# ---- wide_add_seq_flat ----
wide_add_seq_flat/congestion.png
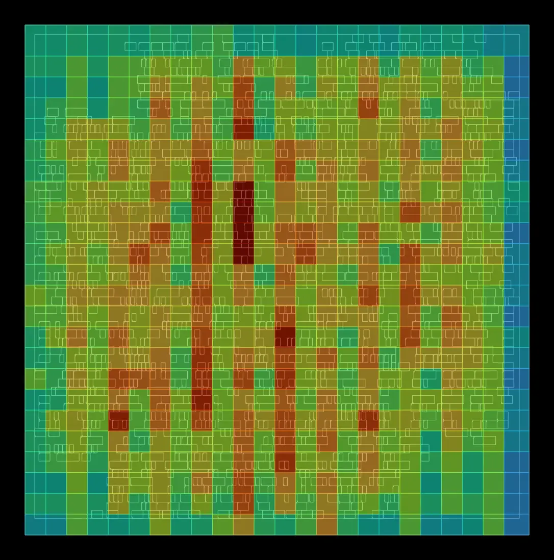

`config.mk`:
```
export PLATFORM = sky130hd
export DESIGN_NAME = wide_add_seq_flat
export DESIGN_NICKNAME = d
export VERILOG_FILES = /design/src/rtl/wide_add_seq_if.sv /design/src/rtl/wide_add_seq.sv /design/src/flat_wrapper.sv
export SDC_FILE = /design/constraint.sdc
export NUM_CORES = 1
export LEC_CHECK = 0
export CAP_MARGIN = 40
export CORE_AREA = 3 3 164 166
export CTS_BUF_LIST = sky130_fd_sc_hd__clkbuf_4
export DETAILED_ROUTE_END_ITERATION = 6
export DIE_AREA = 0 0 167 169
export GPL_ROUTABILITY_DRIVEN = 0
export PLACE_DENSITY_LB_ADDON = 0.08
export SYNTH_ARGS = -nofsm -noshare
export SYNTH_HDL_FRONTEND = slang
export SYNTH_SLANG_ARGS = --single-unit
```
`constraint.sdc`:
```
create_clock -name clk -period 3.91 [get_ports clk]
set_clock_uncertainty 0.05 [all_clocks]
set_input_delay 0.391 -clock clk [delete_from_list [all_inputs] [get_ports clk]]
set_output_delay 0.391 -clock clk [all_outputs]
set_load 0.02 [all_outputs]
```
`src/rtl/wide_add_seq_if.sv`:
```
// Operand/result handshake bundle for wide_add_seq.
// master: operand source and result consumer (drives in_valid, a, b, cin, out_ready).
// slave : the adder (drives in_ready, out_valid, sum, cout, ovf).
interface wide_add_seq_if #(
    parameter int unsigned WORDS = 4
);
    localparam int unsigned W = 16 * WORDS;

    logic         in_valid;
    logic         in_ready;
    logic [W-1:0] a;
    logic [W-1:0] b;
    logic         cin;
    logic         out_valid;
    logic         out_ready;
    logic [W-1:0] sum;
    logic         cout;
    logic         ovf;

    modport master (
        output in_valid, a, b, cin, out_ready,
        input  in_ready, out_valid, sum, cout, ovf
    );

    modport slave (
        input  in_valid, a, b, cin, out_ready,
        output in_ready, out_valid, sum, cout, ovf
    );
endinterface

```
`src/rtl/wide_add_seq.sv`:
```
// Multi-cycle wide adder: adds a WORDS x 16-bit operand pair one 16-bit slice
// per cycle, LSB slice first, linking slices through a registered carry.
// Ports:
//   clk  - rising-edge clock
//   rst  - synchronous active-high reset
//   bus  - wide_add_seq_if.slave: in_valid/in_ready/a/b/cin operand handshake,
//          out_valid/out_ready/sum/cout/ovf result handshake
module wide_add_seq #(
    parameter int unsigned WORDS = 4
) (
    input  logic          clk,
    input  logic          rst,
    wide_add_seq_if.slave bus
);
    localparam int unsigned W  = 16 * WORDS;
    localparam int unsigned CW = (WORDS > 1) ? $clog2(WORDS) : 1;

    typedef enum logic [1:0] {
        IDLE = 2'd0,
        ADD  = 2'd1,
        DONE = 2'd2
    } state_t;

    state_t        state_q;
    logic [W-1:0]  a_q;
    logic [W-1:0]  b_q;
    logic [W-1:0]  sum_q;
    logic [CW-1:0] cnt_q;
    logic          carry_q;
    logic          cout_q;
    logic          ovf_q;
    logic          in_ready_q;
    logic          out_valid_q;

    logic [15:0]   sl_a;
    logic [15:0]   sl_b;
    logic [15:0]   sl_s;
    logic          sl_c;
    logic [8:0]    lo_sum;
    logic [8:0]    hi_sum0;
    logic [8:0]    hi_sum1;
    logic [8:0]    hi_sum;

    // Select the operand slice addressed by the slice counter.
    always_comb begin
        sl_a = '0;
        sl_b = '0;
        for (int unsigned k = 0; k < WORDS; k++) begin
            if (cnt_q == CW'(k)) begin
                sl_a = a_q[16*k +: 16];
                sl_b = b_q[16*k +: 16];
            end
        end
    end

    // 16-bit carry-select slice: upper byte precomputed for both carry values.
    assign lo_sum  = {1'b0, sl_a[7:0]} + {1'b0, sl_b[7:0]} + {8'd0, carry_q};
    assign hi_sum0 = {1'b0, sl_a[15:8]} + {1'b0, sl_b[15:8]};
    assign hi_sum1 = {1'b0, sl_a[15:8]} + {1'b0, sl_b[15:8]} + 9'd1;
    assign hi_sum  = lo_sum[8] ? hi_sum1 : hi_sum0;
    assign sl_s    = {hi_sum[7:0], lo_sum[7:0]};
    assign sl_c    = hi_sum[8];

    // Control FSM and datapath registers.
    always_ff @(posedge clk) begin
        if (rst) begin
            state_q     <= IDLE;
            a_q         <= '0;
            b_q         <= '0;
            sum_q       <= '0;
            cnt_q       <= '0;
            carry_q     <= 1'b0;
            cout_q      <= 1'b0;
            ovf_q       <= 1'b0;
            in_ready_q  <= 1'b1;
            out_valid_q <= 1'b0;
        end else begin
            case (state_q)
                IDLE: begin
                    if (bus.in_valid) begin
                        a_q        <= bus.a;
                        b_q        <= bus.b;
                        carry_q    <= bus.cin;
                        cnt_q      <= '0;
                        in_ready_q <= 1'b0;
                        state_q    <= ADD;
                    end
                end
                ADD: begin
                    for (int unsigned k = 0; k < WORDS; k++) begin
                        if (cnt_q == CW'(k)) begin
                            sum_q[16*k +: 16] <= sl_s;
                        end
                    end
                    carry_q <= sl_c;
                    cnt_q   <= cnt_q + CW'(1);
                    if (cnt_q == CW'(WORDS - 1)) begin
                        cout_q      <= sl_c;
                        // Signed overflow: like-signed operands, result sign differs.
                        ovf_q       <= (a_q[W-1] == b_q[W-1]) && (sl_s[15] != a_q[W-1]);
                        out_valid_q <= 1'b1;
                        state_q     <= DONE;
                    end
                end
                DONE: begin
                    if (bus.out_ready) begin
                        out_valid_q <= 1'b0;
                        in_ready_q  <= 1'b1;
                        state_q     <= IDLE;
                    end
                end
                default: begin
                    out_valid_q <= 1'b0;
                    in_ready_q  <= 1'b1;
                    state_q     <= IDLE;
                end
            endcase
        end
    end

    assign bus.in_ready  = in_ready_q;
    assign bus.out_valid = out_valid_q;
    assign bus.sum       = sum_q;
    assign bus.cout      = cout_q;
    assign bus.ovf       = ovf_q;
endmodule

```
`src/flat_wrapper.sv`:
```
// flat-port wrapper written by rule: the top's interface ports become plain ports
module wide_add_seq_flat 
#(
    parameter int unsigned WORDS = 4
)
  (clk, rst, bus_in_valid, bus_a, bus_b, bus_cin, bus_out_ready, bus_in_ready, bus_out_valid, bus_sum, bus_cout, bus_ovf);
  wide_add_seq_if #(.WORDS(WORDS)) bus_i ();
  input  logic clk;
  input  logic rst;
  input wire logic [$bits(bus_i.in_valid)-1:0] bus_in_valid;
  input wire logic [$bits(bus_i.a)-1:0] bus_a;
  input wire logic [$bits(bus_i.b)-1:0] bus_b;
  input wire logic [$bits(bus_i.cin)-1:0] bus_cin;
  input wire logic [$bits(bus_i.out_ready)-1:0] bus_out_ready;
  output wire logic [$bits(bus_i.in_ready)-1:0] bus_in_ready;
  output wire logic [$bits(bus_i.out_valid)-1:0] bus_out_valid;
  output wire logic [$bits(bus_i.sum)-1:0] bus_sum;
  output wire logic [$bits(bus_i.cout)-1:0] bus_cout;
  output wire logic [$bits(bus_i.ovf)-1:0] bus_ovf;
  assign bus_i.in_valid = bus_in_valid;
  assign bus_i.a = bus_a;
  assign bus_i.b = bus_b;
  assign bus_i.cin = bus_cin;
  assign bus_i.out_ready = bus_out_ready;
  assign bus_in_ready = bus_i.in_ready;
  assign bus_out_valid = bus_i.out_valid;
  assign bus_sum = bus_i.sum;
  assign bus_cout = bus_i.cout;
  assign bus_ovf = bus_i.ovf;
  wide_add_seq #(.WORDS(WORDS)) u_core (.clk(clk), .rst(rst), .bus(bus_i));
endmodule
```
# ---- regfile_wb_arbiter ----
<file path="config.mk">
export PLATFORM = sky130hd
export DESIGN_NAME = regfile_wb_arbiter
export DESIGN_NICKNAME = d
export VERILOG_FILES = /design/src/rtl/regfile_wb_arbiter.sv
export SDC_FILE = /design/constraint.sdc
export NUM_CORES = 1
export LEC_CHECK = 0
export CORE_MARGIN = 2
export CORE_UTILIZATION = 45
export CTS_BUF_LIST = sky130_fd_sc_hd__clkbuf_8
export CTS_CLUSTER_DIAMETER = 200
export DETAILED_ROUTE_END_ITERATION = 10
export PLACE_DENSITY = 0.94
export SYNTH_ARGS = -nofsm -noshare
export SYNTH_HDL_FRONTEND = slang
export SYNTH_SLANG_ARGS = --single-unit
</file>
<file path="constraint.sdc">
create_clock -name Clk -period 4.4 [get_ports Clk]
set_input_delay 0.88 -clock Clk [delete_from_list [all_inputs] [get_ports Clk]]
set_output_delay 0.88 -clock Clk [all_outputs]
set_load 0.01 [all_outputs]
</file>
<file path="src/rtl/regfile_wb_arbiter.sv">
// regfile_wb_arbiter: two-requester round-robin write-back arbiter for a
// register file, with an initialisation sweep that writes register i with
// value i. Every register-file write passes through one pipeline stage.
// Optional feature macro: ZERO_REG_PROTECT_EN (handshakes to register 0 are
// accepted but never written).
module regfile_wb_arbiter #(
  parameter int ADDR = 5,
  parameter int SIZE = 32
) (
  input  logic            Clk,
  input  logic            Clr,
  input  logic            Init_Start,
  input  logic            A_Valid,
  input  logic [ADDR-1:0] A_Addr,
  input  logic [SIZE-1:0] A_Data,
  output logic            A_Ready,
  input  logic            B_Valid,
  input  logic [ADDR-1:0] B_Addr,
  input  logic [SIZE-1:0] B_Data,
  output logic            B_Ready,
  output logic            Write_Reg,
  output logic [ADDR-1:0] W_Addr,
  output logic [SIZE-1:0] W_Data,
  output logic            Busy,
  output logic            Init_Done
);

  typedef enum logic {
    ST_INIT,
    ST_ARB
  } state_t;

  state_t          state, state_nxt;
  logic [ADDR-1:0] cnt;        // sweep index being presented
  logic            prio_b;     // 1: B wins the next tie (A was granted last)
  logic            done_q;     // registered Init_Done pulse
  logic            wr_q;
  logic [ADDR-1:0] waddr_q;
  logic [SIZE-1:0] wdata_q;

  logic            sweep_wr;   // a sweep write is presented this cycle
  logic            arb_open;   // arbitration allowed this cycle
  logic            grant_a;
  logic            grant_b;
  logic            a_wr_ok;    // granted A write actually reaches the file
  logic            b_wr_ok;

  // Next-state, grant and sweep-presentation decode.
  always_comb begin
    // NOTE: every combinational output gets a default first so no latch is inferred.
    state_nxt = state;
    sweep_wr  = 1'b0;
    arb_open  = 1'b0;
    grant_a   = 1'b0;
    grant_b   = 1'b0;
    a_wr_ok   = 1'b1;
    b_wr_ok   = 1'b1;

    // Once the final sweep write is issued (done_q), nothing new is presented
    // and the FSM moves to arbitration on the following edge.
    case (state)
      ST_INIT: begin
        sweep_wr = !done_q;
        if (done_q) state_nxt = ST_ARB;
      end
      ST_ARB: begin
        arb_open = !Init_Start && !Clr;
        if (Init_Start) state_nxt = ST_INIT;
      end
      default: state_nxt = ST_INIT;
    endcase

    // Round-robin: a lone requester always wins; on a tie the pointer decides.
    grant_a = arb_open && A_Valid && (!B_Valid || !prio_b);
    grant_b = arb_open && B_Valid && (!A_Valid ||  prio_b);

`ifdef ZERO_REG_PROTECT_EN
    a_wr_ok = (A_Addr != '0);
    b_wr_ok = (B_Addr != '0);
`else
    a_wr_ok = 1'b1;
    b_wr_ok = 1'b1;
`endif
  end

  // FSM state register.
  always_ff @(posedge Clk) begin
    // NOTE: sequential state uses non-blocking assignments so every flop samples pre-edge values.
    if (Clr) state <= ST_INIT;
    else     state <= state_nxt;
  end

  // Sweep counter, priority pointer and Init_Done pulse.
  always_ff @(posedge Clk) begin
    if (Clr) begin
      cnt    <= '0;
      prio_b <= 1'b0;
      done_q <= 1'b0;
    end else begin
      // The counter wraps to zero after the last index, so it is already
      // at 0 when a later Init_Start re-enters the sweep.
      if (sweep_wr)                           cnt <= cnt + 1'b1;
      else if (state == ST_ARB && Init_Start) cnt <= '0;

      if (grant_a)      prio_b <= 1'b1;
      else if (grant_b) prio_b <= 1'b0;

      done_q <= sweep_wr && (cnt == '1);
    end
  end

  // Write pipeline: one cycle from presentation/handshake to the file port.
  always_ff @(posedge Clk) begin
    // NOTE: only these control/pipeline flops need reset; the register file itself lives outside.
    if (Clr) begin
      wr_q    <= 1'b0;
      waddr_q <= '0;
      wdata_q <= '0;
    end else if (sweep_wr) begin
      wr_q    <= 1'b1;
      waddr_q <= cnt;
      wdata_q <= SIZE'(cnt);
    end else if (grant_a && a_wr_ok) begin
      wr_q    <= 1'b1;
      waddr_q <= A_Addr;
      wdata_q <= A_Data;
    end else if (grant_b && b_wr_ok) begin
      wr_q    <= 1'b1;
      waddr_q <= B_Addr;
      wdata_q <= B_Data;
    end else begin
      wr_q    <= 1'b0;
    end
  end

  assign A_Ready   = grant_a;
  assign B_Ready   = grant_b;
  assign Write_Reg = wr_q;
  assign W_Addr    = waddr_q;
  assign W_Data    = wdata_q;
  assign Busy      = (state == ST_INIT) || Clr;
  assign Init_Done = done_q;

endmodule
</file>
# ---- rr_bus_arbiter ----
## config.mk

```make
export PLATFORM = sky130hd
export DESIGN_NAME = rr_bus_arbiter
export DESIGN_NICKNAME = d
export VERILOG_FILES = /design/src/rtl/rr_bus_arbiter.sv
export SDC_FILE = /design/constraint.sdc
export NUM_CORES = 1
export LEC_CHECK = 0
export CAP_MARGIN = 20
export CELL_PAD_IN_SITES_DETAIL_PLACEMENT = 0
export CELL_PAD_IN_SITES_GLOBAL_PLACEMENT = 1
export CORE_UTILIZATION = 24
export DETAILED_ROUTE_END_ITERATION = 6
export PLACE_DENSITY_LB_ADDON = 0.25
export SYNTH_ARGS = -nofsm -noshare
export SYNTH_HDL_FRONTEND = slang
export SYNTH_SLANG_ARGS = --single-unit
```

## constraint.sdc

```tcl
create_clock -name clk -period 1.76 [get_ports clk]
set_input_delay 0.352 -clock clk [delete_from_list [all_inputs] [get_ports clk]]
set_output_delay 0.352 -clock clk [all_outputs]
set_load 0.02 [all_outputs]
```

## src/rtl/rr_bus_arbiter.sv

```systemverilog
// Round-robin arbiter for a shared DATA_W-bit bus with N_REQ requesters.
// Owns the bus mux select (one-hot grant plus encoded sel), bounds each
// ownership with MAX_HOLD cycles and inserts a one-cycle gap between owners.
module rr_bus_arbiter #(
  parameter int N_REQ    = 4,
  parameter int DATA_W   = 8,
  parameter int MAX_HOLD = 16
) (
  input  logic                      clk,
  input  logic                      rst,
  input  logic [N_REQ-1:0]          req,
  input  logic [N_REQ-1:0]          done,
  input  logic [N_REQ*DATA_W-1:0]   data_in,
  output logic [N_REQ-1:0]          grant,
  output logic [2:0]                sel,
  output logic                      bus_valid,
  output logic [DATA_W-1:0]         bus_data,
  output logic                      busy
);

  localparam logic [1:0]  ST_IDLE  = 2'd0;
  localparam logic [1:0]  ST_OWNED = 2'd1;
  localparam logic [1:0]  ST_GAP   = 2'd2;

  localparam int unsigned NR       = N_REQ;
  localparam logic [2:0]  LAST_RST = 3'(N_REQ - 1);
  localparam logic [7:0]  HOLD_LIM = 8'(MAX_HOLD);

  logic [1:0]        r_state;
  logic [N_REQ-1:0]  r_grant;
  logic [2:0]        r_sel;
  logic [2:0]        r_last;
  logic [7:0]        r_hold;

  logic              w_any;
  logic [2:0]        w_win;
  logic [N_REQ-1:0]  w_win_oh;
  logic              w_release;
  logic              w_valid;
  logic [DATA_W-1:0] w_bus;

  // Winner: first asserted request scanning last_owner+1 .. last_owner (mod N_REQ)
  always_comb begin
    w_any    = 1'b0;
    w_win    = '0;
    w_win_oh = '0;
    for (int unsigned k = 1; k <= NR; k++) begin
      for (int unsigned i = 0; i < NR; i++) begin
        if (!w_any && req[i] && (((32'(r_last) + k) % NR) == i)) begin
          w_any       = 1'b1;
          w_win       = 3'(i);
          w_win_oh[i] = 1'b1;
        end
      end
    end
  end

  // Owner gives up the bus on its own done, dropped request or hold expiry
  assign w_release = (|(done & r_grant)) || !(|(req & r_grant)) ||
                     ((MAX_HOLD != 0) && (r_hold == HOLD_LIM));

  // Arbitration state, grant/select registers and hold counter
  always_ff @(posedge clk) begin
    if (rst) begin
      r_state <= ST_IDLE;
      r_grant <= '0;
      r_sel   <= '0;
      r_last  <= LAST_RST;
      r_hold  <= '0;
    end else begin
      case (r_state)
        // IDLE and GAP arbitrate identically; grant is already zero in both
        ST_IDLE, ST_GAP: begin
          if (w_any) begin
            r_state <= ST_OWNED;
            r_grant <= w_win_oh;
            r_sel   <= w_win;
            r_last  <= w_win;
            r_hold  <= 8'd1;
          end else begin
            r_state <= ST_IDLE;
            r_grant <= '0;
          end
        end
        ST_OWNED: begin
          if (w_release) begin
            r_state <= ST_GAP;
            r_grant <= '0;
          end else if (r_hold != '1) begin
            r_hold <= r_hold + 8'd1;
          end
        end
        default: begin
          r_state <= ST_IDLE;
          r_grant <= '0;
        end
      endcase
    end
  end

  assign w_valid = |r_grant;

  // Bus mux: slice chosen by sel, forced to zero when nobody owns the bus
  always_comb begin
    w_bus = '0;
    for (int unsigned i = 0; i < NR; i++) begin
      if (w_valid && (r_sel == 3'(i))) begin
        w_bus = data_in[i*DATA_W +: DATA_W];
      end
    end
  end

  assign grant     = r_grant;
  assign sel       = r_sel;
  assign bus_valid = w_valid;
  assign bus_data  = w_bus;
  assign busy      = (r_state != ST_IDLE);

endmodule

```

# ---- seven_seg_scanner ----
## src/rtl/seven_seg_pkg.sv

```systemverilog
// rtl/seven_seg_pkg.sv - shared constants and types for the seven-segment scanner
package seven_seg_pkg;

    localparam int DIGITS = 4;

    // All segments dark, in active-high form.
    localparam logic [6:0] SEG_OFF = 7'h00;

    // Hex-to-segment table, active-high, bit order {g,f,e,d,c,b,a}; index 15 is leftmost.
    localparam logic [15:0][6:0] HEX_SEG = {
        7'h71, 7'h79, 7'h5E, 7'h39, 7'h7C, 7'h77, 7'h6F, 7'h7F,
        7'h07, 7'h7D, 7'h6D, 7'h66, 7'h4F, 7'h5B, 7'h06, 7'h3F
    };

    typedef enum logic {
        RESET_IDLE,
        SCAN
    } scan_state_t;

endpackage

```

## src/rtl/hex_to_seg7.sv

```systemverilog
// rtl/hex_to_seg7.sv - combinational nibble to active-high seven-segment decoder
module hex_to_seg7
    import seven_seg_pkg::*;
(
    input  logic [3:0] nibble,
    output logic [6:0] seg
);

    assign seg = HEX_SEG[nibble];

endmodule

```

## src/rtl/seven_seg_scanner.sv

```systemverilog
// rtl/seven_seg_scanner.sv - double-buffered 4-digit multiplexed seven-segment scanner
module seven_seg_scanner
    import seven_seg_pkg::*;
#(
    parameter int CLK_DIV        = 50000,
    parameter int DIG_ACTIVE_LOW = 1,
    parameter int SEG_ACTIVE_LOW = 1
) (
    input  logic              clk,
    input  logic              rst,
    input  logic [15:0]       value,
    input  logic              load,
    input  logic              blank_lz,
    output logic [DIGITS-1:0] dig,
    output logic [6:0]        seg,
    output logic              frame_done
);

    localparam int              PW      = $clog2(CLK_DIV + 1);
    localparam logic [PW-1:0]   PS_MAX  = PW'(CLK_DIV - 1);
    localparam logic [3:0]      DIG_INV = (DIG_ACTIVE_LOW != 0) ? 4'hF : 4'h0;
    localparam logic [6:0]      SEG_INV = (SEG_ACTIVE_LOW != 0) ? 7'h7F : 7'h00;

    logic [PW-1:0] prescaler;
    logic          tick;
    scan_state_t   state;
    logic [1:0]    idx;
    logic [15:0]   shadow;
    logic [15:0]   disp;
    logic          lz_q;

    logic          wrap;
    logic [1:0]    next_idx;
    logic [15:0]   disp_eff;
    logic          lz_eff;
    logic [3:0]    nibble;
    logic          upper_zero;
    logic [6:0]    dec_seg;
    logic [6:0]    seg_ah;
    logic [3:0]    dig_ah;

    assign tick = (prescaler == PS_MAX);

    // Refresh prescaler: one tick every CLK_DIV cycles.
    always_ff @(posedge clk or posedge rst) begin
        if (rst) begin
            prescaler <= '0;
        end else if (tick) begin
            prescaler <= '0;
        end else begin
            prescaler <= prescaler + PW'(1);
        end
    end

    // Shadow buffer: the last load before a wrap is the value of the next frame.
    always_ff @(posedge clk or posedge rst) begin
        if (rst) begin
            shadow <= '0;
        end else if (load) begin
            shadow <= value;
        end
    end

    // A load on the wrap-tick cycle bypasses the shadow so it shows in the frame starting now.
    assign wrap     = tick && (state == SCAN) && (idx == 2'd3);
    assign next_idx = (state == SCAN) ? idx + 2'd1 : 2'd0;
    assign disp_eff = wrap ? (load ? value : shadow) : disp;
    assign lz_eff   = wrap ? blank_lz : lz_q;
    assign nibble   = disp_eff[{next_idx, 2'b00} +: 4];

    hex_to_seg7 u_dec (
        .nibble (nibble),
        .seg    (dec_seg)
    );

    // Leading-zero test: the digit and everything to its left are zero; digit 0 never blanks.
    always_comb begin
        upper_zero = 1'b0;
        case (next_idx)
            2'd1:    upper_zero = (disp_eff[15:4] == 12'h000);
            2'd2:    upper_zero = (disp_eff[15:8] == 8'h00);
            2'd3:    upper_zero = (disp_eff[15:12] == 4'h0);
            default: upper_zero = 1'b0;
        endcase
    end

    assign seg_ah = (lz_eff && upper_zero) ? SEG_OFF : dec_seg;
    assign dig_ah = 4'b0001 << next_idx;

    // Scan FSM with registered digit/segment outputs and frame-buffer swap at wrap.
    always_ff @(posedge clk or posedge rst) begin
        if (rst) begin
            state      <= RESET_IDLE;
            idx        <= 2'd0;
            disp       <= '0;
            lz_q       <= 1'b0;
            frame_done <= 1'b0;
            dig        <= DIG_INV;
            seg        <= SEG_OFF ^ SEG_INV;
        end else begin
            frame_done <= 1'b0;
            if (tick) begin
                case (state)
                    RESET_IDLE: begin
                        state <= SCAN;
                        idx   <= 2'd0;
                    end
                    default: begin
                        idx <= next_idx;
                        if (wrap) begin
                            disp       <= disp_eff;
                            lz_q       <= blank_lz;
                            frame_done <= 1'b1;
                        end
                    end
                endcase
                dig <= dig_ah ^ DIG_INV;
                seg <= seg_ah ^ SEG_INV;
            end
        end
    end

endmodule

```

## config.mk

```make
export PLATFORM = sky130hd
export DESIGN_NAME = seven_seg_scanner
export DESIGN_NICKNAME = d
export VERILOG_FILES = /design/src/rtl/seven_seg_pkg.sv /design/src/rtl/hex_to_seg7.sv /design/src/rtl/seven_seg_scanner.sv
export SDC_FILE = /design/constraint.sdc
export NUM_CORES = 1
export LEC_CHECK = 0
export CORE_MARGIN = 2
export CORE_UTILIZATION = 39
export DETAILED_ROUTE_END_ITERATION = 10
export GPL_TIMING_DRIVEN = 0
export MAX_ROUTING_LAYER = met4
export SETUP_SLACK_MARGIN = 0.5
export SYNTH_ARGS = -nofsm -noshare
export SYNTH_HDL_FRONTEND = slang
export SYNTH_SLANG_ARGS = --single-unit
```

## constraint.sdc

```tcl
create_clock -name clk -period 9.95 [get_ports clk]
set_clock_uncertainty 0.15 [all_clocks]
set_input_delay 1.99 -clock clk [delete_from_list [all_inputs] [get_ports clk]]
set_output_delay 1.99 -clock clk [all_outputs]
set_load 0.02 [all_outputs]
```

wide_add_seq_flat/power_grid.png
Scale: 2 px per µm. Pins as bars on the die edge.
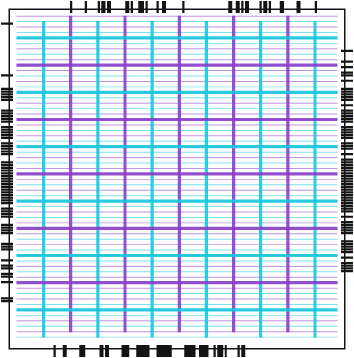
| net | color |
|---|---|
| VSS | cyan |
| VDD | purple |
signal pins: 201
rows: 59
met1 rails: 60
met4 straps: 11
core area: 25800 µm²
die outline width: 167 µm
maximum VDD drop: 179 µV

## Picture notes: wide_add_seq_flat/congestion.png
Routed wire per std cell: 15.8 µm
GRT Max-Usage Layer: met2
met2 track demand over resource in global routing: 33.2%
Total Routing Usage GR: 19.7%
Global Route met3 Usage: 3.81%

==> CHANGELOG.md, wide_add_seq_flat <==
### Implementation results

* Final non-filler cell total at 1819
* Vias in the first global route at 8464
* Total of hold buffers inserted after clock tree synthesis at 0
* Final wirelength at 28.7 mm
* Result of the run: finished, final reports clean
* Multi-input combinational cell count at 923
* Seq area share at 32.6%
* Number of vias per cell after detailed routing at 4.83
* Cell type with the largest total area: dfxtp_1
* Top-level port count at 201
* Power density relative to cell area at 408 nW/µm²
* Dominant cell area share at 45.3%
* Sequential-cell power consumption at 2.22 mW
* Clock sinks at 201
* WP data required at 4.44 ns
* Cells taking the most area after synthesis: dfxtp_1 (45%), nand2_1 (17%), a21oi_1 (13%)
* Log Warnings at 30
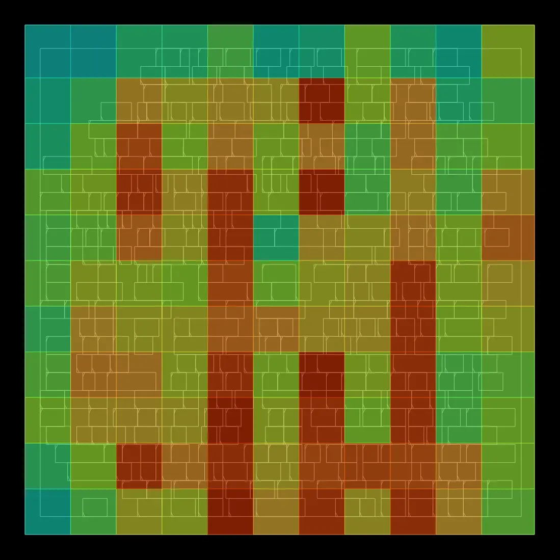
regfile_wb_arbiter/congestion.png
Total Routing Usage GR: 26.8%
Routed wire per std cell: 18.1 µm
met2 track demand over resource in global routing: 46.7%

regfile_wb_arbiter/clk_routes.png
Scale: 8 px per µm.
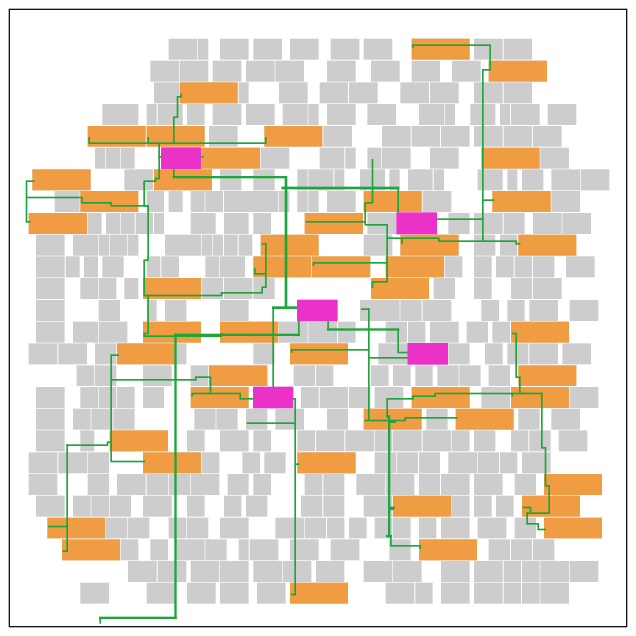
[clock drivers] magenta | count: 5
[clock wires] green | length: 596 µm
[flip-flops] orange | count: 46
routed clock nets: 6
source-to-sink clock delay at the later pin of the worst-skew pair: 0.30 ns
Final Skew: 0.00598 ns
Clock Power Share: 33.3%

==> CHANGELOG.md, regfile_wb_arbiter <==
### Implementation results

* AND-OR/OR-AND share of the synthesized area at 33.1%
* Setup_tns at 0 ns
* Slew margin rel. at 30.2%
* Via Count at 2678
* First-pass GRT wire length at 12.9 mm
* Combinational power at 0.128 mW
* Sequential-cell power consumption at 0.426 mW
* Number of flip-flops under the largest register name at 32
* Result of the run: finished, final reports clean
* Leakage power of the design at 1.19 nW
* Capture instance of the worst register-to-register path: W_Data[18]$_SDFFE_PP0P_
* Number of antenna violations at the first check in global routing at 0
* Dominant cell area share at 38.4%
* Setup repair bufs after CTS at 0
* Number of rows in the core area at 26
* Last weighted congestion value of the routability-driven placer at 0.814
* Power density relative to cell area at 227 nW/µm²
* GRT Max-Usage Layer: met2
* Start point of the worst hold path: W_Data[10]$_SDFFE_PP0P_
* Diodes inserted at 0
* Most common flop cell mapped by yosys: dfxtp_1
* Floorplan die area at 5930 µm²
* Total of hold buffers inserted after clock tree synthesis at 0
* Overall overflow remaining after global route at 0
* Syn nets at 349
* WHS at 0.489 ns
* Net count, final at 453
* Proportion of synthesized chip area in sequential cells at 38.4%
* Crit Path Max Fanout at 16
* Worst EP arrival at 2.93 ns
* Area after DPL at 3570 µm²
* Number of well taps at 70
* Largest class: buffers
* Log Warnings at 26
* Cells on Worst Hold Path at 2
* Yosys cell count at 268
* Final-layout non-clock buffer area share at 34.6%
* Critical path class: in2out
* Commonest Layout Cell: clkdlybuf4s50_1
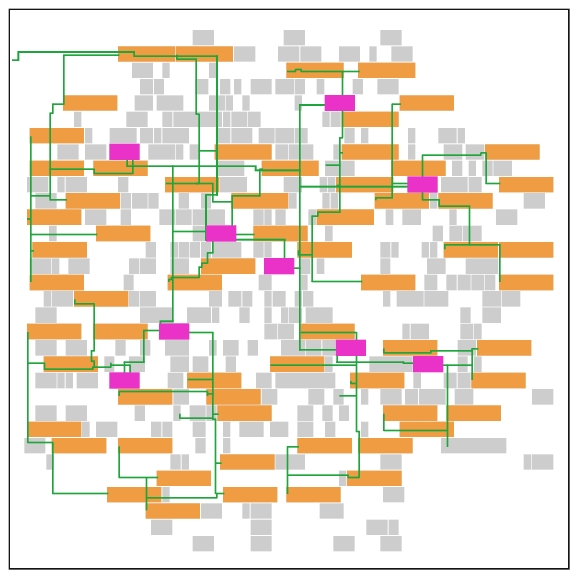
seven_seg_scanner/clk_routes.png
Scale: 6 px per µm.
[clock drivers] magenta | count: 9
[clock wires] green | length: 895 µm
[flip-flops] orange | count: 64
routed clock nets: 10
Clock Power Share: 42.8%
clk pwr: 0.225 mW
source-to-sink clock delay at the later pin of the worst-skew pair: 0.34 ns

==> CHANGELOG.md, seven_seg_scanner <==
### Implementation results

* AND-OR/OR-AND share of the synthesized area at 14.3%
* Count of unique library cells instantiated by Yosys at 55
* Achievable Freq at 0.206 GHz
* H-tree depth reported by CTS at 3
* Via Count at 2198
* Registers with the most flip-flops: disp x16, prescaler x16, shadow x16
* Wl on met1 at 3.11 mm
* Met1 Track Usage GR at 22.9%
* Diodes inserted at 0
* Flop count at 64
* Fraction of registers with async set or reset after synthesis at 100%
* Unrepaired setup endpoints after global routing: false
* Reg clk slew, reported paths at 0.06 ns
* Cells on Worst Hold Path at 1
* Largest Pwr Group: registers
* Sequence of cells on the critical path: buf_2 -> buf_2 -> mux2i_1 -> a211oi_1 -> a2111oi_2 -> inv_1 -> ha_1 -> mux4_2 -> inv_1 -> a21oi_1
* Result of the run: finished, final reports clean
* Cells resized by post-CTS repair at 0
* Power Internal at 0.412 mW
* Crit path capture: seg[3]$_DFFE_PP1N_
* Slew @ Worst Pin at 0.998 ns
* Final antenna-violating net count at 0
* Sequential-cell power consumption at 0.270 mW
* Sequential Area at 1620 µm²
* Count of warnings emitted by yosys at 0
* DRT Pass-1 Iters at 5
* Capture instance of the worst register-to-register path: seg[3]$_DFFE_PP1N_
rr_bus_arbiter/congestion.png
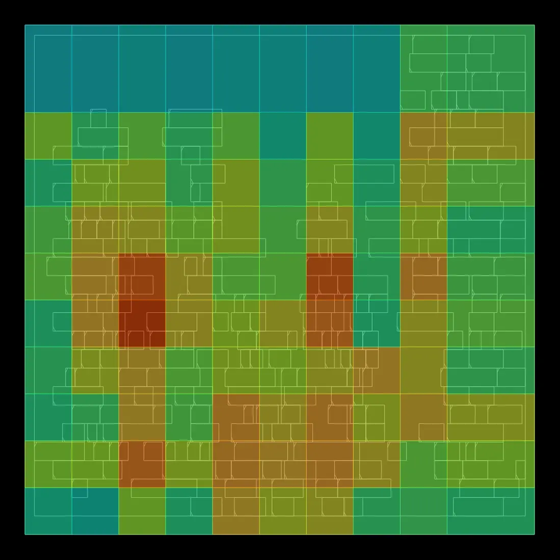
Total Routing Usage GR: 14.8%
Global Route met3 Usage: 3.61%
Routed wire per std cell: 15.1 µm
met2 track demand over resource in global routing: 29.5%

rr_bus_arbiter/placement_by_type.png
Scale: 6 px per µm. Fill, decap, tap and diode cells in gray.
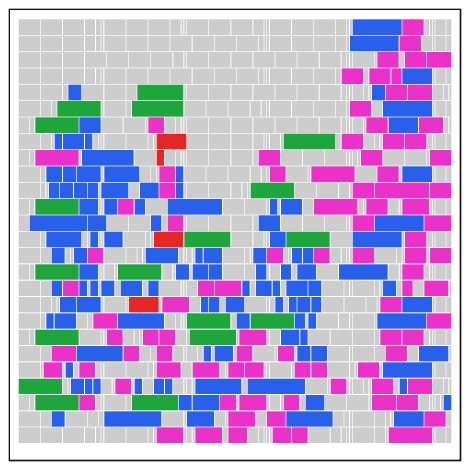
| class | color | cells |
|---|---|---|
| combinational and other logic | blue | 114 |
| other buffers and delay cells | magenta | 93 |
| clock drivers and dummy loads | red | 4 |
| flops | green | 18 |
Seq area share: 14.8%
number of rows in the core area: 26
final instance area: 2530 µm²
core area: 5110 µm²
final design utilization: 49.5%

==> CHANGELOG.md, rr_bus_arbiter <==
### Implementation results

* Result of the run: finished with violations
* Violations in the final reports: setup timing
* Post-synthesis to final-layout area growth at 97.7%
* Top cells by instance count after synthesis: dfxtp_1 (18), nor2_1 (12), nor2b_1 (10)
* Total standard cell area after synthesis at 1280 µm²
* Die outline width at 75.0 µm
* Crit Path Max Fanout at 4
* Filler cell count in the final layout at 488
* Proportion of synthesized chip area in sequential cells at 28.2%
* Start point of the worst hold path: grant[0]$_SDFFE_PP0P_
* Cell type with the largest total area: dfxtp_1
* Number of flip-flops under the largest register name at 8
* Clock tree from TritonCTS: built
* Clock Power Share at 20.2%
* Number of vias per cell after detailed routing at 4.80
* Final period demand of the worst path at 1.91 ns
* Log Warnings at 30
* Setup_tns at -0.996 ns
* Final hold violations at 0
* Multiplexer fraction of the synthesized cell area at 15.7%
* Number of buffer and inverter stages on the critical path at 2
* Wl on met1 at 1.69 mm
* Placed wire-length estimate after detailed placement at 3.33 mm
* Count leader, synth: dfxtp_1
* Finish-stage setup viols at 10
* Non-clock inverter instance count of the final layout at 6
* Most numerous logic cells after layout: clkdlybuf4s50_1 (33), buf_4 (28), dfxtp_1 (12)
* Largest net degree at the start of global routing at 12
* Syn Inst Count at 140
* First-pass GRT wire length at 6.24 mm
* Share of total power in combinational logic at 48.6%
* Element type at the critical path end: primary output
* Met2 Routed Length at 2.36 mm
* Largest Pwr Group: combinational logic
* Crit path setup slack, layout at -0.151 ns
* Number of antenna violations at the first check in global routing at 0
* Unrepaired setup endpoints after global routing: true

# ---- ox_top_flat ----
<file path="src/rtl/ox_if.sv">
// Pin bundle for the OX classifier board: keypad/buttons in, keypad rows,
// LEDs, 7-segment, LCD and classifier status out.
interface ox_if;
  logic [2:0]  in_from_keypad;
  logic        btn_a;
  logic        btn_b;
  logic        btn_c;
  logic        btn_d;
  logic        btn_submit;
  logic [3:0]  out_to_keypad;
  logic [7:0]  out_to_led;
  logic [7:0]  out_to_seg_data;
  logic [7:0]  out_to_seg_en;
  logic        lcd_e;
  logic        lcd_rw;
  logic        lcd_rs;
  logic [7:0]  lcd_data;
  logic [15:0] current_display;
  logic        nn_result_valid;
  logic        nn_y;
  logic [6:0]  nn_o_prob_pct;

  modport master (
    output in_from_keypad, btn_a, btn_b, btn_c, btn_d, btn_submit,
    input  out_to_keypad, out_to_led, out_to_seg_data, out_to_seg_en,
    input  lcd_e, lcd_rw, lcd_rs, lcd_data,
    input  current_display, nn_result_valid, nn_y, nn_o_prob_pct
  );

  modport slave (
    input  in_from_keypad, btn_a, btn_b, btn_c, btn_d, btn_submit,
    output out_to_keypad, out_to_led, out_to_seg_data, out_to_seg_en,
    output lcd_e, lcd_rw, lcd_rs, lcd_data,
    output current_display, nn_result_valid, nn_y, nn_o_prob_pct
  );
endinterface

</file>
<file path="src/rtl/ox_top.sv">
// OX board: 4x3 keypad scanner + 4 buttons -> debounced 4x4 cell toggles, X/O scorer,
// LED result and 7-segment percentage display (built only when OX_SEG7_EN is defined).

// Holds the 4x4 cell register and the saturating press counter.
module ox_input_mgr (
  input  logic        clk,
  input  logic        rst,
  input  logic [15:0] press,
  output logic [15:0] combined_input_flags,
  output logic [4:0]  count_next_c,
  output logic        toggle_c
);
  logic [4:0]  input_count;
  logic [15:0] mask_c;
  logic [5:0]  sum_c;

  // Cell i lives in bit 15-i, so the press vector is bit-reversed into a toggle mask
  assign mask_c       = {<<{press}};
  assign sum_c        = 6'(input_count) + 6'($countones(press));
  assign count_next_c = (sum_c > 6'd16) ? 5'd16 : sum_c[4:0];
  assign toggle_c     = |press;

  always_ff @(posedge clk or posedge rst) begin
    if (rst) begin
      combined_input_flags <= '0;
      input_count          <= '0;
    end else begin
      combined_input_flags <= combined_input_flags ^ mask_c;
      input_count          <= count_next_c;
    end
  end
endmodule

module ox_top #(
  parameter int unsigned SCAN_DIV  = 50000,
  parameter int unsigned DB_CYCLES = 4
) (
  input logic clk,
  input logic rst,
  ox_if.slave io
);
  localparam int unsigned SCW = (SCAN_DIV > 1) ? $clog2(SCAN_DIV) : 1;
  localparam int unsigned DBW = (DB_CYCLES > 1) ? $clog2(DB_CYCLES) : 1;
  localparam logic [15:0] EDGE_MASK   = 16'h6996;
  localparam logic [15:0] CENTRE_MASK = 16'h0660;

  logic [SCW-1:0] scan_cnt_q;
  logic [1:0]     row_q;
  logic [3:0]     rows_q;
  logic           scan_tick_c;
  logic [2:0]     col_s1, col_s2;
  logic [3:0]     btn_s1, btn_s2;
  logic           sub_s1, sub_s2, sub_s3;
  logic [15:0]    samp_en_c, samp_v_c, press;
  logic [15:0]    flags;
  logic [4:0]     count_next_c;
  logic           toggle_c;

  // Row scanner: one low row per SCAN_DIV-clock step
  assign scan_tick_c = (scan_cnt_q == SCW'(SCAN_DIV - 1));

  always_ff @(posedge clk or posedge rst) begin
    if (rst) begin
      scan_cnt_q <= '0;
      row_q      <= 2'd0;
      rows_q     <= 4'b1110;
    end else if (scan_tick_c) begin
      scan_cnt_q <= '0;
      row_q      <= row_q + 2'd1;
      rows_q     <= {rows_q[2:0], rows_q[3]};
    end else begin
      scan_cnt_q <= scan_cnt_q + SCW'(1);
    end
  end

  always_ff @(posedge clk or posedge rst) begin
    if (rst) begin
      col_s1 <= 3'b111;
      col_s2 <= 3'b111;
      btn_s1 <= '0;
      btn_s2 <= '0;
      sub_s1 <= 1'b0;
      sub_s2 <= 1'b0;
      sub_s3 <= 1'b0;
    end else begin
      col_s1 <= io.in_from_keypad;
      col_s2 <= col_s1;
      btn_s1 <= {io.btn_d, io.btn_c, io.btn_b, io.btn_a};
      btn_s2 <= btn_s1;
      sub_s1 <= io.btn_submit;
      sub_s2 <= sub_s1;
      sub_s3 <= sub_s2;
    end
  end

  // Keys are sampled once per step on the active row; buttons every clock
  assign samp_en_c = {4'hF, scan_tick_c ? (12'h007 << (4'(row_q) * 4'd3)) : 12'h000};
  assign samp_v_c  = {btn_s2, {4{~col_s2}}};

  for (genvar g = 0; g < 16; g++) begin : g_db
    logic [DBW-1:0] cnt_q;
    logic           state_q;
    logic           press_q;

    always_ff @(posedge clk or posedge rst) begin
      if (rst) begin
        cnt_q   <= '0;
        state_q <= 1'b0;
        press_q <= 1'b0;
      end else begin
        press_q <= 1'b0;
        if (samp_en_c[g]) begin
          if (samp_v_c[g] == state_q) begin
            cnt_q <= '0;
          end else if (cnt_q == DBW'(DB_CYCLES - 1)) begin
            cnt_q   <= '0;
            state_q <= samp_v_c[g];
            press_q <= samp_v_c[g];
          end else begin
            cnt_q <= cnt_q + DBW'(1);
          end
        end
      end
    end
    assign press[g] = press_q;
  end

  ox_input_mgr INPUT_MGR (
    .clk                  (clk),
    .rst                  (rst),
    .press                (press),
    .combined_input_flags (flags),
    .count_next_c         (count_next_c),
    .toggle_c             (toggle_c)
  );

  // Classifier pipeline: capture -> score -> result; a cell toggle aborts it
  logic        sub_edge_c;
  logic [15:0] cap_q, cap_d;
  logic        stg1_q, stg1_d, stg2_q, stg2_d;
  logic [3:0]  bias_q, bias_d, bias_c;
  logic        valid_q, valid_d, y_q, y_d;
  logic [6:0]  pct_q, pct_d, pct_c;
  logic [7:0]  led_q, led_d;

  assign sub_edge_c = sub_s2 & ~sub_s3;
  // bias = score + 4, keeping the arithmetic unsigned (0..12)
  assign bias_c = 4'd4 + 4'($countones(cap_q & EDGE_MASK)) - 4'($countones(cap_q & CENTRE_MASK));
  assign pct_c  = 7'((9'(bias_q) * 9'd25) / 9'd3);

  always_comb begin
    stg1_d  = 1'b0;
    stg2_d  = 1'b0;
    cap_d   = cap_q;
    bias_d  = bias_q;
    valid_d = valid_q;
    y_d     = y_q;
    pct_d   = pct_q;
    if (toggle_c) begin
      valid_d = 1'b0;
    end else begin
      stg1_d = sub_edge_c;
      if (sub_edge_c) cap_d = flags;
      stg2_d = stg1_q;
      if (stg1_q) bias_d = bias_c;
      if (stg2_q) begin
        valid_d = 1'b1;
        y_d     = (bias_q >= 4'd7);
        pct_d   = pct_c;
      end
    end
    led_d = valid_d ? {y_d, pct_d} : {3'b000, count_next_c};
  end

  always_ff @(posedge clk or posedge rst) begin
    if (rst) begin
      cap_q   <= '0;
      stg1_q  <= 1'b0;
      stg2_q  <= 1'b0;
      bias_q  <= '0;
      valid_q <= 1'b0;
      y_q     <= 1'b0;
      pct_q   <= '0;
      led_q   <= '0;
    end else begin
      cap_q   <= cap_d;
      stg1_q  <= stg1_d;
      stg2_q  <= stg2_d;
      bias_q  <= bias_d;
      valid_q <= valid_d;
      y_q     <= y_d;
      pct_q   <= pct_d;
      led_q   <= led_d;
    end
  end

`ifdef OX_SEG7_EN
  logic [1:0] dig_q;
  logic [7:0] seg_data_q, seg_en_q, seg_c;
  logic [3:0] d_hun_c, d_ten_c, d_one_c;

  function automatic logic [7:0] seg7(input logic [3:0] d);
    case (d)
      4'd0:    seg7 = 8'h3F;
      4'd1:    seg7 = 8'h06;
      4'd2:    seg7 = 8'h5B;
      4'd3:    seg7 = 8'h4F;
      4'd4:    seg7 = 8'h66;
      4'd5:    seg7 = 8'h6D;
      4'd6:    seg7 = 8'h7D;
      4'd7:    seg7 = 8'h07;
      4'd8:    seg7 = 8'h7F;
      4'd9:    seg7 = 8'h6F;
      default: seg7 = 8'h00;
    endcase
  endfunction

  assign d_hun_c = 4'(pct_q / 7'd100);
  assign d_ten_c = 4'((pct_q % 7'd100) / 7'd10);
  assign d_one_c = 4'(pct_q % 7'd10);

  // Leading zeros are blanked; the units digit is always lit
  always_comb begin
    seg_c = 8'h00;
    case (dig_q)
      2'd0:    seg_c = seg7(d_one_c);
      2'd1:    seg_c = (d_hun_c != 4'd0 || d_ten_c != 4'd0) ? seg7(d_ten_c) : 8'h00;
      2'd2:    seg_c = (d_hun_c != 4'd0) ? seg7(d_hun_c) : 8'h00;
      default: seg_c = 8'h00;
    endcase
  end

  always_ff @(posedge clk or posedge rst) begin
    if (rst) begin
      dig_q      <= 2'd0;
      seg_data_q <= 8'h00;
      seg_en_q   <= 8'hFF;
    end else begin
      if (scan_tick_c) dig_q <= (dig_q == 2'd2) ? 2'd0 : dig_q + 2'd1;
      if (valid_q) begin
        seg_data_q <= seg_c;
        seg_en_q   <= ~(8'h01 << dig_q);
      end else begin
        seg_data_q <= 8'h00;
        seg_en_q   <= 8'hFF;
      end
    end
  end

  assign io.out_to_seg_data = seg_data_q;
  assign io.out_to_seg_en   = seg_en_q;
`else
  assign io.out_to_seg_data = 8'h00;
  assign io.out_to_seg_en   = 8'hFF;
`endif

  assign io.out_to_keypad   = rows_q;
  assign io.out_to_led      = led_q;
  assign io.current_display = flags;
  assign io.nn_result_valid = valid_q;
  assign io.nn_y            = y_q;
  assign io.nn_o_prob_pct   = pct_q;
  assign io.lcd_e           = 1'b0;
  assign io.lcd_rw          = 1'b0;
  assign io.lcd_rs          = 1'b0;
  assign io.lcd_data        = 8'h00;
endmodule

</file>
<file path="src/flat_wrapper.sv">
// flat-port wrapper written by rule: the top's interface ports become plain ports
module ox_top_flat 
#(
  parameter int unsigned SCAN_DIV  = 50000,
  parameter int unsigned DB_CYCLES = 4
)
  (clk, rst, io_in_from_keypad, io_btn_a, io_btn_b, io_btn_c, io_btn_d, io_btn_submit, io_out_to_keypad, io_out_to_led, io_out_to_seg_data, io_out_to_seg_en, io_lcd_e, io_lcd_rw, io_lcd_rs, io_lcd_data, io_current_display, io_nn_result_valid, io_nn_y, io_nn_o_prob_pct);
  ox_if io_i ();
  input logic clk;
  input logic rst;
  input wire logic [$bits(io_i.in_from_keypad)-1:0] io_in_from_keypad;
  input wire logic [$bits(io_i.btn_a)-1:0] io_btn_a;
  input wire logic [$bits(io_i.btn_b)-1:0] io_btn_b;
  input wire logic [$bits(io_i.btn_c)-1:0] io_btn_c;
  input wire logic [$bits(io_i.btn_d)-1:0] io_btn_d;
  input wire logic [$bits(io_i.btn_submit)-1:0] io_btn_submit;
  output wire logic [$bits(io_i.out_to_keypad)-1:0] io_out_to_keypad;
  output wire logic [$bits(io_i.out_to_led)-1:0] io_out_to_led;
  output wire logic [$bits(io_i.out_to_seg_data)-1:0] io_out_to_seg_data;
  output wire logic [$bits(io_i.out_to_seg_en)-1:0] io_out_to_seg_en;
  output wire logic [$bits(io_i.lcd_e)-1:0] io_lcd_e;
  output wire logic [$bits(io_i.lcd_rw)-1:0] io_lcd_rw;
  output wire logic [$bits(io_i.lcd_rs)-1:0] io_lcd_rs;
  output wire logic [$bits(io_i.lcd_data)-1:0] io_lcd_data;
  output wire logic [$bits(io_i.current_display)-1:0] io_current_display;
  output wire logic [$bits(io_i.nn_result_valid)-1:0] io_nn_result_valid;
  output wire logic [$bits(io_i.nn_y)-1:0] io_nn_y;
  output wire logic [$bits(io_i.nn_o_prob_pct)-1:0] io_nn_o_prob_pct;
  assign io_i.in_from_keypad = io_in_from_keypad;
  assign io_i.btn_a = io_btn_a;
  assign io_i.btn_b = io_btn_b;
  assign io_i.btn_c = io_btn_c;
  assign io_i.btn_d = io_btn_d;
  assign io_i.btn_submit = io_btn_submit;
  assign io_out_to_keypad = io_i.out_to_keypad;
  assign io_out_to_led = io_i.out_to_led;
  assign io_out_to_seg_data = io_i.out_to_seg_data;
  assign io_out_to_seg_en = io_i.out_to_seg_en;
  assign io_lcd_e = io_i.lcd_e;
  assign io_lcd_rw = io_i.lcd_rw;
  assign io_lcd_rs = io_i.lcd_rs;
  assign io_lcd_data = io_i.lcd_data;
  assign io_current_display = io_i.current_display;
  assign io_nn_result_valid = io_i.nn_result_valid;
  assign io_nn_y = io_i.nn_y;
  assign io_nn_o_prob_pct = io_i.nn_o_prob_pct;
  ox_top #(.SCAN_DIV(SCAN_DIV), .DB_CYCLES(DB_CYCLES)) u_core (.clk(clk), .rst(rst), .io(io_i));
endmodule
</file>
<file path="config.mk">
export PLATFORM = sky130hd
export DESIGN_NAME = ox_top_flat
export DESIGN_NICKNAME = d
export VERILOG_FILES = /design/src/rtl/ox_if.sv /design/src/rtl/ox_top.sv /design/src/flat_wrapper.sv
export SDC_FILE = /design/constraint.sdc
export NUM_CORES = 1
export LEC_CHECK = 0
export ABC_AREA = 1
export CORE_MARGIN = 4
export CORE_UTILIZATION = 40
export DETAILED_ROUTE_END_ITERATION = 6
export REMOVE_ABC_BUFFERS = 1
export SYNTH_ARGS = -nofsm -noshare
export SYNTH_HDL_FRONTEND = slang
export SYNTH_SLANG_ARGS = --single-unit
</file>
<file path="constraint.sdc">
create_clock -name clk -period 5.3 [get_ports clk]
set_clock_uncertainty 0.1 [all_clocks]
set_input_delay 1.06 -clock clk [delete_from_list [all_inputs] [get_ports clk]]
set_output_delay 1.06 -clock clk [all_outputs]
set_load 0.01 [all_outputs]
</file>
# ---- pc_sequencer_flat ----
[config.mk]
export PLATFORM = sky130hd
export DESIGN_NAME = pc_sequencer_flat
export DESIGN_NICKNAME = d
export VERILOG_FILES = /design/src/rtl/pc_sequencer_if.sv /design/src/rtl/pc_sequencer.sv /design/src/flat_wrapper.sv
export SDC_FILE = /design/constraint.sdc
export NUM_CORES = 1
export LEC_CHECK = 0
export CAP_MARGIN = 40
export CELL_PAD_IN_SITES_DETAIL_PLACEMENT = 0
export CELL_PAD_IN_SITES_GLOBAL_PLACEMENT = 1
export CORE_MARGIN = 3
export CORE_UTILIZATION = 18
export DETAILED_ROUTE_END_ITERATION = 10
export PLACE_DENSITY = 0.84
export SLEW_MARGIN = 10
export SYNTH_ARGS = -nofsm -noshare
export SYNTH_HDL_FRONTEND = slang
export SYNTH_SLANG_ARGS = --single-unit
[constraint.sdc]
create_clock -name i_clk -period 0.94 [get_ports i_clk]
set_input_delay 0.094 -clock i_clk [delete_from_list [all_inputs] [get_ports i_clk]]
set_output_delay 0.094 -clock i_clk [all_outputs]
set_load 0.02 [all_outputs]
[src/rtl/pc_sequencer_if.sv]
// pc_sequencer_if: control bundle between the debug/start logic, the pc
// register / program memory and the pc_sequencer instruction-cycle controller.
// The sequencer connects through the slave modport; whoever drives the
// start/step/decoder/pc inputs uses the master modport.
interface pc_sequencer_if #(
    parameter int N_BUS_IN = 11,
    parameter int N_CNT    = 16
);
    logic                i_start;
    logic                i_step_mode;
    logic                i_step;
    logic                i_halt_op;
    logic [N_BUS_IN-1:0] i_pc;

    logic                o_WrPC;
    logic [N_BUS_IN-1:0] o_sum1;
    logic                o_fetch_en;
    logic                o_exec_en;
    logic                o_running;
    logic                o_halted;
    logic [N_CNT-1:0]    o_instr_count;

    modport master (
        output i_start, i_step_mode, i_step, i_halt_op, i_pc,
        input  o_WrPC, o_sum1, o_fetch_en, o_exec_en, o_running, o_halted,
               o_instr_count
    );

    modport slave (
        input  i_start, i_step_mode, i_step, i_halt_op, i_pc,
        output o_WrPC, o_sum1, o_fetch_en, o_exec_en, o_running, o_halted,
               o_instr_count
    );
endinterface

[src/rtl/pc_sequencer.sv]
// pc_sequencer: instruction-cycle controller for the program counter.
// Each instruction runs as FETCH then EXEC; supports free-run, single-step
// (rising edge of i_step) and a terminal HALT that only reset leaves.
// o_WrPC and o_sum1 are combinational so they settle before the pc
// register's falling-edge capture; every other output is decoded from state.
// Optional feature: define INSTR_COUNT_EN to build the saturating
// retired-instruction counter; otherwise o_instr_count is tied to zero.
module pc_sequencer #(
    parameter int N_BUS_IN = 11,
    parameter int N_CNT    = 16
) (
    input  logic                 i_clk,
    input  logic                 i_reset,
    pc_sequencer_if.slave        ctl
);

    typedef enum logic [2:0] {
        S_IDLE      = 3'd0,
        S_FETCH     = 3'd1,
        S_EXEC      = 3'd2,
        S_WAIT_STEP = 3'd3,
        S_HALT      = 3'd4
    } state_t;

    state_t state_q, state_d;
    logic   step_q;
    logic   step_edge;
    logic   retire;

    logic   fetch_en;
    logic   exec_en;
    logic   running;
    logic   halted;

    // A step request is a low-to-high transition; holding i_step high
    // therefore produces a single step.
    assign step_edge = ctl.i_step & ~step_q;

    // An instruction retires in EXEC unless it is the HALT instruction,
    // in which case the PC is left pointing at it.
    assign retire = (state_q == S_EXEC) && !ctl.i_halt_op;

    // State register and step edge-detector history.
    // NOTE: clocked state uses non-blocking assignments so every register
    // samples the pre-edge values; blocking here would create ordering races.
    always_ff @(posedge i_clk) begin
        if (i_reset) begin
            state_q <= S_IDLE;
            step_q  <= 1'b0;
        end else begin
            state_q <= state_d;
            step_q  <= ctl.i_step;
        end
    end

    // Next-state selection and Moore output decode.
    // NOTE: every signal assigned in this block gets a default first, so no
    // path leaves one unassigned and no latch is inferred.
    always_comb begin
        state_d  = state_q;
        fetch_en = 1'b0;
        exec_en  = 1'b0;
        running  = 1'b0;
        halted   = 1'b0;
        unique case (state_q)
            S_IDLE: begin
                if (ctl.i_start) begin
                    state_d = S_FETCH;
                end
            end
            S_FETCH: begin
                fetch_en = 1'b1;
                running  = 1'b1;
                state_d  = S_EXEC;
            end
            S_EXEC: begin
                exec_en = 1'b1;
                running = 1'b1;
                if (ctl.i_halt_op) begin
                    state_d = S_HALT;
                end else if (ctl.i_step_mode) begin
                    state_d = S_WAIT_STEP;
                end else begin
                    state_d = S_FETCH;
                end
            end
            S_WAIT_STEP: begin
                // Only a fresh step edge resumes; dropping i_step_mode here
                // does not restart free-run on its own.
                running = 1'b1;
                if (step_edge) begin
                    state_d = S_FETCH;
                end
            end
            S_HALT: begin
                halted = 1'b1;
            end
            default: begin
                state_d = S_IDLE;
            end
        endcase
    end

    assign ctl.o_fetch_en = fetch_en;
    assign ctl.o_exec_en  = exec_en;
    assign ctl.o_running  = running;
    assign ctl.o_halted   = halted;
    assign ctl.o_WrPC     = retire;

    // Next PC wraps naturally at 2^N_BUS_IN; no overflow flag is raised.
    assign ctl.o_sum1 = ctl.i_pc + N_BUS_IN'(1);

`ifdef INSTR_COUNT_EN
    logic [N_CNT-1:0] count_q, count_d;

    // Saturating count of retired instructions.
    always_comb begin
        count_d = count_q;
        if (retire && (count_q != {N_CNT{1'b1}})) begin
            count_d = count_q + N_CNT'(1);
        end
    end

    // Counter register; cleared only by reset.
    always_ff @(posedge i_clk) begin
        if (i_reset) begin
            count_q <= '0;
        end else begin
            count_q <= count_d;
        end
    end

    assign ctl.o_instr_count = count_q;
`else
    assign ctl.o_instr_count = '0;
`endif

endmodule

[src/flat_wrapper.sv]
// flat-port wrapper written by rule: the top's interface ports become plain ports
module pc_sequencer_flat 
#(
    parameter int N_BUS_IN = 11,
    parameter int N_CNT    = 16
)
  (i_clk, i_reset, ctl_i_start, ctl_i_step_mode, ctl_i_step, ctl_i_halt_op, ctl_i_pc, ctl_o_WrPC, ctl_o_sum1, ctl_o_fetch_en, ctl_o_exec_en, ctl_o_running, ctl_o_halted, ctl_o_instr_count);
  pc_sequencer_if #(.N_BUS_IN(N_BUS_IN), .N_CNT(N_CNT)) ctl_i ();
  input  logic i_clk;
  input  logic i_reset;
  input wire logic [$bits(ctl_i.i_start)-1:0] ctl_i_start;
  input wire logic [$bits(ctl_i.i_step_mode)-1:0] ctl_i_step_mode;
  input wire logic [$bits(ctl_i.i_step)-1:0] ctl_i_step;
  input wire logic [$bits(ctl_i.i_halt_op)-1:0] ctl_i_halt_op;
  input wire logic [$bits(ctl_i.i_pc)-1:0] ctl_i_pc;
  output wire logic [$bits(ctl_i.o_WrPC)-1:0] ctl_o_WrPC;
  output wire logic [$bits(ctl_i.o_sum1)-1:0] ctl_o_sum1;
  output wire logic [$bits(ctl_i.o_fetch_en)-1:0] ctl_o_fetch_en;
  output wire logic [$bits(ctl_i.o_exec_en)-1:0] ctl_o_exec_en;
  output wire logic [$bits(ctl_i.o_running)-1:0] ctl_o_running;
  output wire logic [$bits(ctl_i.o_halted)-1:0] ctl_o_halted;
  output wire logic [$bits(ctl_i.o_instr_count)-1:0] ctl_o_instr_count;
  assign ctl_i.i_start = ctl_i_start;
  assign ctl_i.i_step_mode = ctl_i_step_mode;
  assign ctl_i.i_step = ctl_i_step;
  assign ctl_i.i_halt_op = ctl_i_halt_op;
  assign ctl_i.i_pc = ctl_i_pc;
  assign ctl_o_WrPC = ctl_i.o_WrPC;
  assign ctl_o_sum1 = ctl_i.o_sum1;
  assign ctl_o_fetch_en = ctl_i.o_fetch_en;
  assign ctl_o_exec_en = ctl_i.o_exec_en;
  assign ctl_o_running = ctl_i.o_running;
  assign ctl_o_halted = ctl_i.o_halted;
  assign ctl_o_instr_count = ctl_i.o_instr_count;
  pc_sequencer #(.N_BUS_IN(N_BUS_IN), .N_CNT(N_CNT)) u_core (.i_clk(i_clk), .i_reset(i_reset), .ctl(ctl_i));
endmodule
# ---- fetch_pc_unit ----
**src/rtl/fetch_pc_unit.sv**
```systemverilog
// Instruction-fetch stage: PC register, imem req/ack handshake, one-entry skid buffer and IF/ID register.
// Optional macro FETCH_ALIGN_CHECK_EN traps misaligned redirect targets as a flagged NOP (adds if_misaligned).
module fetch_pc_unit #(
  parameter int               WIDTH    = 32,
  parameter logic [WIDTH-1:0] RESET_PC = '0,
  parameter int               PC_STEP  = 4
) (
  input  logic             clk,
  input  logic             reset,
  input  logic             redirect_valid,
  input  logic [WIDTH-1:0] redirect_pc,
  input  logic             stall,
  output logic             imem_req,
  output logic [WIDTH-1:0] imem_addr,
  input  logic             imem_ack,
  input  logic [WIDTH-1:0] imem_rdata,
  output logic             if_valid,
  output logic [WIDTH-1:0] if_instr,
  output logic [WIDTH-1:0] if_pc,
  output logic [WIDTH-1:0] if_pc_plus4
`ifdef FETCH_ALIGN_CHECK_EN
  ,
  output logic             if_misaligned
`endif
);

  localparam logic [WIDTH-1:0] L_STEP       = WIDTH'(PC_STEP);
  localparam logic [WIDTH-1:0] L_ALIGN_MASK = ~(WIDTH'(3));

  typedef enum logic [2:0] {
    S_IDLE,
    S_REQ,
    S_HOLD,
    S_DROP
`ifdef FETCH_ALIGN_CHECK_EN
    , S_ERR
`endif
  } state_t;

  state_t           r_state;
  logic [WIDTH-1:0] r_pc;
  logic [WIDTH-1:0] r_pend_pc;
  logic             r_req;
  logic             r_if_valid;
  logic [WIDTH-1:0] r_if_instr;
  logic [WIDTH-1:0] r_if_pc;
  logic [WIDTH-1:0] r_if_pc_plus4;
  logic             r_skid_valid;
  logic [WIDTH-1:0] r_skid_instr;
  logic [WIDTH-1:0] r_skid_pc;
`ifdef FETCH_ALIGN_CHECK_EN
  logic             r_if_misaligned;
  logic             r_err_pending;
  logic             r_pend_mis;
  logic             w_tgt_mis;
  logic [WIDTH-1:0] w_rpc_next;
`endif

  logic [WIDTH-1:0] w_pc_next;
  logic [WIDTH-1:0] w_skid_pc_next;
  logic [WIDTH-1:0] w_tgt_aligned;
  logic             w_outstanding;

  assign w_pc_next      = r_pc + L_STEP;
  assign w_skid_pc_next = r_skid_pc + L_STEP;
  assign w_tgt_aligned  = redirect_pc & L_ALIGN_MASK;
  // A request that is not completing this cycle must stay on the bus until acked.
  assign w_outstanding  = ((r_state == S_REQ) || (r_state == S_DROP)) && !imem_ack;
`ifdef FETCH_ALIGN_CHECK_EN
  assign w_tgt_mis      = |redirect_pc[1:0];
  assign w_rpc_next     = redirect_pc + L_STEP;
`endif

  always_ff @(posedge clk or posedge reset) begin
    if (reset) begin
      r_state       <= S_IDLE;
      r_pc          <= RESET_PC;
      r_pend_pc     <= RESET_PC;
      r_req         <= 1'b0;
      r_if_valid    <= 1'b0;
      r_if_instr    <= '0;
      r_if_pc       <= '0;
      r_if_pc_plus4 <= '0;
      r_skid_valid  <= 1'b0;
      r_skid_instr  <= '0;
      r_skid_pc     <= '0;
`ifdef FETCH_ALIGN_CHECK_EN
      r_if_misaligned <= 1'b0;
      r_err_pending   <= 1'b0;
      r_pend_mis      <= 1'b0;
`endif
    end else if (redirect_valid) begin
      r_if_valid   <= 1'b0;
      r_skid_valid <= 1'b0;
`ifdef FETCH_ALIGN_CHECK_EN
      r_if_misaligned <= 1'b0;
      r_err_pending   <= 1'b0;
      r_pend_mis      <= w_tgt_mis;
`endif
      if (w_outstanding) begin
        // Keep the old address on the bus; the target is taken once the stale response drains.
        r_state <= S_DROP;
        r_req   <= 1'b1;
`ifdef FETCH_ALIGN_CHECK_EN
        r_pend_pc <= w_tgt_mis ? redirect_pc : w_tgt_aligned;
`else
        r_pend_pc <= w_tgt_aligned;
`endif
      end
`ifdef FETCH_ALIGN_CHECK_EN
      else if (w_tgt_mis) begin
        r_state <= S_ERR;
        r_req   <= 1'b0;
        r_pc    <= redirect_pc;
        if (!stall) begin
          r_if_valid      <= 1'b1;
          r_if_instr      <= '0;
          r_if_pc         <= redirect_pc;
          r_if_pc_plus4   <= w_rpc_next;
          r_if_misaligned <= 1'b1;
        end else begin
          r_err_pending <= 1'b1;
        end
      end
`endif
      else begin
        r_state <= S_REQ;
        r_req   <= 1'b1;
        r_pc    <= w_tgt_aligned;
      end
    end else begin
      case (r_state)
        S_IDLE: begin
          r_state <= S_REQ;
          r_req   <= 1'b1;
        end
        S_REQ: begin
          if (imem_ack) begin
            r_pc <= w_pc_next;
            if (stall) begin
              r_skid_valid <= 1'b1;
              r_skid_instr <= imem_rdata;
              r_skid_pc    <= r_pc;
              r_state      <= S_HOLD;
              r_req        <= 1'b0;
            end else begin
              r_if_valid    <= 1'b1;
              r_if_instr    <= imem_rdata;
              r_if_pc       <= r_pc;
              r_if_pc_plus4 <= w_pc_next;
            end
          end else if (!stall) begin
            r_if_valid <= 1'b0;
          end
        end
        S_HOLD: begin
          if (!stall) begin
            r_if_valid    <= r_skid_valid;
            r_if_instr    <= r_skid_instr;
            r_if_pc       <= r_skid_pc;
            r_if_pc_plus4 <= w_skid_pc_next;
            r_skid_valid  <= 1'b0;
            r_state       <= S_REQ;
            r_req         <= 1'b1;
          end
        end
        S_DROP: begin
          if (imem_ack) begin
            r_pc <= r_pend_pc;
`ifdef FETCH_ALIGN_CHECK_EN
            if (r_pend_mis) begin
              r_state       <= S_ERR;
              r_req         <= 1'b0;
              r_err_pending <= 1'b1;
            end else begin
              r_state <= S_REQ;
              r_req   <= 1'b1;
            end
`else
            r_state <= S_REQ;
            r_req   <= 1'b1;
`endif
          end
        end
`ifdef FETCH_ALIGN_CHECK_EN
        S_ERR: begin
          if (r_err_pending && !stall) begin
            r_if_valid      <= 1'b1;
            r_if_instr      <= '0;
            r_if_pc         <= r_pc;
            r_if_pc_plus4   <= w_pc_next;
            r_if_misaligned <= 1'b1;
            r_err_pending   <= 1'b0;
          end
        end
`endif
        default: begin
          r_state <= S_IDLE;
          r_req   <= 1'b0;
        end
      endcase
    end
  end

  assign imem_req    = r_req;
  assign imem_addr   = r_pc;
  assign if_valid    = r_if_valid;
  assign if_instr    = r_if_instr;
  assign if_pc       = r_if_pc;
  assign if_pc_plus4 = r_if_pc_plus4;
`ifdef FETCH_ALIGN_CHECK_EN
  assign if_misaligned = r_if_misaligned;
`endif

endmodule
```
**config.mk**
```make
export PLATFORM = sky130hd
export DESIGN_NAME = fetch_pc_unit
export DESIGN_NICKNAME = d
export VERILOG_FILES = /design/src/rtl/fetch_pc_unit.sv
export SDC_FILE = /design/constraint.sdc
export NUM_CORES = 1
export LEC_CHECK = 0
export CAP_MARGIN = 40
export CORE_AREA = 2 2 168 170
export DETAILED_ROUTE_END_ITERATION = 10
export DIE_AREA = 0 0 170 172
export GPL_ROUTABILITY_DRIVEN = 0
export PLACE_DENSITY = 0.67
export REMOVE_ABC_BUFFERS = 1
export SLEW_MARGIN = 10
export SYNTH_ARGS = -nofsm -noshare
export SYNTH_HDL_FRONTEND = slang
export SYNTH_SLANG_ARGS = --single-unit
```
**constraint.sdc**
```tcl
create_clock -name clk -period 12.8 [get_ports clk]
set_input_delay 2.56 -clock clk [delete_from_list [all_inputs] [get_ports clk]]
set_output_delay 2.56 -clock clk [all_outputs]
set_load 0.02 [all_outputs]
```
# ---- alu_share_arbiter ----
[config.mk]
export PLATFORM = sky130hd
export DESIGN_NAME = alu_share_arbiter
export DESIGN_NICKNAME = d
export VERILOG_FILES = /design/src/rtl/alu_share_arbiter.sv
export SDC_FILE = /design/constraint.sdc
export NUM_CORES = 1
export LEC_CHECK = 0
export CORE_UTILIZATION = 49
export CTS_CLUSTER_SIZE = 20
export DETAILED_ROUTE_END_ITERATION = 12
export PLACE_DENSITY_LB_ADDON = 0.05
export SLEW_MARGIN = 20
export SYNTH_ARGS = -nofsm -noshare
export SYNTH_HDL_FRONTEND = slang
export SYNTH_SLANG_ARGS = --single-unit
[constraint.sdc]
create_clock -name clk -period 3.7 [get_ports clk]
set_input_delay 0.37 -clock clk [delete_from_list [all_inputs] [get_ports clk]]
set_output_delay 0.37 -clock clk [all_outputs]
set_load 0.005 [all_outputs]
[src/rtl/alu_share_arbiter.sv]
// ============================================================================
// alu_share_arbiter: two requesters sharing one saturating 16-bit add/sub unit
// Revision: 1.0
// ============================================================================
`default_nettype none

module alu_share_arbiter #(
  parameter bit RR_EN = 1'b1
) (
  input  logic        clk,
  input  logic        rst,
  input  logic        req0_valid,
  input  logic [15:0] req0_a,
  input  logic [15:0] req0_b,
  input  logic        req0_sub,
  output logic        req0_ready,
  input  logic        req1_valid,
  input  logic [15:0] req1_a,
  input  logic [15:0] req1_b,
  input  logic        req1_sub,
  output logic        req1_ready,
  output logic        rsp0_valid,
  input  logic        rsp0_ready,
  output logic        rsp1_valid,
  input  logic        rsp1_ready,
  output logic [15:0] rsp_sum,
  output logic [2:0]  rsp_flag
);

  typedef enum logic [1:0] {
    IDLE = 2'd0,
    EXEC = 2'd1,
    RESP = 2'd2
  } state_t;

  state_t      state_q;
  logic        last_q;
  logic        owner_q;
  logic [15:0] a_q;
  logic [15:0] b_q;
  logic        sub_q;
  logic [15:0] sum_q;
  logic [2:0]  flag_q;
  logic        rsp0_valid_q;
  logic        rsp1_valid_q;

  logic        w_gnt_any;
  logic        w_gnt_id;
  logic        w_accept;
  logic        w_rsp_done;
  logic [15:0] w_b_eff;
  logic [15:0] w_raw;
  logic        w_ovfl;
  logic [15:0] w_sat;
  logic [2:0]  w_flag;

  // last_q holds the most recent grant, so on contention ~last_q is the other one
  always_comb begin
    w_gnt_any = req0_valid | req1_valid;
    w_gnt_id  = 1'b0;
    if (req0_valid && req1_valid) begin
      w_gnt_id = RR_EN ? ~last_q : 1'b0;
    end else if (req1_valid) begin
      w_gnt_id = 1'b1;
    end
  end

  assign w_accept   = (state_q == IDLE) && w_gnt_any;
  assign req0_ready = !rst && w_accept && (w_gnt_id == 1'b0);
  assign req1_ready = !rst && w_accept && (w_gnt_id == 1'b1);
  assign w_rsp_done = (state_q == RESP) &&
                      ((owner_q == 1'b0) ? rsp0_ready : rsp1_ready);

  // The single shared adder: subtraction as a + ~b + 1
  always_comb begin
    w_b_eff = sub_q ? ~b_q : b_q;
    w_raw   = a_q + w_b_eff + {15'd0, sub_q};
    if (sub_q) begin
      w_ovfl = (a_q[15] != b_q[15]) && (w_raw[15] != a_q[15]);
    end else begin
      w_ovfl = (a_q[15] == b_q[15]) && (w_raw[15] != a_q[15]);
    end
    w_sat  = w_ovfl ? (a_q[15] ? 16'h8000 : 16'h7FFF) : w_raw;
    w_flag = {w_sat[15], w_ovfl, (w_sat == 16'h0000)};
  end

  always_ff @(posedge clk) begin
    if (rst) begin
      state_q      <= IDLE;
      last_q       <= 1'b1;
      owner_q      <= 1'b0;
      a_q          <= 16'h0000;
      b_q          <= 16'h0000;
      sub_q        <= 1'b0;
      sum_q        <= 16'h0000;
      flag_q       <= 3'b000;
      rsp0_valid_q <= 1'b0;
      rsp1_valid_q <= 1'b0;
    end else begin
      case (state_q)
        IDLE: begin
          if (w_accept) begin
            a_q     <= w_gnt_id ? req1_a   : req0_a;
            b_q     <= w_gnt_id ? req1_b   : req0_b;
            sub_q   <= w_gnt_id ? req1_sub : req0_sub;
            owner_q <= w_gnt_id;
            last_q  <= w_gnt_id;
            state_q <= EXEC;
          end
        end
        EXEC: begin
          sum_q        <= w_sat;
          flag_q       <= w_flag;
          rsp0_valid_q <= (owner_q == 1'b0);
          rsp1_valid_q <= (owner_q == 1'b1);
          state_q      <= RESP;
        end
        RESP: begin
          if (w_rsp_done) begin
            rsp0_valid_q <= 1'b0;
            rsp1_valid_q <= 1'b0;
            state_q      <= IDLE;
          end
        end
        default: begin
          state_q <= IDLE;
        end
      endcase
    end
  end

  assign rsp0_valid = rsp0_valid_q;
  assign rsp1_valid = rsp1_valid_q;
  assign rsp_sum    = sum_q;
  assign rsp_flag   = flag_q;

endmodule

`default_nettype wire

alu_share_arbiter/clk_routes.png
Scale: 6 px per µm.
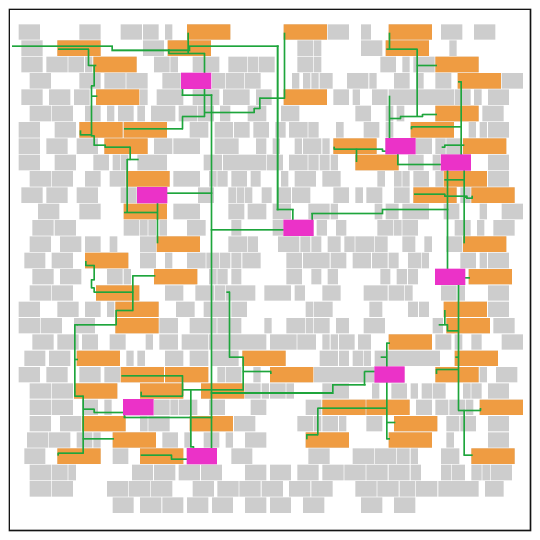
[flip-flops] orange | count: 57
[clock drivers] magenta | count: 9
[clock wires] green | length: 770 µm
routed clock nets: 10
flops lie: spread over the die
Final Skew: 0.00898 ns
clk pwr: 0.664 mW
source-to-sink clock delay at the later pin of the worst-skew pair: 0.35 ns
Clock Power Share: 27.9%

==> CHANGELOG.md, alu_share_arbiter <==
### Implementation results

* Power density relative to cell area at 503 nW/µm²
* Sequential-cell power consumption at 0.752 mW
* Number of well taps at 96
* Avg Synthesized Cell Area at 8.56 µm²
* Number of vias per cell after detailed routing at 5.39
* Setup_tns at 0 ns
* Total standard cell area after synthesis at 3510 µm²
* Via Count at 3198
* Fraction of the mapped netlist area in adder cells at 5.92%
* Number of CTS-inserted buffers at 9
* Crit Path Max Fanout at 15
* Logic area at 2230 µm²
* Final non-filler cell total at 593
* Clk_buf instances at 11
* Result of the run: finished, final reports clean
* Vias in the first global route at 2993
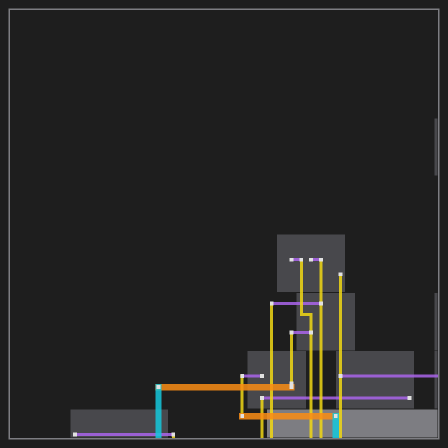
pc_sequencer_flat/detail.png
Region (34, 34) to (54, 54) µm. Cells in gray, sequential cells in the stronger gray; small squares are vias.
| layer | color |
|---|---|
| metal 4 | cyan |
| metal 2 | yellow |
| metal 1 | purple |
| metal 3 | orange |
sequential cells in the window: 1
most frequent: clkbuf_4 (2)
cells with their middle in the window: 6
netlist names of flops here include: u_core.state_q (1)

pc_sequencer_flat/placement_by_type.png
Scale: 8 px per µm. Fill, decap, tap and diode cells in gray.
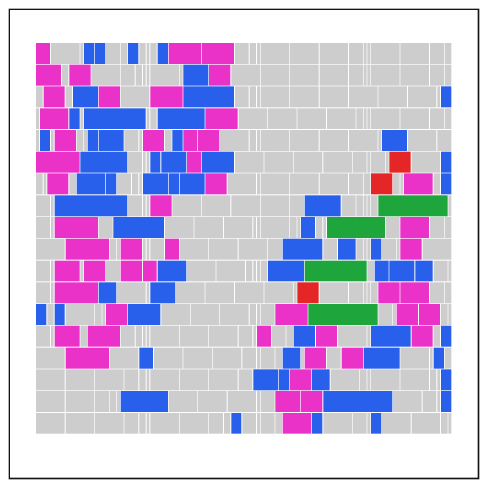
| class | color | cells |
|---|---|---|
| combinational and other logic | blue | 61 |
| other buffers and delay cells | magenta | 50 |
| flops | green | 4 |
| clock drivers | red | 3 |
Seq area share: 8.20%
final design utilization: 42.6%

==> CHANGELOG.md, pc_sequencer_flat <==
### Implementation results

* Final wirelength at 1.68 mm
* Last weighted congestion value of the routability-driven placer at 0.732
* Cells on Worst Hold Path at 3
* Top-level port count at 49
* Crit path setup slack, layout at -0.197 ns
* Setup_tns at -1.15 ns
* Vias in the first global route at 593
* Chip height at 58.5 µm
* Routed wire per std cell at 11.3 µm
* Worst Hold Class: in2reg
* Top cells by instance count after synthesis: buf_4 (16), nand2_1 (5), nor2_1 (5), xor2_1 (5)
* Core area at 2540 µm²
* Combinational power at 0.499 mW
* Element type at the critical path end: primary output
* Result of the run: finished with violations
* Diodes inserted at 0
* Violations in the final reports: setup timing
* Count leader, synth: buf_4
* Final-layout non-clock buffer area share at 40.4%
* Largest net degree at the start of global routing at 9
* Finish-stage setup viols at 11
* Tcrit/Tclk final at 121%
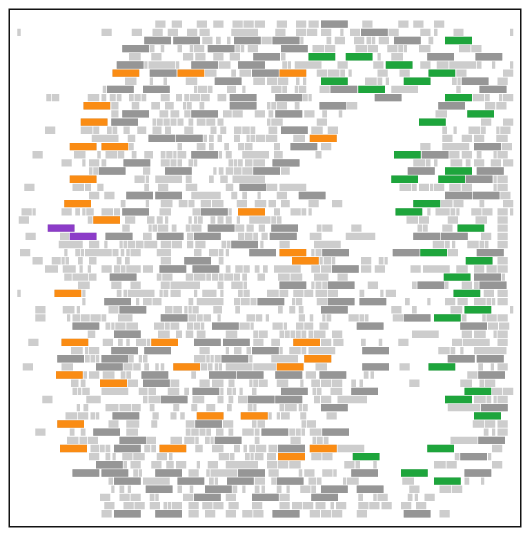
fetch_pc_unit/flops_by_reg.png
Scale: 3 px per µm. Other sequential cells in the stronger gray, the rest of the logic in the fainter gray.
| signal | color | flops |
|---|---|---|
| r_skid_instr | green | 32 |
| r_pend_pc | orange | 30 |
| r_state | purple | 2 |
not colored: 154
Seq area share: 39.0%
sequential-cell power consumption: 1.35 mW
final design utilization: 50.9%
Sequential Area: 5460 µm²

==> CHANGELOG.md, fetch_pc_unit <==
### Implementation results

* Result of the run: finished, final reports clean
* Synth Area in Simple Gates at 13.0%
* Family with the most delay on the worst path: simple AND/OR/NAND/NOR gates
* Total of hold buffers inserted after clock tree synthesis at 0
* Most numerous logic cells after layout: dfrtp_1 (218), clkdlybuf4s50_1 (189), nand2_1 (120)
* Final wirelength at 30.0 mm
* Dominant cell area share at 50.2%
* Placement-stage worst setup slack at 7.59 ns
* Critical path class: in2reg
* Avg Synthesized Cell Area at 10.4 µm²
* Largest Pwr Group: combinational logic
* Log Warnings at 32
* Achievable Freq at 0.209 GHz
* Combinational power at 1.67 mW
* Element type at the critical path end: flop
* Effective utilization at floorplan at 39.5%
* Max Slew Vio Count at 0
* DRT Pass-1 Iters at 5
* Count of unique library cells instantiated by Yosys at 55
* Clock tree from TritonCTS: built
* Met1 Track Usage GR at 27.8%
* Overall overflow remaining after global route at 0
* Placed Cells incl. Taps at 1515
* Chip area line of the yosys report at 10900 µm²
* Reg clk slew, reported paths at 0.06 ns
* Worst Hold Class: reg2reg
* Post-synthesis to final-layout area growth at 28.8%
* Clock-cell share of area at 6.29%
* Switching power at 1.51 mW
* Filler cell count in the final layout at 2469
* Clk pwr at 0.765 mW
* Wl on met1 at 13.4 mm
* Placed wire-length estimate after detailed placement at 20.0 mm
ox_top_flat/flops_by_reg.png
Scale: 3 px per µm. Other sequential cells in the stronger gray, the rest of the logic in the fainter gray.
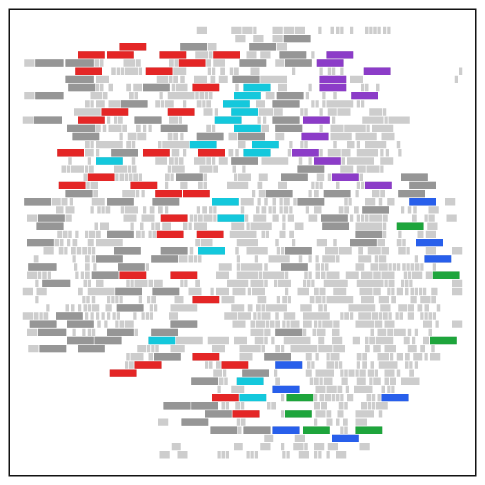
| signal | color | flops |
|---|---|---|
| u_core.g_db.press_q | cyan | 16 |
| u_core.io.nn_o_prob_pct | green | 7 |
| u_core.g_db.cnt_q | red | 32 |
| u_core.cap_q | purple | 12 |
| u_core.io.out_to_led | blue | 8 |
not colored: 84
Seq area share: 39.3%
sequential-cell power consumption: 1.45 mW
Sequential Area: 3990 µm²
final design utilization: 48.0%

==> CHANGELOG.md, ox_top_flat <==
### Implementation results

* Result of the run: finished, final reports clean
* Effective utilization at floorplan at 40.9%
* Clk pwr at 1.16 mW
* Overall overflow remaining after global route at 0
* Critical path launch point: u_core.bias_q[0]$_DFFE_PP0P_
* Cell seen most often among critical-path stages: nand2_1
* CTS max path bufs at 2
* Die outline width at 155 µm
* R2r startpoint: u_core.bias_q[0]$_DFFE_PP0P_
* Crit path capture: u_core.io.out_to_led[0]$_DFF_PP0_
* Chip area line of the yosys report at 8650 µm²
* Clock tree from TritonCTS: built
* Wl on met1 at 7.32 mm
* Element type at the critical path end: flop
* Final instance area at 10200 µm²
* Initial DRC Count at 202
* Largest register by flop count: u_core.g_db.cnt_q
* First-pass GRT wire length at 28.0 mm
* Commonest Layout Cell: nand2_1
* Met2 track demand over resource in global routing at 24.3%
* Placed Cells incl. Taps at 1251
* Flop count at 159
* Proportion of synthesized chip area in sequential cells at 46.1%
* WHS at 0.249 ns
* Number of vias per cell after detailed routing at 4.53
* Crit Path Max Fanout at 5
* Clk_buf instances at 19
* Dominant cell area share at 43.4%
* Switching share of total power at 42.2%
* Final-layout non-clock buffer area share at 5.92%
* Tally of max-capacitance violations at 0
* Multiplexer fraction of the synthesized cell area at 1.40%
* Cell type with the largest total area: dfrtp_1
* Capture instance of the worst register-to-register path: u_core.io.out_to_led[0]$_DFF_PP0_
* Multi-input combinational cell count at 619
* Total Routing Usage GR at 14.5%
* Most common flop cell mapped by yosys: dfrtp_1
* Slew margin rel. at 47.4%
* Combinational power at 2.67 mW
* Number of rows in the core area at 53
* Setup_tns at 0 ns
* Fraction of registers with async set or reset after synthesis at 100%

==> gallery <==
PDN straps and rails.
shot_01.png
Scale: 6 px per µm. Pins as bars on the die edge.
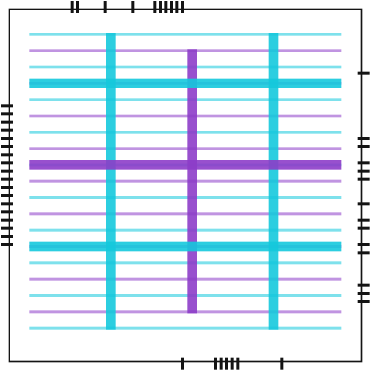
shot_02.png
Scale: 2 px per µm. Pins as bars on the die edge.
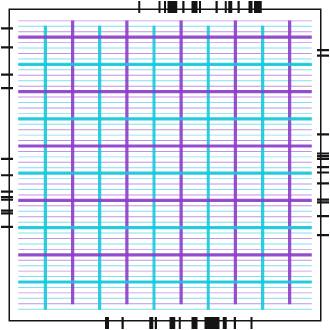
shot_03.png
Scale: 4 px per µm. Pins as bars on the die edge.
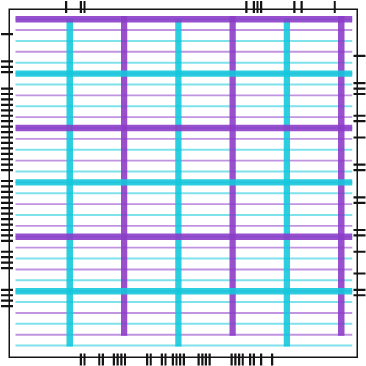
shot_04.png
Scale: 2 px per µm. Pins as bars on the die edge.
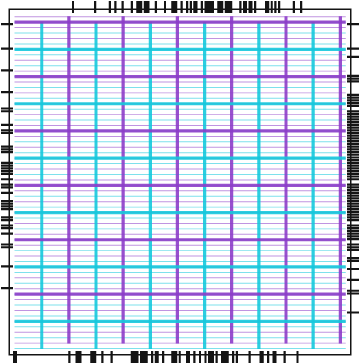
The one with the largest die is shot_04.png.
- fetch_pc_unit = shot_04.png
- ox_top_flat = shot_02.png
- pc_sequencer_flat = shot_01.png
- alu_share_arbiter = shot_03.png

Key to shot_01.png:
| net | color |
|---|---|
| VSS | cyan |
| VDD | purple |
met1 rails: 19
met4 straps: 3


# ---- mux_select_scanner ----
mux_select_scanner/flops_by_reg.png
Scale: 6 px per µm. Other sequential cells in the stronger gray, the rest of the logic in the fainter gray.
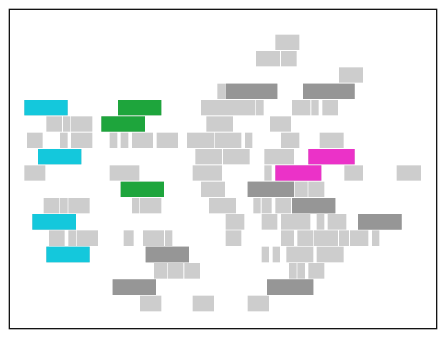

<file path="config.mk">
export PLATFORM = sky130hd
export DESIGN_NAME = mux_select_scanner
export DESIGN_NICKNAME = d
export VERILOG_FILES = /design/src/rtl/mux_select_scanner.sv
export SDC_FILE = /design/constraint.sdc
export NUM_CORES = 1
export LEC_CHECK = 0
export CORE_AREA = 2 2 69 51
export DETAILED_ROUTE_END_ITERATION = 6
export DIE_AREA = 0 0 71 53
export GPL_ROUTABILITY_DRIVEN = 0
export PLACE_DENSITY = 0.46
export SYNTH_ARGS = -nofsm -noshare
export SYNTH_HDL_FRONTEND = slang
export SYNTH_SLANG_ARGS = --single-unit
</file>
<file path="constraint.sdc">
create_clock -name clk -period 1.1 [get_ports clk]
set_input_delay 0.22 -clock clk [delete_from_list [all_inputs] [get_ports clk]]
set_output_delay 0.22 -clock clk [all_outputs]
set_load 0.03 [all_outputs]
</file>
<file path="src/rtl/mux_select_scanner.sv">
// -----------------------------------------------------------------------------
// mux_select_scanner
//
// Scans a 4:1 decoder/tristate mux. It steps the mux select lines through
// channels 0..3, waits SETTLE idle cycles after each select change, samples
// the mux output y_in once per channel and assembles the four samples into a
// 4-bit word. The word is handed off over a valid/ready handshake, either one
// frame per start pulse (CONTINUOUS=0) or back-to-back frames until stop
// (CONTINUOUS=1).
//
// Parameters:
//   SETTLE      idle cycles after each select change before sampling (0..15)
//   CONTINUOUS  0 = one frame per start pulse, 1 = scan until stop
//
// Ports:
//   clk          system clock, rising edge
//   reset        synchronous active-high reset, overrides all other inputs
//   start        begin a frame (only looked at while idle)
//   stop         CONTINUOUS=1: finish the current frame, then go idle
//   y_in         mux output y
//   select       channel select toward the mux decoder
//   busy         a frame is in progress
//   data         assembled word, data[i] = y_in sampled while select==i
//   data_valid   data holds an unconsumed word
//   data_ready   consumer accepts data when data_valid && data_ready
//   overrun      sticky: a completed frame overwrote an unconsumed word
//   data_parity  (only with SCAN_PARITY_EN) XOR of the four data bits
//
// Optional feature macro: SCAN_PARITY_EN adds the data_parity output.
// -----------------------------------------------------------------------------
module mux_select_scanner #(
   parameter int SETTLE     = 1,
   parameter int CONTINUOUS = 0
) (
   input  logic       clk,
   input  logic       reset,
   input  logic       start,
   input  logic       stop,
   input  logic       y_in,
   output logic [1:0] select,
   output logic       busy,
   output logic [3:0] data,
   output logic       data_valid,
   input  logic       data_ready,
   output logic       overrun
`ifdef SCAN_PARITY_EN
   ,
   output logic       data_parity
`endif
);

   typedef enum logic [1:0] {
      IDLE        = 2'd0,
      SETTLE_WAIT = 2'd1,
      SAMPLE      = 2'd2
   } state_t;

   localparam bit         HAS_SETTLE = (SETTLE > 0);
   localparam bit         CONT       = (CONTINUOUS != 0);
   // Last counter value spent in SETTLE_WAIT; the state lasts exactly SETTLE cycles.
   localparam logic [3:0] CNT_LAST   = HAS_SETTLE ? 4'(SETTLE - 1) : 4'd0;

   state_t     state, state_nxt;
   logic [3:0] cnt;
   logic [2:0] shadow;      // samples of channels 0..2; channel 3 goes straight into data
   logic       stop_seen;
   logic       frame_done;
   logic       keep_going;
   logic [3:0] word_nxt;

   assign busy       = (state != IDLE);
   assign frame_done = (state == SAMPLE) && (select == 2'd3);
   // A stop arriving on the completion edge itself still ends the run.
   assign keep_going = CONT && !stop_seen && !stop;
   assign word_nxt   = {y_in, shadow};

   always_comb begin
      state_nxt = state;
      case (state)
         IDLE: begin
            if (start) state_nxt = HAS_SETTLE ? SETTLE_WAIT : SAMPLE;
         end
         SETTLE_WAIT: begin
            if (cnt == CNT_LAST) state_nxt = SAMPLE;
         end
         SAMPLE: begin
            if (frame_done && !keep_going) state_nxt = IDLE;
            else                           state_nxt = HAS_SETTLE ? SETTLE_WAIT : SAMPLE;
         end
         default: state_nxt = IDLE;
      endcase
   end

   always_ff @(posedge clk) begin
      if (reset) begin
         state     <= IDLE;
         cnt       <= 4'd0;
         select    <= 2'd0;
         shadow    <= 3'd0;
         stop_seen <= 1'b0;
      end else begin
         state <= state_nxt;

         if (state == SETTLE_WAIT && state_nxt == SETTLE_WAIT) cnt <= cnt + 4'd1;
         else                                                 cnt <= 4'd0;

         // select only moves on SAMPLE edges; 3 wraps to 0 for the next frame.
         if (state == SAMPLE) begin
            select <= select + 2'd1;
            if (select != 2'd3) shadow[select] <= y_in;
         end

         if (state_nxt == IDLE)           stop_seen <= 1'b0;
         else if (busy && stop && CONT)   stop_seen <= 1'b1;
      end
   end

   // Output word and handshake
   always_ff @(posedge clk) begin
      if (reset) begin
         data       <= 4'd0;
         data_valid <= 1'b0;
         overrun    <= 1'b0;
      end else if (frame_done) begin
         data       <= word_nxt;
         data_valid <= 1'b1;
         if (data_valid && !data_ready) overrun <= 1'b1;
      end else if (data_valid && data_ready) begin
         data_valid <= 1'b0;
      end
   end

`ifdef SCAN_PARITY_EN
   always_ff @(posedge clk) begin
      if (reset)           data_parity <= 1'b0;
      else if (frame_done) data_parity <= ^word_nxt;
   end
`endif

endmodule
</file>
# ---- nes_pulse_sequencer_flat ----
File: config.mk
export PLATFORM = sky130hd
export DESIGN_NAME = nes_pulse_sequencer_flat
export DESIGN_NICKNAME = d
export VERILOG_FILES = /design/src/rtl/nes_pulse_sequencer_pkg.sv /design/src/rtl/nes_pulse_sequencer_if.sv /design/src/rtl/nes_pulse_sequencer_phase_timer.sv /design/src/rtl/nes_pulse_sequencer.sv /design/src/flat_wrapper.sv
export SDC_FILE = /design/constraint.sdc
export NUM_CORES = 1
export LEC_CHECK = 0
export CAP_MARGIN = 20
export CORE_MARGIN = 3
export CORE_UTILIZATION = 50
export DETAILED_ROUTE_END_ITERATION = 16
export PLACE_DENSITY_LB_ADDON = 0.12
export SYNTH_ARGS = -nofsm -noshare
export SYNTH_HDL_FRONTEND = slang
export SYNTH_SLANG_ARGS = --single-unit
File: constraint.sdc
create_clock -name clk -period 3.7 [get_ports clk]
set_clock_uncertainty 0.1 [all_clocks]
set_input_delay 0.555 -clock clk [delete_from_list [all_inputs] [get_ports clk]]
set_output_delay 0.555 -clock clk [all_outputs]
set_load 0.05 [all_outputs]
File: src/rtl/nes_pulse_sequencer_pkg.sv
// ---------------------------------------------------------------------------
// nes_pkg
// Shared types and default timing for the NES controller pulse sequencer.
//   nes_seq_state_t : sequencer FSM state encoding
//   NES_*           : default latch/clock timing and button count
// ---------------------------------------------------------------------------
package nes_pkg;

    typedef enum logic [1:0] {
        IDLE  = 2'd0,
        LATCH = 2'd1,
        HIGH  = 2'd2,
        LOW   = 2'd3
    } nes_seq_state_t;

    localparam int NES_LATCH_CYC   = 24;
    localparam int NES_HIGH_CYC    = 12;
    localparam int NES_LOW_CYC     = 12;
    localparam int NES_NUM_BUTTONS = 8;

endpackage : nes_pkg

File: src/rtl/nes_pulse_sequencer_if.sv
// ---------------------------------------------------------------------------
// nes_pulse_sequencer_if
// Bundles the request/status and controller-pin signals of the sequencer.
//   start      : burst request (driven by master)
//   busy       : sequence in progress
//   latch      : controller latch pin
//   pulse      : controller clock pin
//   pulse_idx  : current pulse index, 0-based
//   done       : one-cycle end-of-burst strobe
// Optional build macro NES_CAPTURE_EN adds:
//   nes_data   : controller serial data, active low (driven by master)
//   data_out   : captured buttons, bit k = pulse k
//   data_valid : strobe coincident with done
// Modports: slave = the sequencer, master = the system side driving it.
// ---------------------------------------------------------------------------
interface nes_pulse_sequencer_if #(
    parameter int NUM_PULSES = nes_pkg::NES_NUM_BUTTONS
);
    localparam int IDX_W = $clog2(NUM_PULSES + 1);

    logic             start;
    logic             busy;
    logic             latch;
    logic             pulse;
    logic [IDX_W-1:0] pulse_idx;
    logic             done;
`ifdef NES_CAPTURE_EN
    logic                  nes_data;
    logic [NUM_PULSES-1:0] data_out;
    logic                  data_valid;

    modport slave (
        input  start, nes_data,
        output busy, latch, pulse, pulse_idx, done, data_out, data_valid
    );

    modport master (
        output start, nes_data,
        input  busy, latch, pulse, pulse_idx, done, data_out, data_valid
    );
`else
    modport slave (
        input  start,
        output busy, latch, pulse, pulse_idx, done
    );

    modport master (
        output start,
        input  busy, latch, pulse, pulse_idx, done
    );
`endif

endinterface : nes_pulse_sequencer_if

File: src/rtl/nes_pulse_sequencer_phase_timer.sv
// ---------------------------------------------------------------------------
// nes_phase_timer
// Loadable down-counter timing one sequencer phase.
//   clk     : system clock
//   reset   : synchronous reset, active low (counter clears to 0)
//   i_load  : load i_value this cycle (has priority over i_dec)
//   i_value : value loaded, phase length minus one
//   i_dec   : decrement this cycle
//   o_zero  : counter is 0, i.e. this is the last cycle of the phase
// ---------------------------------------------------------------------------
module nes_phase_timer #(
    parameter int CNT_W = 8
) (
    input  logic             clk,
    input  logic             reset,
    input  logic             i_load,
    input  logic [CNT_W-1:0] i_value,
    input  logic             i_dec,
    output logic             o_zero
);

    logic [CNT_W-1:0] r_cnt;

    // NOTE: state registers use non-blocking assignments so every flop
    // samples the pre-edge value of every other flop.
    always_ff @(posedge clk) begin
        if (!reset) begin
            r_cnt <= '0;
        end else if (i_load) begin
            r_cnt <= i_value;
        end else if (i_dec) begin
            r_cnt <= r_cnt - 1'b1;
        end
    end

    assign o_zero = (r_cnt == '0);

endmodule : nes_phase_timer

File: src/rtl/nes_pulse_sequencer.sv
// ---------------------------------------------------------------------------
// nes_pulse_sequencer
// Generates the NES controller read sequence: one latch pulse, NUM_PULSES
// clock pulses with programmable high/low widths, then a done strobe.
// MODE=0 instead produces a free-running periodic pulse (no latch, no done).
//   clk   : system clock
//   reset : synchronous reset, active low; aborts any burst without done
//   bus   : nes_pulse_sequencer_if.slave (start in; busy, latch, pulse,
//           pulse_idx, done out; all outputs registered)
// Optional build macro NES_CAPTURE_EN adds serial capture of the controller
// buttons (nes_data in; data_out, data_valid out).
// ---------------------------------------------------------------------------
module nes_pulse_sequencer
    import nes_pkg::*;
#(
    parameter int CNT_W      = 8,
    parameter int LATCH_CYC  = NES_LATCH_CYC,
    parameter int HIGH_CYC   = NES_HIGH_CYC,
    parameter int LOW_CYC    = NES_LOW_CYC,
    parameter int NUM_PULSES = NES_NUM_BUTTONS,
    parameter int MODE       = 1
) (
    input  logic                  clk,
    input  logic                  reset,
    nes_pulse_sequencer_if.slave  bus
);

    localparam int IDX_W = $clog2(NUM_PULSES + 1);

    // Counter reload values: a phase of N cycles counts N-1 down to 0.
    localparam logic [CNT_W-1:0] LATCH_LD = CNT_W'(LATCH_CYC - 1);
    localparam logic [CNT_W-1:0] HIGH_LD  = CNT_W'(HIGH_CYC - 1);
    localparam logic [CNT_W-1:0] LOW_LD   = CNT_W'(LOW_CYC - 1);
    localparam logic [IDX_W-1:0] LAST_IDX = IDX_W'(NUM_PULSES - 1);

    nes_seq_state_t   r_state;
    nes_seq_state_t   w_next;
    logic [IDX_W-1:0] r_idx;
    logic [IDX_W-1:0] w_idx_next;
    logic             r_busy;
    logic             r_latch;
    logic             r_pulse;
    logic             r_done;

    logic             w_load;
    logic [CNT_W-1:0] w_load_val;
    logic             w_dec;
    logic             w_zero;
    logic             w_done;
    logic             w_last;

    nes_phase_timer #(
        .CNT_W (CNT_W)
    ) u_phase_timer (
        .clk     (clk),
        .reset   (reset),
        .i_load  (w_load),
        .i_value (w_load_val),
        .i_dec   (w_dec),
        .o_zero  (w_zero)
    );

    assign w_last = (r_idx == LAST_IDX);

    // NOTE: every signal written here gets a default first, so no path
    // through the case leaves one unassigned and infers a latch.
    always_comb begin
        w_next     = r_state;
        w_idx_next = r_idx;
        w_load     = 1'b0;
        w_load_val = '0;
        w_dec      = 1'b0;
        w_done     = 1'b0;

        unique case (r_state)
            IDLE: begin
                if (MODE == 0) begin
                    // Free-running: leave IDLE on the first cycle out of reset.
                    w_next     = HIGH;
                    w_load     = 1'b1;
                    w_load_val = HIGH_LD;
                end else if (bus.start) begin
                    w_next     = LATCH;
                    w_load     = 1'b1;
                    w_load_val = LATCH_LD;
                end
            end

            LATCH: begin
                if (w_zero) begin
                    w_next     = HIGH;
                    w_load     = 1'b1;
                    w_load_val = HIGH_LD;
                end else begin
                    w_dec = 1'b1;
                end
            end

            HIGH: begin
                if (w_zero) begin
                    w_next     = LOW;
                    w_load     = 1'b1;
                    w_load_val = LOW_LD;
                end else begin
                    w_dec = 1'b1;
                end
            end

            LOW: begin
                if (w_zero) begin
                    if (w_last) begin
                        w_idx_next = '0;
                        if (MODE == 0) begin
                            w_next     = HIGH;
                            w_load     = 1'b1;
                            w_load_val = HIGH_LD;
                        end else begin
                            w_next = IDLE;
                            w_done = 1'b1;
                        end
                    end else begin
                        w_idx_next = r_idx + 1'b1;
                        w_next     = HIGH;
                        w_load     = 1'b1;
                        w_load_val = HIGH_LD;
                    end
                end else begin
                    w_dec = 1'b1;
                end
            end

            default: begin
                w_next = IDLE;
            end
        endcase
    end

    // Pin outputs are registered from the next state so they line up
    // exactly with the state they describe.
    always_ff @(posedge clk) begin
        if (!reset) begin
            r_state <= IDLE;
            r_idx   <= '0;
            r_busy  <= 1'b0;
            r_latch <= 1'b0;
            r_pulse <= 1'b0;
            r_done  <= 1'b0;
        end else begin
            r_state <= w_next;
            r_idx   <= w_idx_next;
            r_busy  <= (w_next != IDLE);
            r_latch <= (w_next == LATCH);
            r_pulse <= (w_next == HIGH);
            r_done  <= w_done;
        end
    end

    assign bus.busy      = r_busy;
    assign bus.latch     = r_latch;
    assign bus.pulse     = r_pulse;
    assign bus.pulse_idx = r_idx;
    assign bus.done      = r_done;

`ifdef NES_CAPTURE_EN
    logic [NUM_PULSES-1:0] r_shift;
    logic [NUM_PULSES-1:0] r_data_out;
    logic                  r_data_valid;

    // Bit 0 comes from the last LATCH cycle, bit k from the last HIGH cycle
    // of pulse k-1; the final pulse's HIGH sample has no slot and is dropped.
    // NOTE: the capture store is cleared by reset like any other register;
    // it is a few flops, not a RAM, so the reset costs nothing structural.
    always_ff @(posedge clk) begin
        if (!reset) begin
            r_shift      <= '0;
            r_data_out   <= '0;
            r_data_valid <= 1'b0;
        end else begin
            if (MODE != 0) begin
                if (r_state == LATCH && w_zero) begin
                    r_shift[0] <= ~bus.nes_data;
                end
                for (int k = 1; k < NUM_PULSES; k++) begin
                    if (r_state == HIGH && w_zero && r_idx == IDX_W'(k - 1)) begin
                        r_shift[k] <= ~bus.nes_data;
                    end
                end
            end
            r_data_valid <= w_done;
            if (w_done) begin
                r_data_out <= r_shift;
            end
        end
    end

    assign bus.data_out   = r_data_out;
    assign bus.data_valid = r_data_valid;
`endif

endmodule : nes_pulse_sequencer

File: src/flat_wrapper.sv
// flat-port wrapper written by rule: the top's interface ports become plain ports
module nes_pulse_sequencer_flat import nes_pkg::*;
#(
    parameter int CNT_W      = 8,
    parameter int LATCH_CYC  = NES_LATCH_CYC,
    parameter int HIGH_CYC   = NES_HIGH_CYC,
    parameter int LOW_CYC    = NES_LOW_CYC,
    parameter int NUM_PULSES = NES_NUM_BUTTONS,
    parameter int MODE       = 1
)
  (clk, reset, bus_start, bus_busy, bus_latch, bus_pulse, bus_pulse_idx, bus_done);
  nes_pulse_sequencer_if #(.NUM_PULSES(NUM_PULSES)) bus_i ();
  input  logic clk;
  input  logic reset;
  input wire logic [$bits(bus_i.start)-1:0] bus_start;
  output wire logic [$bits(bus_i.busy)-1:0] bus_busy;
  output wire logic [$bits(bus_i.latch)-1:0] bus_latch;
  output wire logic [$bits(bus_i.pulse)-1:0] bus_pulse;
  output wire logic [$bits(bus_i.pulse_idx)-1:0] bus_pulse_idx;
  output wire logic [$bits(bus_i.done)-1:0] bus_done;
  assign bus_i.start = bus_start;
  assign bus_busy = bus_i.busy;
  assign bus_latch = bus_i.latch;
  assign bus_pulse = bus_i.pulse;
  assign bus_pulse_idx = bus_i.pulse_idx;
  assign bus_done = bus_i.done;
  nes_pulse_sequencer #(.CNT_W(CNT_W), .LATCH_CYC(LATCH_CYC), .HIGH_CYC(HIGH_CYC), .LOW_CYC(LOW_CYC), .NUM_PULSES(NUM_PULSES), .MODE(MODE)) u_core (.clk(clk), .reset(reset), .bus(bus_i));
endmodule
# ---- rr_sel_gen ----
[config.mk]
export PLATFORM = sky130hd
export DESIGN_NAME = rr_sel_gen
export DESIGN_NICKNAME = d
export VERILOG_FILES = /design/src/rtl/rr_sel_gen_pkg.sv /design/src/rtl/rr_pick.sv /design/src/rtl/rr_sel_gen.sv
export SDC_FILE = /design/constraint.sdc
export NUM_CORES = 1
export LEC_CHECK = 0
export CORE_UTILIZATION = 30
export CTS_CLUSTER_DIAMETER = 60
export DETAILED_ROUTE_END_ITERATION = 8
export SYNTH_ARGS = -nofsm -noshare
export SYNTH_HDL_FRONTEND = slang
export SYNTH_SLANG_ARGS = --single-unit
[constraint.sdc]
create_clock -name clk -period 2.6 [get_ports clk]
set_input_delay 0.39 -clock clk [delete_from_list [all_inputs] [get_ports clk]]
set_output_delay 0.39 -clock clk [all_outputs]
set_load 0.005 [all_outputs]
[src/rtl/rr_sel_gen_pkg.sv]
// Shared constants, state type and helpers for the round-robin mux select generator.
package rr_sel_gen_pkg;

    localparam int NUM_CH = 4;
    localparam int SEL_W  = 2;

    typedef enum logic {
        IDLE = 1'b0,
        BUSY = 1'b1
    } state_t;

    function automatic logic [NUM_CH-1:0] onehot(input logic [SEL_W-1:0] s);
        return 4'b0001 << s;
    endfunction

endpackage

[src/rtl/rr_pick.sv]
// Combinational round-robin picker: first set request at or after ptr, wrapping mod 4.
module rr_pick
    import rr_sel_gen_pkg::*;
(
    input  logic [NUM_CH-1:0] req,
    input  logic [SEL_W-1:0]  ptr,
    output logic              any,
    output logic [SEL_W-1:0]  win
);

    logic [NUM_CH-1:0] rot;
    logic [SEL_W-1:0]  off;

    // Rotating right by ptr puts the highest-priority channel at bit 0.
    always_comb begin
        rot = '0;
        for (int i = 0; i < NUM_CH; i++) begin
            rot[i] = req[2'(i) + ptr];
        end
    end

    always_comb begin
        off = '0;
        for (int i = NUM_CH - 1; i >= 0; i--) begin
            if (rot[i]) begin
                off = 2'(i);
            end
        end
    end

    assign any = |req;
    assign win = off + ptr;

endmodule

[src/rtl/rr_sel_gen.sv]
// Round-robin arbiter driving the 4:1 mux select, with hold limit and back-to-back grants.
module rr_sel_gen
    import rr_sel_gen_pkg::*;
#(
    parameter int unsigned MAX_HOLD = 8,
    parameter int unsigned CNT_W    = 4
) (
    input  logic              clk,
    input  logic              rst_n,
    input  logic [NUM_CH-1:0] req,
    input  logic              done,
    output logic [SEL_W-1:0]  sel,
    output logic [NUM_CH-1:0] grant,
    output logic              valid,
    output logic [CNT_W-1:0]  busy_cnt
);

    state_t            state, state_nxt;
    logic [SEL_W-1:0]  ptr, ptr_nxt;
    logic [SEL_W-1:0]  sel_nxt;
    logic [NUM_CH-1:0] grant_nxt;
    logic              valid_nxt;
    logic [CNT_W-1:0]  cnt_nxt;

    logic [SEL_W-1:0]  pick_ptr;
    logic              pick_any;
    logic [SEL_W-1:0]  pick_win;
    logic              hold_hit;
    logic              release_now;

    // While busy the search must already start past the owner so a release re-arbitrates in the same cycle.
    assign pick_ptr    = (state == BUSY) ? sel + 2'd1 : ptr;
    assign hold_hit    = (MAX_HOLD != 0) && (busy_cnt == CNT_W'(MAX_HOLD - 1));
    assign release_now = done || !req[sel] || hold_hit;

    rr_pick u_pick (
        .req (req),
        .ptr (pick_ptr),
        .any (pick_any),
        .win (pick_win)
    );

    always_comb begin
        state_nxt = state;
        ptr_nxt   = ptr;
        sel_nxt   = sel;
        grant_nxt = grant;
        valid_nxt = valid;
        cnt_nxt   = busy_cnt;

        case (state)
            IDLE: begin
                if (pick_any) begin
                    sel_nxt   = pick_win;
                    grant_nxt = onehot(pick_win);
                    valid_nxt = 1'b1;
                    cnt_nxt   = '0;
                    state_nxt = BUSY;
                end
            end
            BUSY: begin
                if (release_now) begin
                    ptr_nxt = sel + 2'd1;
                    cnt_nxt = '0;
                    if (pick_any) begin
                        sel_nxt   = pick_win;
                        grant_nxt = onehot(pick_win);
                    end else begin
                        grant_nxt = '0;
                        valid_nxt = 1'b0;
                        state_nxt = IDLE;
                    end
                end else if (busy_cnt != '1) begin
                    cnt_nxt = busy_cnt + 1'b1;
                end
            end
            default: begin
                state_nxt = IDLE;
            end
        endcase
    end

    always_ff @(posedge clk or negedge rst_n) begin
        if (!rst_n) begin
            state    <= IDLE;
            ptr      <= '0;
            sel      <= '0;
            grant    <= '0;
            valid    <= 1'b0;
            busy_cnt <= '0;
        end else begin
            state    <= state_nxt;
            ptr      <= ptr_nxt;
            sel      <= sel_nxt;
            grant    <= grant_nxt;
            valid    <= valid_nxt;
            busy_cnt <= cnt_nxt;
        end
    end

endmodule

mux_select_scanner/placement_by_type.png
Scale: 6 px per µm. Fill, decap, tap and diode cells in gray.
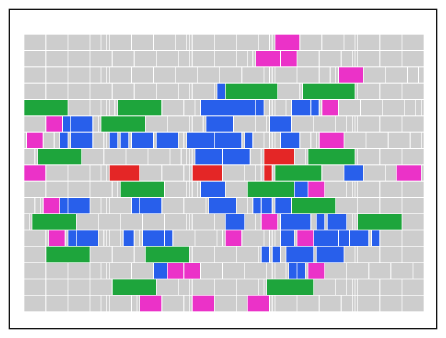
| class | color | cells |
|---|---|---|
| clock drivers and dummy loads | red | 4 |
| combinational and other logic | blue | 53 |
| other buffers and delay cells | magenta | 22 |
| flops | green | 17 |
core area: 3080 µm²
final instance area: 1060 µm²

About mux_select_scanner/flops_by_reg.png:
| signal | color | flops |
|---|---|---|
| data | cyan | 4 |
| state | magenta | 2 |
| shadow | green | 3 |
Sequential Area: 353 µm²
final design utilization: 34.2%
Seq area share: 33.4%
sequential-cell power consumption: 0.629 mW

==> CHANGELOG.md, mux_select_scanner <==
### Implementation results

* Worst Hold Endpoint: overrun$_SDFFE_PP0P_
* Placement-stage worst setup slack at -0.282 ns
* Final non-filler cell total at 134
* Yosys cell count at 71
* Slew @ Worst Pin at 0.197 ns
* Count leader, synth: dfxtp_1
* Flop count at 17
* Met3 WL post-DR at 65 µm
* Violations in the final reports: setup timing
* Post-synthesis to final-layout area growth at 42.6%
* Fraction of registers with async set or reset after synthesis at 0%
* Via Count at 526
* Count of warnings emitted by yosys at 0
* Result of the run: finished with violations
* Area after DPL at 978 µm²
* Crit path setup slack, layout at -0.0815 ns
* Finish-stage setup viols at 15
nes_pulse_sequencer_flat/power_grid.png
Scale: 8 px per µm. Pins as bars on the die edge.
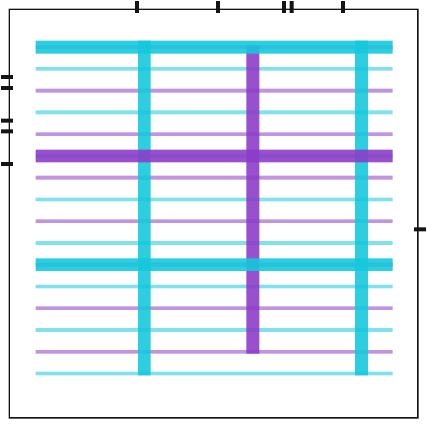
| net | color |
|---|---|
| VDD | purple |
| VSS | cyan |
signal pins: 11
met4 straps: 3
met1 rails: 16
core area: 1820 µm²
die outline width: 50.9 µm
chip height: 50.9 µm
maximum VDD drop: 484 µV

nes_pulse_sequencer_flat/flops_by_reg.png
Scale: 10 px per µm. Other sequential cells in the stronger gray, the rest of the logic in the fainter gray.
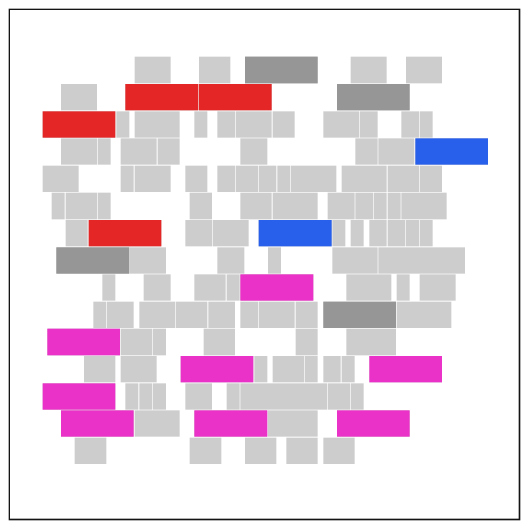
| signal | color | flops |
|---|---|---|
| u_core.u_phase_timer.r_cnt | magenta | 8 |
| u_core.r_state | blue | 2 |
| u_core.bus.pulse_idx | red | 4 |
not colored: 4
Sequential Area: 360 µm²
Seq area share: 30.9%
sequential-cell power consumption: 0.303 mW

==> CHANGELOG.md, nes_pulse_sequencer_flat <==
### Implementation results

* Element type at the critical path start: flop
* Cells on Worst Hold Path at 2
* Tcrit/Tclk final at 59.1%
* Placed Cells incl. Taps at 141
* Syn Inst Count at 108
* Number of well taps at 25
* Result of the run: finished, final reports clean
* Power Internal at 0.550 mW
* WP data required at 3.04 ns
* Most numerous logic cells after layout: nor2_1 (18), dfxtp_1 (18), clkdlybuf4s50_1 (10)
* Top cells by instance count after synthesis: dfxtp_1 (18), nor2_1 (18), inv_1 (8)
* Setup_tns at 0 ns
* Clock tree from TritonCTS: built
* Capture instance of the worst register-to-register path: u_core.u_phase_timer.r_cnt[6]$_SDFFE_PN0P_
* Log Warnings at 30
* Area after DPL at 1130 µm²
* Effective utilization at floorplan at 55.3%
* Top-level port count at 11
* Overall overflow remaining after global route at 0
* Total power at 1.03 mW
* Count of unique library cells instantiated by Yosys at 33
* Cells taking the most area after synthesis: dfxtp_1 (36%), ha_1 (8.7%), nor2_1 (6.7%)
* Root buffer cell: clkbuf_4
* Crit path capture: bus_pulse_idx[3]
* Number of buffer and inverter stages on the critical path at 1
* Quantity of I/O buffers inserted on ports at 10
* Register bit count reported by yosys at 18
* Most common flop cell mapped by yosys: dfxtp_1
* Achievable Freq at 0.458 GHz
* Largest class: multi-input combinational cells
rr_sel_gen/congestion.png
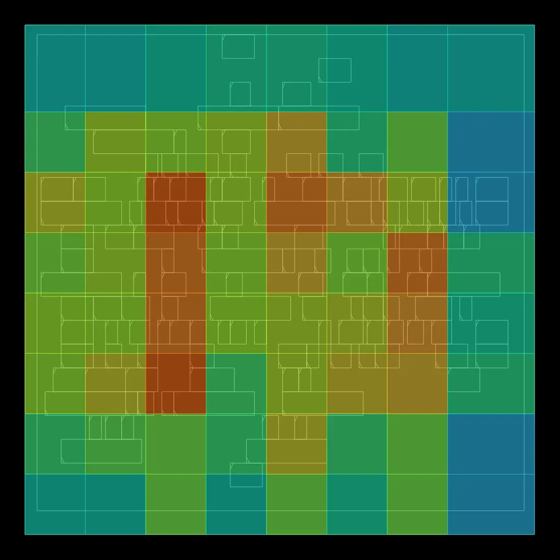
final design utilization: 40.0%
met1 Track Usage GR: 19.9%

==> CHANGELOG.md, rr_sel_gen <==
### Implementation results

* Cell seen most often among critical-path stages: a21oi_1
* Die outline width at 58.2 µm
* Total of hold buffers inserted after clock tree synthesis at 0
* Commonest Layout Cell: clkdlybuf4s50_1
* Top routing layer in use: met4
* Cells resized by post-CTS repair at 0
* Final Skew at 0.00233 ns
* Wl on met1 at 1.07 mm
* Power Internal at 0.733 mW
* Finish-stage setup viols at 0
* Sequential Area at 350 µm²
* Register bit count reported by yosys at 14
* Slew @ Worst Pin at 0.623 ns
* Result of the run: finished, final reports clean
* Xor and xnor area share after synthesis at 1.85%
* GRT Max-Usage Layer: met2
* Total Routing Usage GR at 14.1%
* Capture instance of the worst register-to-register path: grant[2]$_DFFE_PN0P_
* Largest net degree at the start of global routing at 15
* Leakage power of the design at 0.526 nW
* Met2 track demand over resource in global routing at 22.5%
* Placed wire-length estimate after detailed placement at 1.60 mm
* Crit Path Max Fanout at 14
* Proportion of power drawn by flip-flops and latches at 28.8%
* Effective utilization at floorplan at 31.3%
* Crit path setup slack, layout at 0.324 ns
* Unrepaired setup endpoints after global routing: false
* Switching share of total power at 38.7%
* Top cells by instance count after synthesis: dfrtp_1 (14), nand2_1 (13), a21oi_1 (12)

# ---- dcache_ctrl_flat ----
<file path="config.mk">
export PLATFORM = sky130hd
export DESIGN_NAME = dcache_ctrl_flat
export DESIGN_NICKNAME = d
export VERILOG_FILES = /design/src/rtl/dcache_ctrl_if.sv /design/src/rtl/dcache_ctrl.sv /design/src/flat_wrapper.sv
export SDC_FILE = /design/constraint.sdc
export NUM_CORES = 2
export LEC_CHECK = 0
export ABC_AREA = 1
export ABC_CLOCK_PERIOD_IN_PS = 9700
export CAP_MARGIN = 20
export CORE_MARGIN = 5
export CORE_UTILIZATION = 45
export CTS_BUF_LIST = sky130_fd_sc_hd__clkbuf_4 sky130_fd_sc_hd__clkbuf_8
export CTS_CLUSTER_DIAMETER = 200
export DETAILED_ROUTE_END_ITERATION = 7
export HOLD_SLACK_MARGIN = 0.02
export PLACE_DENSITY = 0.69
export SLEW_MARGIN = 15
export SYNTH_ARGS = -nofsm -noshare
export SYNTH_HDL_FRONTEND = slang
export SYNTH_SLANG_ARGS = --single-unit
</file>
<file path="constraint.sdc">
create_clock -name clk -period 9.7 [get_ports clk]
set_clock_uncertainty 0.15 [all_clocks]
set_input_delay 2.91 -clock clk [delete_from_list [all_inputs] [get_ports clk]]
set_output_delay 2.91 -clock clk [all_outputs]
set_load 0.01 [all_outputs]
</file>
<file path="src/rtl/dcache_ctrl_if.sv">
// CPU-side request/response and word-serial memory bus of the data cache.
// The cache itself connects through the slave modport; the driving side uses master.
interface dcache_ctrl_if;
    logic        rd_req;
    logic        wr_req;
    logic [31:0] addr;
    logic [31:0] wr_data;
    logic [31:0] rd_data;
    logic        miss;
    logic        mem_req;
    logic        mem_we;
    logic [31:0] mem_addr;
    logic [31:0] mem_wdata;
    logic [31:0] mem_rdata;
    logic        mem_ack;
    logic [31:0] access_cnt;
    logic [31:0] miss_cnt;

    modport slave (
        input  rd_req, wr_req, addr, wr_data, mem_rdata, mem_ack,
        output rd_data, miss, mem_req, mem_we, mem_addr, mem_wdata, access_cnt, miss_cnt
    );

    modport master (
        output rd_req, wr_req, addr, wr_data, mem_rdata, mem_ack,
        input  rd_data, miss, mem_req, mem_we, mem_addr, mem_wdata, access_cnt, miss_cnt
    );
endinterface

</file>
<file path="src/rtl/dcache_ctrl.sv">
// Direct-mapped write-back, write-allocate data cache controller.
// Stalls the pipeline through miss while a dirty victim is written back and the line refilled.
module dcache_ctrl #(
    parameter int unsigned LINE_ADDR_LEN = 3,
    parameter int unsigned SET_ADDR_LEN  = 2,
    parameter int unsigned TAG_ADDR_LEN  = 30 - LINE_ADDR_LEN - SET_ADDR_LEN
) (
    input logic          clk,
    input logic          rst,
    dcache_ctrl_if.slave bus
);
    localparam int unsigned WORDS = 1 << LINE_ADDR_LEN;
    localparam int unsigned SETS  = 1 << SET_ADDR_LEN;
    localparam logic [LINE_ADDR_LEN:0] LAST_WORD = (LINE_ADDR_LEN + 1)'(WORDS - 1);

    typedef enum logic [1:0] {StIdle, StWb, StFill} state_e;

    state_e                   state_q, state_d;
    logic [LINE_ADDR_LEN:0]   cnt_q, cnt_d;
    logic [SETS-1:0]          valid_q, dirty_q;
    logic [TAG_ADDR_LEN-1:0]  tag_q [SETS];
    logic [31:0]              data_q [SETS][WORDS];
    logic [31:0]              access_cnt_q, miss_cnt_q;

    logic [LINE_ADDR_LEN-1:0] offset, word;
    logic [SET_ADDR_LEN-1:0]  set;
    logic [TAG_ADDR_LEN-1:0]  tag;
    logic                     req, write, hit, last;
    logic                     start_miss, fill_we, fill_done;
    logic                     mem_req, mem_we;
    logic [31:0]              mem_addr, mem_wdata;

    assign offset = bus.addr[LINE_ADDR_LEN+1:2];
    assign set    = bus.addr[LINE_ADDR_LEN+SET_ADDR_LEN+1:LINE_ADDR_LEN+2];
    assign tag    = bus.addr[31:32-TAG_ADDR_LEN];
    assign word   = cnt_q[LINE_ADDR_LEN-1:0];
    assign req    = bus.rd_req | bus.wr_req;
    assign write  = bus.wr_req;
    assign hit    = (state_q == StIdle) && valid_q[set] && (tag_q[set] == tag);
    assign last   = (cnt_q == LAST_WORD);

    assign bus.rd_data    = hit ? data_q[set][offset] : '0;
    // Held through the whole transfer, and forced low while reset is asserted.
    assign bus.miss       = rst && ((state_q != StIdle) || (req && !hit));
    assign bus.mem_req    = mem_req;
    assign bus.mem_we     = mem_we;
    assign bus.mem_addr   = mem_addr;
    assign bus.mem_wdata  = mem_wdata;
    assign bus.access_cnt = access_cnt_q;
    assign bus.miss_cnt   = miss_cnt_q;

    always_comb begin
        state_d    = state_q;
        cnt_d      = cnt_q;
        start_miss = 1'b0;
        fill_we    = 1'b0;
        fill_done  = 1'b0;
        mem_req    = 1'b0;
        mem_we     = 1'b0;
        mem_addr   = '0;
        mem_wdata  = '0;
        unique case (state_q)
            StIdle: begin
                if (req && !hit) begin
                    start_miss = 1'b1;
                    cnt_d      = '0;
                    state_d    = (valid_q[set] && dirty_q[set]) ? StWb : StFill;
                end
            end
            StWb: begin
                mem_req   = 1'b1;
                mem_we    = 1'b1;
                mem_addr  = {tag_q[set], set, word, 2'b00};
                mem_wdata = data_q[set][word];
                if (bus.mem_ack) begin
                    cnt_d = last ? '0 : cnt_q + 1'b1;
                    if (last) state_d = StFill;
                end
            end
            StFill: begin
                mem_req  = 1'b1;
                mem_addr = {tag, set, word, 2'b00};
                if (bus.mem_ack) begin
                    fill_we = 1'b1;
                    cnt_d   = cnt_q + 1'b1;
                    if (last) begin
                        fill_done = 1'b1;
                        state_d   = StIdle;
                    end
                end
            end
            default: state_d = StIdle;
        endcase
    end

    always_ff @(posedge clk or negedge rst) begin
        if (!rst) begin
            state_q      <= StIdle;
            cnt_q        <= '0;
            valid_q      <= '0;
            dirty_q      <= '0;
            access_cnt_q <= '0;
            miss_cnt_q   <= '0;
        end else begin
            state_q <= state_d;
            cnt_q   <= cnt_d;
            if (hit && req) access_cnt_q <= access_cnt_q + 32'd1;
            // The line is invalid while being replaced so an abandoned refill never hits.
            if (start_miss) begin
                miss_cnt_q   <= miss_cnt_q + 32'd1;
                valid_q[set] <= 1'b0;
            end
            if (fill_done) begin
                valid_q[set] <= 1'b1;
                dirty_q[set] <= 1'b0;
            end else if (hit && write) begin
                dirty_q[set] <= 1'b1;
            end
        end
    end

    always_ff @(posedge clk) begin
        if (fill_we) begin
            data_q[set][word] <= bus.mem_rdata;
        end else if (hit && write) begin
            data_q[set][offset] <= bus.wr_data;
        end
        if (fill_done) tag_q[set] <= tag;
    end
endmodule
</file>
<file path="src/flat_wrapper.sv">
// flat-port wrapper written by rule: the top's interface ports become plain ports
module dcache_ctrl_flat 
#(
    parameter int unsigned LINE_ADDR_LEN = 3,
    parameter int unsigned SET_ADDR_LEN  = 2,
    parameter int unsigned TAG_ADDR_LEN  = 30 - LINE_ADDR_LEN - SET_ADDR_LEN
)
  (clk, rst, bus_rd_req, bus_wr_req, bus_addr, bus_wr_data, bus_mem_rdata, bus_mem_ack, bus_rd_data, bus_miss, bus_mem_req, bus_mem_we, bus_mem_addr, bus_mem_wdata, bus_access_cnt, bus_miss_cnt);
  dcache_ctrl_if bus_i ();
  input logic clk;
  input logic rst;
  input wire logic [$bits(bus_i.rd_req)-1:0] bus_rd_req;
  input wire logic [$bits(bus_i.wr_req)-1:0] bus_wr_req;
  input wire logic [$bits(bus_i.addr)-1:0] bus_addr;
  input wire logic [$bits(bus_i.wr_data)-1:0] bus_wr_data;
  input wire logic [$bits(bus_i.mem_rdata)-1:0] bus_mem_rdata;
  input wire logic [$bits(bus_i.mem_ack)-1:0] bus_mem_ack;
  output wire logic [$bits(bus_i.rd_data)-1:0] bus_rd_data;
  output wire logic [$bits(bus_i.miss)-1:0] bus_miss;
  output wire logic [$bits(bus_i.mem_req)-1:0] bus_mem_req;
  output wire logic [$bits(bus_i.mem_we)-1:0] bus_mem_we;
  output wire logic [$bits(bus_i.mem_addr)-1:0] bus_mem_addr;
  output wire logic [$bits(bus_i.mem_wdata)-1:0] bus_mem_wdata;
  output wire logic [$bits(bus_i.access_cnt)-1:0] bus_access_cnt;
  output wire logic [$bits(bus_i.miss_cnt)-1:0] bus_miss_cnt;
  assign bus_i.rd_req = bus_rd_req;
  assign bus_i.wr_req = bus_wr_req;
  assign bus_i.addr = bus_addr;
  assign bus_i.wr_data = bus_wr_data;
  assign bus_i.mem_rdata = bus_mem_rdata;
  assign bus_i.mem_ack = bus_mem_ack;
  assign bus_rd_data = bus_i.rd_data;
  assign bus_miss = bus_i.miss;
  assign bus_mem_req = bus_i.mem_req;
  assign bus_mem_we = bus_i.mem_we;
  assign bus_mem_addr = bus_i.mem_addr;
  assign bus_mem_wdata = bus_i.mem_wdata;
  assign bus_access_cnt = bus_i.access_cnt;
  assign bus_miss_cnt = bus_i.miss_cnt;
  dcache_ctrl #(.LINE_ADDR_LEN(LINE_ADDR_LEN), .SET_ADDR_LEN(SET_ADDR_LEN), .TAG_ADDR_LEN(TAG_ADDR_LEN)) u_core (.clk(clk), .rst(rst), .bus(bus_i));
endmodule
</file>
# ---- xnor_reduce_scheduler_flat ----
**config.mk**
```make
export PLATFORM = sky130hd
export DESIGN_NAME = xnor_reduce_scheduler_flat
export DESIGN_NICKNAME = d
export VERILOG_FILES = /design/src/rtl/xnor_reduce_scheduler_if.sv /design/src/rtl/xnor_reduce_scheduler.sv /design/src/flat_wrapper.sv
export SDC_FILE = /design/constraint.sdc
export NUM_CORES = 1
export LEC_CHECK = 0
export ABC_AREA = 1
export CAP_MARGIN = 20
export CORE_ASPECT_RATIO = 1.5
export CORE_MARGIN = 2
export CORE_UTILIZATION = 50
export DETAILED_ROUTE_END_ITERATION = 8
export PLACE_DENSITY = 0.84
export SYNTH_ARGS = -nofsm -noshare
export SYNTH_HDL_FRONTEND = slang
export SYNTH_SLANG_ARGS = --single-unit
```
**constraint.sdc**
```tcl
create_clock -name CLK -period 3.1 [get_ports CLK]
set_input_delay 0.31 -clock CLK [delete_from_list [all_inputs] [get_ports CLK]]
set_output_delay 0.31 -clock CLK [all_outputs]
set_load 0.02 [all_outputs]
```
**src/rtl/xnor_reduce_scheduler_if.sv**
```systemverilog
// Requester/consumer handshake bundle for the shared serial XNOR reducer.
// The slave modport is the scheduler's view; master is the requester/consumer side.
interface xnor_reduce_scheduler_if #(
    parameter int unsigned NREQ  = 4,
    parameter int unsigned WIDTH = 8
);
    localparam int unsigned IDW = (NREQ > 1) ? $clog2(NREQ) : 1;

    logic [NREQ-1:0]       req_valid;
    logic [NREQ*WIDTH-1:0] req_data;
    logic [NREQ-1:0]       req_ready;
    logic                  resp_valid;
    logic                  resp_data;
    logic [IDW-1:0]        resp_id;
    logic                  resp_ready;

    modport slave (
        input  req_valid, req_data, resp_ready,
        output req_ready, resp_valid, resp_data, resp_id
    );

    modport master (
        output req_valid, req_data, resp_ready,
        input  req_ready, resp_valid, resp_data, resp_id
    );
endinterface

```
**src/rtl/xnor_reduce_scheduler.sv**
```systemverilog
// Round-robin scheduler sharing one bit-serial XNOR-reduction cell among NREQ requesters.
// Words are reduced LSB first with the accumulator seeded to 1.
module xnor_reduce_scheduler #(
    parameter int unsigned NREQ  = 4,
    parameter int unsigned WIDTH = 8
) (
    input  logic                    CLK,
    input  logic                    RESET,
    xnor_reduce_scheduler_if.slave  bus,
    output logic                    busy
);
    localparam int unsigned IDW = (NREQ > 1) ? $clog2(NREQ) : 1;
    localparam int unsigned CW  = $clog2(WIDTH + 1);

    typedef enum logic [1:0] {StIdle, StShift, StDone} state_e;

    state_e           state_q, state_d;
    logic [WIDTH-1:0] sh_q, sh_d;
    logic             acc_q, acc_d;
    logic [CW-1:0]    cnt_q, cnt_d;
    logic [IDW-1:0]   id_q, id_d;
    logic [IDW-1:0]   last_q, last_d;
    logic             res_data_q, res_data_d;
    logic [IDW-1:0]   res_id_q, res_id_d;
    logic             grant_found;
    logic [IDW-1:0]   grant_idx;
    logic [IDW-1:0]   scan_idx;
    logic [NREQ-1:0]  ready;

    // Scan starts just after the previous winner so every requester gets a turn.
    always_comb begin
        grant_found = 1'b0;
        grant_idx   = '0;
        scan_idx    = '0;
        for (int unsigned k = 1; k <= NREQ; k++) begin
            scan_idx = IDW'((32'(last_q) + k) % NREQ);
            if (!grant_found && bus.req_valid[scan_idx]) begin
                grant_found = 1'b1;
                grant_idx   = scan_idx;
            end
        end
    end

    always_comb begin
        state_d    = state_q;
        sh_d       = sh_q;
        acc_d      = acc_q;
        cnt_d      = cnt_q;
        id_d       = id_q;
        last_d     = last_q;
        res_data_d = res_data_q;
        res_id_d   = res_id_q;
        ready      = '0;
        unique case (state_q)
            StIdle: begin
                if (grant_found) begin
                    ready[grant_idx] = 1'b1;
                    sh_d    = bus.req_data[32'(grant_idx)*WIDTH +: WIDTH];
                    acc_d   = 1'b1;
                    cnt_d   = '0;
                    id_d    = grant_idx;
                    last_d  = grant_idx;
                    state_d = StShift;
                end
            end
            StShift: begin
                acc_d = ~(acc_q ^ sh_q[0]);
                sh_d  = sh_q >> 1;
                cnt_d = cnt_q + CW'(1);
                if (cnt_q == CW'(WIDTH - 1)) begin
                    // Result registers only move here so they hold between jobs.
                    res_data_d = acc_d;
                    res_id_d   = id_q;
                    state_d    = StDone;
                end
            end
            StDone: begin
                if (bus.resp_ready) begin
                    state_d = StIdle;
                end
            end
            default: state_d = StIdle;
        endcase
        if (RESET) begin
            ready = '0;
        end
    end

    always_ff @(posedge CLK) begin
        if (RESET) begin
            state_q    <= StIdle;
            sh_q       <= '0;
            acc_q      <= 1'b0;
            cnt_q      <= '0;
            id_q       <= '0;
            last_q     <= IDW'(NREQ - 1);
            res_data_q <= 1'b0;
            res_id_q   <= '0;
        end else begin
            state_q    <= state_d;
            sh_q       <= sh_d;
            acc_q      <= acc_d;
            cnt_q      <= cnt_d;
            id_q       <= id_d;
            last_q     <= last_d;
            res_data_q <= res_data_d;
            res_id_q   <= res_id_d;
        end
    end

    assign bus.req_ready  = ready;
    assign bus.resp_valid = (state_q == StDone);
    assign bus.resp_data  = res_data_q;
    assign bus.resp_id    = res_id_q;
    assign busy           = (state_q != StIdle);
endmodule

```
**src/flat_wrapper.sv**
```systemverilog
// flat-port wrapper written by rule: the top's interface ports become plain ports
module xnor_reduce_scheduler_flat 
#(
    parameter int unsigned NREQ  = 4,
    parameter int unsigned WIDTH = 8
)
  (CLK, RESET, busy, bus_req_valid, bus_req_data, bus_resp_ready, bus_req_ready, bus_resp_valid, bus_resp_data, bus_resp_id);
  xnor_reduce_scheduler_if #(.NREQ(NREQ), .WIDTH(WIDTH)) bus_i ();
  input  logic CLK;
  input  logic RESET;
  output logic busy;
  input wire logic [$bits(bus_i.req_valid)-1:0] bus_req_valid;
  input wire logic [$bits(bus_i.req_data)-1:0] bus_req_data;
  input wire logic [$bits(bus_i.resp_ready)-1:0] bus_resp_ready;
  output wire logic [$bits(bus_i.req_ready)-1:0] bus_req_ready;
  output wire logic [$bits(bus_i.resp_valid)-1:0] bus_resp_valid;
  output wire logic [$bits(bus_i.resp_data)-1:0] bus_resp_data;
  output wire logic [$bits(bus_i.resp_id)-1:0] bus_resp_id;
  assign bus_i.req_valid = bus_req_valid;
  assign bus_i.req_data = bus_req_data;
  assign bus_i.resp_ready = bus_resp_ready;
  assign bus_req_ready = bus_i.req_ready;
  assign bus_resp_valid = bus_i.resp_valid;
  assign bus_resp_data = bus_i.resp_data;
  assign bus_resp_id = bus_i.resp_id;
  xnor_reduce_scheduler #(.NREQ(NREQ), .WIDTH(WIDTH)) u_core (.CLK(CLK), .RESET(RESET), .bus(bus_i), .busy(busy));
endmodule
```
# ---- ccff_bitstream_loader_flat ----
[src/rtl/ccff_bitstream_loader_if.sv]
// Word stream carrying the configuration bitstream into the ccff loader.
// The master presents s_data/s_valid and the loader answers with s_ready.
`timescale 1ns/1ps

interface ccff_bitstream_loader_if;
    logic [31:0] s_data;
    logic        s_valid;
    logic        s_ready;

    modport master (output s_data, output s_valid, input s_ready);
    modport slave  (input s_data, input s_valid, output s_ready);
endinterface : ccff_bitstream_loader_if

[src/rtl/ccff_bitstream_loader.sv]
// Serialises 32-bit bitstream words MSB first into a CHAIN_LEN-long ccff chain,
// either loading it or re-sending the stream and counting tail mismatches.
`timescale 1ns/1ps

module ccff_bitstream_loader #(
    parameter int CHAIN_LEN = 4096
) (
    input  logic                        prog_clk,
    input  logic                        prog_reset_n,
    input  logic                        start,
    input  logic                        mode,
    ccff_bitstream_loader_if.slave      stream,
    output logic                        ccff_head,
    input  logic                        ccff_tail,
    output logic                        ccff_clk_en,
    output logic                        busy,
    output logic                        done,
    output logic [15:0]                 err_count
);

    typedef enum logic [1:0] {
        IDLE,
        FETCH,
        SHIFT,
        DONE
    } state_t;

    localparam logic [15:0] LAST_BIT  = 16'(CHAIN_LEN - 1);
    localparam logic [4:0]  LAST_WORD = 5'd31;

    state_t      state;
    logic [31:0] sreg;
    logic [15:0] bit_cnt;
    logic [4:0]  word_cnt;
    logic        verify;

    // NOTE: every output is a flop written alongside the state, so each
    // transition also sets the value the outputs must show in the next state.
    always_ff @(posedge prog_clk) begin
        if (!prog_reset_n) begin
            state          <= IDLE;
            sreg           <= '0;
            bit_cnt        <= '0;
            word_cnt       <= '0;
            verify         <= 1'b0;
            stream.s_ready <= 1'b0;
            ccff_head      <= 1'b0;
            ccff_clk_en    <= 1'b0;
            busy           <= 1'b0;
            done           <= 1'b0;
            err_count      <= '0;
        end else begin
            done <= 1'b0;
            case (state)
                IDLE: begin
                    if (start) begin
                        bit_cnt        <= '0;
                        word_cnt       <= '0;
                        err_count      <= '0;
                        verify         <= mode;
                        stream.s_ready <= 1'b1;
                        busy           <= 1'b1;
                        state          <= FETCH;
                    end
                end

                FETCH: begin
                    if (stream.s_valid) begin
                        sreg           <= stream.s_data;
                        word_cnt       <= '0;
                        stream.s_ready <= 1'b0;
                        ccff_clk_en    <= 1'b1;
                        ccff_head      <= stream.s_data[31];
                        state          <= SHIFT;
                    end
                end

                SHIFT: begin
                    sreg     <= {sreg[30:0], 1'b0};
                    bit_cnt  <= bit_cnt + 16'd1;
                    word_cnt <= word_cnt + 5'd1;

                    // The tail replays the previously loaded stream in step with the head.
                    if (verify && (ccff_tail != ccff_head) && (err_count != 16'hFFFF)) begin
                        err_count <= err_count + 16'd1;
                    end

                    if (bit_cnt == LAST_BIT) begin
                        ccff_clk_en <= 1'b0;
                        ccff_head   <= 1'b0;
                        done        <= 1'b1;
                        state       <= DONE;
                    end else if (word_cnt == LAST_WORD) begin
                        ccff_clk_en    <= 1'b0;
                        ccff_head      <= 1'b0;
                        stream.s_ready <= 1'b1;
                        state          <= FETCH;
                    end else begin
                        // Head leads the shift so it shows the bit about to become sreg[31].
                        ccff_head <= sreg[30];
                    end
                end

                DONE: begin
                    busy  <= 1'b0;
                    state <= IDLE;
                end

                default: begin
                    state <= IDLE;
                end
            endcase
        end
    end

endmodule : ccff_bitstream_loader

[src/flat_wrapper.sv]
// flat-port wrapper written by rule: the top's interface ports become plain ports
module ccff_bitstream_loader_flat 
#(
    parameter int CHAIN_LEN = 4096
)
  (prog_clk, prog_reset_n, start, mode, ccff_head, ccff_tail, ccff_clk_en, busy, done, err_count, stream_s_data, stream_s_valid, stream_s_ready);
  ccff_bitstream_loader_if stream_i ();
  input  logic prog_clk;
  input  logic prog_reset_n;
  input  logic start;
  input  logic mode;
  output logic ccff_head;
  input  logic ccff_tail;
  output logic ccff_clk_en;
  output logic busy;
  output logic done;
  output logic [15:0] err_count;
  input wire logic [$bits(stream_i.s_data)-1:0] stream_s_data;
  input wire logic [$bits(stream_i.s_valid)-1:0] stream_s_valid;
  output wire logic [$bits(stream_i.s_ready)-1:0] stream_s_ready;
  assign stream_i.s_data = stream_s_data;
  assign stream_i.s_valid = stream_s_valid;
  assign stream_s_ready = stream_i.s_ready;
  ccff_bitstream_loader #(.CHAIN_LEN(CHAIN_LEN)) u_core (.prog_clk(prog_clk), .prog_reset_n(prog_reset_n), .start(start), .mode(mode), .stream(stream_i), .ccff_head(ccff_head), .ccff_tail(ccff_tail), .ccff_clk_en(ccff_clk_en), .busy(busy), .done(done), .err_count(err_count));
endmodule
[config.mk]
export PLATFORM = sky130hd
export DESIGN_NAME = ccff_bitstream_loader_flat
export DESIGN_NICKNAME = d
export VERILOG_FILES = /design/src/rtl/ccff_bitstream_loader_if.sv /design/src/rtl/ccff_bitstream_loader.sv /design/src/flat_wrapper.sv
export SDC_FILE = /design/constraint.sdc
export NUM_CORES = 1
export LEC_CHECK = 0
export CAP_MARGIN = 20
export CORE_MARGIN = 2
export CORE_UTILIZATION = 55
export CTS_CLUSTER_SIZE = 10
export DETAILED_ROUTE_END_ITERATION = 7
export PLACE_DENSITY = 0.8
export SLEW_MARGIN = 0
export SYNTH_ARGS = -nofsm -noshare
export SYNTH_HDL_FRONTEND = slang
export SYNTH_SLANG_ARGS = --single-unit
[constraint.sdc]
create_clock -name prog_clk -period 3.3 [get_ports prog_clk]
set_input_delay 0.66 -clock prog_clk [delete_from_list [all_inputs] [get_ports prog_clk]]
set_output_delay 0.66 -clock prog_clk [all_outputs]
set_load 0.02 [all_outputs]
# ---- muldiv_hilo ----
`src/rtl/muldiv_hilo.sv`:
```
// Iterative 32-cycle MULT/MULTU/DIV/DIVU unit owning the HI/LO registers.
// Signed ops run on magnitudes; the sign is corrected in FIN before HI/LO are written.
`timescale 1ns/1ps

module muldiv_hilo (
    input  logic        clk,
    input  logic        rst_n,
    input  logic        start,
    input  logic [1:0]  op,
    input  logic [31:0] a_in,
    input  logic [31:0] b_in,
    input  logic        hi_we,
    input  logic        lo_we,
    input  logic [31:0] wdata,
    output logic        busy,
    output logic        done,
    output logic [31:0] hi,
    output logic [31:0] lo
);

    typedef enum logic [1:0] {S_IDLE, S_RUN, S_FIN} state_t;

    state_t      r_state;
    state_t      w_next;
    logic [4:0]  r_cnt;
    logic        r_is_div;
    logic        r_neg_res;
    logic        r_neg_rem;
    logic        r_divz;
    logic [31:0] r_a_raw;
    logic [31:0] r_b;
    logic [63:0] r_acc;
    logic [31:0] r_rem;
    logic [31:0] r_quo;
    logic [31:0] r_hi;
    logic [31:0] r_lo;
    logic        r_done;

    logic        w_signed;
    logic        w_a_neg;
    logic        w_b_neg;
    logic [31:0] w_a_mag;
    logic [31:0] w_b_mag;
    logic [32:0] w_sum;
    logic [32:0] w_part;
    logic        w_ge;
    logic [31:0] w_diff;
    logic [63:0] w_prod;
    logic [31:0] w_quo_fin;
    logic [31:0] w_rem_fin;
    logic [31:0] w_res_hi;
    logic [31:0] w_res_lo;

    always_ff @(posedge clk or negedge rst_n) begin
        if (!rst_n) r_state <= S_IDLE;
        else        r_state <= w_next;
    end

    always_comb begin
        w_next = r_state;
        case (r_state)
            S_IDLE:  if (start) w_next = S_RUN;
            S_RUN:   if (r_cnt == 5'd31) w_next = S_FIN;
            S_FIN:   w_next = S_IDLE;
            default: w_next = S_IDLE;
        endcase
    end

    assign w_signed = ~op[0];
    assign w_a_neg  = w_signed & a_in[31];
    assign w_b_neg  = w_signed & b_in[31];
    assign w_a_mag  = w_a_neg ? (~a_in + 32'd1) : a_in;
    assign w_b_mag  = w_b_neg ? (~b_in + 32'd1) : b_in;

    // Multiply keeps the multiplier in the low half of the accumulator and shifts it out.
    assign w_sum  = {1'b0, r_acc[63:32]} + (r_acc[0] ? {1'b0, r_b} : 33'd0);

    // Restoring divide: 33-bit partial remainder compared against the divisor.
    assign w_part = {r_rem, r_quo[31]};
    assign w_ge   = (w_part >= {1'b0, r_b});
    assign w_diff = w_part[31:0] - r_b;

    assign w_prod    = r_neg_res ? (~r_acc + 64'd1) : r_acc;
    assign w_quo_fin = r_neg_res ? (~r_quo + 32'd1) : r_quo;
    assign w_rem_fin = r_neg_rem ? (~r_rem + 32'd1) : r_rem;

    always_comb begin
        w_res_hi = w_prod[63:32];
        w_res_lo = w_prod[31:0];
        if (r_is_div) begin
            if (r_divz) begin
                w_res_hi = r_a_raw;
                w_res_lo = 32'hFFFF_FFFF;
            end else begin
                w_res_hi = w_rem_fin;
                w_res_lo = w_quo_fin;
            end
        end
    end

    always_ff @(posedge clk or negedge rst_n) begin
        if (!rst_n) begin
            r_cnt     <= 5'd0;
            r_is_div  <= 1'b0;
            r_neg_res <= 1'b0;
            r_neg_rem <= 1'b0;
            r_divz    <= 1'b0;
            r_a_raw   <= 32'd0;
            r_b       <= 32'd0;
            r_acc     <= 64'd0;
            r_rem     <= 32'd0;
            r_quo     <= 32'd0;
            r_hi      <= 32'd0;
            r_lo      <= 32'd0;
            r_done    <= 1'b0;
        end else begin
            r_done <= (r_state == S_FIN);
            case (r_state)
                S_IDLE: begin
                    if (hi_we) r_hi <= wdata;
                    if (lo_we) r_lo <= wdata;
                    if (start) begin
                        r_cnt     <= 5'd0;
                        r_is_div  <= op[1];
                        r_neg_res <= w_a_neg ^ w_b_neg;
                        r_neg_rem <= w_a_neg;
                        r_divz    <= (b_in == 32'd0);
                        r_a_raw   <= a_in;
                        r_b       <= w_b_mag;
                        r_acc     <= {32'd0, w_a_mag};
                        r_rem     <= 32'd0;
                        r_quo     <= w_a_mag;
                    end
                end
                S_RUN: begin
                    r_cnt <= r_cnt + 5'd1;
                    r_acc <= {w_sum, r_acc[31:1]};
                    r_rem <= w_ge ? w_diff : w_part[31:0];
                    r_quo <= {r_quo[30:0], w_ge};
                end
                S_FIN: begin
                    r_hi <= w_res_hi;
                    r_lo <= w_res_lo;
                end
                default: ;
            endcase
        end
    end

    assign busy = (r_state != S_IDLE);
    assign done = r_done;
    assign hi   = r_hi;
    assign lo   = r_lo;

endmodule

```
`config.mk`:
```
export PLATFORM = sky130hd
export DESIGN_NAME = muldiv_hilo
export DESIGN_NICKNAME = d
export VERILOG_FILES = /design/src/rtl/muldiv_hilo.sv
export SDC_FILE = /design/constraint.sdc
export NUM_CORES = 1
export LEC_CHECK = 0
export CORE_MARGIN = 5
export CORE_UTILIZATION = 36
export CTS_CLUSTER_DIAMETER = 40
export DETAILED_ROUTE_END_ITERATION = 16
export SYNTH_ARGS = -nofsm -noshare
export SYNTH_HDL_FRONTEND = slang
export SYNTH_SLANG_ARGS = --single-unit
```
`constraint.sdc`:
```
create_clock -name clk -period 3.3 [get_ports clk]
set_input_delay 0.66 -clock clk [delete_from_list [all_inputs] [get_ports clk]]
set_output_delay 0.66 -clock clk [all_outputs]
set_load 0.02 [all_outputs]
```
dcache_ctrl_flat/placement_by_type.png
Scale: 1.5 px per µm. Fill, decap, tap and diode cells in gray.
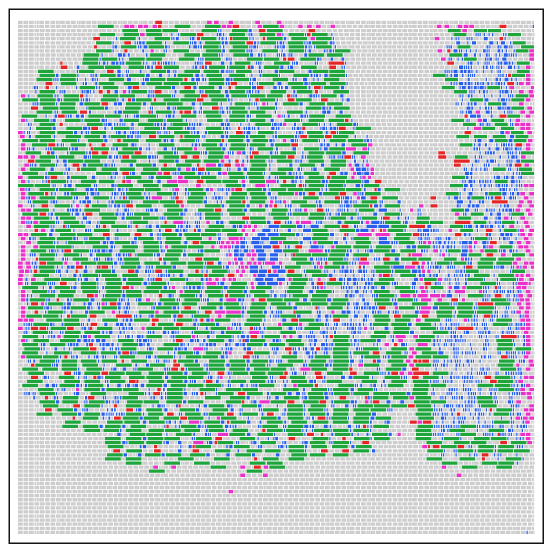
| class | color | cells |
|---|---|---|
| combinational and other logic | blue | 3401 |
| flops | green | 1202 |
| other buffers and delay cells | magenta | 443 |
| clock drivers and dummy loads | red | 347 |
final instance area: 62800 µm²
core area: 118000 µm²
number of rows in the core area: 126

dcache_ctrl_flat/congestion.png
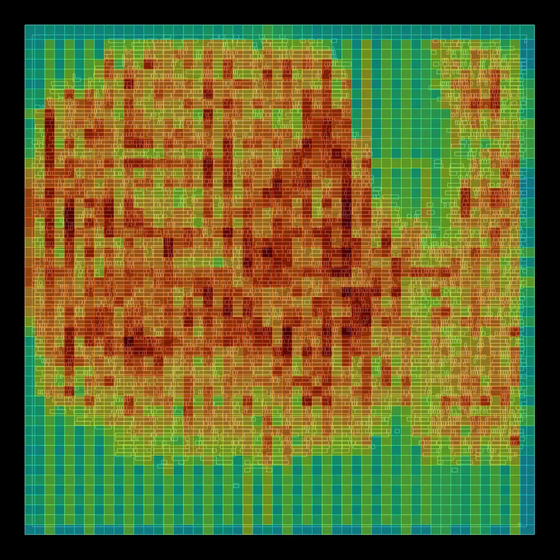
met2 track demand over resource in global routing: 43.5%
Global Route met3 Usage: 9.25%
met1 Track Usage GR: 37.7%
final design utilization: 53.2%

==> CHANGELOG.md, dcache_ctrl_flat <==
### Implementation results

* Clock Power Share at 38.5%
* Critical path launch point: bus_addr[6]
* Tcrit/Tclk final at 98.5%
* Maximum VDD drop at 144 µV
* Last weighted congestion value of the routability-driven placer at 0.914
* Result of the run: finished, final reports clean
* Crit path setup slack, layout at 0.149 ns
* Avg Synthesized Cell Area at 10.8 µm²
* Chip area line of the yosys report at 53600 µm²
* DRT Pass-1 Iters at 8
* Logic area at 16300 µm²
* Source-to-sink clock delay at the later pin of the worst-skew pair at 0.89 ns
* Final non-filler cell total at 6938
* Number of buffer and inverter stages on the critical path at 6
* Number of CTS-inserted buffers at 189
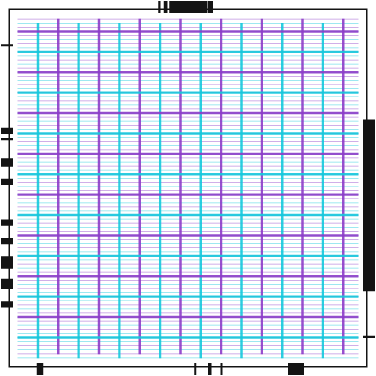
muldiv_hilo/power_grid.png
Scale: 1.5 px per µm. Pins as bars on the die edge.
| net | color |
|---|---|
| VSS | cyan |
| VDD | purple |
met4 straps: 16
met1 rails: 84
maximum VDD drop: 499 µV
core area: 51300 µm²
die outline width: 237 µm

==> CHANGELOG.md, muldiv_hilo <==
### Implementation results

* WP data required at 3.80 ns
* Xor and xnor area share after synthesis at 10.6%
* Fraction of the mapped netlist area in adder cells at 4.99%
* Total Routing Usage GR at 24.4%
* Worst EP arrival at 4.06 ns
* Number of stages on the worst setup path at 9
* Violations in the final reports: setup timing
* Filler cell count in the final layout at 5029
* Finish-stage setup viols at 1
* Final hold violations at 0
* Result of the run: finished with violations
* Number of flip-flops under the largest register name at 64
* Flop count at 268
* Initial DRC Count at 1572
* Final wirelength at 71.2 mm
* Final-layout non-clock buffer area share at 14.6%
* Via Count at 18700
* WHS at 0.00648 ns
* Crit path setup slack, layout at -0.261 ns
* Global Route met3 Usage at 4.47%
* Final period demand of the worst path at 3.56 ns
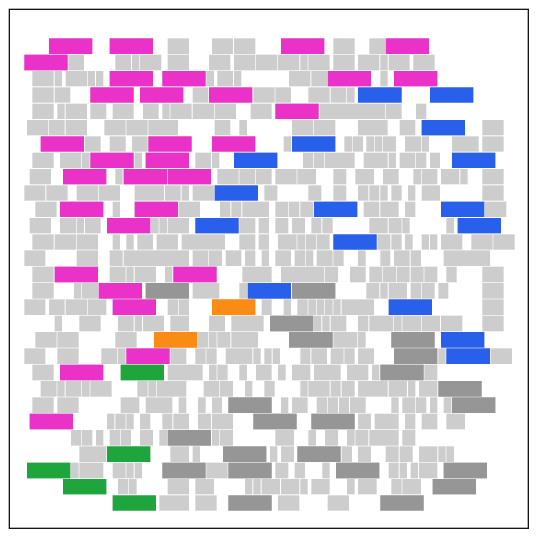
ccff_bitstream_loader_flat/flops_by_reg.png
Scale: 6 px per µm. Other sequential cells in the stronger gray, the rest of the logic in the fainter gray.
| signal | color | flops |
|---|---|---|
| u_core.state | orange | 2 |
| u_core.word_cnt | green | 5 |
| u_core.err_count | blue | 16 |
| u_core.sreg | magenta | 31 |
final design utilization: 70.9%
sequential-cell power consumption: 1.20 mW
Seq area share: 33.2%

==> CHANGELOG.md, ccff_bitstream_loader_flat <==
### Implementation results

* Total of hold buffers inserted after clock tree synthesis at 0
* Quantity of I/O buffers inserted on ports at 58
* Largest net degree at the start of global routing at 50
* Global Route met3 Usage at 5.33%
* Crit-path max cell delay at 0.63 ns
* Top-level port count at 59
* Slew @ Worst Pin at 0.694 ns
* Clk_buf instances at 10
* Chip area line of the yosys report at 3720 µm²
* Cell type with the largest total area: dfxtp_1
* Most common flop cell mapped by yosys: dfxtp_1
* Number of stages on the worst setup path at 6
* Final-layout non-clock buffer area share at 13.9%
* Final hold violations at 0
* Syn Inst Count at 428
* First-pass GRT wire length at 13.9 mm
* Placed Cells incl. Taps at 545
* Most numerous logic cells after layout: dfxtp_1 (76), nor2_1 (63), clkdlybuf4s50_1 (58)
* Registers with the most flip-flops: u_core.sreg x31, u_core.bit_cnt x16, u_core.err_count x16
* Result of the run: finished, final reports clean
* Largest class: multi-input combinational cells
* Final non-filler cell total at 561
* Achievable Freq at 0.397 GHz
* Clock-cell share of area at 4.72%
* AND-OR/OR-AND share of the synthesized area at 17.0%
* R2r startpoint: u_core.state[0]$_SDFFE_PN0P_
* Filler cell count in the final layout at 519
* Sequential Area at 1520 µm²
* Clock Power Share at 26.4%
* Source-to-sink clock delay at the later pin of the worst-skew pair at 0.35 ns
* WHS at 0.458 ns
* Share of total power in combinational logic at 33.0%
* Largest register by flop count: u_core.sreg
* Diodes inserted at 0
* Combinational power at 0.974 mW
* Flop count at 76
* Core area at 6460 µm²
* Final Skew at 0.00757 ns
* Capture instance of the worst register-to-register path: u_core.err_count[13]$_SDFFE_PN0P_
* Start point of the worst hold path: u_core.word_cnt[4]$_SDFFE_PN0P_
* Floorplan die area at 7440 µm²
* Syn nets at 474
* Setup_tns at 0 ns
xnor_reduce_scheduler_flat/placement_by_type.png
Scale: 6 px per µm. Fill, decap, tap and diode cells in gray.
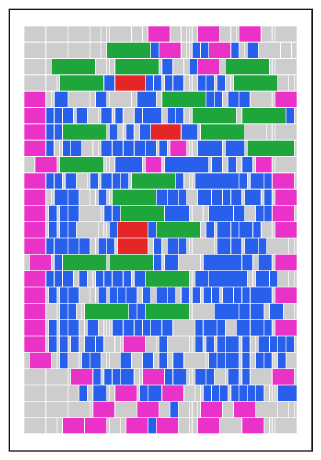
| class | color | cells |
|---|---|---|
| combinational and other logic | blue | 226 |
| other buffers and delay cells | magenta | 50 |
| flops | green | 22 |
| clock drivers and dummy loads | red | 4 |
final instance area: 2150 µm²
final design utilization: 69.4%
number of rows in the core area: 25
core area: 3100 µm²

xnor_reduce_scheduler_flat/power_grid.png
Scale: 4 px per µm. Pins as bars on the die edge.
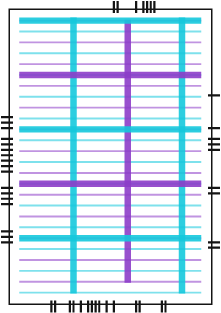
| net | color |
|---|---|
| VSS | cyan |
| VDD | purple |
met4 straps: 3
met1 rails: 26
signal pins: 48
rows: 25
met5 straps: 5
maximum VDD drop: 695 µV
die outline width: 50.2 µm
chip height: 73.4 µm

==> CHANGELOG.md, xnor_reduce_scheduler_flat <==
### Implementation results

* Number of well taps at 40
* Cells taking the most area after synthesis: dfxtp_1 (27%), nand2_1 (15%), nand3_1 (11%)
* Number of CTS-inserted buffers at 3
* Setup_tns at 0 ns
* Result of the run: finished, final reports clean
* R2R depth at 11
* WP data required at 2.79 ns
* CTS max path bufs at 2
* Wl on met1 at 1.46 mm
* Diodes inserted at 0
* Total of hold buffers inserted after clock tree synthesis at 0
* Net count, final at 343
* Final antenna-violating net count at 0
* Power Internal at 0.902 mW
* Clk_buf instances at 4
* Non-CTS buffers at 50
* Logic area at 910 µm²
* Comb/total area at 42.3%
* Combinational power at 1.14 mW
* Met2 Routed Length at 1.96 mm
* Crit path setup slack, layout at 0.351 ns
* AND-OR/OR-AND share of the synthesized area at 9.20%
* Synth Area in Simple Gates at 46.2%
* Non-clock inverter instance count of the final layout at 50
* Flop count at 22
* Floorplan die area at 3690 µm²
* Multi-input combinational cell count at 176
* Sequential Area at 442 µm²
* Met2 track demand over resource in global routing at 42.4%
* Reg clk slew, reported paths at 0.07 ns
* Quantity of I/O buffers inserted on ports at 47
* Clock sinks at 22


==> gallery <==
PDN straps and rails.
(a)
Scale: 6 px per µm. Pins as bars on the die edge.
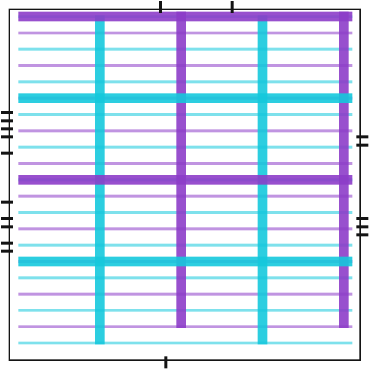
(b)
Scale: 4 px per µm. Pins as bars on the die edge.
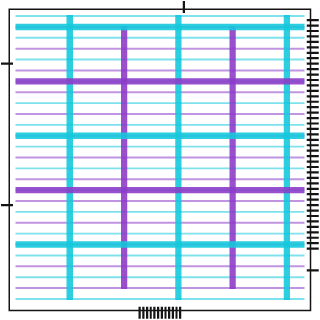
(c)
Scale: 4 px per µm. Pins as bars on the die edge.
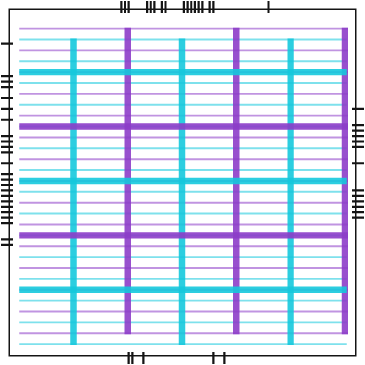
(d)
Scale: 4 px per µm. Pins as bars on the die edge.
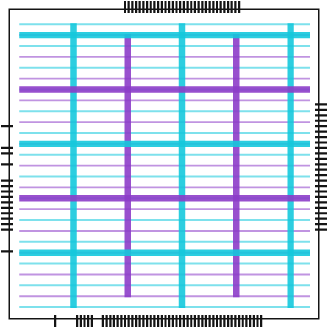
(e)
Scale: 4 px per µm. Pins as bars on the die edge.
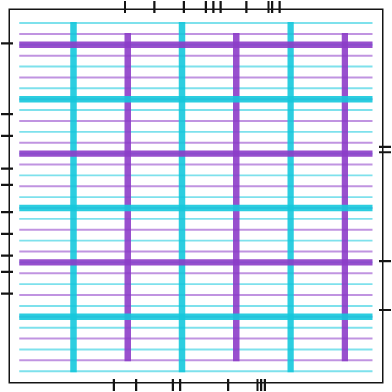
(f)
Scale: 6 px per µm. Pins as bars on the die edge.
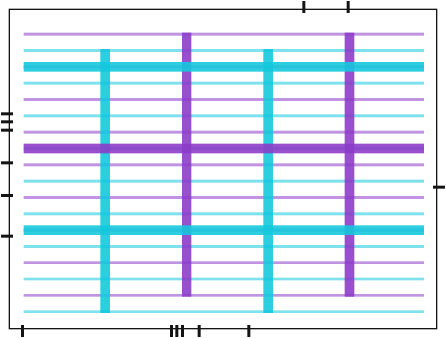
| from | picture |
|---|---|
| rr_bus_arbiter | (b) |
| ccff_bitstream_loader_flat | (c) |
| seven_seg_scanner | (e) |
| mux_select_scanner | (f) |
| regfile_wb_arbiter | (d) |
| rr_sel_gen | (a) |
Of these, largest die: (e)
Of these, most pins: (d)


==> notes/layouts.md <==
Pictures saved along the way, in no particular order.

Cell classes on the final placement.
panel A
Scale: 3 px per µm. Fill, decap, tap and diode cells in gray.
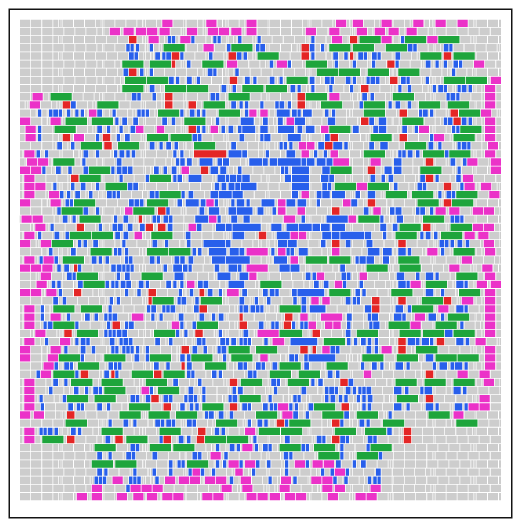
panel B
Scale: 6 px per µm. Fill, decap, tap and diode cells in gray.
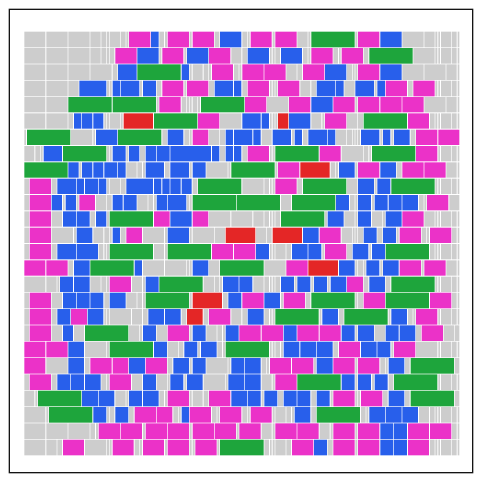
panel C
Scale: 10 px per µm. Fill, decap, tap and diode cells in gray.
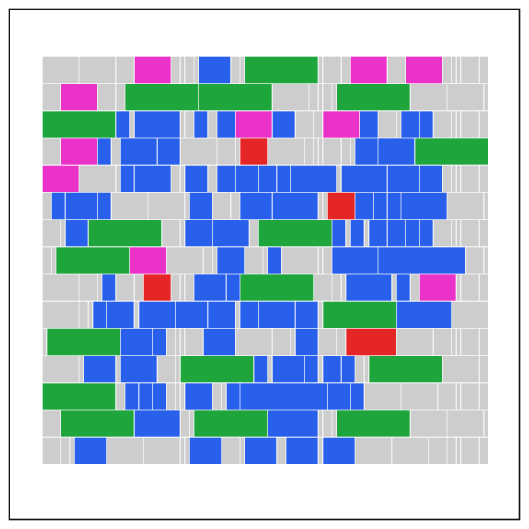
panel D
Scale: 3 px per µm. Fill, decap, tap and diode cells in gray.
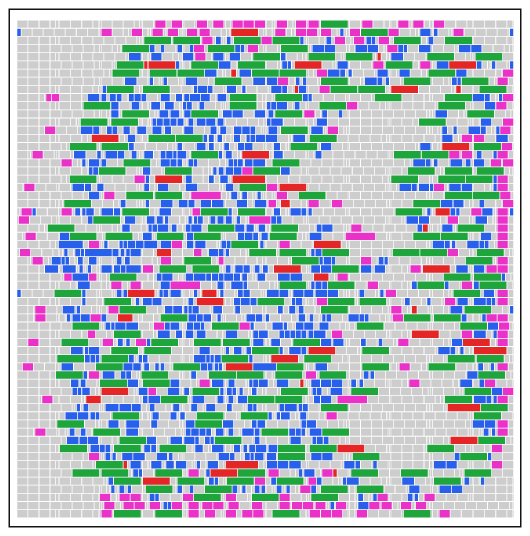
panel E
Scale: 8 px per µm. Fill, decap, tap and diode cells in gray.
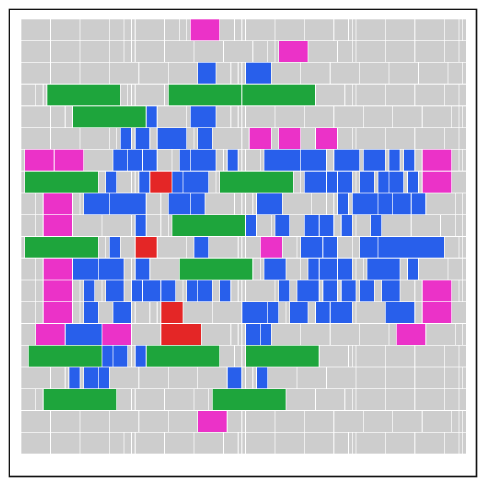
panel F
Scale: 4 px per µm. Fill, decap, tap and diode cells in gray.
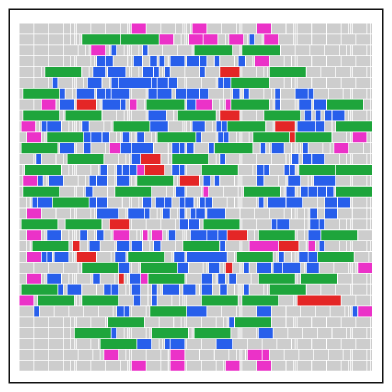
- most cells: panel A
- fewest cells: panel C
| from | picture |
|---|---|
| regfile_wb_arbiter | panel B |
| seven_seg_scanner | panel F |
| nes_pulse_sequencer_flat | panel C |
| rr_sel_gen | panel E |
| fetch_pc_unit | panel D |
| wide_add_seq_flat | panel A |

Key to panel C:
| class | color | cells |
|---|---|---|
| combinational and other logic | blue | 88 |
| clock drivers and dummy loads | red | 4 |
| other buffers and delay cells | magenta | 10 |
| flops | green | 18 |

Power is estimated from default activity; no workload was simulated.
